######## ready_barrier ########
ready_barrier, cell placement:
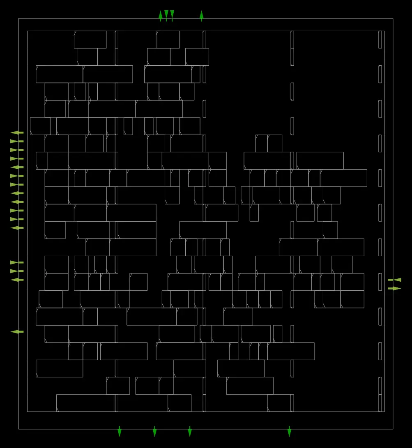

===== src/rtl/ready_barrier.sv =====
// N-channel sticky ready-flag collector with an ALL/ANY barrier.
// Emits per-flag rise strobes plus one done or timeout pulse per window.
module ready_barrier #(
   parameter int NCH     = 4,
   parameter int TIMEOUT = 20,
   parameter int TW      = 8,
   localparam int CW     = $clog2(NCH + 1)
) (
   input  logic           clk,
   input  logic           rst,
   input  logic           arm,
   input  logic           mode_any,
   input  logic [NCH-1:0] set_i,
   input  logic [NCH-1:0] clr_i,
   output logic [NCH-1:0] ready_o,
   output logic [NCH-1:0] rise_o,
   output logic [CW-1:0]  count_o,
   output logic           busy_o,
   output logic           done_o,
   output logic           timeout_o
);

   typedef enum logic [1:0] {
      IDLE,
      WAIT,
      DONE
   } state_t;

   localparam logic [TW-1:0] TLOAD = TW'(TIMEOUT);
   localparam bit            TEN   = (TIMEOUT != 0);

   state_t         state;
   state_t         state_n;
   logic [TW-1:0]  cnt;
   logic [TW-1:0]  cnt_n;
   logic [NCH-1:0] ready_n;
   logic [NCH-1:0] upd;
   logic           tmo_n;
   logic           cond;

   function automatic logic [CW-1:0] popcnt(input logic [NCH-1:0] v);
      logic [CW-1:0] c;
      c = '0;
      for (int i = 0; i < NCH; i++) begin
         c = c + CW'(v[i]);
      end
      return c;
   endfunction

   // Set wins over a simultaneous clear.
   always_comb begin
      upd  = set_i | (ready_o & ~clr_i);
      cond = mode_any ? |ready_o : &ready_o;
   end

   always_comb begin
      state_n = state;
      ready_n = ready_o;
      cnt_n   = cnt;
      tmo_n   = 1'b0;
      unique case (state)
         IDLE: begin
            if (arm) begin
               ready_n = '0;
               cnt_n   = TLOAD;
               state_n = WAIT;
            end else begin
               ready_n = upd;
            end
         end
         WAIT: begin
            if (arm) begin
               ready_n = '0;
               cnt_n   = TLOAD;
            end else begin
               ready_n = upd;
               if (cond) begin
                  state_n = DONE;
               end else if (TEN && cnt == '0) begin
                  tmo_n   = 1'b1;
                  state_n = IDLE;
               end else if (cnt != '0) begin
                  cnt_n = cnt - 1'b1;
               end
            end
         end
         DONE: begin
            state_n = IDLE;
         end
         default: begin
            state_n = IDLE;
         end
      endcase
   end

   always_ff @(posedge clk) begin
      if (rst) begin
         state     <= IDLE;
         cnt       <= '0;
         ready_o   <= '0;
         rise_o    <= '0;
         count_o   <= '0;
         timeout_o <= 1'b0;
      end else begin
         state     <= state_n;
         cnt       <= cnt_n;
         ready_o   <= ready_n;
         rise_o    <= ready_n & ~ready_o;
         count_o   <= popcnt(ready_n);
         timeout_o <= tmo_n;
      end
   end

   always_comb begin
      busy_o = (state == WAIT);
      done_o = (state == DONE);
   end

endmodule


===== config.mk =====
export PLATFORM = sky130hd
export DESIGN_NAME = ready_barrier
export DESIGN_NICKNAME = d
export VERILOG_FILES = /design/src/rtl/ready_barrier.sv
export SDC_FILE = /design/constraint.sdc
export NUM_CORES = 1
export LEC_CHECK = 0
export CAP_MARGIN = 10
export CORE_ASPECT_RATIO = 1.1
export CORE_UTILIZATION = 30
export CTS_BUF_LIST = sky130_fd_sc_hd__clkbuf_8
export CTS_CLUSTER_SIZE = 12
export DETAILED_ROUTE_END_ITERATION = 12
export GPL_TIMING_DRIVEN = 0
export MAX_ROUTING_LAYER = met4
export PLACE_DENSITY = 0.55
export SLEW_MARGIN = 5
export SYNTH_ARGS = -nofsm -noshare
export SYNTH_HDL_FRONTEND = slang
export SYNTH_SLANG_ARGS = --single-unit

===== constraint.sdc =====
create_clock -name clk -period 2.2 [get_ports clk]
set_clock_uncertainty 0.2 [all_clocks]
set_input_delay 0.33 -clock clk [delete_from_list [all_inputs] [get_ports clk]]
set_output_delay 0.33 -clock clk [all_outputs]
set_load 0.005 [all_outputs]

######## iter_cmp ########
`src/rtl/iter_cmp_pkg.sv`:
```
// ---------------------------------------------------------------------------
// iter_cmp_pkg : shared types, comparison-mode encodings and result helpers
// for the iterative comparator.
// ---------------------------------------------------------------------------
`default_nettype none

package iter_cmp_pkg;

  // Controller states
  typedef enum logic [1:0] {
    IDLE = 2'd0,
    RUN  = 2'd1,
    DONE = 2'd2
  } state_t;

  // Comparison-mode encodings. EQUAL/NOTEQUAL keep their historical codes;
  // new modes are appended after them so existing users are unaffected.
  localparam logic [3:0] CMPMode_EQUAL    = 4'd0;
  localparam logic [3:0] CMPMode_NOTEQUAL = 4'd1;
  localparam logic [3:0] CMPMode_PAL      = 4'd2;
  localparam logic [3:0] CMPMode_LT       = 4'd3;
  localparam logic [3:0] CMPMode_LTU      = 4'd4;
  localparam logic [3:0] CMPMode_GEZ      = 4'd5;
  localparam logic [3:0] CMPMode_GTZ      = 4'd6;
  localparam logic [3:0] CMPMode_LEZ      = 4'd7;
  localparam logic [3:0] CMPMode_LTZ      = 4'd8;

  // Modes that compare A against zero (B is replaced by zero at accept)
  function automatic logic mode_is_zero(input logic [3:0] mode);
    return (mode >= CMPMode_GEZ) && (mode <= CMPMode_LTZ);
  endfunction

  // Modes using two's-complement ordering (MSBs inverted before the scan)
  function automatic logic mode_is_signed(input logic [3:0] mode);
    return (mode == CMPMode_LT) || mode_is_zero(mode);
  endfunction

  // Final result from the accumulated scan flags; unused codes give 0
  function automatic logic cmp_result(input logic [3:0] mode,
                                      input logic       eq,
                                      input logic       lt,
                                      input logic       pal);
    logic r;
    case (mode)
      CMPMode_EQUAL:    r = eq;
      CMPMode_NOTEQUAL: r = ~eq;
      CMPMode_PAL:      r = pal;
      CMPMode_LT:       r = lt;
      CMPMode_LTU:      r = lt;
      CMPMode_GEZ:      r = ~lt;
      CMPMode_GTZ:      r = ~lt & ~eq;
      CMPMode_LEZ:      r = lt | eq;
      CMPMode_LTZ:      r = lt;
      default:          r = 1'b0;
    endcase
    return r;
  endfunction

endpackage

`default_nettype wire

```
`src/rtl/iter_cmp_slice.sv`:
```
// ---------------------------------------------------------------------------
// cmp_slice : one CHUNK-bit step of the iterative comparator. Updates the
// MSB-first equal/less-than flags and the palindrome flag.
// ---------------------------------------------------------------------------
`default_nettype none

module cmp_slice #(
  parameter int CHUNK = 4
) (
  input  logic [CHUNK-1:0] a,       // current chunk of A, MSB side
  input  logic [CHUNK-1:0] b,       // current chunk of B, MSB side
  input  logic [CHUNK-1:0] m,       // mirror chunk of A, LSB side
  input  logic             eq_in,
  input  logic             lt_in,
  input  logic             pal_in,
  output logic             eq_out,
  output logic             lt_out,
  output logic             pal_out
);

  logic [CHUNK-1:0] m_rev;

  // Bit-reverse the mirror chunk so it lines up with the MSB-side chunk
  always_comb begin
    m_rev = '0;
    for (int i = 0; i < CHUNK; i++) begin
      m_rev[i] = m[CHUNK-1-i];
    end
  end

  // Less-than is decided by the first differing chunk from the top
  always_comb begin
    eq_out  = eq_in & (a == b);
    lt_out  = lt_in | (eq_in & (a < b));
    pal_out = pal_in & (a == m_rev);
  end

endmodule

`default_nettype wire

```
`src/rtl/iter_cmp.sv`:
```
// ---------------------------------------------------------------------------
// iter_cmp : multi-cycle comparator examining CHUNK bits per cycle with a
// fixed latency of WIDTH/CHUNK cycles for every mode.
// WIDTH must be a multiple of CHUNK and CHUNK >= 1.
// ---------------------------------------------------------------------------
`default_nettype none

module iter_cmp
  import iter_cmp_pkg::*;
#(
  parameter int WIDTH = 32,
  parameter int CHUNK = 4
) (
  input  logic             clk,
  input  logic             reset,      // asynchronous, active low
  input  logic             start,
  input  logic             flush,
  input  logic [3:0]       CMPMode,
  input  logic [WIDTH-1:0] A,
  input  logic [WIDTH-1:0] B,
  output logic             busy,
  output logic             done,
  output logic             cmp
);

  localparam int LAT = WIDTH / CHUNK;
  localparam int CW  = $clog2(LAT + 1);
  localparam logic [CW-1:0] LAST = CW'(LAT - 1);

  state_t state, state_nxt;
  logic   accept, finish, step;

  // Working copies: sh_a/sh_b shift left (MSB chunk first), sh_m shifts
  // right so its low chunk is the palindrome mirror of sh_a's top chunk.
  logic [WIDTH-1:0] sh_a, sh_b, sh_m;
  logic [3:0]       mode_q;
  logic             eq_q, lt_q, pal_q;
  logic [CW-1:0]    cnt;
  logic             cmp_q;

  logic [WIDTH-1:0] a_load, b_load, msb_flip;
  logic             eq_nx, lt_nx, pal_nx;

  // State register
  always_ff @(posedge clk or negedge reset) begin
    if (!reset) state <= IDLE;
    else        state <= state_nxt;
  end

  // Next state and status outputs; flush overrides everything else
  always_comb begin
    state_nxt = state;
    busy      = 1'b0;
    done      = 1'b0;
    accept    = 1'b0;
    finish    = 1'b0;
    case (state)
      IDLE: begin
        if (start) begin
          accept    = 1'b1;
          state_nxt = RUN;
        end
      end
      RUN: begin
        busy = 1'b1;
        if (cnt == LAST) begin
          finish    = 1'b1;
          state_nxt = DONE;
        end
      end
      DONE: begin
        done = 1'b1;
        if (start) begin
          accept    = 1'b1;
          state_nxt = RUN;
        end else begin
          state_nxt = IDLE;
        end
      end
      default: state_nxt = IDLE;
    endcase
    if (flush) begin
      state_nxt = IDLE;
      accept    = 1'b0;
      finish    = 1'b0;
    end
  end

  assign step = busy & ~flush;

  // Operand preparation at accept: zero modes ignore B, signed modes flip MSBs
  always_comb begin
    msb_flip = mode_is_signed(CMPMode) ? (WIDTH'(1) << (WIDTH - 1)) : '0;
    b_load   = mode_is_zero(CMPMode) ? '0 : B;
    a_load   = A ^ msb_flip;
    b_load   = b_load ^ msb_flip;
  end

  cmp_slice #(
    .CHUNK (CHUNK)
  ) u_slice (
    .a       (sh_a[WIDTH-1 -: CHUNK]),
    .b       (sh_b[WIDTH-1 -: CHUNK]),
    .m       (sh_m[CHUNK-1:0]),
    .eq_in   (eq_q),
    .lt_in   (lt_q),
    .pal_in  (pal_q),
    .eq_out  (eq_nx),
    .lt_out  (lt_nx),
    .pal_out (pal_nx)
  );

  // Datapath: latch at accept, scan one chunk per RUN cycle, publish at the end
  always_ff @(posedge clk or negedge reset) begin
    if (!reset) begin
      sh_a   <= '0;
      sh_b   <= '0;
      sh_m   <= '0;
      mode_q <= '0;
      eq_q   <= 1'b0;
      lt_q   <= 1'b0;
      pal_q  <= 1'b0;
      cnt    <= '0;
      cmp_q  <= 1'b0;
    end else if (accept) begin
      sh_a   <= a_load;
      sh_b   <= b_load;
      sh_m   <= A;
      mode_q <= CMPMode;
      eq_q   <= 1'b1;
      lt_q   <= 1'b0;
      pal_q  <= 1'b1;
      cnt    <= '0;
    end else if (step) begin
      sh_a  <= sh_a << CHUNK;
      sh_b  <= sh_b << CHUNK;
      sh_m  <= sh_m >> CHUNK;
      eq_q  <= eq_nx;
      lt_q  <= lt_nx;
      pal_q <= pal_nx;
      cnt   <= cnt + CW'(1);
      if (finish) cmp_q <= cmp_result(mode_q, eq_nx, lt_nx, pal_nx);
    end
  end

  assign cmp = cmp_q;

endmodule

`default_nettype wire

```
`config.mk`:
```
export PLATFORM = sky130hd
export DESIGN_NAME = iter_cmp
export DESIGN_NICKNAME = d
export VERILOG_FILES = /design/src/rtl/iter_cmp_pkg.sv /design/src/rtl/iter_cmp_slice.sv /design/src/rtl/iter_cmp.sv
export SDC_FILE = /design/constraint.sdc
export NUM_CORES = 1
export LEC_CHECK = 0
export CAP_MARGIN = 10
export CORE_AREA = 5 5 105 117
export CTS_CLUSTER_SIZE = 10
export DETAILED_ROUTE_END_ITERATION = 10
export DIE_AREA = 0 0 110 122
export GPL_TIMING_DRIVEN = 0
export PLACE_DENSITY = 0.68
export SLEW_MARGIN = 20
export SYNTH_ARGS = -nofsm -noshare
export SYNTH_HDL_FRONTEND = slang
export SYNTH_SLANG_ARGS = --single-unit
```
`constraint.sdc`:
```
create_clock -name clk -period 4 [get_ports clk]
set_clock_uncertainty 0.15 [all_clocks]
set_input_delay 0.8 -clock clk [delete_from_list [all_inputs] [get_ports clk]]
set_output_delay 0.8 -clock clk [all_outputs]
set_load 0.02 [all_outputs]
```

==> layout pictures side by side <==
Routed metal per tile.
shot_01.png
(2 px per um) The die is cut into 22 by 24 equal tiles; dark purple is low, yellow is high, scaled to the fullest tile. Values are wire area over tile area, all layers added.
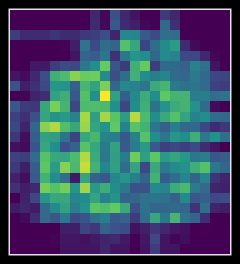
shot_02.png
(4 px per um) The die is cut into 12 by 13 equal tiles; dark purple is low, yellow is high, scaled to the fullest tile. Values are wire area over tile area, all layers added.
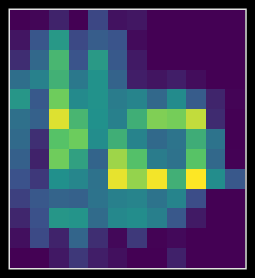
ready_barrier is shot_02.png.
iter_cmp is shot_01.png.

iter_cmp, logic cells by family:
(3 px per um)
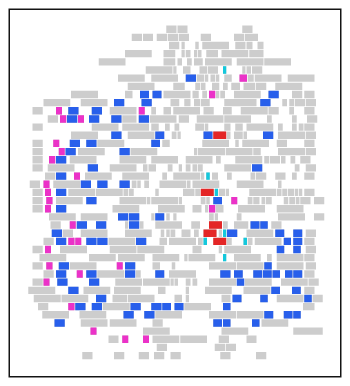
- cyan: inv cells (cells 7)
- blue: non-inverting ao/oa cells (cells 93)
- red: fa/ha/maj cells (cells 5)
- magenta: and/or cells (cells 28)

iter_cmp, cell placement:
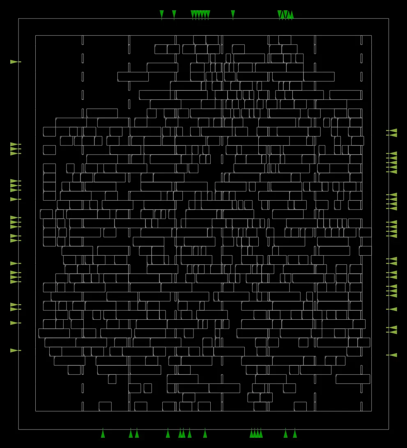
core region area: 0.0111 mm^2
row count: 41
final core occ: 54.9%

==> flow_metrics.tcl, iter_cmp <==
# yosys + openroad results
set metrics [dict create \
    status "completed" \
    seq_cells 110 \
    critical-path-max-stage-delay_ns 0.48 \
    p_seq_share_pct 49.5 \
    reg2reg_slack_ns 1.75 \
    clk_share_pct 5.24 \
    n_tap_cell 150 \
    syn-mean-instance-area_um2 11.9 \
    post_dp_cell_area_mm2 0.00579 \
    mappedNetlistArea_mm2 0.00483 \
    drt-wirelength-per-cell_um 18.7 \
    p_int_w 0.00220 \
    crit_end "sh_b[6]" \
    critical-path-slowest-cell "nor3b_2" \
    regArea_mm2 0.00275 \
    synthSimpleGateAreaFrac_pct 10.4 \
    ios 75 \
    xor_share_pct 1.45 \
    crit_cells 7 \
    port_buffers 74 \
    cts_buffer_depth 2 \
    wirelength_um 12100 \
    drv_slew 0 \
    path_delay_family "buffers and inverters" \
    pg_seq_w 0.00150 \
    topCellsByArea "dfrtp_1, a221o_1, a22o_1" \
    path_max_fanout 10 \
    layout_top_cell "dfrtp_1" \
    comb_cells 257 \
    required_ns 4.11 \
    nNonClkInverters 7 \
    powerDensity_mw_per_mm2 497 \
]
iter_cmp: registers in the layout, indices dropped and copies added (netlist names):
signal,flops
pal_q,1
state,2
sh_b,32
cnt,4
cmp,1
sh_m,32
lt_q,1
mode_q,4
sh_a,32
eq_q,1
iter_cmp: kinds of logic after synthesis:
group | count (synthesis)
buffers and inverters | 38
AND/OR/NAND/NOR | 94
adder cells (fa/ha/maj) | 5
AND-OR/OR-AND | 136
XOR/XNOR | 8
multiplexers | 14
flip-flops | 110
ready_barrier, logic cells by family:
(6 px per um)
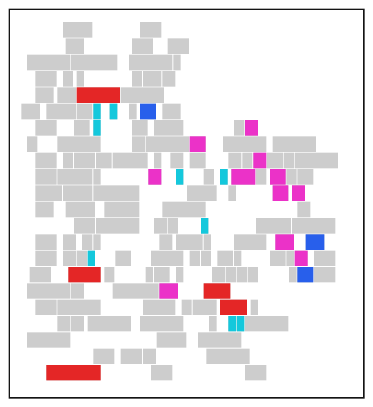
- blue: non-inverting ao/oa cells (cells 3)
- red: fa/ha/maj cells (cells 5)
- cyan: inv cells (cells 9)
- magenta: and/or cells (cells 11)

ready_barrier, close-up of the layout:
Window x 14 to 44, y 17 to 47 um. Cells in gray, sequential cells in the stronger gray; small squares are vias.
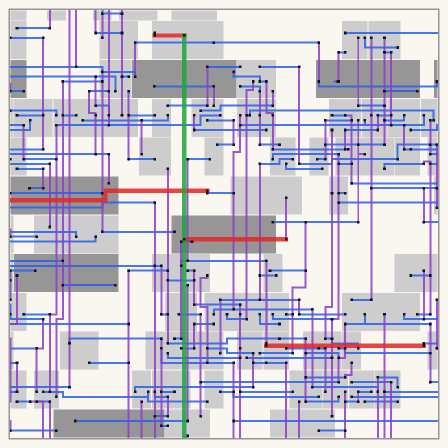
- red: M3
- blue: M1
- purple: M2
- green: M4
- cells with their middle in the window: 56
- sequential cells in the window: 6
- netlist names of flops here include: cnt (3), ready_o (2)
- most frequent: nand2_1 (4), dfxtp_1 (4)

About 'cell placement' of ready_barrier:
tap cells: 48
flop share of the area: 28.7%

==> flow_metrics.tcl, ready_barrier <==
# yosys + openroad results
set metrics [dict create \
    cts_resized 18 \
    drtIter0Drc 29 \
    dr.pass1.iters 4 \
    mappedNetlistArea_mm2 0.00107 \
    path_common_cell "a21oi_4" \
    final.setup.worst_slack_ns -0.00621 \
    ys_sh_mux_pct 1.06 \
    overflow 0 \
    finalCritPeriodShare_pct 100 \
    largestRegisters "cnt x8, ready_o x4, rise_o x4" \
    status "finished with violations" \
    yosysTopAreaCell "dfxtp_1" \
    via_per_inst 4.93 \
    violations "negative setup slack" \
    top_cells_by_count "dfxtp_1, a21oi_1, inv_1, nor2_1, nand2b_1" \
    crit_cells 9 \
    layout-drive-gt1-share_pct 24.8 \
    finalWeightedCongestion 0.744 \
    yosys.area_share.adder_pct 6.57 \
    cts_buffers 3 \
    cts_tree "yes" \
    p_comb_share_pct 21.7 \
    layout_top_cells "dfxtp_1, clkdlybuf4s50_1, nor2_1" \
    tightestPinTransition_ns 0.468 \
    grt_pass1_wl_um 4460 \
    p_seq_share_pct 49.8 \
    drt-wirelength-per-cell_um 13.0 \
    p_leak_nw 0.605 \
    r2r_start "state[1]" \
    critPathBufInv 2 \
    dpl.cell_count 192 \
    p_int_w 0.000640 \
    path_max_fanout 5 \
    setup_viol 1 \
    critPathLaunchType "flop" \
    syn_nets 136 \
    hold_buffers 0 \
    required_ns 2.14 \
]
## ready_barrier: area by class of cell
cell class | count | share of cell area [%]
Buffer | 4 | 1.78
Clock buffer | 3 | 2.66
Inverter | 9 | 2.18
Multi-Input combinational cell | 84 | 42.3
Sequential cell | 22 | 28.7
Tap cell | 48 | 3.87
Timing Repair Buffer | 31 | 18.6
## ready_barrier: per-layer routing
layer | global-route usage (%) | routed length, um
met1 | 17.9 | 1180
met5 | - | 0
met4 | 6.85 | 43
met3 | 2.99 | 91
met2 | 27.4 | 1290

######## uart_rx_fifo_writer ########
uart_rx_fifo_writer, routed metal per tile:
(3 px per um) The die is cut into 18 by 18 equal tiles; dark purple is low, yellow is high, scaled to the fullest tile. Values are wire area over tile area, all layers added.
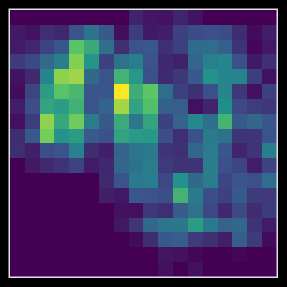

$ cat src/rtl/uart_rx_fifo_writer.sv
// UART 8N1 receiver that pushes each good byte into an async FIFO write port.
// Define UART_PARITY_EN to add one even-parity bit between the data and stop bits.
module uart_rx_fifo_writer #(
    parameter int CLK_HZ     = 100_000_000,
    parameter int BAUD       = 115_200,
    parameter int DATA_WIDTH = 8
) (
    input  logic                  clk_w,
    input  logic                  rst_n_w,
    input  logic                  i_rx,
    input  logic                  i_full,
    input  logic                  i_clr_err,
    output logic                  o_wr_en,
    output logic [DATA_WIDTH-1:0] o_wr_data,
    output logic                  o_busy,
    output logic                  o_frame_err,
    output logic                  o_overflow,
    output logic                  o_parity_err,
    output logic [15:0]           o_byte_cnt
);
    localparam int CLKS_PER_BIT = CLK_HZ / BAUD;
    localparam int TW = $clog2(CLKS_PER_BIT);
    localparam int BW = $clog2(DATA_WIDTH + 1);
    localparam logic [TW-1:0] HALF_LAST = TW'(CLKS_PER_BIT / 2 - 1);
    localparam logic [TW-1:0] BIT_LAST  = TW'(CLKS_PER_BIT - 1);
    localparam logic [BW-1:0] IDX_LAST  = BW'(DATA_WIDTH - 1);

    typedef enum logic [2:0] {
        ST_IDLE   = 3'd0,
        ST_START  = 3'd1,
        ST_DATA   = 3'd2,
`ifdef UART_PARITY_EN
        ST_PARITY = 3'd3,
`endif
        ST_STOP   = 3'd4,
        ST_BREAK  = 3'd5
    } state_t;

    state_t                r_state_reg, w_state_next;
    logic                  r_sync1, r_rx_s;
    logic [TW-1:0]         r_timer_reg, w_timer_next;
    logic [BW-1:0]         r_idx_reg, w_idx_next;
    logic [DATA_WIDTH-1:0] r_shift_reg, w_shift_next;
    logic                  w_push, w_set_frame, w_set_ovf;
    logic                  r_push_reg, r_wr_en_reg;
    logic [DATA_WIDTH-1:0] r_wr_data_reg;
    logic [15:0]           r_byte_cnt_reg;
    logic                  r_frame_err_reg, r_overflow_reg;
`ifdef UART_PARITY_EN
    logic                  r_par_bad_reg, w_par_bad_next, w_set_par, r_parity_err_reg;
`endif

    always_ff @(posedge clk_w or negedge rst_n_w) begin
        if (!rst_n_w) begin
            r_state_reg <= ST_IDLE;
        end else begin
            r_state_reg <= w_state_next;
        end
    end

    always_comb begin
        w_state_next = r_state_reg;
        w_timer_next = r_timer_reg;
        w_idx_next   = r_idx_reg;
        w_shift_next = r_shift_reg;
        w_push       = 1'b0;
        w_set_frame  = 1'b0;
        w_set_ovf    = 1'b0;
`ifdef UART_PARITY_EN
        w_par_bad_next = r_par_bad_reg;
        w_set_par      = 1'b0;
`endif
        case (r_state_reg)
            ST_IDLE: begin
                if (!r_rx_s) begin
                    w_state_next = ST_START;
                    w_timer_next = '0;
                end
            end
            ST_START: begin
                if (r_timer_reg == HALF_LAST) begin
                    w_timer_next = '0;
                    w_idx_next   = '0;
                    w_state_next = r_rx_s ? ST_IDLE : ST_DATA;
                end else begin
                    w_timer_next = r_timer_reg + 1'b1;
                end
            end
            ST_DATA: begin
                if (r_timer_reg == BIT_LAST) begin
                    w_timer_next = '0;
                    w_shift_next = {r_rx_s, r_shift_reg[DATA_WIDTH-1:1]};
                    w_idx_next   = r_idx_reg + 1'b1;
                    if (r_idx_reg == IDX_LAST) begin
`ifdef UART_PARITY_EN
                        w_state_next = ST_PARITY;
`else
                        w_state_next = ST_STOP;
`endif
                    end
                end else begin
                    w_timer_next = r_timer_reg + 1'b1;
                end
            end
`ifdef UART_PARITY_EN
            ST_PARITY: begin
                if (r_timer_reg == BIT_LAST) begin
                    w_timer_next   = '0;
                    w_par_bad_next = ^{r_shift_reg, r_rx_s};
                    w_state_next   = ST_STOP;
                end else begin
                    w_timer_next = r_timer_reg + 1'b1;
                end
            end
`endif
            ST_STOP: begin
                if (r_timer_reg == BIT_LAST) begin
                    w_timer_next = '0;
                    // A low stop bit masks every other outcome of the frame.
                    if (!r_rx_s) begin
                        w_set_frame  = 1'b1;
                        w_state_next = ST_BREAK;
                    end else begin
                        w_state_next = ST_IDLE;
`ifdef UART_PARITY_EN
                        if (r_par_bad_reg) w_set_par = 1'b1;
                        else
`endif
                        if (i_full) w_set_ovf = 1'b1;
                        else        w_push    = 1'b1;
                    end
                end else begin
                    w_timer_next = r_timer_reg + 1'b1;
                end
            end
            ST_BREAK: begin
                if (r_rx_s) w_state_next = ST_IDLE;
            end
            default: w_state_next = ST_IDLE;
        endcase
    end

    always_ff @(posedge clk_w or negedge rst_n_w) begin
        if (!rst_n_w) begin
            r_sync1         <= 1'b1;
            r_rx_s          <= 1'b1;
            r_timer_reg     <= '0;
            r_idx_reg       <= '0;
            r_shift_reg     <= '0;
            r_push_reg      <= 1'b0;
            r_wr_en_reg     <= 1'b0;
            r_wr_data_reg   <= '0;
            r_byte_cnt_reg  <= '0;
            r_frame_err_reg <= 1'b0;
            r_overflow_reg  <= 1'b0;
        end else begin
            r_sync1     <= i_rx;
            r_rx_s      <= r_sync1;
            r_timer_reg <= w_timer_next;
            r_idx_reg   <= w_idx_next;
            r_shift_reg <= w_shift_next;
            // Decision registered first, strobe one cycle later.
            r_push_reg  <= w_push;
            r_wr_en_reg <= r_push_reg;
            if (r_push_reg) begin
                r_wr_data_reg  <= r_shift_reg;
                r_byte_cnt_reg <= r_byte_cnt_reg + 16'd1;
            end
            if (w_set_frame)    r_frame_err_reg <= 1'b1;
            else if (i_clr_err) r_frame_err_reg <= 1'b0;
            if (w_set_ovf)      r_overflow_reg  <= 1'b1;
            else if (i_clr_err) r_overflow_reg  <= 1'b0;
        end
    end

`ifdef UART_PARITY_EN
    always_ff @(posedge clk_w or negedge rst_n_w) begin
        if (!rst_n_w) begin
            r_par_bad_reg    <= 1'b0;
            r_parity_err_reg <= 1'b0;
        end else begin
            r_par_bad_reg <= w_par_bad_next;
            if (w_set_par)      r_parity_err_reg <= 1'b1;
            else if (i_clr_err) r_parity_err_reg <= 1'b0;
        end
    end
    assign o_parity_err = r_parity_err_reg;
`else
    assign o_parity_err = 1'b0;
`endif

    assign o_wr_en     = r_wr_en_reg;
    assign o_wr_data   = r_wr_data_reg;
    assign o_busy      = (r_state_reg != ST_IDLE);
    assign o_frame_err = r_frame_err_reg;
    assign o_overflow  = r_overflow_reg;
    assign o_byte_cnt  = r_byte_cnt_reg;
endmodule

$ cat config.mk
export PLATFORM = sky130hd
export DESIGN_NAME = uart_rx_fifo_writer
export DESIGN_NICKNAME = d
export VERILOG_FILES = /design/src/rtl/uart_rx_fifo_writer.sv
export SDC_FILE = /design/constraint.sdc
export NUM_CORES = 1
export LEC_CHECK = 0
export ABC_AREA = 1
export ABC_CLOCK_PERIOD_IN_PS = 2700
export CAP_MARGIN = 15
export CORE_MARGIN = 2
export CORE_UTILIZATION = 40
export CTS_BUF_LIST = sky130_fd_sc_hd__clkbuf_16
export DETAILED_ROUTE_END_ITERATION = 8
export GPL_TIMING_DRIVEN = 0
export PLACE_DENSITY = 0.7
export SETUP_SLACK_MARGIN = 0.2
export SLEW_MARGIN = 20
export SYNTH_ARGS = -nofsm -noshare
export SYNTH_HDL_FRONTEND = slang
export SYNTH_SLANG_ARGS = --single-unit
$ cat constraint.sdc
create_clock -name clk_w -period 2.7 [get_ports clk_w]
set_input_delay 0.81 -clock clk_w [delete_from_list [all_inputs] [get_ports clk_w]]
set_output_delay 0.81 -clock clk_w [all_outputs]
set_load 0.01 [all_outputs]
######## adder_arb12 ########
### config.mk
export PLATFORM = sky130hd
export DESIGN_NAME = adder_arb12
export DESIGN_NICKNAME = d
export VERILOG_FILES = /design/src/rtl/adder_arb12.sv
export SDC_FILE = /design/constraint.sdc
export NUM_CORES = 1
export LEC_CHECK = 0
export CAP_MARGIN = 40
export CORE_UTILIZATION = 48
export CTS_CLUSTER_SIZE = 25
export DETAILED_ROUTE_END_ITERATION = 10
export GPL_TIMING_DRIVEN = 0
export PLACE_DENSITY_LB_ADDON = 0.3
export SLEW_MARGIN = 20
export SYNTH_ARGS = -nofsm -noshare
export SYNTH_HDL_FRONTEND = slang
export SYNTH_SLANG_ARGS = --single-unit
### constraint.sdc
create_clock -name clk -period 7.45 [get_ports clk]
set_clock_uncertainty 0.15 [all_clocks]
set_input_delay 0.745 -clock clk [delete_from_list [all_inputs] [get_ports clk]]
set_output_delay 0.745 -clock clk [all_outputs]
set_load 0.02 [all_outputs]
### src/rtl/adder_arb12.sv
// Two-requester arbiter and sequencer for a shared 12-bit ripple-carry adder.
// Define ADDER_ARB12_FIXED_PRIO_EN for fixed priority (requester 0 wins); default is round-robin.
module adder_arb12 #(
    parameter int unsigned SETTLE = 2
) (
    input  logic        clk,
    input  logic        rst_n,
    input  logic        req0_valid,
    input  logic [11:0] req0_a,
    input  logic [11:0] req0_b,
    input  logic        req0_cin,
    output logic        req0_ready,
    input  logic        req1_valid,
    input  logic [11:0] req1_a,
    input  logic [11:0] req1_b,
    input  logic        req1_cin,
    output logic        req1_ready,
    output logic        rsp_valid,
    input  logic        rsp_ready,
    output logic        rsp_id,
    output logic [11:0] rsp_sum,
    output logic        rsp_cout
);

    typedef enum logic [1:0] {StIdle, StSettle, StResp} state_e;

    state_e      state;
    logic [3:0]  cnt;
    logic [11:0] op_a;
    logic [11:0] op_b;
    logic        op_cin;
    logic        op_id;
    logic        grant1;
    logic        accept;
    logic [11:0] sum_c;
    logic [12:0] carry;

`ifdef ADDER_ARB12_FIXED_PRIO_EN
    always_comb begin
        grant1 = ~req0_valid & req1_valid;
    end
`else
    logic last_grant;

    // Contended: favour whoever did not win last time.
    always_comb begin
        if (req0_valid && req1_valid) begin
            grant1 = ~last_grant;
        end else begin
            grant1 = req1_valid;
        end
    end

    always_ff @(posedge clk or negedge rst_n) begin
        if (!rst_n) begin
            last_grant <= 1'b1;
        end else if (accept) begin
            last_grant <= grant1;
        end
    end
`endif

    // Readies are gated by rst_n so they stay low throughout reset.
    assign req0_ready = rst_n & (state == StIdle) & req0_valid & ~grant1;
    assign req1_ready = rst_n & (state == StIdle) & req1_valid & grant1;
    assign accept     = req0_ready | req1_ready;

    always_comb begin
        carry[0] = op_cin;
        sum_c    = '0;
        for (int i = 0; i < 12; i++) begin
            sum_c[i]     = op_a[i] ^ op_b[i] ^ carry[i];
            carry[i + 1] = (op_a[i] & op_b[i]) | (carry[i] & (op_a[i] ^ op_b[i]));
        end
    end

    always_ff @(posedge clk or negedge rst_n) begin
        if (!rst_n) begin
            state     <= StIdle;
            cnt       <= '0;
            op_a      <= '0;
            op_b      <= '0;
            op_cin    <= 1'b0;
            op_id     <= 1'b0;
            rsp_valid <= 1'b0;
            rsp_id    <= 1'b0;
            rsp_sum   <= '0;
            rsp_cout  <= 1'b0;
        end else begin
            case (state)
                StIdle: begin
                    if (accept) begin
                        op_a   <= grant1 ? req1_a : req0_a;
                        op_b   <= grant1 ? req1_b : req0_b;
                        op_cin <= grant1 ? req1_cin : req0_cin;
                        op_id  <= grant1;
                        cnt    <= 4'(SETTLE - 1);
                        state  <= StSettle;
                    end
                end
                StSettle: begin
                    if (cnt != 4'd0) begin
                        cnt <= cnt - 4'd1;
                    end else begin
                        rsp_sum   <= sum_c;
                        rsp_cout  <= carry[12];
                        rsp_id    <= op_id;
                        rsp_valid <= 1'b1;
                        state     <= StResp;
                    end
                end
                StResp: begin
                    if (rsp_ready) begin
                        rsp_valid <= 1'b0;
                        state     <= StIdle;
                    end
                end
                default: state <= StIdle;
            endcase
        end
    end

endmodule
uart_rx_fifo_writer, close-up of the layout:
Window x 29 to 59, y 29 to 59 um. Cells in gray, sequential cells in the stronger gray; small squares are vias.
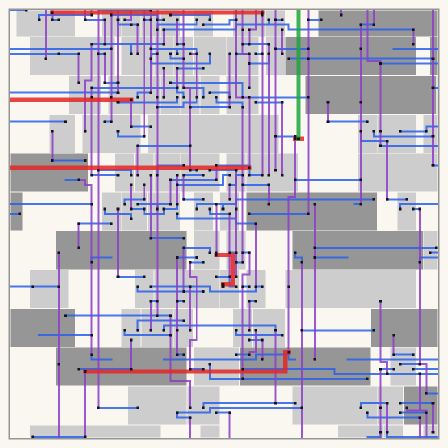
- blue: M1
- red: M3
- green: M4
- purple: M2
- netlist names of flops here include: r_idx_reg (4), o_byte_cnt (2), r_state_reg (2)
- cells with their middle in the window: 70
- sequential cells in the window: 10
- most frequent: nand2_1 (21), dfrtp_1 (10), nor2_1 (6)

About 'routed metal per tile' of uart_rx_fifo_writer:
- nearly empty tiles: 25%
- emptiest ninth of the die: south-west
- densest ninth of the die: center

==> flow_metrics.tcl, uart_rx_fifo_writer <==
# yosys + openroad results
set metrics [dict create \
    status "completed" \
    top_cell_area_share_pct 46.0 \
    yosysWarnings 0 \
    hold_buffers 0 \
    path_class "reg -> out" \
    grt_pass1_vias 2138 \
    dr.pass1.iters 4 \
    pre_cts_slack_ns 0.648 \
    r2r_start "r_timer_reg[0]" \
    r2r_cells 8 \
    yosysTopAreaCell "dfrtp_1" \
    syn_to_final_growth_pct 20.9 \
    power_w 0.00157 \
    cap_violations 0 \
    wirelength_um 5440 \
    via_per_inst 4.73 \
    crit_end "o_busy" \
    cp-startpoint "r_state_reg[1]" \
]
uart_rx_fifo_writer: final cells by class:
type,count,area share (%)
buffer,6,1.15
clock buffer,5,3.59
clock inverter,2,1.08
inverter,39,4.64
multi-input combinational,243,37.3
sequential,55,39.6
tap,96,3.45
timing repair buffer,32,9.13
uart_rx_fifo_writer: per-layer routing:
metal	wire length (um)	part of all wire, %
met1	2640	49
met2	2530	46
met4	28	0.52
met5	0	0
met3	240	4.4
uart_rx_fifo_writer: where the power goes:
part	total, W	switching [W]	internal [W]
sequential	0.000830	0.00000297	0.000827
combinational	0.0000264	0.0000187	0.00000770
clock	0.000716	0.000284	0.000433
adder_arb12, logic cells by family:
(4 px per um)
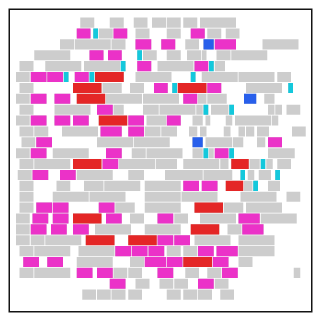
- red: fa/ha/maj cells (cells 14)
- magenta: mux cells (cells 66; where spread over the die)
- blue: non-inverting ao/oa cells (cells 3)
- cyan: inv cells (cells 17)

==> flow_metrics.tcl, adder_arb12 <==
# yosys + openroad results
set metrics [dict create \
    dr.pass1.iters 4 \
    mappedNetlistArea_mm2 0.00257 \
    fin_area_mm2 0.00349 \
    track_usage_pct 20.3 \
    r2r_cells 16 \
    layout.area.comb_mm2 0.00123 \
    core_util_floorplan_pct 50.1 \
    hold_path.class "in -> async" \
    drt-wirelength-per-cell_um 14.8 \
    rsz0062_at_grt "no" \
    die_y_um 75.2 \
    yosysTopAreaCell "dfrtp_1" \
    topCellsByArea "dfrtp_1, mux2_2, fa_1" \
    overflow 0 \
    sh_comb_area_pct 35.2 \
    power_frac_clock_pct 12.4 \
    path_common_cell "fa_1" \
    yosys_area_mm2 0.00257 \
    ir_drop_v 0.000177 \
    finalWeightedCongestion 0.772 \
    drtAntennaViolNets 0 \
    top_cells_by_count "dfrtp_1, mux2_2, inv_1" \
    buffer_area_share_pct 23.1 \
    clkTransAtPathRegs_ns 0.09 \
    seq_share_pct 34.5 \
    top_cell_area_share_pct 45.7 \
    synth.distinct_cells 32 \
    grt_busiest_layer "met2" \
    status "completed" \
    openroad.warnings 27 \
    grt_start_max_net_pins 27 \
    yosys.area_share.adder_pct 10.3 \
]
adder_arb12: per-stage QoR:
step	power, W	cells	utilization (%)	setup slack, ns
3_5_place_dp	0.00117	325	65.9	1.98
5_1_grt	0.00142	333	67.8	1.75
3_3_place_gp	0.00114	324	65.6	2.01
6_report	0.00132	333	67.8	1.97
4_1_cts	0.00134	333	67.8	1.95
2_1_floorplan	0.000939	183	-	2.26
adder_arb12: worst max-delay path, delay by kind of cell (launching register included):
kind	cells	cell delay [ns]
buffers and inverters	3	0.23
adder cells (fa/ha/maj)	12	4.53
multiplexers	1	0.13
flip-flops	1	0.37

######## fp_mul_core_flat ########
fp_mul_core_flat, routed metal, one color a layer:
(2 px per um) Only two layers are drawn.
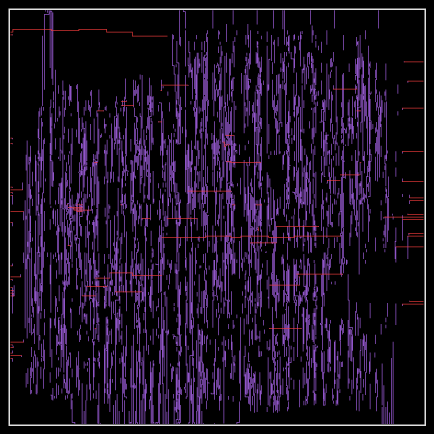

File: config.mk
export PLATFORM = sky130hd
export DESIGN_NAME = fp_mul_core_flat
export DESIGN_NICKNAME = d
export VERILOG_FILES = /design/src/rtl/fp_mul_core_if.sv /design/src/rtl/fp_mul_core.sv /design/src/flat_wrapper.sv
export SDC_FILE = /design/constraint.sdc
export NUM_CORES = 1
export LEC_CHECK = 0
export ABC_CLOCK_PERIOD_IN_PS = 8460
export CELL_PAD_IN_SITES_DETAIL_PLACEMENT = 2
export CELL_PAD_IN_SITES_GLOBAL_PLACEMENT = 2
export CORE_MARGIN = 5
export CORE_UTILIZATION = 30
export DETAILED_ROUTE_END_ITERATION = 10
export HOLD_SLACK_MARGIN = 0.03
export MAX_ROUTING_LAYER = met4
export PLACE_DENSITY = 0.7
export REMOVE_ABC_BUFFERS = 1
export SLEW_MARGIN = 25
export SYNTH_ARGS = -nofsm -noshare
export SYNTH_HDL_FRONTEND = slang
export SYNTH_SLANG_ARGS = --single-unit
export TNS_END_PERCENT = 1
File: constraint.sdc
create_clock -name clk -period 8.46 [get_ports clk]
set_clock_uncertainty 0.15 [all_clocks]
set_input_delay 1.269 -clock clk [delete_from_list [all_inputs] [get_ports clk]]
set_output_delay 1.269 -clock clk [all_outputs]
set_load 0.05 [all_outputs]
File: src/rtl/fp_mul_core_if.sv
// Handshake and result bundle for fp_mul_core.
// The requester drives start/a/b; the core returns busy, done and the unpacked
// product (sign, normalized mantissa, unbiased exponent).
interface fp_mul_core_if;
    logic        start;
    logic [31:0] a;
    logic [31:0] b;
    logic        busy;
    logic        sign;
    logic [23:0] nMantissa;
    logic [8:0]  uExp;
    logic        done;

    modport master (output start, a, b, input busy, sign, nMantissa, uExp, done);
    modport slave  (input start, a, b, output busy, sign, nMantissa, uExp, done);
endinterface

File: src/rtl/fp_mul_core.sv
// Sequential IEEE-754 single-precision mantissa/exponent multiplier.
// Operands are captured on an accepted start, multiplied with a 24-step
// shift-add loop, then normalized so the hidden bit lands at nMantissa[23].
// The result is handed to a downstream normalizer via a one-cycle done pulse.
// Optional macro FP_MUL_ROUND_EN adds a round-to-nearest-even step (one extra
// NORM cycle); without it the mantissa is truncated.
//
// state | meaning
// ------+-----------------------------------------------------------
// IDLE  | waiting for start; operands captured and unpacked on start
// MUL   | 24 shift-add steps, one multiplier bit per cycle
// NORM  | align product so bit 46 is the leading one, load outputs
// DONE  | done pulse for one cycle, then back to IDLE
module fp_mul_core (
    input  logic          clk,
    input  logic          rst,
    fp_mul_core_if.slave  mul_if
);
    typedef enum logic [1:0] {IDLE, MUL, NORM, DONE} state_t;

    state_t             r_state;
    logic               r_busy;
    logic               r_done;
    logic               r_sign;
    logic [23:0]        r_mant;
    logic [8:0]         r_uexp;
    logic               r_sign_c;
    logic               r_zero;
    logic [47:0]        r_mcand;
    logic [23:0]        r_mplier;
    logic [47:0]        r_prod;
    logic signed [9:0]  r_exp;
    logic [4:0]         r_cnt;
    logic [5:0]         r_shift_cnt;
    logic               r_first;

    logic signed [9:0]  w_exp_a;
    logic signed [9:0]  w_exp_b;
    logic [47:0]        w_prod_adj;
    logic signed [9:0]  w_exp_adj;
    logic               w_exit;

    // Saturate the unbiased exponent into the 9-bit two's-complement output.
    function automatic logic [8:0] clamp_exp(input logic signed [9:0] e);
        if (e > 10'sd255)
            return 9'h0FF;
        else if (e < -10'sd256)
            return 9'h100;
        else
            return e[8:0];
    endfunction

    // Unbiased exponents; denormals use the fixed -126 with a zero hidden bit.
    assign w_exp_a = (mul_if.a[30:23] == 8'd0) ? -10'sd126
                   : $signed({2'b00, mul_if.a[30:23]}) - 10'sd127;
    assign w_exp_b = (mul_if.b[30:23] == 8'd0) ? -10'sd126
                   : $signed({2'b00, mul_if.b[30:23]}) - 10'sd127;

    // Only the first NORM cycle can see a product >= 2.0; fold that right
    // shift into the same cycle so normal operands leave NORM immediately.
    assign w_prod_adj = (r_first && r_prod[47]) ? (r_prod >> 1) : r_prod;
    assign w_exp_adj  = (r_first && r_prod[47]) ? (r_exp + 10'sd1) : r_exp;
    assign w_exit     = r_zero || w_prod_adj[46] || (r_shift_cnt == 6'd0);

`ifdef FP_MUL_ROUND_EN
    logic               w_inc;
    logic [24:0]        w_mant_rnd;
    logic [23:0]        w_mant_fin;
    logic signed [9:0]  w_exp_rnd;
    logic               r_rnd;

    // Nearest-even on the already aligned product held in r_prod.
    assign w_inc      = r_prod[22] & ((|r_prod[21:0]) | r_prod[23]);
    assign w_mant_rnd = {1'b0, r_prod[46:23]} + {24'd0, w_inc};
    assign w_mant_fin = w_mant_rnd[24] ? 24'h800000 : w_mant_rnd[23:0];
    assign w_exp_rnd  = w_mant_rnd[24] ? (r_exp + 10'sd1) : r_exp;
`endif

    // Sequencer plus datapath registers; all outputs come straight from flops.
    always_ff @(posedge clk) begin
        if (rst) begin
            r_state     <= IDLE;
            r_busy      <= 1'b0;
            r_done      <= 1'b0;
            r_sign      <= 1'b0;
            r_mant      <= 24'd0;
            r_uexp      <= 9'd0;
            r_sign_c    <= 1'b0;
            r_zero      <= 1'b0;
            r_mcand     <= 48'd0;
            r_mplier    <= 24'd0;
            r_prod      <= 48'd0;
            r_exp       <= 10'sd0;
            r_cnt       <= 5'd0;
            r_shift_cnt <= 6'd0;
            r_first     <= 1'b0;
`ifdef FP_MUL_ROUND_EN
            r_rnd       <= 1'b0;
`endif
        end else begin
            case (r_state)
                IDLE: begin
                    if (mul_if.start) begin
                        r_sign_c <= mul_if.a[31] ^ mul_if.b[31];
                        r_zero   <= (mul_if.a[30:0] == 31'd0) || (mul_if.b[30:0] == 31'd0);
                        r_mcand  <= {24'd0, (mul_if.a[30:23] != 8'd0), mul_if.a[22:0]};
                        r_mplier <= {(mul_if.b[30:23] != 8'd0), mul_if.b[22:0]};
                        r_prod   <= 48'd0;
                        r_exp    <= w_exp_a + w_exp_b;
                        r_cnt    <= 5'd23;
                        r_busy   <= 1'b1;
                        r_state  <= MUL;
                    end
                end
                MUL: begin
                    if (r_mplier[0])
                        r_prod <= r_prod + r_mcand;
                    r_mcand  <= r_mcand << 1;
                    r_mplier <= r_mplier >> 1;
                    if (r_cnt == 5'd0) begin
                        r_first     <= 1'b1;
                        r_shift_cnt <= 6'd47;
`ifdef FP_MUL_ROUND_EN
                        r_rnd       <= 1'b0;
`endif
                        r_state     <= NORM;
                    end else begin
                        r_cnt <= r_cnt - 5'd1;
                    end
                end
                NORM: begin
                    r_first <= 1'b0;
`ifdef FP_MUL_ROUND_EN
                    if (r_rnd) begin
                        r_sign  <= r_sign_c;
                        r_mant  <= r_zero ? 24'd0 : w_mant_fin;
                        r_uexp  <= r_zero ? 9'h100 : clamp_exp(w_exp_rnd);
                        r_done  <= 1'b1;
                        r_state <= DONE;
                    end else if (w_exit) begin
                        r_prod <= w_prod_adj;
                        r_exp  <= w_exp_adj;
                        r_rnd  <= 1'b1;
                    end else begin
                        r_prod      <= w_prod_adj << 1;
                        r_exp       <= w_exp_adj - 10'sd1;
                        r_shift_cnt <= r_shift_cnt - 6'd1;
                    end
`else
                    if (w_exit) begin
                        r_sign  <= r_sign_c;
                        r_mant  <= r_zero ? 24'd0 : w_prod_adj[46:23];
                        r_uexp  <= r_zero ? 9'h100 : clamp_exp(w_exp_adj);
                        r_done  <= 1'b1;
                        r_state <= DONE;
                    end else begin
                        r_prod      <= w_prod_adj << 1;
                        r_exp       <= w_exp_adj - 10'sd1;
                        r_shift_cnt <= r_shift_cnt - 6'd1;
                    end
`endif
                end
                DONE: begin
                    r_done  <= 1'b0;
                    r_busy  <= 1'b0;
                    r_state <= IDLE;
                end
                default: r_state <= IDLE;
            endcase
        end
    end

    assign mul_if.busy      = r_busy;
    assign mul_if.done      = r_done;
    assign mul_if.sign      = r_sign;
    assign mul_if.nMantissa = r_mant;
    assign mul_if.uExp      = r_uexp;
endmodule

File: src/flat_wrapper.sv
// flat-port wrapper written by rule: the top's interface ports become plain ports
module fp_mul_core_flat 
  (clk, rst, mul_if_start, mul_if_a, mul_if_b, mul_if_busy, mul_if_sign, mul_if_nMantissa, mul_if_uExp, mul_if_done);
  fp_mul_core_if mul_if_i ();
  input  logic clk;
  input  logic rst;
  input wire logic [$bits(mul_if_i.start)-1:0] mul_if_start;
  input wire logic [$bits(mul_if_i.a)-1:0] mul_if_a;
  input wire logic [$bits(mul_if_i.b)-1:0] mul_if_b;
  output wire logic [$bits(mul_if_i.busy)-1:0] mul_if_busy;
  output wire logic [$bits(mul_if_i.sign)-1:0] mul_if_sign;
  output wire logic [$bits(mul_if_i.nMantissa)-1:0] mul_if_nMantissa;
  output wire logic [$bits(mul_if_i.uExp)-1:0] mul_if_uExp;
  output wire logic [$bits(mul_if_i.done)-1:0] mul_if_done;
  assign mul_if_i.start = mul_if_start;
  assign mul_if_i.a = mul_if_a;
  assign mul_if_i.b = mul_if_b;
  assign mul_if_busy = mul_if_i.busy;
  assign mul_if_sign = mul_if_i.sign;
  assign mul_if_nMantissa = mul_if_i.nMantissa;
  assign mul_if_uExp = mul_if_i.uExp;
  assign mul_if_done = mul_if_i.done;
  fp_mul_core u_core (.clk(clk), .rst(rst), .mul_if(mul_if_i));
endmodule
######## tc21073_mbyte_add_seq ########
### config.mk
export PLATFORM = sky130hd
export DESIGN_NAME = tc21073_mbyte_add_seq
export DESIGN_NICKNAME = d
export VERILOG_FILES = /design/src/rtl/tc21073_mbyte_add_seq.sv
export SDC_FILE = /design/constraint.sdc
export NUM_CORES = 1
export LEC_CHECK = 0
export ABC_CLOCK_PERIOD_IN_PS = 4200
export CORE_ASPECT_RATIO = 1.4
export CORE_MARGIN = 1
export CORE_UTILIZATION = 52
export CTS_BUF_LIST = sky130_fd_sc_hd__clkbuf_8
export CTS_CLUSTER_DIAMETER = 40
export CTS_CLUSTER_SIZE = 30
export DETAILED_ROUTE_END_ITERATION = 12
export HOLD_SLACK_MARGIN = 0.03
export PLACE_DENSITY = 0.87
export REMOVE_ABC_BUFFERS = 1
export SLEW_MARGIN = 20
export SYNTH_ARGS = -nofsm -noshare
export SYNTH_HDL_FRONTEND = slang
export SYNTH_SLANG_ARGS = --single-unit
### constraint.sdc
create_clock -name clk -period 4.2 [get_ports clk]
set_input_delay 0.63 -clock clk [delete_from_list [all_inputs] [get_ports clk]]
set_output_delay 0.63 -clock clk [all_outputs]
set_load 0.02 [all_outputs]
### src/rtl/tc21073_mbyte_add_seq.sv
// Byte-serial wide adder front end: walks an external 8-bit full adder LSB byte first.
// Build option: define TC_SUB_EN to add the in_sub port (A - B via ~B and carry-in 1).
module tc21073_mbyte_add_seq #(
    parameter int NBYTES = 4
) (
    input  logic                clk,
    input  logic                rst_n,
    input  logic                in_valid,
    output logic                in_ready,
    input  logic [8*NBYTES-1:0] in_a,
    input  logic [8*NBYTES-1:0] in_b,
    input  logic                in_cin,
`ifdef TC_SUB_EN
    input  logic                in_sub,
`endif
    output logic [7:0]          add_a,
    output logic [7:0]          add_b,
    output logic                add_cin,
    input  logic [7:0]          add_sum,
    input  logic                add_cout,
    output logic                out_valid,
    input  logic                out_ready,
    output logic [8*NBYTES-1:0] out_sum,
    output logic                out_cout,
    output logic                out_ovf
);

    localparam int W    = 8 * NBYTES;
    localparam int IDXW = (NBYTES > 1) ? $clog2(NBYTES) : 1;
    localparam logic [IDXW-1:0] LAST_IDX = IDXW'(NBYTES - 1);

    typedef enum logic [1:0] {
        IDLE = 2'd0,
        RUN  = 2'd1,
        DONE = 2'd2
    } state_t;

    state_t          state_reg;
    logic [IDXW-1:0] idx_reg;
    logic            carry_reg;
    logic [W-1:0]    a_reg;
    logic [W-1:0]    b_reg;
    logic [W-1:0]    res_reg;
    logic            sub_sel;
    logic            run_active;
    logic            done_active;

    logic [7:0] a_bytes [NBYTES];
    logic [7:0] b_bytes [NBYTES];

`ifdef TC_SUB_EN
    assign sub_sel = in_sub;
`else
    assign sub_sel = 1'b0;
`endif

    // Byte views of the registered operands, selected by idx during RUN.
    for (genvar gi = 0; gi < NBYTES; gi++) begin : g_byte
        assign a_bytes[gi] = a_reg[8*gi +: 8];
        assign b_bytes[gi] = b_reg[8*gi +: 8];
    end

    // b_reg holds the effective B (already inverted for subtraction) so both the
    // adder feed and the overflow check use it directly.
    always_ff @(posedge clk) begin
        if (!rst_n) begin
            state_reg <= IDLE;
            idx_reg   <= '0;
            carry_reg <= 1'b0;
            a_reg     <= '0;
            b_reg     <= '0;
            res_reg   <= '0;
        end else begin
            case (state_reg)
                IDLE: begin
                    if (in_valid) begin
                        a_reg     <= in_a;
                        b_reg     <= in_b ^ {W{sub_sel}};
                        carry_reg <= sub_sel | in_cin;
                        idx_reg   <= '0;
                        state_reg <= RUN;
                    end
                end
                RUN: begin
                    res_reg[8*idx_reg +: 8] <= add_sum;
                    carry_reg               <= add_cout;
                    if (idx_reg == LAST_IDX) begin
                        state_reg <= DONE;
                    end else begin
                        idx_reg <= idx_reg + 1'b1;
                    end
                end
                DONE: begin
                    if (out_ready) begin
                        state_reg <= IDLE;
                    end
                end
                default: state_reg <= IDLE;
            endcase
        end
    end

    assign run_active  = (state_reg == RUN);
    assign done_active = (state_reg == DONE);

    assign in_ready = (state_reg == IDLE) & rst_n;

    assign add_a   = run_active ? a_bytes[idx_reg] : 8'h00;
    assign add_b   = run_active ? b_bytes[idx_reg] : 8'h00;
    assign add_cin = run_active & carry_reg;

    // Result outputs read as zero outside DONE so a discarded partial sum never leaks.
    assign out_valid = done_active;
    assign out_sum   = done_active ? res_reg : '0;
    assign out_cout  = done_active & carry_reg;
    assign out_ovf   = done_active & (a_reg[W-1] == b_reg[W-1]) & (res_reg[W-1] != a_reg[W-1]);

endmodule

fp_mul_core_flat, logic cells by family:
(2 px per um)
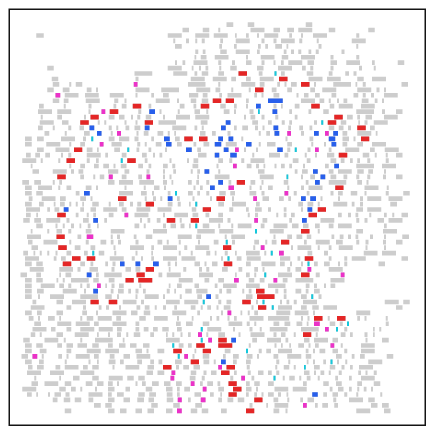
- blue: non-inverting ao/oa cells (cells 50)
- cyan: inv cells (cells 32)
- red: fa/ha/maj cells (cells 73)
- magenta: and/or cells (cells 43)

Notes on 'routed metal, one color a layer' of fp_mul_core_flat above:
- red: M3 (wire length 674 um)
- purple: M2 (wire length 19900 um)
gr usage total: 19.0%
Routed WL: 40300 um
DR vias: 11032

==> flow_metrics.tcl, fp_mul_core_flat <==
# yosys + openroad results
set metrics [dict create \
    status "completed" \
    crit_cells 14 \
    seq_share_pct 26.7 \
    clk-power_w 0.000822 \
    syn_to_final_growth_pct 16.9 \
    nNetsFinal 1637 \
    whs_ns 0.311 \
    top_cell_area_share_pct 31.2 \
    yosys_area_mm2 0.0117 \
    fin_area_mm2 0.0136 \
    max_freq_mhz 209 \
    synthSimpleGateAreaFrac_pct 20.4 \
    finalCritPeriodShare_pct 56.5 \
    synth.most_common_cell "nor2_1" \
    hold_buffers 0 \
    critical-path-max-stage-delay_ns 0.55 \
    p_seq_share_pct 32.6 \
    n_tap_cell 518 \
    utilization_pct 35.4 \
    nClkBuffers 20 \
    rsz0062_at_grt "no" \
    ys_sh_mux_pct 6.52 \
]
-- fp_mul_core_flat: metal layers --
metal | vias up | wire length (um) | track usage (%)
met5 | - | 0 | -
met4 | 0 | 416 | 3.85
met2 | 105 | 19900 | 32.5
li1 | 5368 | - | -
met3 | 26 | 674 | 2.36
met1 | 5533 | 19400 | 24.4
tc21073_mbyte_add_seq, routed metal, one color a layer:
(3 px per um) Only two layers are drawn.
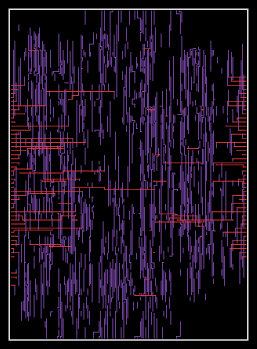
- purple: M2 (wire length 5390 um)
- red: M3 (wire length 703 um)

==> flow_metrics.tcl, tc21073_mbyte_add_seq <==
# yosys + openroad results
set metrics [dict create \
    edf_count 0 \
    cts_tree "yes" \
    die_x_um 79.0 \
    core_util_floorplan_pct 54.7 \
    nNonClkInverters 13 \
    yosysTopAreaCell "dfxtp_1" \
    clkLatencyLatePin_ns 0.36 \
    syn-instance-count 498 \
    yosysWarnings 0 \
    n_tap_cell 100 \
    nNetsFinal 689 \
    powerDensity_mw_per_mm2 329 \
    mappedNetlistArea_mm2 0.00431 \
    p_switching_w 0.000477 \
    reg2reg_slack_ns 1.76 \
    hold_buffers 0 \
    synth.distinct_cells 34 \
    max_freq_mhz 313 \
    track_usage_pct 25.3 \
    nClkBuffers 10 \
    buffers 134 \
    arrival_ns 2.56 \
    via_per_inst 5.46 \
    synthFlopType "dfxtp_1" \
    grt_use_met1_pct 29.4 \
    swShare_pct 25.0 \
    via_count 3882 \
    hold_start "b_reg[19]" \
    drv_slew 0 \
    seq_share_pct 34.9 \
    crit_end "out_sum[1]" \
    tightestPinTransition_ns 0.979 \
    layout_top_cells "nand2_1, clkdlybuf4s50_1, dfxtp_1, a21oi_1, and2_1" \
    clk_share_pct 3.48 \
    synth.most_common_cell "nand2_1" \
    drt-wirelength-per-cell_um 14.7 \
    status "completed" \
    ys_sh_mux_pct 8.58 \
    comb_cells 347 \
]
==> tc21073_mbyte_add_seq: worst min-delay path: stages (launching register included) <==
cell and delay, ns:
dfxtp_1 0.32, nand2_1 0.05, a21oi_1 0.05
==> tc21073_mbyte_add_seq: metrics by stage <==
stage / setup TNS, ns / hold slack (ns) / area [um^2]
2_1_floorplan: -15.67 / 0.424 / 4130
3_3_place_gp: 0 / 0.437 / 5600
3_5_place_dp: 0 / 0.445 / 5600
4_1_cts: 0 / 0.460 / 5800
5_1_grt: 0 / 0.478 / 5800
6_report: 0 / 0.459 / 5800

## Gallery

Cell placement.
image #1
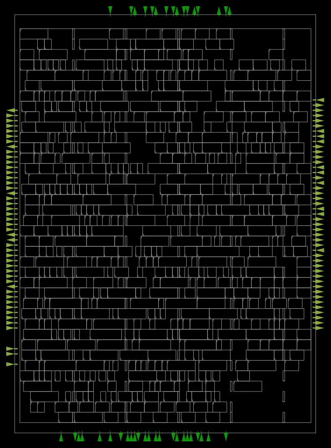
image #2
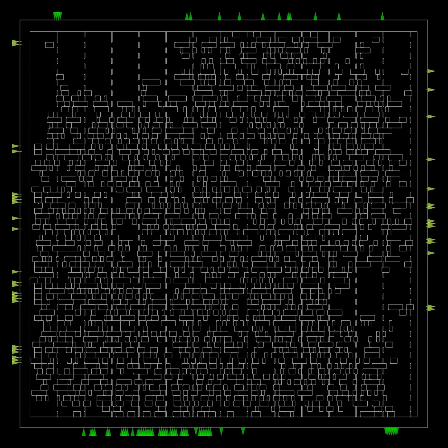
Image #2 is fp_mul_core_flat.
Image #1 is tc21073_mbyte_add_seq.
- highest utilization: image #1
- most cells: image #2


######## data_memory_controller_flat ########
data_memory_controller_flat, cell placement:
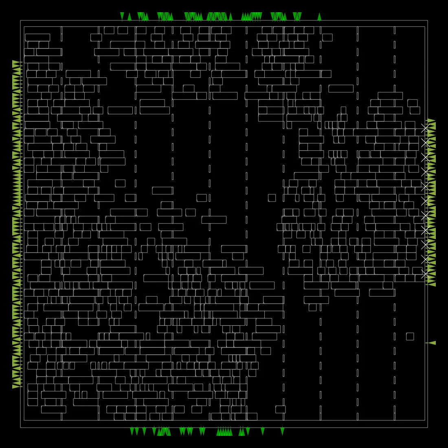

### src/rtl/dmem_pkg.sv
// rtl/dmem_pkg.sv - shared encodings and decode helpers for the data memory controller
package dmem_pkg;

  typedef enum logic [1:0] {
    ST_IDLE   = 2'd0,
    ST_ACCESS = 2'd1,
    ST_DONE   = 2'd2
  } state_t;

  localparam logic [2:0] F3_LB  = 3'b000;
  localparam logic [2:0] F3_LH  = 3'b001;
  localparam logic [2:0] F3_LW  = 3'b010;
  localparam logic [2:0] F3_LBU = 3'b100;
  localparam logic [2:0] F3_LHU = 3'b101;

  localparam logic [1:0] SZ_B = 2'b00;
  localparam logic [1:0] SZ_H = 2'b01;
  localparam logic [1:0] SZ_W = 2'b10;

  localparam logic [3:0] BE_BYTE = 4'b0001;
  localparam logic [3:0] BE_HALF = 4'b0011;
  localparam logic [3:0] BE_WORD = 4'b1111;

  typedef struct packed {
    logic       is_store;
    logic [1:0] size;
    logic       is_unsigned;
  } access_t;

  // Stores win over loads; unknown load codes and the spare store size fall back to a word.
  function automatic access_t decode_access(input logic [2:0] funct3, input logic [2:0] mem_write);
    access_t a;
    a.is_store    = mem_write[2];
    a.size        = SZ_W;
    a.is_unsigned = 1'b0;
    if (mem_write[2]) begin
      if (mem_write[1:0] == SZ_B)      a.size = SZ_B;
      else if (mem_write[1:0] == SZ_H) a.size = SZ_H;
      else                             a.size = SZ_W;
    end else begin
      case (funct3)
        F3_LB:   a.size = SZ_B;
        F3_LH:   a.size = SZ_H;
        F3_LBU:  begin a.size = SZ_B; a.is_unsigned = 1'b1; end
        F3_LHU:  begin a.size = SZ_H; a.is_unsigned = 1'b1; end
        default: a.size = SZ_W;
      endcase
    end
    return a;
  endfunction

  function automatic logic is_misaligned(input logic [1:0] size, input logic [1:0] offset);
    case (size)
      SZ_H:    return offset[0];
      SZ_W:    return |offset;
      default: return 1'b0;
    endcase
  endfunction

  function automatic logic [3:0] byte_enable(input logic [1:0] size, input logic [1:0] offset);
    case (size)
      SZ_B:    return BE_BYTE << offset;
      SZ_H:    return BE_HALF << {offset[1], 1'b0};
      default: return BE_WORD;
    endcase
  endfunction

  // Lane replication lets the memory pick whichever lane its byte enables select.
  function automatic logic [31:0] store_data(input logic [1:0] size, input logic [31:0] data);
    case (size)
      SZ_B:    return {4{data[7:0]}};
      SZ_H:    return {2{data[15:0]}};
      default: return data;
    endcase
  endfunction

endpackage

### src/rtl/data_memory_controller_if.sv
// rtl/data_memory_controller_if.sv - pipeline and backing-memory signals of the data memory controller
interface data_memory_controller_if;

  logic [3:0]  MEM_READ;
  logic [2:0]  MEM_WRITE;
  logic [31:0] ADDRESS;
  logic [31:0] WRITE_DATA;
  logic [31:0] READ_DATA;
  logic        BUSYWAIT;
  logic        MISALIGNED;
  logic        TIMEOUT;
  logic [29:0] MEM_ADDR;
  logic [31:0] MEM_WDATA;
  logic [3:0]  MEM_BYTE_EN;
  logic        MEM_RD;
  logic        MEM_WR;
  logic [31:0] MEM_RDATA;
  logic        MEM_ACK;

  modport slave (
    input  MEM_READ, MEM_WRITE, ADDRESS, WRITE_DATA, MEM_RDATA, MEM_ACK,
    output READ_DATA, BUSYWAIT, MISALIGNED, TIMEOUT,
    output MEM_ADDR, MEM_WDATA, MEM_BYTE_EN, MEM_RD, MEM_WR
  );

  modport master (
    output MEM_READ, MEM_WRITE, ADDRESS, WRITE_DATA, MEM_RDATA, MEM_ACK,
    input  READ_DATA, BUSYWAIT, MISALIGNED, TIMEOUT,
    input  MEM_ADDR, MEM_WDATA, MEM_BYTE_EN, MEM_RD, MEM_WR
  );

endinterface

### src/rtl/dmem_load_align.sv
// rtl/dmem_load_align.sv - lane select and sign/zero extension of a loaded word
module dmem_load_align
  import dmem_pkg::*;
(
  input  logic [31:0] i_rdata,
  input  logic [1:0]  i_offset,
  input  logic [1:0]  i_size,
  input  logic        i_unsigned,
  output logic [31:0] o_data
);

  logic [7:0]  w_byte;
  logic [15:0] w_half;

  // Pick the addressed lane and extend it to 32 bits.
  always_comb begin
    w_byte = i_rdata[{i_offset, 3'b000} +: 8];
    w_half = i_offset[1] ? i_rdata[31:16] : i_rdata[15:0];
    case (i_size)
      SZ_B:    o_data = i_unsigned ? {24'h0, w_byte} : {{24{w_byte[7]}}, w_byte};
      SZ_H:    o_data = i_unsigned ? {16'h0, w_half} : {{16{w_half[15]}}, w_half};
      default: o_data = i_rdata;
    endcase
  end

endmodule

### src/rtl/data_memory_controller.sv
// rtl/data_memory_controller.sv - load/store controller between pipeline and word-wide backing memory
module data_memory_controller
  import dmem_pkg::*;
#(
  parameter int TIMEOUT_CYCLES = 255
)
(
  input logic                      CLK,
  input logic                      RESET,
  data_memory_controller_if.slave  bus
);

  localparam int CNT_W = ($clog2(TIMEOUT_CYCLES + 1) > 8) ? $clog2(TIMEOUT_CYCLES + 1) : 8;
  // The counter holds the number of ACCESS cycles already completed, so the
  // last permitted cycle is the one where it equals TIMEOUT_CYCLES-1.
  localparam logic [CNT_W-1:0] CNT_LAST = CNT_W'(TIMEOUT_CYCLES - 1);

  logic        w_req;
  logic        w_misaligned;
  logic        w_busy;
  access_t     w_acc;
  logic [31:0] w_load_data;

  state_t           r_state;
  access_t          r_acc;
  logic [1:0]       r_offset;
  logic [CNT_W-1:0] r_cnt;
  logic [31:0]      r_read_data;
  logic [29:0]      r_mem_addr;
  logic [31:0]      r_mem_wdata;
  logic [3:0]       r_mem_be;
  logic             r_mem_rd;
  logic             r_mem_wr;
  logic             r_misaligned;
  logic             r_timeout;

  assign w_req        = bus.MEM_READ[3] | bus.MEM_WRITE[2];
  assign w_acc        = decode_access(bus.MEM_READ[2:0], bus.MEM_WRITE);
  assign w_misaligned = w_req & is_misaligned(w_acc.size, bus.ADDRESS[1:0]);
  // Stall starts in the request cycle itself so the pipeline never advances past an accepted access.
  assign w_busy       = (r_state == ST_ACCESS) |
                        ((r_state == ST_IDLE) & w_req & ~w_misaligned);

  dmem_load_align u_load_align (
    .i_rdata    (bus.MEM_RDATA),
    .i_offset   (r_offset),
    .i_size     (r_acc.size),
    .i_unsigned (r_acc.is_unsigned),
    .o_data     (w_load_data)
  );

  // Access FSM with registered strobes, memory-side address/data and status pulses.
  always_ff @(posedge CLK or negedge RESET) begin
    if (!RESET) begin
      r_state      <= ST_IDLE;
      r_acc        <= '0;
      r_offset     <= 2'b00;
      r_cnt        <= '0;
      r_read_data  <= 32'h0;
      r_mem_addr   <= 30'h0;
      r_mem_wdata  <= 32'h0;
      r_mem_be     <= 4'h0;
      r_mem_rd     <= 1'b0;
      r_mem_wr     <= 1'b0;
      r_misaligned <= 1'b0;
      r_timeout    <= 1'b0;
    end else begin
      r_misaligned <= 1'b0;
      r_timeout    <= 1'b0;
      case (r_state)
        ST_IDLE: begin
          if (w_req) begin
            if (w_misaligned) begin
              r_misaligned <= 1'b1;
              r_read_data  <= 32'h0;
            end else begin
              r_acc       <= w_acc;
              r_offset    <= bus.ADDRESS[1:0];
              r_mem_addr  <= bus.ADDRESS[31:2];
              r_mem_be    <= byte_enable(w_acc.size, bus.ADDRESS[1:0]);
              r_mem_wdata <= store_data(w_acc.size, bus.WRITE_DATA);
              r_mem_rd    <= ~w_acc.is_store;
              r_mem_wr    <= w_acc.is_store;
              r_cnt       <= '0;
              r_state     <= ST_ACCESS;
            end
          end
        end
        ST_ACCESS: begin
          // An acknowledge in the final permitted cycle still completes normally.
          if (bus.MEM_ACK) begin
            r_mem_rd <= 1'b0;
            r_mem_wr <= 1'b0;
            if (!r_acc.is_store) r_read_data <= w_load_data;
            r_state  <= ST_DONE;
          end else if (r_cnt == CNT_LAST) begin
            r_mem_rd    <= 1'b0;
            r_mem_wr    <= 1'b0;
            r_read_data <= 32'h0;
            r_timeout   <= 1'b1;
            r_state     <= ST_DONE;
          end else begin
            r_cnt <= r_cnt + 1'b1;
          end
        end
        ST_DONE: begin
          r_state <= ST_IDLE;
        end
        default: begin
          r_state <= ST_IDLE;
        end
      endcase
    end
  end

  assign bus.READ_DATA   = r_read_data;
  assign bus.BUSYWAIT    = w_busy;
  assign bus.MISALIGNED  = r_misaligned;
  assign bus.TIMEOUT     = r_timeout;
  assign bus.MEM_ADDR    = r_mem_addr;
  assign bus.MEM_WDATA   = r_mem_wdata;
  assign bus.MEM_BYTE_EN = r_mem_be;
  assign bus.MEM_RD      = r_mem_rd;
  assign bus.MEM_WR      = r_mem_wr;

endmodule
### src/flat_wrapper.sv
// flat-port wrapper written by rule: the top's interface ports become plain ports
module data_memory_controller_flat import dmem_pkg::*;
#(
  parameter int TIMEOUT_CYCLES = 255
)
  (CLK, RESET, bus_MEM_READ, bus_MEM_WRITE, bus_ADDRESS, bus_WRITE_DATA, bus_MEM_RDATA, bus_MEM_ACK, bus_READ_DATA, bus_BUSYWAIT, bus_MISALIGNED, bus_TIMEOUT, bus_MEM_ADDR, bus_MEM_WDATA, bus_MEM_BYTE_EN, bus_MEM_RD, bus_MEM_WR);
  data_memory_controller_if bus_i ();
  input logic CLK;
  input logic RESET;
  input wire logic [$bits(bus_i.MEM_READ)-1:0] bus_MEM_READ;
  input wire logic [$bits(bus_i.MEM_WRITE)-1:0] bus_MEM_WRITE;
  input wire logic [$bits(bus_i.ADDRESS)-1:0] bus_ADDRESS;
  input wire logic [$bits(bus_i.WRITE_DATA)-1:0] bus_WRITE_DATA;
  input wire logic [$bits(bus_i.MEM_RDATA)-1:0] bus_MEM_RDATA;
  input wire logic [$bits(bus_i.MEM_ACK)-1:0] bus_MEM_ACK;
  output wire logic [$bits(bus_i.READ_DATA)-1:0] bus_READ_DATA;
  output wire logic [$bits(bus_i.BUSYWAIT)-1:0] bus_BUSYWAIT;
  output wire logic [$bits(bus_i.MISALIGNED)-1:0] bus_MISALIGNED;
  output wire logic [$bits(bus_i.TIMEOUT)-1:0] bus_TIMEOUT;
  output wire logic [$bits(bus_i.MEM_ADDR)-1:0] bus_MEM_ADDR;
  output wire logic [$bits(bus_i.MEM_WDATA)-1:0] bus_MEM_WDATA;
  output wire logic [$bits(bus_i.MEM_BYTE_EN)-1:0] bus_MEM_BYTE_EN;
  output wire logic [$bits(bus_i.MEM_RD)-1:0] bus_MEM_RD;
  output wire logic [$bits(bus_i.MEM_WR)-1:0] bus_MEM_WR;
  assign bus_i.MEM_READ = bus_MEM_READ;
  assign bus_i.MEM_WRITE = bus_MEM_WRITE;
  assign bus_i.ADDRESS = bus_ADDRESS;
  assign bus_i.WRITE_DATA = bus_WRITE_DATA;
  assign bus_i.MEM_RDATA = bus_MEM_RDATA;
  assign bus_i.MEM_ACK = bus_MEM_ACK;
  assign bus_READ_DATA = bus_i.READ_DATA;
  assign bus_BUSYWAIT = bus_i.BUSYWAIT;
  assign bus_MISALIGNED = bus_i.MISALIGNED;
  assign bus_TIMEOUT = bus_i.TIMEOUT;
  assign bus_MEM_ADDR = bus_i.MEM_ADDR;
  assign bus_MEM_WDATA = bus_i.MEM_WDATA;
  assign bus_MEM_BYTE_EN = bus_i.MEM_BYTE_EN;
  assign bus_MEM_RD = bus_i.MEM_RD;
  assign bus_MEM_WR = bus_i.MEM_WR;
  data_memory_controller #(.TIMEOUT_CYCLES(TIMEOUT_CYCLES)) u_core (.CLK(CLK), .RESET(RESET), .bus(bus_i));
endmodule
### config.mk
export PLATFORM = sky130hd
export DESIGN_NAME = data_memory_controller_flat
export DESIGN_NICKNAME = d
export VERILOG_FILES = /design/src/rtl/dmem_pkg.sv /design/src/rtl/data_memory_controller_if.sv /design/src/rtl/dmem_load_align.sv /design/src/rtl/data_memory_controller.sv /design/src/flat_wrapper.sv
export SDC_FILE = /design/constraint.sdc
export NUM_CORES = 1
export LEC_CHECK = 0
export CAP_MARGIN = 20
export CORE_MARGIN = 1
export CORE_UTILIZATION = 25
export CTS_CLUSTER_DIAMETER = 120
export CTS_CLUSTER_SIZE = 20
export DETAILED_ROUTE_END_ITERATION = 12
export SYNTH_ARGS = -nofsm -noshare
export SYNTH_HDL_FRONTEND = slang
export SYNTH_SLANG_ARGS = --single-unit
### constraint.sdc
create_clock -name CLK -period 2.4 [get_ports CLK]
set_input_delay 0.36 -clock CLK [delete_from_list [all_inputs] [get_ports CLK]]
set_output_delay 0.36 -clock CLK [all_outputs]
set_load 0.01 [all_outputs]
######## qstate_reader_flat ########
`config.mk`:
```
export PLATFORM = sky130hd
export DESIGN_NAME = qstate_reader_flat
export DESIGN_NICKNAME = d
export VERILOG_FILES = /design/src/rtl/qstate_reader_if.sv /design/src/rtl/qstate_reader.sv /design/src/flat_wrapper.sv
export SDC_FILE = /design/constraint.sdc
export NUM_CORES = 1
export LEC_CHECK = 0
export CAP_MARGIN = 15
export CORE_ASPECT_RATIO = 2
export CORE_UTILIZATION = 54
export DETAILED_ROUTE_END_ITERATION = 10
export PLACE_DENSITY = 0.93
export REMOVE_ABC_BUFFERS = 1
export SLEW_MARGIN = 30
export SYNTH_ARGS = -nofsm -noshare
export SYNTH_HDL_FRONTEND = slang
export SYNTH_SLANG_ARGS = --single-unit
```
`constraint.sdc`:
```
create_clock -name clk -period 10.45 [get_ports clk]
set_input_delay 1.5675 -clock clk [delete_from_list [all_inputs] [get_ports clk]]
set_output_delay 1.5675 -clock clk [all_outputs]
set_load 0.05 [all_outputs]
```
`src/rtl/qstate_reader_if.sv`:
```
// Complex amplitude type and the capture/stream bus of the state readout block.
// The reader takes the slave modport; the host/measurement side takes master.
typedef struct packed {
  logic [7:0] a;
  logic [7:0] b;
} complex_num_t;

interface qstate_reader_if #(
  parameter int N = 2
);
  localparam int L = 1 << N;

  logic                   cap_valid;
  logic                   cap_ready;
  complex_num_t [L-1:0]   state;
  logic                   out_valid;
  logic                   out_ready;
  logic [N-1:0]           out_idx;
  logic [7:0]             out_re;
  logic [7:0]             out_im;
  logic [7:0]             out_prob;
  logic                   out_last;
  logic [N+7:0]           out_sum;

  modport master (
    output cap_valid, state, out_ready,
    input  cap_ready, out_valid, out_idx, out_re, out_im, out_prob, out_last, out_sum
  );

  modport slave (
    input  cap_valid, state, out_ready,
    output cap_ready, out_valid, out_idx, out_re, out_im, out_prob, out_last, out_sum
  );
endinterface

```
`src/rtl/qstate_reader.sv`:
```
// Captures a full complex state vector in one handshake and streams it out one
// amplitude per beat, with |a|^2+|b|^2 per beat and the running norm on the last.
module qstate_reader #(
  parameter int N = 2
) (
  input logic            clk,
  input logic            reset,
  qstate_reader_if.slave bus
);
  localparam int L = 1 << N;
  localparam logic [N-1:0] LAST_IDX = N'(L - 1);

  typedef enum logic [0:0] {
    S_IDLE   = 1'b0,
    S_STREAM = 1'b1
  } fsm_e;

  fsm_e                 fsm_q, fsm_d;
  complex_num_t [L-1:0] buf_q, buf_d;
  logic [N-1:0]         idx_q, idx_d;
  logic [N+7:0]         acc_q, acc_d;

  logic         cap_ready_s;
  logic         out_valid_s;
  logic         cap_fire_s;
  logic         beat_fire_s;
  logic         last_s;
  complex_num_t cur_s;
  logic [7:0]   prob_s;

  // Sign-magnitude Q1.6 squares summed in Q2.12, truncated to Q2.6, saturated at 0xFF.
  function automatic logic [7:0] prob_of(input logic [6:0] m_a, input logic [6:0] m_b);
    logic [14:0] ext_a;
    logic [14:0] ext_b;
    logic [14:0] p;
    logic [8:0]  scaled;
    ext_a  = {8'd0, m_a};
    ext_b  = {8'd0, m_b};
    p      = (ext_a * ext_a) + (ext_b * ext_b);
    scaled = p[14:6];
    if (scaled[8]) begin
      prob_of = 8'hFF;
    end else begin
      prob_of = scaled[7:0];
    end
  endfunction

  // Control and index/accumulator registers with synchronous active-low reset.
  always_ff @(posedge clk) begin
    if (!reset) begin
      fsm_q <= S_IDLE;
      idx_q <= {N{1'b0}};
      acc_q <= {(N+8){1'b0}};
    end else begin
      fsm_q <= fsm_d;
      idx_q <= idx_d;
      acc_q <= acc_d;
    end
  end

  // Vector buffer; contents are only meaningful after a capture.
  always_ff @(posedge clk) begin
    buf_q <= buf_d;
  end

  // Next-state decode.
  always_comb begin
    fsm_d = fsm_q;
    case (fsm_q)
      S_IDLE: begin
        if (bus.cap_valid) begin
          fsm_d = S_STREAM;
        end else begin
          fsm_d = S_IDLE;
        end
      end
      S_STREAM: begin
        if (bus.out_ready && last_s) begin
          fsm_d = S_IDLE;
        end else begin
          fsm_d = S_STREAM;
        end
      end
      default: fsm_d = S_IDLE;
    endcase
  end

  // Handshake outputs decoded from registered state only.
  always_comb begin
    cap_ready_s = 1'b0;
    out_valid_s = 1'b0;
    case (fsm_q)
      S_IDLE:   cap_ready_s = 1'b1;
      S_STREAM: out_valid_s = 1'b1;
      default: begin
        cap_ready_s = 1'b0;
        out_valid_s = 1'b0;
      end
    endcase
  end

  // Current beat data from the buffer, index and accumulator.
  always_comb begin
    cap_fire_s  = cap_ready_s & bus.cap_valid;
    beat_fire_s = out_valid_s & bus.out_ready;
    last_s      = out_valid_s & (idx_q == LAST_IDX);
    cur_s       = buf_q[idx_q];
    prob_s      = prob_of(cur_s.a[6:0], cur_s.b[6:0]);
  end

  // Capture clears index and accumulator; an accepted beat advances both.
  always_comb begin
    buf_d = buf_q;
    idx_d = idx_q;
    acc_d = acc_q;
    if (cap_fire_s) begin
      buf_d = bus.state;
      idx_d = {N{1'b0}};
      acc_d = {(N+8){1'b0}};
    end else if (beat_fire_s) begin
      idx_d = idx_q + {{(N-1){1'b0}}, 1'b1};
      acc_d = acc_q + {{N{1'b0}}, prob_s};
    end else begin
      buf_d = buf_q;
      idx_d = idx_q;
      acc_d = acc_q;
    end
  end

  // Drive the bus outputs.
  always_comb begin
    bus.cap_ready = cap_ready_s;
    bus.out_valid = out_valid_s;
    bus.out_idx   = idx_q;
    bus.out_re    = cur_s.a;
    bus.out_im    = cur_s.b;
    bus.out_prob  = prob_s;
    bus.out_last  = last_s;
    bus.out_sum   = acc_q + {{N{1'b0}}, prob_s};
  end
endmodule

```
`src/flat_wrapper.sv`:
```
// flat-port wrapper written by rule: the top's interface ports become plain ports
module qstate_reader_flat 
#(
  parameter int N = 2
)
  (clk, reset, bus_cap_valid, bus_state, bus_out_ready, bus_cap_ready, bus_out_valid, bus_out_idx, bus_out_re, bus_out_im, bus_out_prob, bus_out_last, bus_out_sum);
  qstate_reader_if #(.N(N)) bus_i ();
  input logic clk;
  input logic reset;
  input wire logic [$bits(bus_i.cap_valid)-1:0] bus_cap_valid;
  input wire logic [$bits(bus_i.state)-1:0] bus_state;
  input wire logic [$bits(bus_i.out_ready)-1:0] bus_out_ready;
  output wire logic [$bits(bus_i.cap_ready)-1:0] bus_cap_ready;
  output wire logic [$bits(bus_i.out_valid)-1:0] bus_out_valid;
  output wire logic [$bits(bus_i.out_idx)-1:0] bus_out_idx;
  output wire logic [$bits(bus_i.out_re)-1:0] bus_out_re;
  output wire logic [$bits(bus_i.out_im)-1:0] bus_out_im;
  output wire logic [$bits(bus_i.out_prob)-1:0] bus_out_prob;
  output wire logic [$bits(bus_i.out_last)-1:0] bus_out_last;
  output wire logic [$bits(bus_i.out_sum)-1:0] bus_out_sum;
  assign bus_i.cap_valid = bus_cap_valid;
  assign bus_i.state = bus_state;
  assign bus_i.out_ready = bus_out_ready;
  assign bus_cap_ready = bus_i.cap_ready;
  assign bus_out_valid = bus_i.out_valid;
  assign bus_out_idx = bus_i.out_idx;
  assign bus_out_re = bus_i.out_re;
  assign bus_out_im = bus_i.out_im;
  assign bus_out_prob = bus_i.out_prob;
  assign bus_out_last = bus_i.out_last;
  assign bus_out_sum = bus_i.out_sum;
  qstate_reader #(.N(N)) u_core (.clk(clk), .reset(reset), .bus(bus_i));
endmodule
```
######## fetch_unit ########
<file path="src/rtl/fetch_unit.sv">
// Fetch stage: owns the PC, reads the icache combinationally and queues {pc, instr} toward decode.
// Head is registered (fetch at N visible at N+1); full queue without a pop holds the PC in place.

// Generic flushable FIFO; head is presented from storage and reads zero when empty.
// Latency: a push is visible at the head on the following cycle.
// Backpressure: the caller must not push when full unless it pops in the same cycle.
module fetch_fifo #(
  parameter int WIDTH = 64,
  parameter int DEPTH = 4
) (
  input  logic                       clk,
  input  logic                       rst,
  input  logic                       flush,
  input  logic                       push,
  input  logic                       pop,
  input  logic [WIDTH-1:0]           wdata,
  output logic [WIDTH-1:0]           rdata,
  output logic                       vld,
  output logic                       full,
  output logic [$clog2(DEPTH):0]     count
);
  localparam int PW = $clog2(DEPTH);
  localparam int CW = PW + 1;
  localparam logic [CW-1:0] DEPTH_C = CW'(DEPTH);

  logic [WIDTH-1:0] mem [DEPTH];
  logic [PW-1:0]    head;
  logic [PW-1:0]    tail;

  assign vld   = (count != '0);
  assign full  = (count == DEPTH_C);
  assign rdata = vld ? mem[head] : '0;

  // Storage is written only on push; pointers wrap naturally since DEPTH is a power of two.
  always_ff @(posedge clk) begin
    if (push) begin
      mem[tail] <= wdata;
    end
  end

  always_ff @(posedge clk) begin
    if (rst || flush) begin
      head  <= '0;
      tail  <= '0;
      count <= '0;
    end else begin
      if (push) begin
        tail <= tail + PW'(1);
      end
      if (pop) begin
        head <= head + PW'(1);
      end
      case ({push, pop})
        2'b10:   count <= count + CW'(1);
        2'b01:   count <= count - CW'(1);
        default: count <= count;
      endcase
    end
  end
endmodule

// Instruction fetch: PC register, icache address drive, fetch queue to decode.
// Latency: one cycle from icache read to queue head; no bypass path.
// Backpressure: out_ready low fills the queue, then pc holds on the un-fetched address.
module fetch_unit #(
  parameter logic [31:0] RESET_PC = 32'h0000_0000,
  parameter int          FQ_DEPTH = 4
) (
  input  logic                        clk,
  input  logic                        rst,
  input  logic                        fetch_en,
  output logic [31:0]                 icache_addr,
  input  logic [31:0]                 icache_data,
  input  logic                        redirect_valid,
  input  logic [31:0]                 redirect_pc,
  output logic                        out_valid,
  input  logic                        out_ready,
  output logic [31:0]                 out_pc,
  output logic [31:0]                 out_instr,
  output logic [$clog2(FQ_DEPTH):0]   fq_count
);
  typedef struct packed {
    logic [31:0] pc;
    logic [31:0] instr;
  } fq_entry_t;

  logic [31:0] pc;
  logic        pop;
  logic        push;
  logic        fq_full;
  fq_entry_t   wr_entry;
  fq_entry_t   head_entry;

  // Redirect suppresses both ends of the queue so no stale entry slips out or in.
  assign pop  = out_valid & out_ready & ~redirect_valid;
  assign push = fetch_en & ~redirect_valid & (~fq_full | pop);

  assign icache_addr    = pc;
  assign wr_entry.pc    = pc;
  assign wr_entry.instr = icache_data;
  assign out_pc         = head_entry.pc;
  assign out_instr      = head_entry.instr;

  always_ff @(posedge clk) begin
    if (rst) begin
      pc <= RESET_PC;
    end else if (redirect_valid) begin
      pc <= {redirect_pc[31:2], 2'b00};
    end else if (push) begin
      pc <= pc + 32'd4;
    end
  end

  fetch_fifo #(
    .WIDTH ($bits(fq_entry_t)),
    .DEPTH (FQ_DEPTH)
  ) u_fq (
    .clk   (clk),
    .rst   (rst),
    .flush (redirect_valid),
    .push  (push),
    .pop   (pop),
    .wdata (wr_entry),
    .rdata (head_entry),
    .vld   (out_valid),
    .full  (fq_full),
    .count (fq_count)
  );
endmodule

</file>
<file path="config.mk">
export PLATFORM = sky130hd
export DESIGN_NAME = fetch_unit
export DESIGN_NICKNAME = d
export VERILOG_FILES = /design/src/rtl/fetch_unit.sv
export SDC_FILE = /design/constraint.sdc
export NUM_CORES = 1
export LEC_CHECK = 0
export CAP_MARGIN = 25
export CORE_MARGIN = 1
export CORE_UTILIZATION = 29
export CTS_BUF_LIST = sky130_fd_sc_hd__clkbuf_8
export DETAILED_ROUTE_END_ITERATION = 7
export PLACE_DENSITY = 0.48
export SYNTH_ARGS = -nofsm -noshare
export SYNTH_HDL_FRONTEND = slang
export SYNTH_SLANG_ARGS = --single-unit
</file>
<file path="constraint.sdc">
create_clock -name clk -period 7.94 [get_ports clk]
set_input_delay 2.382 -clock clk [delete_from_list [all_inputs] [get_ports clk]]
set_output_delay 2.382 -clock clk [all_outputs]
set_load 0.02 [all_outputs]
</file>

==> layout pictures side by side <==
Logic cells by family.
panel A
(2 px per um)
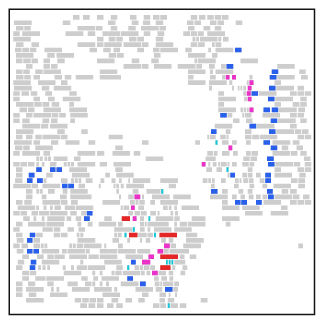
panel B
(2 px per um)
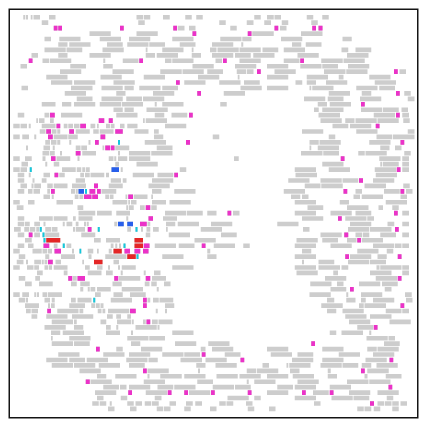
panel C
(3 px per um)
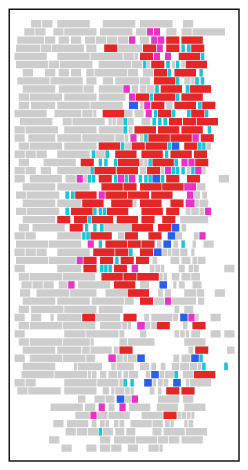
Of these, smallest die: panel C
Of these, most cells: panel B
panel B -> fetch_unit
panel A -> data_memory_controller_flat
panel C -> qstate_reader_flat

Key to panel A:
- magenta: and/or cells (cells 17)
- blue: non-inverting ao/oa cells (cells 47)
- red: fa/ha/maj cells (cells 5; where south)
- cyan: inv cells (cells 12)

data_memory_controller_flat, close-up of the layout:
Window x 61 to 91, y 61 to 91 um. Cells in gray, sequential cells in the stronger gray; small squares are vias.
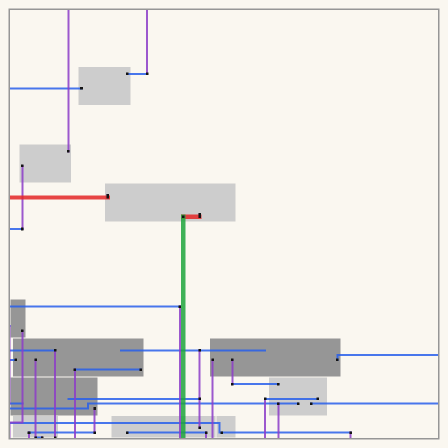
- red: M3
- blue: M1
- purple: M2
- green: M4
- cells with their middle in the window: 10
- netlist names of flops here include: u_core.r_cnt (2), u_core.r_offset (1)
- sequential cells in the window: 3
- most frequent: dfrtp_1 (3), clkdlybuf4s50_1 (2)

## Picture notes: 'cell placement' of data_memory_controller_flat
tap cells: 280
Flops: 118
row count: 54
Final Non-Filler Cells: 996

==> flow_metrics.tcl, data_memory_controller_flat <==
# yosys + openroad results
set metrics [dict create \
    status "finished with violations" \
    violations "design-rule violations" \
    pre_cts_slack_ns -0.621 \
    final.setup.worst_slack_ns 0.0618 \
    overflow 0 \
    crit_end "bus_BUSYWAIT" \
    edf_count 0 \
    path_max_fanout 3 \
    path_class "in -> out" \
    wl_met3_um 1510 \
    die_y_um 152 \
    synthFlopType "dfrtp_1" \
    wl_met2_um 7930 \
    dpl.cell_count 963 \
    wirelength_um 17400 \
    drcViolationCount 22 \
    fin_area_mm2 0.00890 \
    layout_top_cells "clkdlybuf4s50_1, dfrtp_1, o21ai_0, mux2_2, buf_4" \
    dr.pass1.iters 8 \
]
==> data_memory_controller_flat: repair_timing <==
item	4_1_cts	5_1_grt
buffers inserted	1	0
setup endpoints to repair	48	1
pin swaps	4	0
gates resized	18	1
==> data_memory_controller_flat: final cells by class <==
cell class	instances	area, um^2	share of cell area, %
multi-input cells	305	2500	28.1
inverters	12	45.0	0.506
clock inverters	14	176	1.98
flip-flops and latches	118	2950	33.2
well taps	280	350	3.93
clock buffers	18	429	4.82
repair buffers	249	2450	27.5
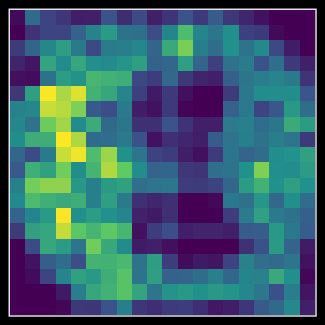
fetch_unit: routed metal per tile
(1.5 px per um) The die is cut into 20 by 20 equal tiles; dark purple is low, yellow is high, scaled to the fullest tile. Values are wire area over tile area, all layers added.
- nearly empty tiles: 8.0%
- mean over tiles: 0.11
- tiles over half the peak: 25%
- densest ninth of the die: west
- fullest tile: 0.31
DR vias: 6785
drt wl/cell: 20.0 um

==> flow_metrics.tcl, fetch_unit <==
# yosys + openroad results
set metrics [dict create \
    top_layer_used "met4" \
    die_y_um 204 \
    dr.pass1.iters 4 \
    r2r_cells 5 \
    grt_pass1_wl_um 43600 \
    edf_count 248 \
    grt_pass1_vias 7059 \
    clock_sinks 287 \
    largest_reg_flops 248 \
    hold_path.class "reg -> reg" \
    buffer_area_share_pct 11.5 \
    buffers 173 \
    period_needed_ns 5.84 \
    syn-instance-count 685 \
    tightestPinTransition_ns 0.945 \
    crit_end "out_instr[10]" \
    grt_start_max_net_pins 55 \
    wirelength_um 28500 \
    arrival_ns 3.46 \
    synthFlopType "edfxtp_1" \
    post_cts_buffers 0 \
    layout_top_cell "edfxtp_1" \
    drcViolationCount 0 \
    layout_top_cells "edfxtp_1, clkdlybuf4s50_1, and2_1, mux4_2, clkbuf_8" \
    drtIter0Drc 321 \
    mappedNetlistArea_mm2 0.0118 \
    n_antenna_cell 0 \
    topCellsByArea "edfxtp_1, mux4_2, dfxtp_1" \
    crit_cells 4 \
    timing.rr.end "u_fq.mem[0][2]" \
    dieArea_mm2 0.0414 \
    top_register "u_fq.mem" \
    max_freq_mhz 171 \
    comb_cells 342 \
    utilization_pct 37.3 \
    seq_share_pct 55.4 \
    syn-mean-instance-area_um2 17.2 \
    status "completed" \
    ios 169 \
]
==> fetch_unit: cell families after synthesis <==
logic type / synth area share (%)
flops: 69.8
simple gates: 10.2
mux: 11.9
compound gates: 3.93
buf+inv: 2.37
xor+xnor: 1.04
fa+ha+maj: 0.701
other cells: 0.0318
qstate_reader_flat, close-up of the layout:
Window x 23 to 53, y 60 to 90 um. Cells in gray, sequential cells in the stronger gray; small squares are vias.
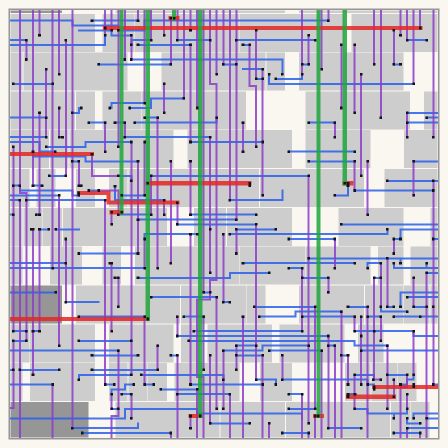
- purple: M2
- blue: M1
- green: M4
- red: M3
- cells with their middle in the window: 68
- sequential cells in the window: 1
- most frequent: fa_1 (18), ha_1 (17), inv_1 (15)
- netlist names of flops here include: u_core.buf_q (1)

==> flow_metrics.tcl, qstate_reader_flat <==
# yosys + openroad results
set metrics [dict create \
    whs_ns 0.473 \
    clock_sinks 77 \
    cts_buffer_depth 2 \
    rows 53 \
    synthFlopType "edfxtp_1" \
    syn-instance-count 511 \
    endpoint_kind "output pin" \
    grt_pass1_wl_um 20800 \
    tightestPinTransition_ns 0.799 \
    ys_seq_elements 77 \
    path_class "reg -> out" \
    seq_share_pct 28.8 \
    edf_count 64 \
    crit_cells 32 \
    ys_sh_mux_pct 6.78 \
    syn_to_final_growth_pct 27.9 \
    buffer_area_share_pct 15.7 \
    timing.rr.end "u_core.acc_q[7]" \
    n_antenna_cell 0 \
    seq_cells 77 \
    cts_buffers 9 \
    path_max_fanout 16 \
    nNetsFinal 790 \
    grt_busiest_layer "met2" \
    layout-drive-gt1-share_pct 10.2 \
    drt-wirelength-per-cell_um 17.7 \
    period_needed_ns 9.98 \
    finalWeightedCongestion 0.889 \
    post_dp_cell_area_mm2 0.00720 \
    status "completed" \
    yosys.area_share.adder_pct 28.9 \
]
[qstate_reader_flat: sequential cells by signal, indices dropped and copies added (netlist names)]
signal,count
u_core.buf_q,64
u_core.acc_q,10
u_core.bus.out_idx,2
u_core.fsm_q,1

######## cfg_stream_tx ########
cfg_stream_tx, routed metal per tile:
(3 px per um) The die is cut into 21 by 21 equal tiles; dark purple is low, yellow is high, scaled to the fullest tile. Values are wire area over tile area, all layers added.
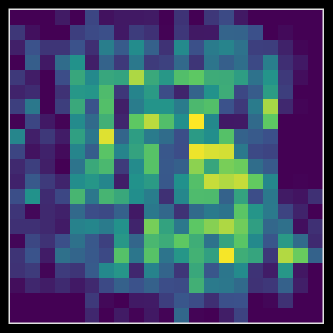

### src/rtl/cfg_pkg.sv
// Shared types and sizing helpers for the configuration-chain transmitter.
// CFG_STREAM_TX_PARITY_EN adds a trailing even-parity bit after the payload.
`timescale 1ns/1ps
package cfg_pkg;

`ifdef CFG_STREAM_TX_PARITY_EN
  typedef enum logic [2:0] {IDLE, FETCH, HDR, PAY, PAR, DONE} tx_state_t;
  localparam int unsigned PAR_BITS = 1;
`else
  typedef enum logic [2:0] {IDLE, FETCH, HDR, PAY, DONE} tx_state_t;
  localparam int unsigned PAR_BITS = 0;
`endif

  localparam int unsigned DEF_ID_WIDTH   = 3;
  localparam int unsigned DEF_CFG_SIZE   = 256;
  localparam int unsigned DEF_WORD_WIDTH = 32;

  function automatic int unsigned calc_nw(int unsigned cfg_size, int unsigned word_width);
    return cfg_size / word_width;
  endfunction

  function automatic int unsigned calc_bit_cnt_w(int unsigned id_width, int unsigned word_width);
    return $clog2(((id_width > word_width) ? id_width : word_width) + 1);
  endfunction

  function automatic int unsigned calc_word_cnt_w(int unsigned nw);
    return $clog2(nw + 1);
  endfunction

  function automatic int unsigned frame_len(int unsigned id_width, int unsigned cfg_size);
    return id_width + cfg_size + PAR_BITS;
  endfunction

  localparam int unsigned NW         = calc_nw(DEF_CFG_SIZE, DEF_WORD_WIDTH);
  localparam int unsigned BIT_CNT_W  = calc_bit_cnt_w(DEF_ID_WIDTH, DEF_WORD_WIDTH);
  localparam int unsigned WORD_CNT_W = calc_word_cnt_w(NW);
  localparam int unsigned FRAME_LEN  = frame_len(DEF_ID_WIDTH, DEF_CFG_SIZE);

endpackage

### src/rtl/cfg_word_buf.sv
// One-entry prefetch register between the host word interface and the shifter.
`timescale 1ns/1ps
module cfg_word_buf #(
  parameter int unsigned WIDTH = 32
) (
  input  logic             clk,
  input  logic             rst,
  input  logic             load,
  input  logic             inv,
  input  logic [WIDTH-1:0] din,
  output logic [WIDTH-1:0] dout,
  output logic             valid
);

  // Invalidate wins over load so an abort cannot leave a stale word behind.
  always_ff @(posedge clk) begin
    if (rst) begin
      valid <= 1'b0;
    end else if (inv) begin
      valid <= 1'b0;
    end else if (load) begin
      valid <= 1'b1;
    end
  end

  always_ff @(posedge clk) begin
    if (load) begin
      dout <= din;
    end
  end

endmodule

### src/rtl/cfg_stream_tx.sv
// Serial configuration transmitter: start strobe, MSB-first ID header, LSB-first payload.
// CFG_STREAM_TX_PARITY_EN appends an even-parity bit over the payload.
`timescale 1ns/1ps
module cfg_stream_tx
  import cfg_pkg::*;
#(
  parameter int unsigned ID_WIDTH   = DEF_ID_WIDTH,
  parameter int unsigned CFG_SIZE   = DEF_CFG_SIZE,
  parameter int unsigned WORD_WIDTH = DEF_WORD_WIDTH
) (
  input  logic                  clk,
  input  logic                  rst,
  input  logic                  cmd_valid,
  input  logic [ID_WIDTH-1:0]   cmd_id,
  output logic                  cmd_ready,
  input  logic [WORD_WIDTH-1:0] word_data,
  input  logic                  word_valid,
  output logic                  word_ready,
  output logic                  cfg_out_start,
  output logic                  cfg_bit_out,
  output logic                  busy,
  output logic                  done,
  output logic                  err_underrun
);

  localparam int unsigned N_WORDS = calc_nw(CFG_SIZE, WORD_WIDTH);
  localparam int unsigned BCW     = calc_bit_cnt_w(ID_WIDTH, WORD_WIDTH);
  localparam int unsigned WCW     = calc_word_cnt_w(N_WORDS);

  tx_state_t             state, state_n;
  logic [BCW-1:0]        bit_cnt, bit_cnt_n;
  logic [WCW-1:0]        word_cnt, word_cnt_n;
  logic [ID_WIDTH-1:0]   id_q, id_n;
  logic [WORD_WIDTH-1:0] sh, sh_n;
  logic                  bit_n, start_n, done_n, err_n;
  logic                  buf_valid, buf_inv, word_fire, need_word;
  logic [WORD_WIDTH-1:0] buf_data;
`ifdef CFG_STREAM_TX_PARITY_EN
  logic                  par_q, par_n;
`endif

  cfg_word_buf #(.WIDTH(WORD_WIDTH)) u_buf (
    .clk   (clk),
    .rst   (rst),
    .load  (word_fire),
    .inv   (buf_inv),
    .din   (word_data),
    .dout  (buf_data),
    .valid (buf_valid)
  );

  assign busy = (state != IDLE);

  // Outputs are registered, so each state decides the bit shown in the next cycle.
  always_comb begin
    state_n    = state;
    bit_cnt_n  = bit_cnt;
    word_cnt_n = word_cnt;
    id_n       = id_q;
    sh_n       = sh;
    err_n      = err_underrun;
    bit_n      = 1'b0;
    start_n    = 1'b0;
    done_n     = 1'b0;
    buf_inv    = 1'b0;
    need_word  = 1'b0;
    cmd_ready  = (state == IDLE);
    word_ready = ((state == FETCH) || (state == HDR) || (state == PAY)) &&
                 !buf_valid && (word_cnt < WCW'(N_WORDS));
    word_fire  = word_valid && word_ready;
    if (word_fire) begin
      word_cnt_n = word_cnt + WCW'(1);
    end

    case (state)
      IDLE: begin
        if (cmd_valid) begin
          state_n    = FETCH;
          id_n       = cmd_id;
          err_n      = 1'b0;
          word_cnt_n = '0;
        end
      end
      FETCH: begin
        if (buf_valid || word_fire) begin
          state_n   = HDR;
          start_n   = 1'b1;
          bit_n     = id_q[ID_WIDTH-1];
          id_n      = id_q << 1;
          bit_cnt_n = BCW'(1);
        end
      end
      HDR: begin
        if (bit_cnt < BCW'(ID_WIDTH)) begin
          bit_n     = id_q[ID_WIDTH-1];
          id_n      = id_q << 1;
          bit_cnt_n = bit_cnt + BCW'(1);
        end else begin
          need_word = 1'b1;
        end
      end
      PAY: begin
        if (bit_cnt < BCW'(WORD_WIDTH)) begin
          bit_n     = sh[0];
          sh_n      = sh >> 1;
          bit_cnt_n = bit_cnt + BCW'(1);
        end else if (buf_valid || (word_cnt != WCW'(N_WORDS))) begin
          need_word = 1'b1;
        end else begin
`ifdef CFG_STREAM_TX_PARITY_EN
          state_n = PAR;
          bit_n   = par_q;
`else
          state_n = DONE;
          done_n  = 1'b1;
`endif
        end
      end
`ifdef CFG_STREAM_TX_PARITY_EN
      PAR: begin
        state_n = DONE;
        done_n  = 1'b1;
      end
`endif
      DONE:    state_n = IDLE;
      default: state_n = IDLE;
    endcase

    // Word boundary: hand the buffered word to the shifter or abort on underrun.
    if (need_word) begin
      buf_inv = 1'b1;
      if (buf_valid) begin
        state_n   = PAY;
        bit_n     = buf_data[0];
        sh_n      = buf_data >> 1;
        bit_cnt_n = BCW'(1);
      end else begin
        state_n = IDLE;
        err_n   = 1'b1;
      end
    end
  end

`ifdef CFG_STREAM_TX_PARITY_EN
  always_comb begin
    par_n = par_q;
    if (state == FETCH) begin
      par_n = 1'b0;
    end else if (state_n == PAY) begin
      par_n = par_q ^ bit_n;
    end
  end

  always_ff @(posedge clk) begin
    if (rst) begin
      par_q <= 1'b0;
    end else begin
      par_q <= par_n;
    end
  end
`endif

  always_ff @(posedge clk) begin
    if (rst) begin
      state         <= IDLE;
      bit_cnt       <= '0;
      word_cnt      <= '0;
      id_q          <= '0;
      sh            <= '0;
      cfg_bit_out   <= 1'b0;
      cfg_out_start <= 1'b0;
      done          <= 1'b0;
      err_underrun  <= 1'b0;
    end else begin
      state         <= state_n;
      bit_cnt       <= bit_cnt_n;
      word_cnt      <= word_cnt_n;
      id_q          <= id_n;
      sh            <= sh_n;
      cfg_bit_out   <= bit_n;
      cfg_out_start <= start_n;
      done          <= done_n;
      err_underrun  <= err_n;
    end
  end

endmodule

### config.mk
export PLATFORM = sky130hd
export DESIGN_NAME = cfg_stream_tx
export DESIGN_NICKNAME = d
export VERILOG_FILES = /design/src/rtl/cfg_pkg.sv /design/src/rtl/cfg_word_buf.sv /design/src/rtl/cfg_stream_tx.sv
export SDC_FILE = /design/constraint.sdc
export NUM_CORES = 1
export LEC_CHECK = 0
export ABC_AREA = 1
export CORE_MARGIN = 2
export CORE_UTILIZATION = 39
export CTS_CLUSTER_DIAMETER = 60
export DETAILED_ROUTE_END_ITERATION = 10
export GPL_TIMING_DRIVEN = 0
export PLACE_DENSITY_LB_ADDON = 0.12
export REMOVE_ABC_BUFFERS = 1
export SETUP_SLACK_MARGIN = 0.5
export SLEW_MARGIN = 15
export SYNTH_ARGS = -nofsm -noshare
export SYNTH_HDL_FRONTEND = slang
export SYNTH_HIERARCHICAL = 1
export SYNTH_SLANG_ARGS = --single-unit
### constraint.sdc
create_clock -name clk -period 3.45 [get_ports clk]
set_input_delay 0.345 -clock clk [delete_from_list [all_inputs] [get_ports clk]]
set_output_delay 0.345 -clock clk [all_outputs]
set_load 0.02 [all_outputs]
######## sbus_decoder ########
**src/rtl/sbus_pkg.sv**
```systemverilog
// SBUS framing constants, decoder state encoding and a saturating-increment helper.
package sbus_pkg;

  localparam logic [7:0] SBUS_HEADER        = 8'h0F;
  localparam logic [7:0] SBUS_FOOTER        = 8'h00;
  localparam int         SBUS_PAYLOAD_BYTES = 22;
  localparam int         SBUS_CHANNELS      = 16;
  localparam int         SBUS_CH_BITS       = 11;
  localparam int         SBUS_PAYLOAD_BITS  = SBUS_PAYLOAD_BYTES * 8;

  typedef enum logic [1:0] {
    IDLE,
    PAYLOAD,
    FLAGS,
    FOOTER
  } sbus_state_t;

  function automatic logic [7:0] sat_inc8(input logic [7:0] v);
    return (v == 8'hFF) ? v : v + 8'd1;
  endfunction

endpackage

```
**src/rtl/sbus_timeout.sv**
```systemverilog
// Clearable, enabled cycle counter with a sticky expiry flag. expired_o is high in the
// LIMIT-th consecutive enabled cycle (that cycle included) and stays high until cleared.
module sbus_timeout #(
  parameter int LIMIT = 4800
) (
  input  logic clk_i,
  input  logic rst_ni,
  input  logic clear_i,
  input  logic enable_i,
  output logic expired_o
);

  localparam int             W    = (LIMIT > 1) ? $clog2(LIMIT) : 1;
  localparam logic [W-1:0]   LAST = W'(LIMIT - 1);

  logic [W-1:0] count_q, count_d;

  always_comb begin
    count_d = count_q;
    if (clear_i) begin
      count_d = '0;
    end else if (enable_i && (count_q != LAST)) begin
      count_d = count_q + W'(1);
    end
  end

  always_ff @(posedge clk_i or negedge rst_ni) begin
    if (!rst_ni) begin
      count_q <= '0;
    end else begin
      count_q <= count_d;
    end
  end

  assign expired_o = (count_q == LAST);

endmodule

```
**src/rtl/sbus_decoder.sv**
```systemverilog
// SBUS frame decoder: assembles a 25-byte frame in shadow registers and publishes channels
// and flags atomically on a good footer. Stale-link watchdog enabled by SBUS_STALE_EN.
module sbus_decoder
  import sbus_pkg::*;
#(
  parameter int GAP_CLKS = 4800
`ifdef SBUS_STALE_EN
  , parameter int STALE_CLKS = 1600000
`endif
) (
  input  logic                                  clock,
  input  logic                                  reset_n,
  input  logic                                  rxDataReady,
  input  logic [7:0]                            rxData,
  output logic [SBUS_CHANNELS*SBUS_CH_BITS-1:0] channels,
  output logic                                  ch17,
  output logic                                  ch18,
  output logic                                  frameLost,
  output logic                                  failsafe,
  output logic                                  frameValid,
  output logic [7:0]                            errorCount,
  output logic                                  stale
);

  localparam logic [4:0] LAST_IDX = 5'(SBUS_PAYLOAD_BYTES - 1);

  sbus_state_t                  state_q, state_d;
  logic [4:0]                   idx_q, idx_d;
  logic [SBUS_PAYLOAD_BITS-1:0] shadow_q;
  logic [3:0]                   sflags_q;
  logic [SBUS_PAYLOAD_BITS-1:0] channels_q;
  logic [3:0]                   flags_q;
  logic                         valid_q;
  logic [7:0]                   err_q;
  logic                         load_byte, load_flags, commit, err_inc;
  logic                         gap_expired;

  sbus_timeout #(.LIMIT(GAP_CLKS)) u_gap (
    .clk_i    (clock),
    .rst_ni   (reset_n),
    .clear_i  (rxDataReady || (state_q == IDLE)),
    .enable_i (state_q != IDLE),
    .expired_o(gap_expired)
  );

  // An arriving byte always takes priority over a gap expiry in the same cycle.
  always_comb begin
    state_d    = state_q;
    idx_d      = idx_q;
    load_byte  = 1'b0;
    load_flags = 1'b0;
    commit     = 1'b0;
    err_inc    = 1'b0;
    if (rxDataReady) begin
      case (state_q)
        IDLE: begin
          if (rxData == SBUS_HEADER) begin
            state_d = PAYLOAD;
            idx_d   = '0;
          end
        end
        PAYLOAD: begin
          load_byte = 1'b1;
          if (idx_q == LAST_IDX) state_d = FLAGS;
          else                   idx_d   = idx_q + 5'd1;
        end
        FLAGS: begin
          load_flags = 1'b1;
          state_d    = FOOTER;
        end
        FOOTER: begin
          if (rxData == SBUS_FOOTER) commit  = 1'b1;
          else                       err_inc = 1'b1;
          state_d = IDLE;
        end
        default: state_d = IDLE;
      endcase
    end else if (gap_expired && (state_q != IDLE)) begin
      state_d = IDLE;
      err_inc = 1'b1;
    end
  end

  always_ff @(posedge clock or negedge reset_n) begin
    if (!reset_n) begin
      state_q  <= IDLE;
      idx_q    <= '0;
      shadow_q <= '0;
      sflags_q <= '0;
    end else begin
      state_q <= state_d;
      idx_q   <= idx_d;
      if (load_byte)  shadow_q[{idx_q, 3'b000} +: 8] <= rxData;
      if (load_flags) sflags_q <= rxData[3:0];
    end
  end

  // flags_q[3] resets high so failsafe reads 1 until a real frame says otherwise.
  always_ff @(posedge clock or negedge reset_n) begin
    if (!reset_n) begin
      channels_q <= '0;
      flags_q    <= 4'b1000;
      valid_q    <= 1'b0;
      err_q      <= '0;
    end else begin
      valid_q <= commit;
      if (commit) begin
        channels_q <= shadow_q;
        flags_q    <= sflags_q;
      end
      if (err_inc) err_q <= sat_inc8(err_q);
    end
  end

`ifdef SBUS_STALE_EN
  logic wd_expired;
  logic stale_q, stale_d;
  logic failsafe_q;

  sbus_timeout #(.LIMIT(STALE_CLKS)) u_stale (
    .clk_i    (clock),
    .rst_ni   (reset_n),
    .clear_i  (commit),
    .enable_i (1'b1),
    .expired_o(wd_expired)
  );

  always_comb begin
    stale_d = stale_q;
    if (commit)          stale_d = 1'b0;
    else if (wd_expired) stale_d = 1'b1;
  end

  always_ff @(posedge clock or negedge reset_n) begin
    if (!reset_n) begin
      stale_q    <= 1'b1;
      failsafe_q <= 1'b1;
    end else begin
      stale_q    <= stale_d;
      failsafe_q <= stale_d | (commit ? sflags_q[3] : flags_q[3]);
    end
  end

  assign stale    = stale_q;
  assign failsafe = failsafe_q;
`else
  assign stale    = 1'b0;
  assign failsafe = flags_q[3];
`endif

  assign channels   = channels_q;
  assign ch17       = flags_q[0];
  assign ch18       = flags_q[1];
  assign frameLost  = flags_q[2];
  assign frameValid = valid_q;
  assign errorCount = err_q;

endmodule
```
**config.mk**
```make
export PLATFORM = sky130hd
export DESIGN_NAME = sbus_decoder
export DESIGN_NICKNAME = d
export VERILOG_FILES = /design/src/rtl/sbus_pkg.sv /design/src/rtl/sbus_timeout.sv /design/src/rtl/sbus_decoder.sv
export SDC_FILE = /design/constraint.sdc
export NUM_CORES = 1
export LEC_CHECK = 0
export CORE_MARGIN = 2
export CORE_UTILIZATION = 30
export CTS_CLUSTER_DIAMETER = 150
export DETAILED_ROUTE_END_ITERATION = 8
export SLEW_MARGIN = 20
export SYNTH_ARGS = -nofsm -noshare
export SYNTH_HDL_FRONTEND = slang
export SYNTH_SLANG_ARGS = --single-unit
```
**constraint.sdc**
```tcl
create_clock -name clock -period 2.2 [get_ports clock]
set_input_delay 0.33 -clock clock [delete_from_list [all_inputs] [get_ports clock]]
set_output_delay 0.33 -clock clock [all_outputs]
set_load 0.01 [all_outputs]
```
######## led_matrix_scanner ########
**src/rtl/led_matrix_scanner.sv**
```systemverilog
// led_matrix_scanner
// Time-multiplexed scan controller for an 8x8 LED matrix plus one 7+1
// segment digit that shares the column bus. A frame has 9 slots: slots 0-7
// each strobe one matrix row, and slot 8 enables the digit. Every slot
// starts with a blanking guard so that neither rows nor columns change while
// anything is lit. The frame is double-buffered. The bus writes only the
// back buffer. A swap request is held until the next frame boundary, so a
// displayed frame never tears.
//
// Ports:
//   clock, reset_n        system clock, asynchronous active-low reset
//   enable                scan enable; low blanks outputs and restarts scan
//   wr_valid/wr_ready     write handshake into back[wr_addr] (9-15 dropped)
//   wr_addr, wr_data      slot index and slot pattern
//   swap_req              request front/back swap at next frame boundary
//   row                   active-low row strobes (8'hFF = all off)
//   d                     active-high column/segment data
//   seven_seg             digit enable (slot 8 drive phase)
//   frame_start           1-cycle pulse in slot 0 cycle 0
//   swap_done             1-cycle pulse in the first cycle of a swapped frame
module led_matrix_scanner #(
  parameter int SLOT_CYCLES  = 3000,
  parameter int BLANK_CYCLES = 32
) (
  input  logic       clock,
  input  logic       reset_n,
  input  logic       enable,
  input  logic       wr_valid,
  output logic       wr_ready,
  input  logic [3:0] wr_addr,
  input  logic [7:0] wr_data,
  input  logic       swap_req,
  output logic [7:0] row,
  output logic [7:0] d,
  output logic       seven_seg,
  output logic       frame_start,
  output logic       swap_done
);

  localparam int CW = $clog2(SLOT_CYCLES);
  localparam logic [CW-1:0] CYC_LAST = CW'(SLOT_CYCLES - 1);
  localparam logic [CW-1:0] BLANK_C  = CW'(BLANK_CYCLES);
  localparam logic [3:0]    SLOT_DIG = 4'd8;

  typedef enum logic {ST_IDLE, ST_SCAN} state_t;

  state_t          state_q, state_d;
  logic [3:0]      slot_q, slot_d;
  logic [CW-1:0]   cyc_q, cyc_d;
  logic            sel_q, sel_d;
  logic            pend_q, pend_d;
  logic [7:0]      buf_q [2][9];
  logic [7:0]      buf_d [2][9];
  logic            wr_ready_q;
  logic [7:0]      row_q, row_d;
  logic [7:0]      d_q, d_d;
  logic            seg_q, seg_d;
  logic            fs_q, fs_d;
  logic            sd_q, sd_d;

  always_comb begin
    state_d = state_q;
    slot_d  = slot_q;
    cyc_d   = cyc_q;
    sel_d   = sel_q;
    pend_d  = pend_q | swap_req;
    buf_d   = buf_q;
    sd_d    = 1'b0;

    // The write targets the pre-swap back buffer. If a swap takes effect at
    // the same edge, that buffer becomes the new front.
    if (wr_valid && wr_ready_q && (wr_addr < 4'd9))
      buf_d[!sel_q][wr_addr] = wr_data;

    if (!enable) begin
      state_d = ST_IDLE;
      slot_d  = 4'd0;
      cyc_d   = '0;
    end else if (state_q == ST_IDLE) begin
      // First enabled edge lands on slot 0 cycle 0.
      state_d = ST_SCAN;
      slot_d  = 4'd0;
      cyc_d   = '0;
    end else if (cyc_q == CYC_LAST) begin
      cyc_d = '0;
      if (slot_q == SLOT_DIG) begin
        slot_d = 4'd0;
        if (pend_d) begin
          sel_d  = !sel_q;
          pend_d = 1'b0;
          sd_d   = 1'b1;
        end
      end else begin
        slot_d = slot_q + 4'd1;
      end
    end else begin
      cyc_d = cyc_q + 1'b1;
    end

    // Outputs are computed from the next counter state, so the registered
    // values line up with the slot/cycle of the same cycle.
    row_d = 8'hFF;
    d_d   = 8'h00;
    seg_d = 1'b0;
    fs_d  = 1'b0;
    if (state_d == ST_SCAN) begin
      fs_d = (slot_d == 4'd0) && (cyc_d == '0);
      if (cyc_d >= BLANK_C) begin
        d_d = buf_d[sel_d][slot_d];
        if (slot_d == SLOT_DIG) seg_d = 1'b1;
        else                    row_d = ~(8'd1 << slot_d[2:0]);
      end
    end
  end

  always_ff @(posedge clock or negedge reset_n) begin
    if (!reset_n) begin
      state_q    <= ST_IDLE;
      slot_q     <= 4'd0;
      cyc_q      <= '0;
      sel_q      <= 1'b0;
      pend_q     <= 1'b0;
      wr_ready_q <= 1'b0;
      row_q      <= 8'hFF;
      d_q        <= 8'h00;
      seg_q      <= 1'b0;
      fs_q       <= 1'b0;
      sd_q       <= 1'b0;
      for (int b = 0; b < 2; b++)
        for (int i = 0; i < 9; i++)
          buf_q[b][i] <= 8'h00;
    end else begin
      state_q    <= state_d;
      slot_q     <= slot_d;
      cyc_q      <= cyc_d;
      sel_q      <= sel_d;
      pend_q     <= pend_d;
      wr_ready_q <= 1'b1;
      row_q      <= row_d;
      d_q        <= d_d;
      seg_q      <= seg_d;
      fs_q       <= fs_d;
      sd_q       <= sd_d;
      buf_q      <= buf_d;
    end
  end

  assign wr_ready    = wr_ready_q;
  assign row         = row_q;
  assign d           = d_q;
  assign seven_seg   = seg_q;
  assign frame_start = fs_q;
  assign swap_done   = sd_q;

endmodule

```
**config.mk**
```make
export PLATFORM = sky130hd
export DESIGN_NAME = led_matrix_scanner
export DESIGN_NICKNAME = d
export VERILOG_FILES = /design/src/rtl/led_matrix_scanner.sv
export SDC_FILE = /design/constraint.sdc
export NUM_CORES = 1
export LEC_CHECK = 0
export CORE_ASPECT_RATIO = 1.1
export CORE_MARGIN = 8
export CORE_UTILIZATION = 55
export CTS_CLUSTER_SIZE = 12
export DETAILED_ROUTE_END_ITERATION = 7
export GPL_TIMING_DRIVEN = 0
export HOLD_SLACK_MARGIN = 0.12
export PLACE_DENSITY = 0.73
export SLEW_MARGIN = 20
export SYNTH_ARGS = -nofsm -noshare
export SYNTH_HDL_FRONTEND = slang
export SYNTH_SLANG_ARGS = --single-unit
```
**constraint.sdc**
```tcl
create_clock -name clock -period 3.9 [get_ports clock]
set_clock_uncertainty 0.15 [all_clocks]
set_input_delay 1.17 -clock clock [delete_from_list [all_inputs] [get_ports clock]]
set_output_delay 1.17 -clock clock [all_outputs]
set_load 0.01 [all_outputs]
```
######## keyenc_fifo ########
**src/rtl/keyenc_fifo.sv**
```systemverilog
`default_nettype none
// ============================================================================
// Module   : keyenc_fifo
// Purpose  : Synchronised, debounced key priority encoder feeding a press-event
//            FIFO. Optional auto-repeat is enabled by macro KEYENC_REPEAT_EN.
// Revision : 1.0 - initial release
// ============================================================================
module keyenc_fifo #(
    parameter int NKEYS      = 16,
    parameter int VW         = $clog2(NKEYS),
    parameter int DEB_CYCLES = 4,
    parameter int FIFO_DEPTH = 4,
    parameter int REP_DELAY  = 500,
    parameter int REP_RATE   = 100
) (
    input  logic                          clk,
    input  logic                          rst_n,
    input  logic [NKEYS-1:0]              keys,
    output logic                          key_in,
    output logic [VW-1:0]                 key_val,
    output logic                          ev_valid,
    output logic [VW-1:0]                 ev_code,
    input  logic                          ev_ready,
    output logic [$clog2(FIFO_DEPTH):0]   ev_count,
    output logic                          ovf,
    output logic                          lost,
    input  logic                          clr_flags
);

    localparam int c_cw = $clog2(DEB_CYCLES + 1);
    localparam int c_aw = $clog2(FIFO_DEPTH);
    localparam int c_nw = c_aw + 1;
    localparam logic [c_cw-1:0] c_deb   = c_cw'(DEB_CYCLES);
    localparam logic [c_nw-1:0] c_depth = c_nw'(FIFO_DEPTH);

    function automatic logic [VW-1:0] lowest(input logic [NKEYS-1:0] v);
        lowest = '0;
        for (int i = NKEYS - 1; i >= 0; i--)
            if (v[i]) lowest = VW'(i);
    endfunction

    logic [NKEYS-1:0] r_s1, r_s2, r_db, r_db_d, w_db_next;
    logic [c_cw-1:0]  r_cnt [NKEYS];
    logic             r_key_in;
    logic [VW-1:0]    r_key_val;

    always_comb begin
        w_db_next = r_db;
        for (int i = 0; i < NKEYS; i++)
            if ((r_s2[i] != r_db[i]) && (r_cnt[i] == c_deb))
                w_db_next[i] = ~r_db[i];
    end

    // key_in/key_val load from the next debounced state so they move on the same edge as it
    always_ff @(posedge clk) begin
        if (!rst_n) begin
            r_s1      <= '0;
            r_s2      <= '0;
            r_db      <= '0;
            r_db_d    <= '0;
            r_key_in  <= 1'b0;
            r_key_val <= '0;
            for (int i = 0; i < NKEYS; i++) r_cnt[i] <= '0;
        end else begin
            r_s1      <= keys;
            r_s2      <= r_s1;
            r_db      <= w_db_next;
            r_db_d    <= r_db;
            r_key_in  <= |w_db_next;
            r_key_val <= lowest(w_db_next);
            for (int i = 0; i < NKEYS; i++) begin
                if ((r_s2[i] == r_db[i]) || (r_cnt[i] == c_deb))
                    r_cnt[i] <= '0;
                else
                    r_cnt[i] <= r_cnt[i] + 1'b1;
            end
        end
    end

    logic [NKEYS-1:0] w_rise;
    logic             w_press, w_multi, w_ev;
    logic [VW-1:0]    w_press_code, w_ev_code;

    assign w_rise       = r_db & ~r_db_d;
    assign w_press      = |w_rise;
    assign w_multi      = (w_rise & (w_rise - 1'b1)) != '0;
    assign w_press_code = lowest(w_rise);

`ifdef KEYENC_REPEAT_EN
    localparam int c_rw = $clog2(REP_DELAY + REP_RATE + 1);
    logic [c_rw-1:0] r_rep_cnt;
    logic            r_rep_first;
    logic            w_rep_hit, w_rep;

    assign w_rep_hit = r_rep_first ? (r_rep_cnt == c_rw'(REP_DELAY - 1))
                                   : (r_rep_cnt == c_rw'(REP_RATE - 1));
    assign w_rep     = w_rep_hit && (|r_db) && (r_db == r_db_d);

    // Any debounced change (including a press) restarts the delay phase
    always_ff @(posedge clk) begin
        if (!rst_n || (r_db != r_db_d) || !(|r_db)) begin
            r_rep_cnt   <= '0;
            r_rep_first <= 1'b1;
        end else if (w_rep) begin
            r_rep_cnt   <= '0;
            r_rep_first <= 1'b0;
        end else begin
            r_rep_cnt   <= r_rep_cnt + 1'b1;
        end
    end

    assign w_ev      = w_press | w_rep;
    assign w_ev_code = w_press ? w_press_code : r_key_val;
`else
    assign w_ev      = w_press;
    assign w_ev_code = w_press_code;
`endif

    logic [VW-1:0]   r_mem [FIFO_DEPTH];
    logic [c_aw-1:0] r_wr, r_rd;
    logic [c_nw-1:0] r_count;
    logic            r_ovf, r_lost;
    logic            w_full, w_pop, w_push;

    assign w_full = (r_count == c_depth);
    assign w_pop  = (r_count != '0) && ev_ready;
    assign w_push = w_ev && (!w_full || w_pop);

    // Pointers wrap naturally because FIFO_DEPTH is a power of two
    always_ff @(posedge clk) begin
        if (!rst_n) begin
            r_wr    <= '0;
            r_rd    <= '0;
            r_count <= '0;
            r_ovf   <= 1'b0;
            r_lost  <= 1'b0;
        end else begin
            if (w_push) r_wr <= r_wr + 1'b1;
            if (w_pop)  r_rd <= r_rd + 1'b1;
            if (w_push && !w_pop)      r_count <= r_count + 1'b1;
            else if (w_pop && !w_push) r_count <= r_count - 1'b1;
            r_ovf  <= (w_ev && w_full && !w_pop) || (r_ovf && !clr_flags);
            r_lost <= (w_press && w_multi)       || (r_lost && !clr_flags);
        end
    end

    always_ff @(posedge clk) begin
        if (w_push) r_mem[r_wr] <= w_ev_code;
    end

    assign key_in   = r_key_in;
    assign key_val  = r_key_val;
    assign ev_valid = (r_count != '0);
    assign ev_code  = ev_valid ? r_mem[r_rd] : '0;
    assign ev_count = r_count;
    assign ovf      = r_ovf;
    assign lost     = r_lost;

endmodule
`default_nettype wire

```
**config.mk**
```make
export PLATFORM = sky130hd
export DESIGN_NAME = keyenc_fifo
export DESIGN_NICKNAME = d
export VERILOG_FILES = /design/src/rtl/keyenc_fifo.sv
export SDC_FILE = /design/constraint.sdc
export NUM_CORES = 1
export LEC_CHECK = 0
export ABC_AREA = 1
export CORE_MARGIN = 8
export CORE_UTILIZATION = 35
export DETAILED_ROUTE_END_ITERATION = 10
export HOLD_SLACK_MARGIN = 0.05
export PLACE_DENSITY = 0.61
export SLEW_MARGIN = 20
export SYNTH_ARGS = -nofsm -noshare
export SYNTH_HDL_FRONTEND = slang
export SYNTH_SLANG_ARGS = --single-unit
```
**constraint.sdc**
```tcl
create_clock -name clk -period 5.43 [get_ports clk]
set_input_delay 0.543 -clock clk [delete_from_list [all_inputs] [get_ports clk]]
set_output_delay 0.543 -clock clk [all_outputs]
set_load 0.01 [all_outputs]
```

==> notes/layouts.md <==
Pictures saved along the way, in no particular order.

Routed metal per tile.
Plate I
(1 px per um) The die is cut into 23 by 23 equal tiles; dark purple is low, yellow is high, scaled to the fullest tile. Values are wire area over tile area, all layers added.
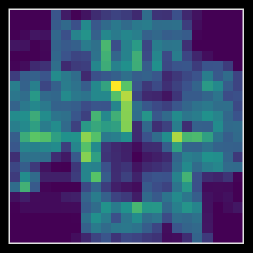
Plate II
(2 px per um) The die is cut into 31 by 31 equal tiles; dark purple is low, yellow is high, scaled to the fullest tile. Values are wire area over tile area, all layers added.
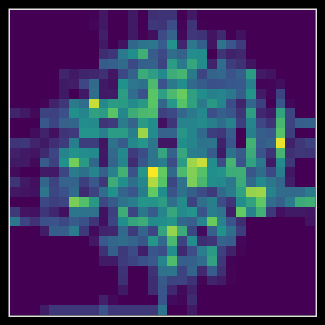
Plate III
(2 px per um) The die is cut into 27 by 29 equal tiles; dark purple is low, yellow is high, scaled to the fullest tile. Values are wire area over tile area, all layers added.
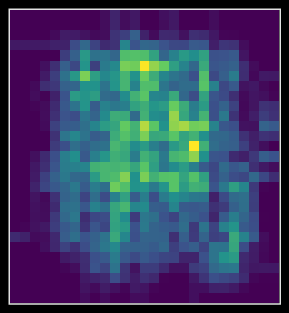
sbus_decoder -> Plate I
keyenc_fifo -> Plate II
led_matrix_scanner -> Plate III

Key to Plate II:
- emptiest ninth of the die: south-east
- tiles over half the peak: 11%
- nearly empty tiles: 37%
- densest ninth of the die: center
- fullest tile: 0.36

keyenc_fifo, cell placement:
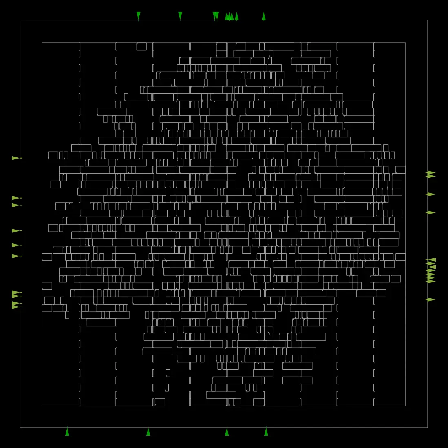
core region area: 0.0185 mm^2
Final Non-Filler Cells: 1064
FILL cells: 1828
Flops: 144
tap cells: 234

==> flow_metrics.tcl, keyenc_fifo <==
# yosys + openroad results
set metrics [dict create \
    status "completed" \
    synth-compound-area-share_pct 6.22 \
    clkTransAtPathRegs_ns 0.06 \
    hold_path.class "reg -> reg" \
    largest_reg_flops 48 \
    fin_area_mm2 0.00793 \
    clk-power_w 0.00122 \
    ys_top_logic_family "simple AND/OR/NAND/NOR gates" \
    die_y_um 153 \
    regArea_mm2 0.00352 \
    synth.most_common_cell "inv_1" \
    drtIter0Drc 160 \
    htree_levels 4 \
    dp_hpwl_um 7890 \
    top_cell_area_share_pct 29.4 \
    drcViolationCount 0 \
    syn_to_final_growth_pct 21.2 \
    endpoint_kind "flop" \
    syn-mean-instance-area_um2 9.00 \
    wirelength_um 10900 \
    dieArea_mm2 0.0233 \
    synthFlopType "dfxtp_1" \
    nNetsFinal 875 \
    timing.rr.end "ev_count[2]" \
    seq_share_pct 44.4 \
    yosys_cells 727 \
    path_class "reg -> reg" \
    top_power_group "sequential cells" \
    critical-path-max-stage-delay_ns 0.40 \
    yosys.area_share.adder_pct 7.38 \
    setup_viol 0 \
    n_antenna_cell 0 \
    power_frac_clock_pct 41.0 \
    utilization_pct 42.8 \
    arrival_ns 2.68 \
    yosys_area_mm2 0.00654 \
    edf_count 64 \
    grt_pass1_vias 4383 \
    fin_tns_setup_ns 0 \
    path_delay_family "simple AND/OR/NAND/NOR gates" \
    critical-path-slowest-cell "fa_1" \
    required_ns 5.73 \
    via_count 4403 \
    r2r_cells 16 \
    yosysTopAreaCell "edfxtp_1" \
]
## keyenc_fifo: layer usage
layer  vias to the layer above  global-route usage, %  wire length [um]
li1                       2399                      -                 -
met1                      1939                   11.9              5210
met2                        54                   16.9              5090
met3                        11                   3.06               407
met4                         0                   5.14               182
met5                         -                      0                 0
## keyenc_fifo: cell families (layout without fill, tap and decap cells)
kind of cell	after synthesis	after routing
muxes	3	3
other	1	48
and+or+nand+nor	295	295
xor gates and xnor gates	20	20
DFF	144	144
buffers and inverters	156	212
AOI/OAI and AO/OA	70	70
adders and majority gates	38	38
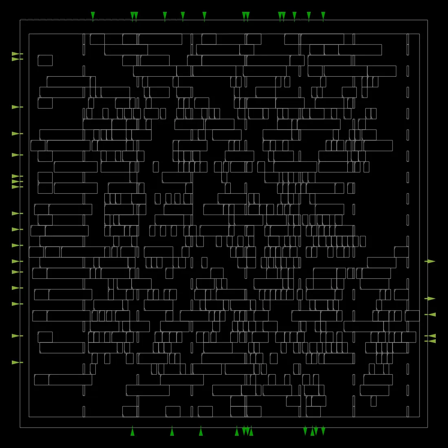
cfg_stream_tx: cell placement
flop share of the area: 43.6%
final core occ: 47.5%

About 'routed metal per tile' of cfg_stream_tx:
- mean over tiles: 0.11
- densest ninth of the die: center
- tiles over half the peak: 22%
drt wl/cell: 11.6 um
Routed WL: 7650 um
DR vias: 3159
gr usage total: 14.9%

==> flow_metrics.tcl, cfg_stream_tx <==
# yosys + openroad results
set metrics [dict create \
    dr.pass1.iters 4 \
    nNonClkInverters 35 \
    fin_area_mm2 0.00464 \
    pg_comb_w 0.000609 \
    layout_top_cell "nand2_1" \
    endpoint_kind "flop" \
    n_tap_cell 133 \
    period_needed_ns 2.48 \
    nNetsFinal 567 \
    finalWeightedCongestion 0.793 \
    cts_tree "yes" \
    ys_seq_share_pct 51.6 \
    ys_seq_elements 85 \
    largest_class "registers" \
    grt_start_max_net_pins 66 \
    ir_drop_v 0.000204 \
    p_switching_w 0.000809 \
    path_delay_family "simple AND/OR/NAND/NOR gates" \
    synth-compound-area-share_pct 1.92 \
    status "completed" \
    yosys.area_share.adder_pct 1.28 \
    top_power_group "sequential cells" \
    clkLatencyLatePin_ns 0.35 \
    pre_cts_slack_ns 0.953 \
    htree_levels 3 \
    ios 46 \
    finalCritPeriodShare_pct 71.8 \
    post_cts_buffers 0 \
    power_frac_clock_pct 27.3 \
    critPathLaunchType "flop" \
    buffer_area_share_pct 10.3 \
    core_util_floorplan_pct 40.1 \
    final.fill_count 999 \
    post_dp_cell_area_mm2 0.00444 \
]
==> cfg_stream_tx: layer usage <==
metal / vias up / wire (um)
li1: 1647 / -
met1: 1447 / 3610
met2: 52 / 3660
met3: 13 / 245
met4: 0 / 133
met5: - / 0
==> cfg_stream_tx: worst paths after layout <==
kind / startpoint / endpoint / slack [ns] / depth (start not counted)
worst max-delay path: state[0] / bit_cnt[1] / 0.97 / 9
worst min-delay path: sh[31] / sh[31] / 0.46 / 2
worst max register to register: state[0] / bit_cnt[1] / 0.97 / 9
worst min register to register: sh[31] / sh[31] / 0.46 / 2
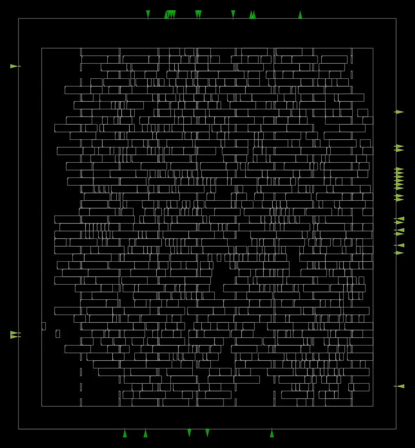
led_matrix_scanner: cell placement
row count: 47
core region area: 0.0151 mm^2
flop share of the area: 46.2%

==> flow_metrics.tcl, led_matrix_scanner <==
# yosys + openroad results
set metrics [dict create \
    hold_path.class "reg -> reg" \
    top_cell_area_share_pct 51.4 \
    r2r_start "cyc_q[0]" \
    hold_depth 2 \
    crit_end "d[0]" \
    topCellsByArea "dfrtp_1, mux2_2, nand2_1" \
    dp_hpwl_um 15300 \
    clk-power_w 0.00183 \
    regArea_mm2 0.00459 \
    ys_seq_elements 183 \
    status "completed" \
    fin_tns_setup_ns 0 \
    nNonClkInverters 10 \
    n_tap_cell 196 \
    overflow 0 \
    buffer_area_share_pct 6.07 \
    hold_start "buf_q[84]" \
    fin_area_mm2 0.00993 \
    final.setup.worst_slack_ns 0.0654 \
    syn-mean-instance-area_um2 11.5 \
    p_int_w 0.00327 \
    endpoint_kind "flop" \
    synthFlopType "dfrtp_1" \
    core_util_floorplan_pct 56.4 \
    port_buffers 33 \
    synth.most_common_cell "dfrtp_1" \
    synth.distinct_cells 70 \
    reg2reg_slack_ns 0.12 \
    layout.area.comb_mm2 0.00382 \
    dpl.cell_count 971 \
    critical-path-slowest-cell "clkdlybuf4s50_1" \
    cp-startpoint "wr_valid" \
]
==> led_matrix_scanner: sequential cells by signal, indices dropped and copies added (netlist names) <==
name,cells
pend_q,1
slot_q,4
cyc_q,12
swap_done,1
frame_start,1
wr_ready,1
buf_q,144
sel_q,1
row,8
d,8
seven_seg,1
state_q,1
==> led_matrix_scanner: metal layers <==
metal,vias up,track usage [%],share of wire (%)
met2,250,37.1,49
met3,64,6.01,7.1
met5,-,0,0
li1,2746,-,-
met4,0,10.2,3.4
met1,3122,29.0,41
sbus_decoder, routed metal, one color a layer:
(1.5 px per um) Only two layers are drawn.
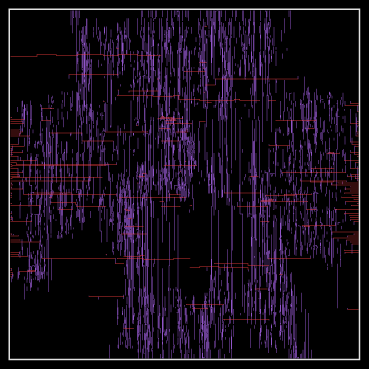
- red: M3 (wire length 2250 um)
- purple: M2 (wire length 19700 um)

==> flow_metrics.tcl, sbus_decoder <==
# yosys + openroad results
set metrics [dict create \
    status "completed" \
    rsz0062_at_grt "no" \
    yosys_cells 1410 \
    die_x_um 233 \
    ys_top_logic_family "simple AND/OR/NAND/NOR gates" \
    reg2reg_slack_ns 0.07 \
    wirelength_um 41700 \
    port_buffers 199 \
    cts_buffers 44 \
    hold_path.class "in -> async" \
    drtAntennaViolNets 0 \
    whs_ns 0.379 \
    drcViolationCount 0 \
    pg_seq_w 0.00798 \
    powerDensity_mw_per_mm2 888 \
    drt-wirelength-per-cell_um 17.3 \
    dpl.cell_count 2321 \
    via_count 10924 \
    clk-power_w 0.00776 \
    yosys.area_share.adder_pct 0.878 \
    overflow 0 \
    root_buffer "clkbuf_16" \
    antenna_found_initial 0 \
    syn_to_final_growth_pct 33.2 \
    finalNonFillerCells 2405 \
    clkTransAtPathRegs_ns 0.06 \
    dr.pass1.iters 5 \
    yosysTopAreaCell "dfrtp_1" \
    buffer_area_share_pct 14.6 \
    largest_class "registers" \
    r2r_start "state_q[1]" \
    grt_pass1_vias 11358 \
    via_per_inst 4.54 \
    tightestPinTransition_ns 0.719 \
    post_dp_cell_area_mm2 0.0192 \
    synth_async_sr_flop_share_pct 100 \
    drv_slew 0 \
    clkLatencyLatePin_ns 0.57 \
]
sbus_decoder: layer usage:
layer  track usage [%]  vias to the layer above  share of wire [%]
met5                 0                        -                  0
met4              4.36                        0                2.1
met3              3.69                       63                5.4
met2              25.3                      258                 47
met1              21.3                     5441                 45
li1                  -                     5162                  -
sbus_decoder: critical path, cell delays in order (launching register included):
cell	delay, ns
dfrtp_1	0.41
inv_1	0.09
ha_2	0.19
nand2_2	0.06
or3_4	0.38
buf_6	0.15
nor3_4	0.24
buf_12	0.16
mux2_2	0.33

######## vd_stream_frame_top ########
vd_stream_frame_top, cell placement:
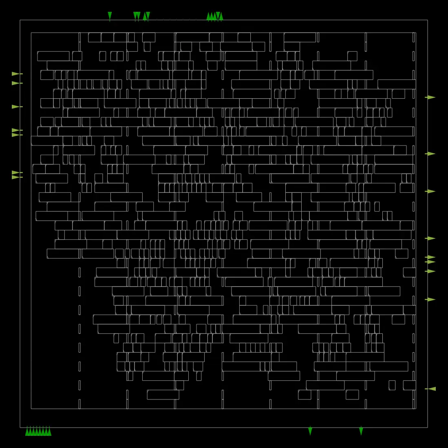
vd_stream_frame_top, routed metal, one color a layer:
(3 px per um) Only two layers are drawn.
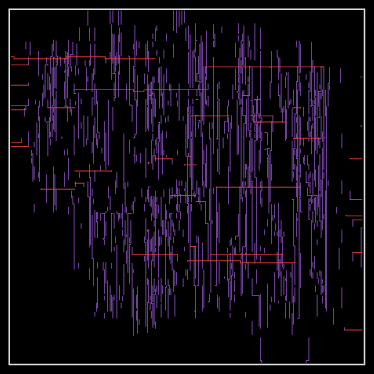
vd_stream_frame_top, routed metal per tile:
(2 px per um) The die is cut into 24 by 24 equal tiles; dark purple is low, yellow is high, scaled to the fullest tile. Values are wire area over tile area, all layers added.
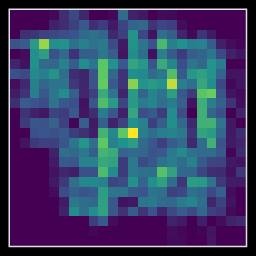
===== config.mk =====
export PLATFORM = sky130hd
export DESIGN_NAME = vd_stream_frame_top
export DESIGN_NICKNAME = d
export VERILOG_FILES = /design/src/rtl/vd_stream_frame_top.sv
export SDC_FILE = /design/constraint.sdc
export NUM_CORES = 1
export LEC_CHECK = 0
export ABC_AREA = 1
export CORE_MARGIN = 3
export CORE_UTILIZATION = 42
export CTS_BUF_LIST = sky130_fd_sc_hd__clkbuf_8
export DETAILED_ROUTE_END_ITERATION = 6
export PLACE_DENSITY_LB_ADDON = 0.2
export SLEW_MARGIN = 20
export SYNTH_ARGS = -nofsm -noshare
export SYNTH_HDL_FRONTEND = slang
export SYNTH_SLANG_ARGS = --single-unit

===== constraint.sdc =====
create_clock -name i_clk -period 2.35 [get_ports i_clk]
set_input_delay 0.235 -clock i_clk [delete_from_list [all_inputs] [get_ports i_clk]]
set_output_delay 0.235 -clock i_clk [all_outputs]
set_load 0.02 [all_outputs]

===== src/rtl/vd_stream_frame_top.sv =====
// ---------------------------------------------------------------------------
// vd_stream_frame_top
//   Framed, back-pressured Viterbi decode top.
//   - Serialiser: splits each IN_W-bit coded word into SYM = IN_W/2 symbol
//     pairs (MSB pair first) and feeds one pair per cycle into the core.
//   - Tag pipe: carries "last symbol of frame" beside the core's fixed latency.
//   - Packer: collects decisions MSB-first into OUT_W-bit words and flushes a
//     zero-padded short word at frame end.
//   - Output FIFO: first-word fall-through, registered outputs, guarded by a
//     bit-credit counter so downstream stalls never lose a core decision.
// Ports
//   i_clk, i_rst_n           clock, async active-low reset
//   i_valid/i_ready          coded word handshake; i_data coded word,
//                            i_last marks the final word of a frame
//   o_valid/o_ready          decoded word handshake; o_data decisions
//                            (first in MSB), o_nbits valid bits,
//                            o_last final word of frame
// ---------------------------------------------------------------------------

// Behavioural stand-in for the Viterbi_decoding core: same interface and
// fixed latency. Hard decision on the systematic (first) bit of each pair.
//   i_valid/i_sym   one symbol pair per valid cycle
//   o_valid/o_dec   matching decision exactly DEC_LAT cycles later
module Viterbi_decoding #(
  parameter int DEC_LAT = 4
) (
  input  logic       i_clk,
  input  logic       i_rst_n,
  input  logic       i_valid,
  input  logic [1:0] i_sym,
  output logic       o_valid,
  output logic       o_dec
);
  logic [DEC_LAT-1:0] vld_pipe;
  logic [DEC_LAT-1:0] dec_pipe;
  logic               unused_par;

  // Parity bit of the pair is not used by a hard systematic decision.
  assign unused_par = i_sym[0];

  always_ff @(posedge i_clk or negedge i_rst_n) begin
    if (!i_rst_n) begin
      vld_pipe <= '0;
      dec_pipe <= '0;
    end else begin
      vld_pipe[0] <= i_valid;
      dec_pipe[0] <= i_valid & i_sym[1];
      for (int k = 1; k < DEC_LAT; k++) begin
        vld_pipe[k] <= vld_pipe[k-1];
        dec_pipe[k] <= dec_pipe[k-1];
      end
    end
  end

  assign o_valid = vld_pipe[DEC_LAT-1];
  assign o_dec   = dec_pipe[DEC_LAT-1];
endmodule

module vd_stream_frame_top #(
  parameter int IN_W       = 16,
  parameter int OUT_W      = 8,
  parameter int DEC_LAT    = 4,
  parameter int FIFO_DEPTH = 4
) (
  input  logic                       i_clk,
  input  logic                       i_rst_n,
  input  logic                       i_valid,
  output logic                       i_ready,
  input  logic [IN_W-1:0]            i_data,
  input  logic                       i_last,
  output logic                       o_valid,
  input  logic                       o_ready,
  output logic [OUT_W-1:0]           o_data,
  output logic [$clog2(OUT_W+1)-1:0] o_nbits,
  output logic                       o_last
);
  localparam int SYM     = IN_W / 2;
  localparam int NBW     = $clog2(OUT_W + 1);
  localparam int CAP     = FIFO_DEPTH * OUT_W;
  localparam int CRW     = $clog2(CAP + SYM + OUT_W + 1);
  localparam int SCW     = (SYM > 1) ? $clog2(SYM) : 1;
  localparam int AW      = $clog2(OUT_W);
  localparam int AW1     = AW + 1;
  localparam int SYM_MOD = SYM % OUT_W;
  localparam int PW      = (FIFO_DEPTH > 1) ? $clog2(FIFO_DEPTH) : 1;
  localparam int CNTW    = $clog2(FIFO_DEPTH + 1);

  if (IN_W < 2 || (IN_W % 2) != 0) begin : g_bad_in_w
    $error("IN_W must be even and >= 2");
  end
  if (OUT_W < 2) begin : g_bad_out_w
    $error("OUT_W must be >= 2");
  end
  if (DEC_LAT < 1) begin : g_bad_lat
    $error("DEC_LAT must be >= 1");
  end
  if (FIFO_DEPTH * OUT_W < SYM) begin : g_bad_depth
    $error("FIFO_DEPTH*OUT_W must be >= IN_W/2");
  end

  typedef struct packed {
    logic             last;
    logic [NBW-1:0]   nbits;
    logic [OUT_W-1:0] data;
  } word_t;

  typedef enum logic {S_IDLE, S_SHIFT} ser_st_t;

  // ---------------- serialiser + credits ----------------
  ser_st_t          st;
  logic [IN_W-1:0]  shreg;
  logic [SCW-1:0]   sym_cnt;
  logic             last_q;
  logic             rdy_en;
  logic [AW-1:0]    align;     // frame bits accepted so far, mod OUT_W
  logic [CRW-1:0]   credits;
  logic [CRW-1:0]   credits_nxt;
  logic [AW1-1:0]   align_sum, align_wrap, pad_last;
  logic             final_sym, credit_ok, accept, pop;

  // Pad bits the frame would need if this word were its last. Reserving them
  // at accept time (rather than when the short word is pushed) means a frame
  // end can never push into a FIFO already promised to later words. The
  // check does not depend on i_last, so i_ready never looks at the payload.
  always_comb begin
    align_sum  = {1'b0, align} + AW1'(SYM_MOD);
    align_wrap = (align_sum >= AW1'(OUT_W)) ? align_sum - AW1'(OUT_W) : align_sum;
    pad_last   = (align_wrap == '0) ? '0 : AW1'(OUT_W) - align_wrap;
  end

  assign final_sym = (st == S_SHIFT) && (sym_cnt == SCW'(SYM - 1));
  assign credit_ok = credits >= (CRW'(SYM) + CRW'(pad_last));
  assign i_ready   = rdy_en & ((st == S_IDLE) | final_sym) & credit_ok;
  assign accept    = i_valid & i_ready;

  always_comb begin
    credits_nxt = credits;
    if (pop)    credits_nxt = credits_nxt + CRW'(OUT_W);
    if (accept) credits_nxt = credits_nxt - CRW'(SYM) - (i_last ? CRW'(pad_last) : '0);
  end

  always_ff @(posedge i_clk or negedge i_rst_n) begin
    if (!i_rst_n) begin
      st      <= S_IDLE;
      shreg   <= '0;
      sym_cnt <= '0;
      last_q  <= 1'b0;
      rdy_en  <= 1'b0;
      align   <= '0;
      credits <= CRW'(CAP);
    end else begin
      rdy_en  <= 1'b1;
      credits <= credits_nxt;
      if (accept) align <= i_last ? '0 : AW'(align_wrap);
      case (st)
        S_IDLE: begin
          if (accept) begin
            shreg   <= i_data;
            last_q  <= i_last;
            sym_cnt <= '0;
            st      <= S_SHIFT;
          end
        end
        default: begin
          if (final_sym) begin
            if (accept) begin  // back-to-back: reload without a bubble
              shreg   <= i_data;
              last_q  <= i_last;
              sym_cnt <= '0;
            end else begin
              st      <= S_IDLE;
            end
          end else begin
            shreg   <= shreg << 2;
            sym_cnt <= sym_cnt + SCW'(1);
          end
        end
      endcase
    end
  end

  // ---------------- core + tag pipe ----------------
  logic                core_vld, core_tag, dec_vld, dec_bit, tag_out;
  logic [1:0]          core_sym;
  logic [DEC_LAT-1:0]  tag_pipe;

  assign core_vld = (st == S_SHIFT);
  assign core_sym = shreg[IN_W-1 -: 2];
  assign core_tag = last_q & final_sym;

  Viterbi_decoding #(.DEC_LAT(DEC_LAT)) u_core (
    .i_clk   (i_clk),
    .i_rst_n (i_rst_n),
    .i_valid (core_vld),
    .i_sym   (core_sym),
    .o_valid (dec_vld),
    .o_dec   (dec_bit)
  );

  always_ff @(posedge i_clk or negedge i_rst_n) begin
    if (!i_rst_n) begin
      tag_pipe <= '0;
    end else begin
      tag_pipe[0] <= core_tag;
      for (int k = 1; k < DEC_LAT; k++) tag_pipe[k] <= tag_pipe[k-1];
    end
  end
  assign tag_out = tag_pipe[DEC_LAT-1];

  // ---------------- packer ----------------
  logic [OUT_W-1:0] acc, acc_n;
  logic [NBW-1:0]   cnt, cnt_n;
  logic             push;
  word_t            push_ent;

  always_comb begin
    acc_n          = {acc[OUT_W-2:0], dec_bit};
    cnt_n          = cnt + NBW'(1);
    push           = dec_vld & ((cnt_n == NBW'(OUT_W)) | tag_out);
    push_ent.last  = tag_out;
    push_ent.nbits = cnt_n;
    // Decisions sit right-aligned in acc; left-align so the first is the MSB.
    push_ent.data  = acc_n << (NBW'(OUT_W) - cnt_n);
  end

  always_ff @(posedge i_clk or negedge i_rst_n) begin
    if (!i_rst_n) begin
      acc <= '0;
      cnt <= '0;
    end else if (dec_vld) begin
      if (push) begin
        acc <= '0;
        cnt <= '0;
      end else begin
        acc <= acc_n;
        cnt <= cnt_n;
      end
    end
  end

  // ---------------- output FIFO ----------------
  word_t            mem [FIFO_DEPTH];
  logic [PW-1:0]    wr_ptr, rd_ptr, rd_n;
  logic [CNTW-1:0]  f_cnt, f_cnt_n, ring_left;
  word_t            head_n;

  function automatic logic [PW-1:0] ptr_inc(input logic [PW-1:0] p);
    return (p == PW'(FIFO_DEPTH - 1)) ? '0 : p + PW'(1);
  endfunction

  assign pop = o_valid & o_ready;

  // Next head is computed from the post-update state so the outputs can be
  // loaded straight into registers while keeping fall-through behaviour.
  always_comb begin
    rd_n      = pop ? ptr_inc(rd_ptr) : rd_ptr;
    f_cnt_n   = f_cnt + CNTW'(push) - CNTW'(pop);
    ring_left = f_cnt - CNTW'(pop);
    if (f_cnt_n == '0)        head_n = '0;
    else if (ring_left == '0) head_n = push_ent;
    else                      head_n = mem[rd_n];
  end

  always_ff @(posedge i_clk) begin
    if (push) mem[wr_ptr] <= push_ent;
  end

  always_ff @(posedge i_clk or negedge i_rst_n) begin
    if (!i_rst_n) begin
      wr_ptr  <= '0;
      rd_ptr  <= '0;
      f_cnt   <= '0;
      o_valid <= 1'b0;
      o_last  <= 1'b0;
      o_nbits <= '0;
      o_data  <= '0;
    end else begin
      if (push) wr_ptr <= ptr_inc(wr_ptr);
      rd_ptr  <= rd_n;
      f_cnt   <= f_cnt_n;
      o_valid <= (f_cnt_n != '0);
      {o_last, o_nbits, o_data} <= head_n;
    end
  end

  a_no_overflow: assert property (@(posedge i_clk) disable iff (!i_rst_n)
    !(push && !pop && (f_cnt == CNTW'(FIFO_DEPTH))));
endmodule


==> flow_metrics.tcl <==
# yosys + openroad results
set metrics [dict create \
    largest_reg_flops 52 \
    syn-instance-count 547 \
    violations "negative setup slack" \
    clkLatencyLatePin_ns 0.44 \
    yosys_cells 547 \
    dp_hpwl_um 7120 \
    ir_drop_v 0.000697 \
    finalCritPeriodShare_pct 104 \
    syn_to_final_growth_pct 22.3 \
    synth-compound-area-share_pct 4.85 \
    status "finished with violations" \
    critical-path-max-stage-delay_ns 0.46 \
    ys_sh_mux_pct 0.214 \
    setup_viol 12 \
    yosysTopAreaCell "edfxtp_1" \
    pg_comb_w 0.00477 \
    p_leak_nw 2.99 \
    path_class "reg -> reg" \
    cts_resized 11 \
    yosys_area_mm2 0.00526 \
    yosys.area_share.adder_pct 3.95 \
    rsz0062_at_grt "yes" \
    top_power_group "combinational logic" \
    synthSimpleGateAreaFrac_pct 22.6 \
    p_int_w 0.00556 \
    wl_met2_um 5230 \
    endpoint_kind "flop" \
    top_register "mem" \
    finalWeightedCongestion 0.791 \
    final.setup.worst_slack_ns -0.0873 \
]
## Picture notes: 'cell placement' of vd_stream_frame_top
Final Non-Filler Cells: 790
tap cells: 168

## Picture notes: 'routed metal, one color a layer' of vd_stream_frame_top
- purple: M2 (wire length 5230 um)
- red: M3 (wire length 404 um)
gr usage total: 16.4%
DR vias: 3734
Routed WL: 10700 um
drt wl/cell: 13.5 um

## Picture notes: 'routed metal per tile' of vd_stream_frame_top
- mean over tiles: 0.12
- nearly empty tiles: 23%
- densest ninth of the die: center
- emptiest ninth of the die: south-west

## cells in the mapped netlist, types with 2 or more instances
library cell / count
buf_4: 7
nand2_2: 8
dfrtp_1: 60
nand3b_1: 16
clkbuf_1: 2
or2_2: 5
o22ai_1: 8
o21ai_0: 14
nand3_1: 58
inv_2: 9
buf_2: 9
inv_1: 85
xor2_1: 2
nand4_1: 2
nor2_2: 4
nand2_1: 120
ha_1: 15
edfxtp_1: 52
xnor2_1: 3
nand2_4: 3
o211ai_1: 5
a31oi_1: 6
nor2_1: 39
o21ai_2: 3
a21oi_1: 2


==> notes/layouts.md <==
Pictures saved along the way, in no particular order.

Routed metal per tile.
(a)
(1.5 px per um) The die is cut into 21 by 21 equal tiles; dark purple is low, yellow is high, scaled to the fullest tile. Values are wire area over tile area, all layers added.
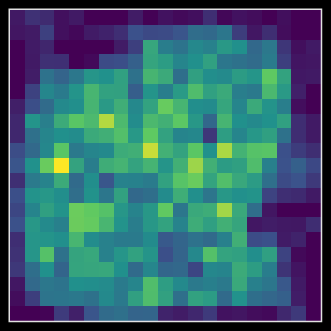
(b)
(4 px per um) The die is cut into 15 by 15 equal tiles; dark purple is low, yellow is high, scaled to the fullest tile. Values are wire area over tile area, all layers added.
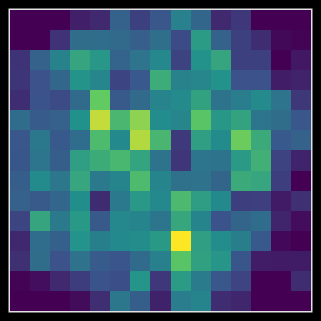
(c)
(2 px per um) The die is cut into 30 by 30 equal tiles; dark purple is low, yellow is high, scaled to the fullest tile. Values are wire area over tile area, all layers added.
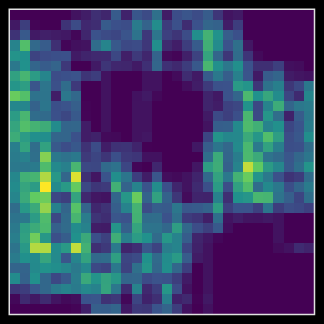
(d)
(2 px per um) The die is cut into 15 by 30 equal tiles; dark purple is low, yellow is high, scaled to the fullest tile. Values are wire area over tile area, all layers added.
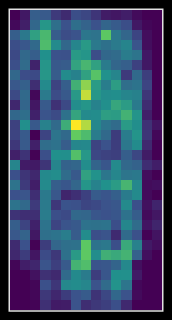
(e)
(2 px per um) The die is cut into 16 by 22 equal tiles; dark purple is low, yellow is high, scaled to the fullest tile. Values are wire area over tile area, all layers added.
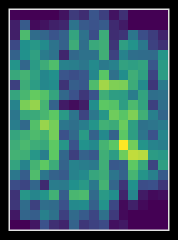
qstate_reader_flat: (d)
tc21073_mbyte_add_seq: (e)
data_memory_controller_flat: (c)
fp_mul_core_flat: (a)
adder_arb12: (b)
Of these, largest die: (a)
Of these, smallest die: (b)


## Gallery

Logic cells by family.
picture 1
(3 px per um)
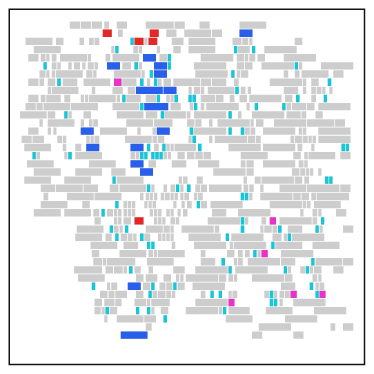
picture 2
(1.5 px per um)
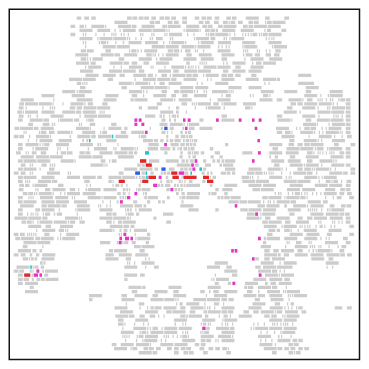
picture 3
(2 px per um)
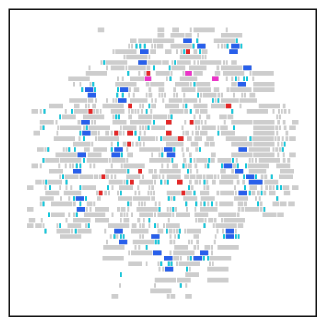
picture 4
(3 px per um)
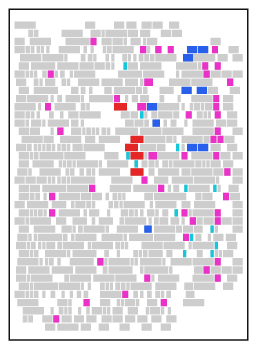
picture 5
(4 px per um)
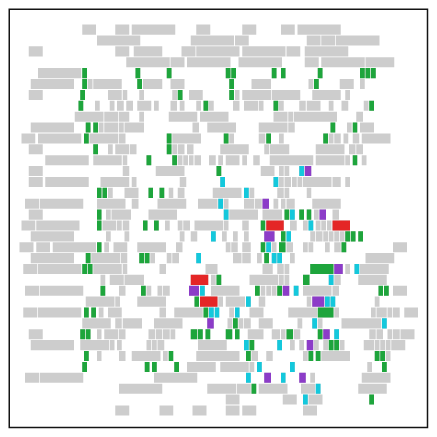
picture 6
(2 px per um)
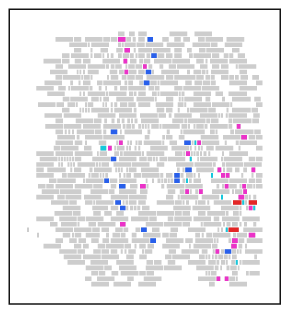
Of these, largest die: picture 2
Of these, most cells: picture 2
cfg_stream_tx is picture 5.
vd_stream_frame_top is picture 1.
sbus_decoder is picture 2.
tc21073_mbyte_add_seq is picture 4.
led_matrix_scanner is picture 6.
keyenc_fifo is picture 3.

Key to picture 1:
- magenta: and/or cells (cells 6)
- cyan: inv cells (cells 94)
- blue: fa/ha/maj cells (cells 16)
- red: xor and xnor cells (cells 5)

No activity file was given, so power comes from the tool's default toggle rates.
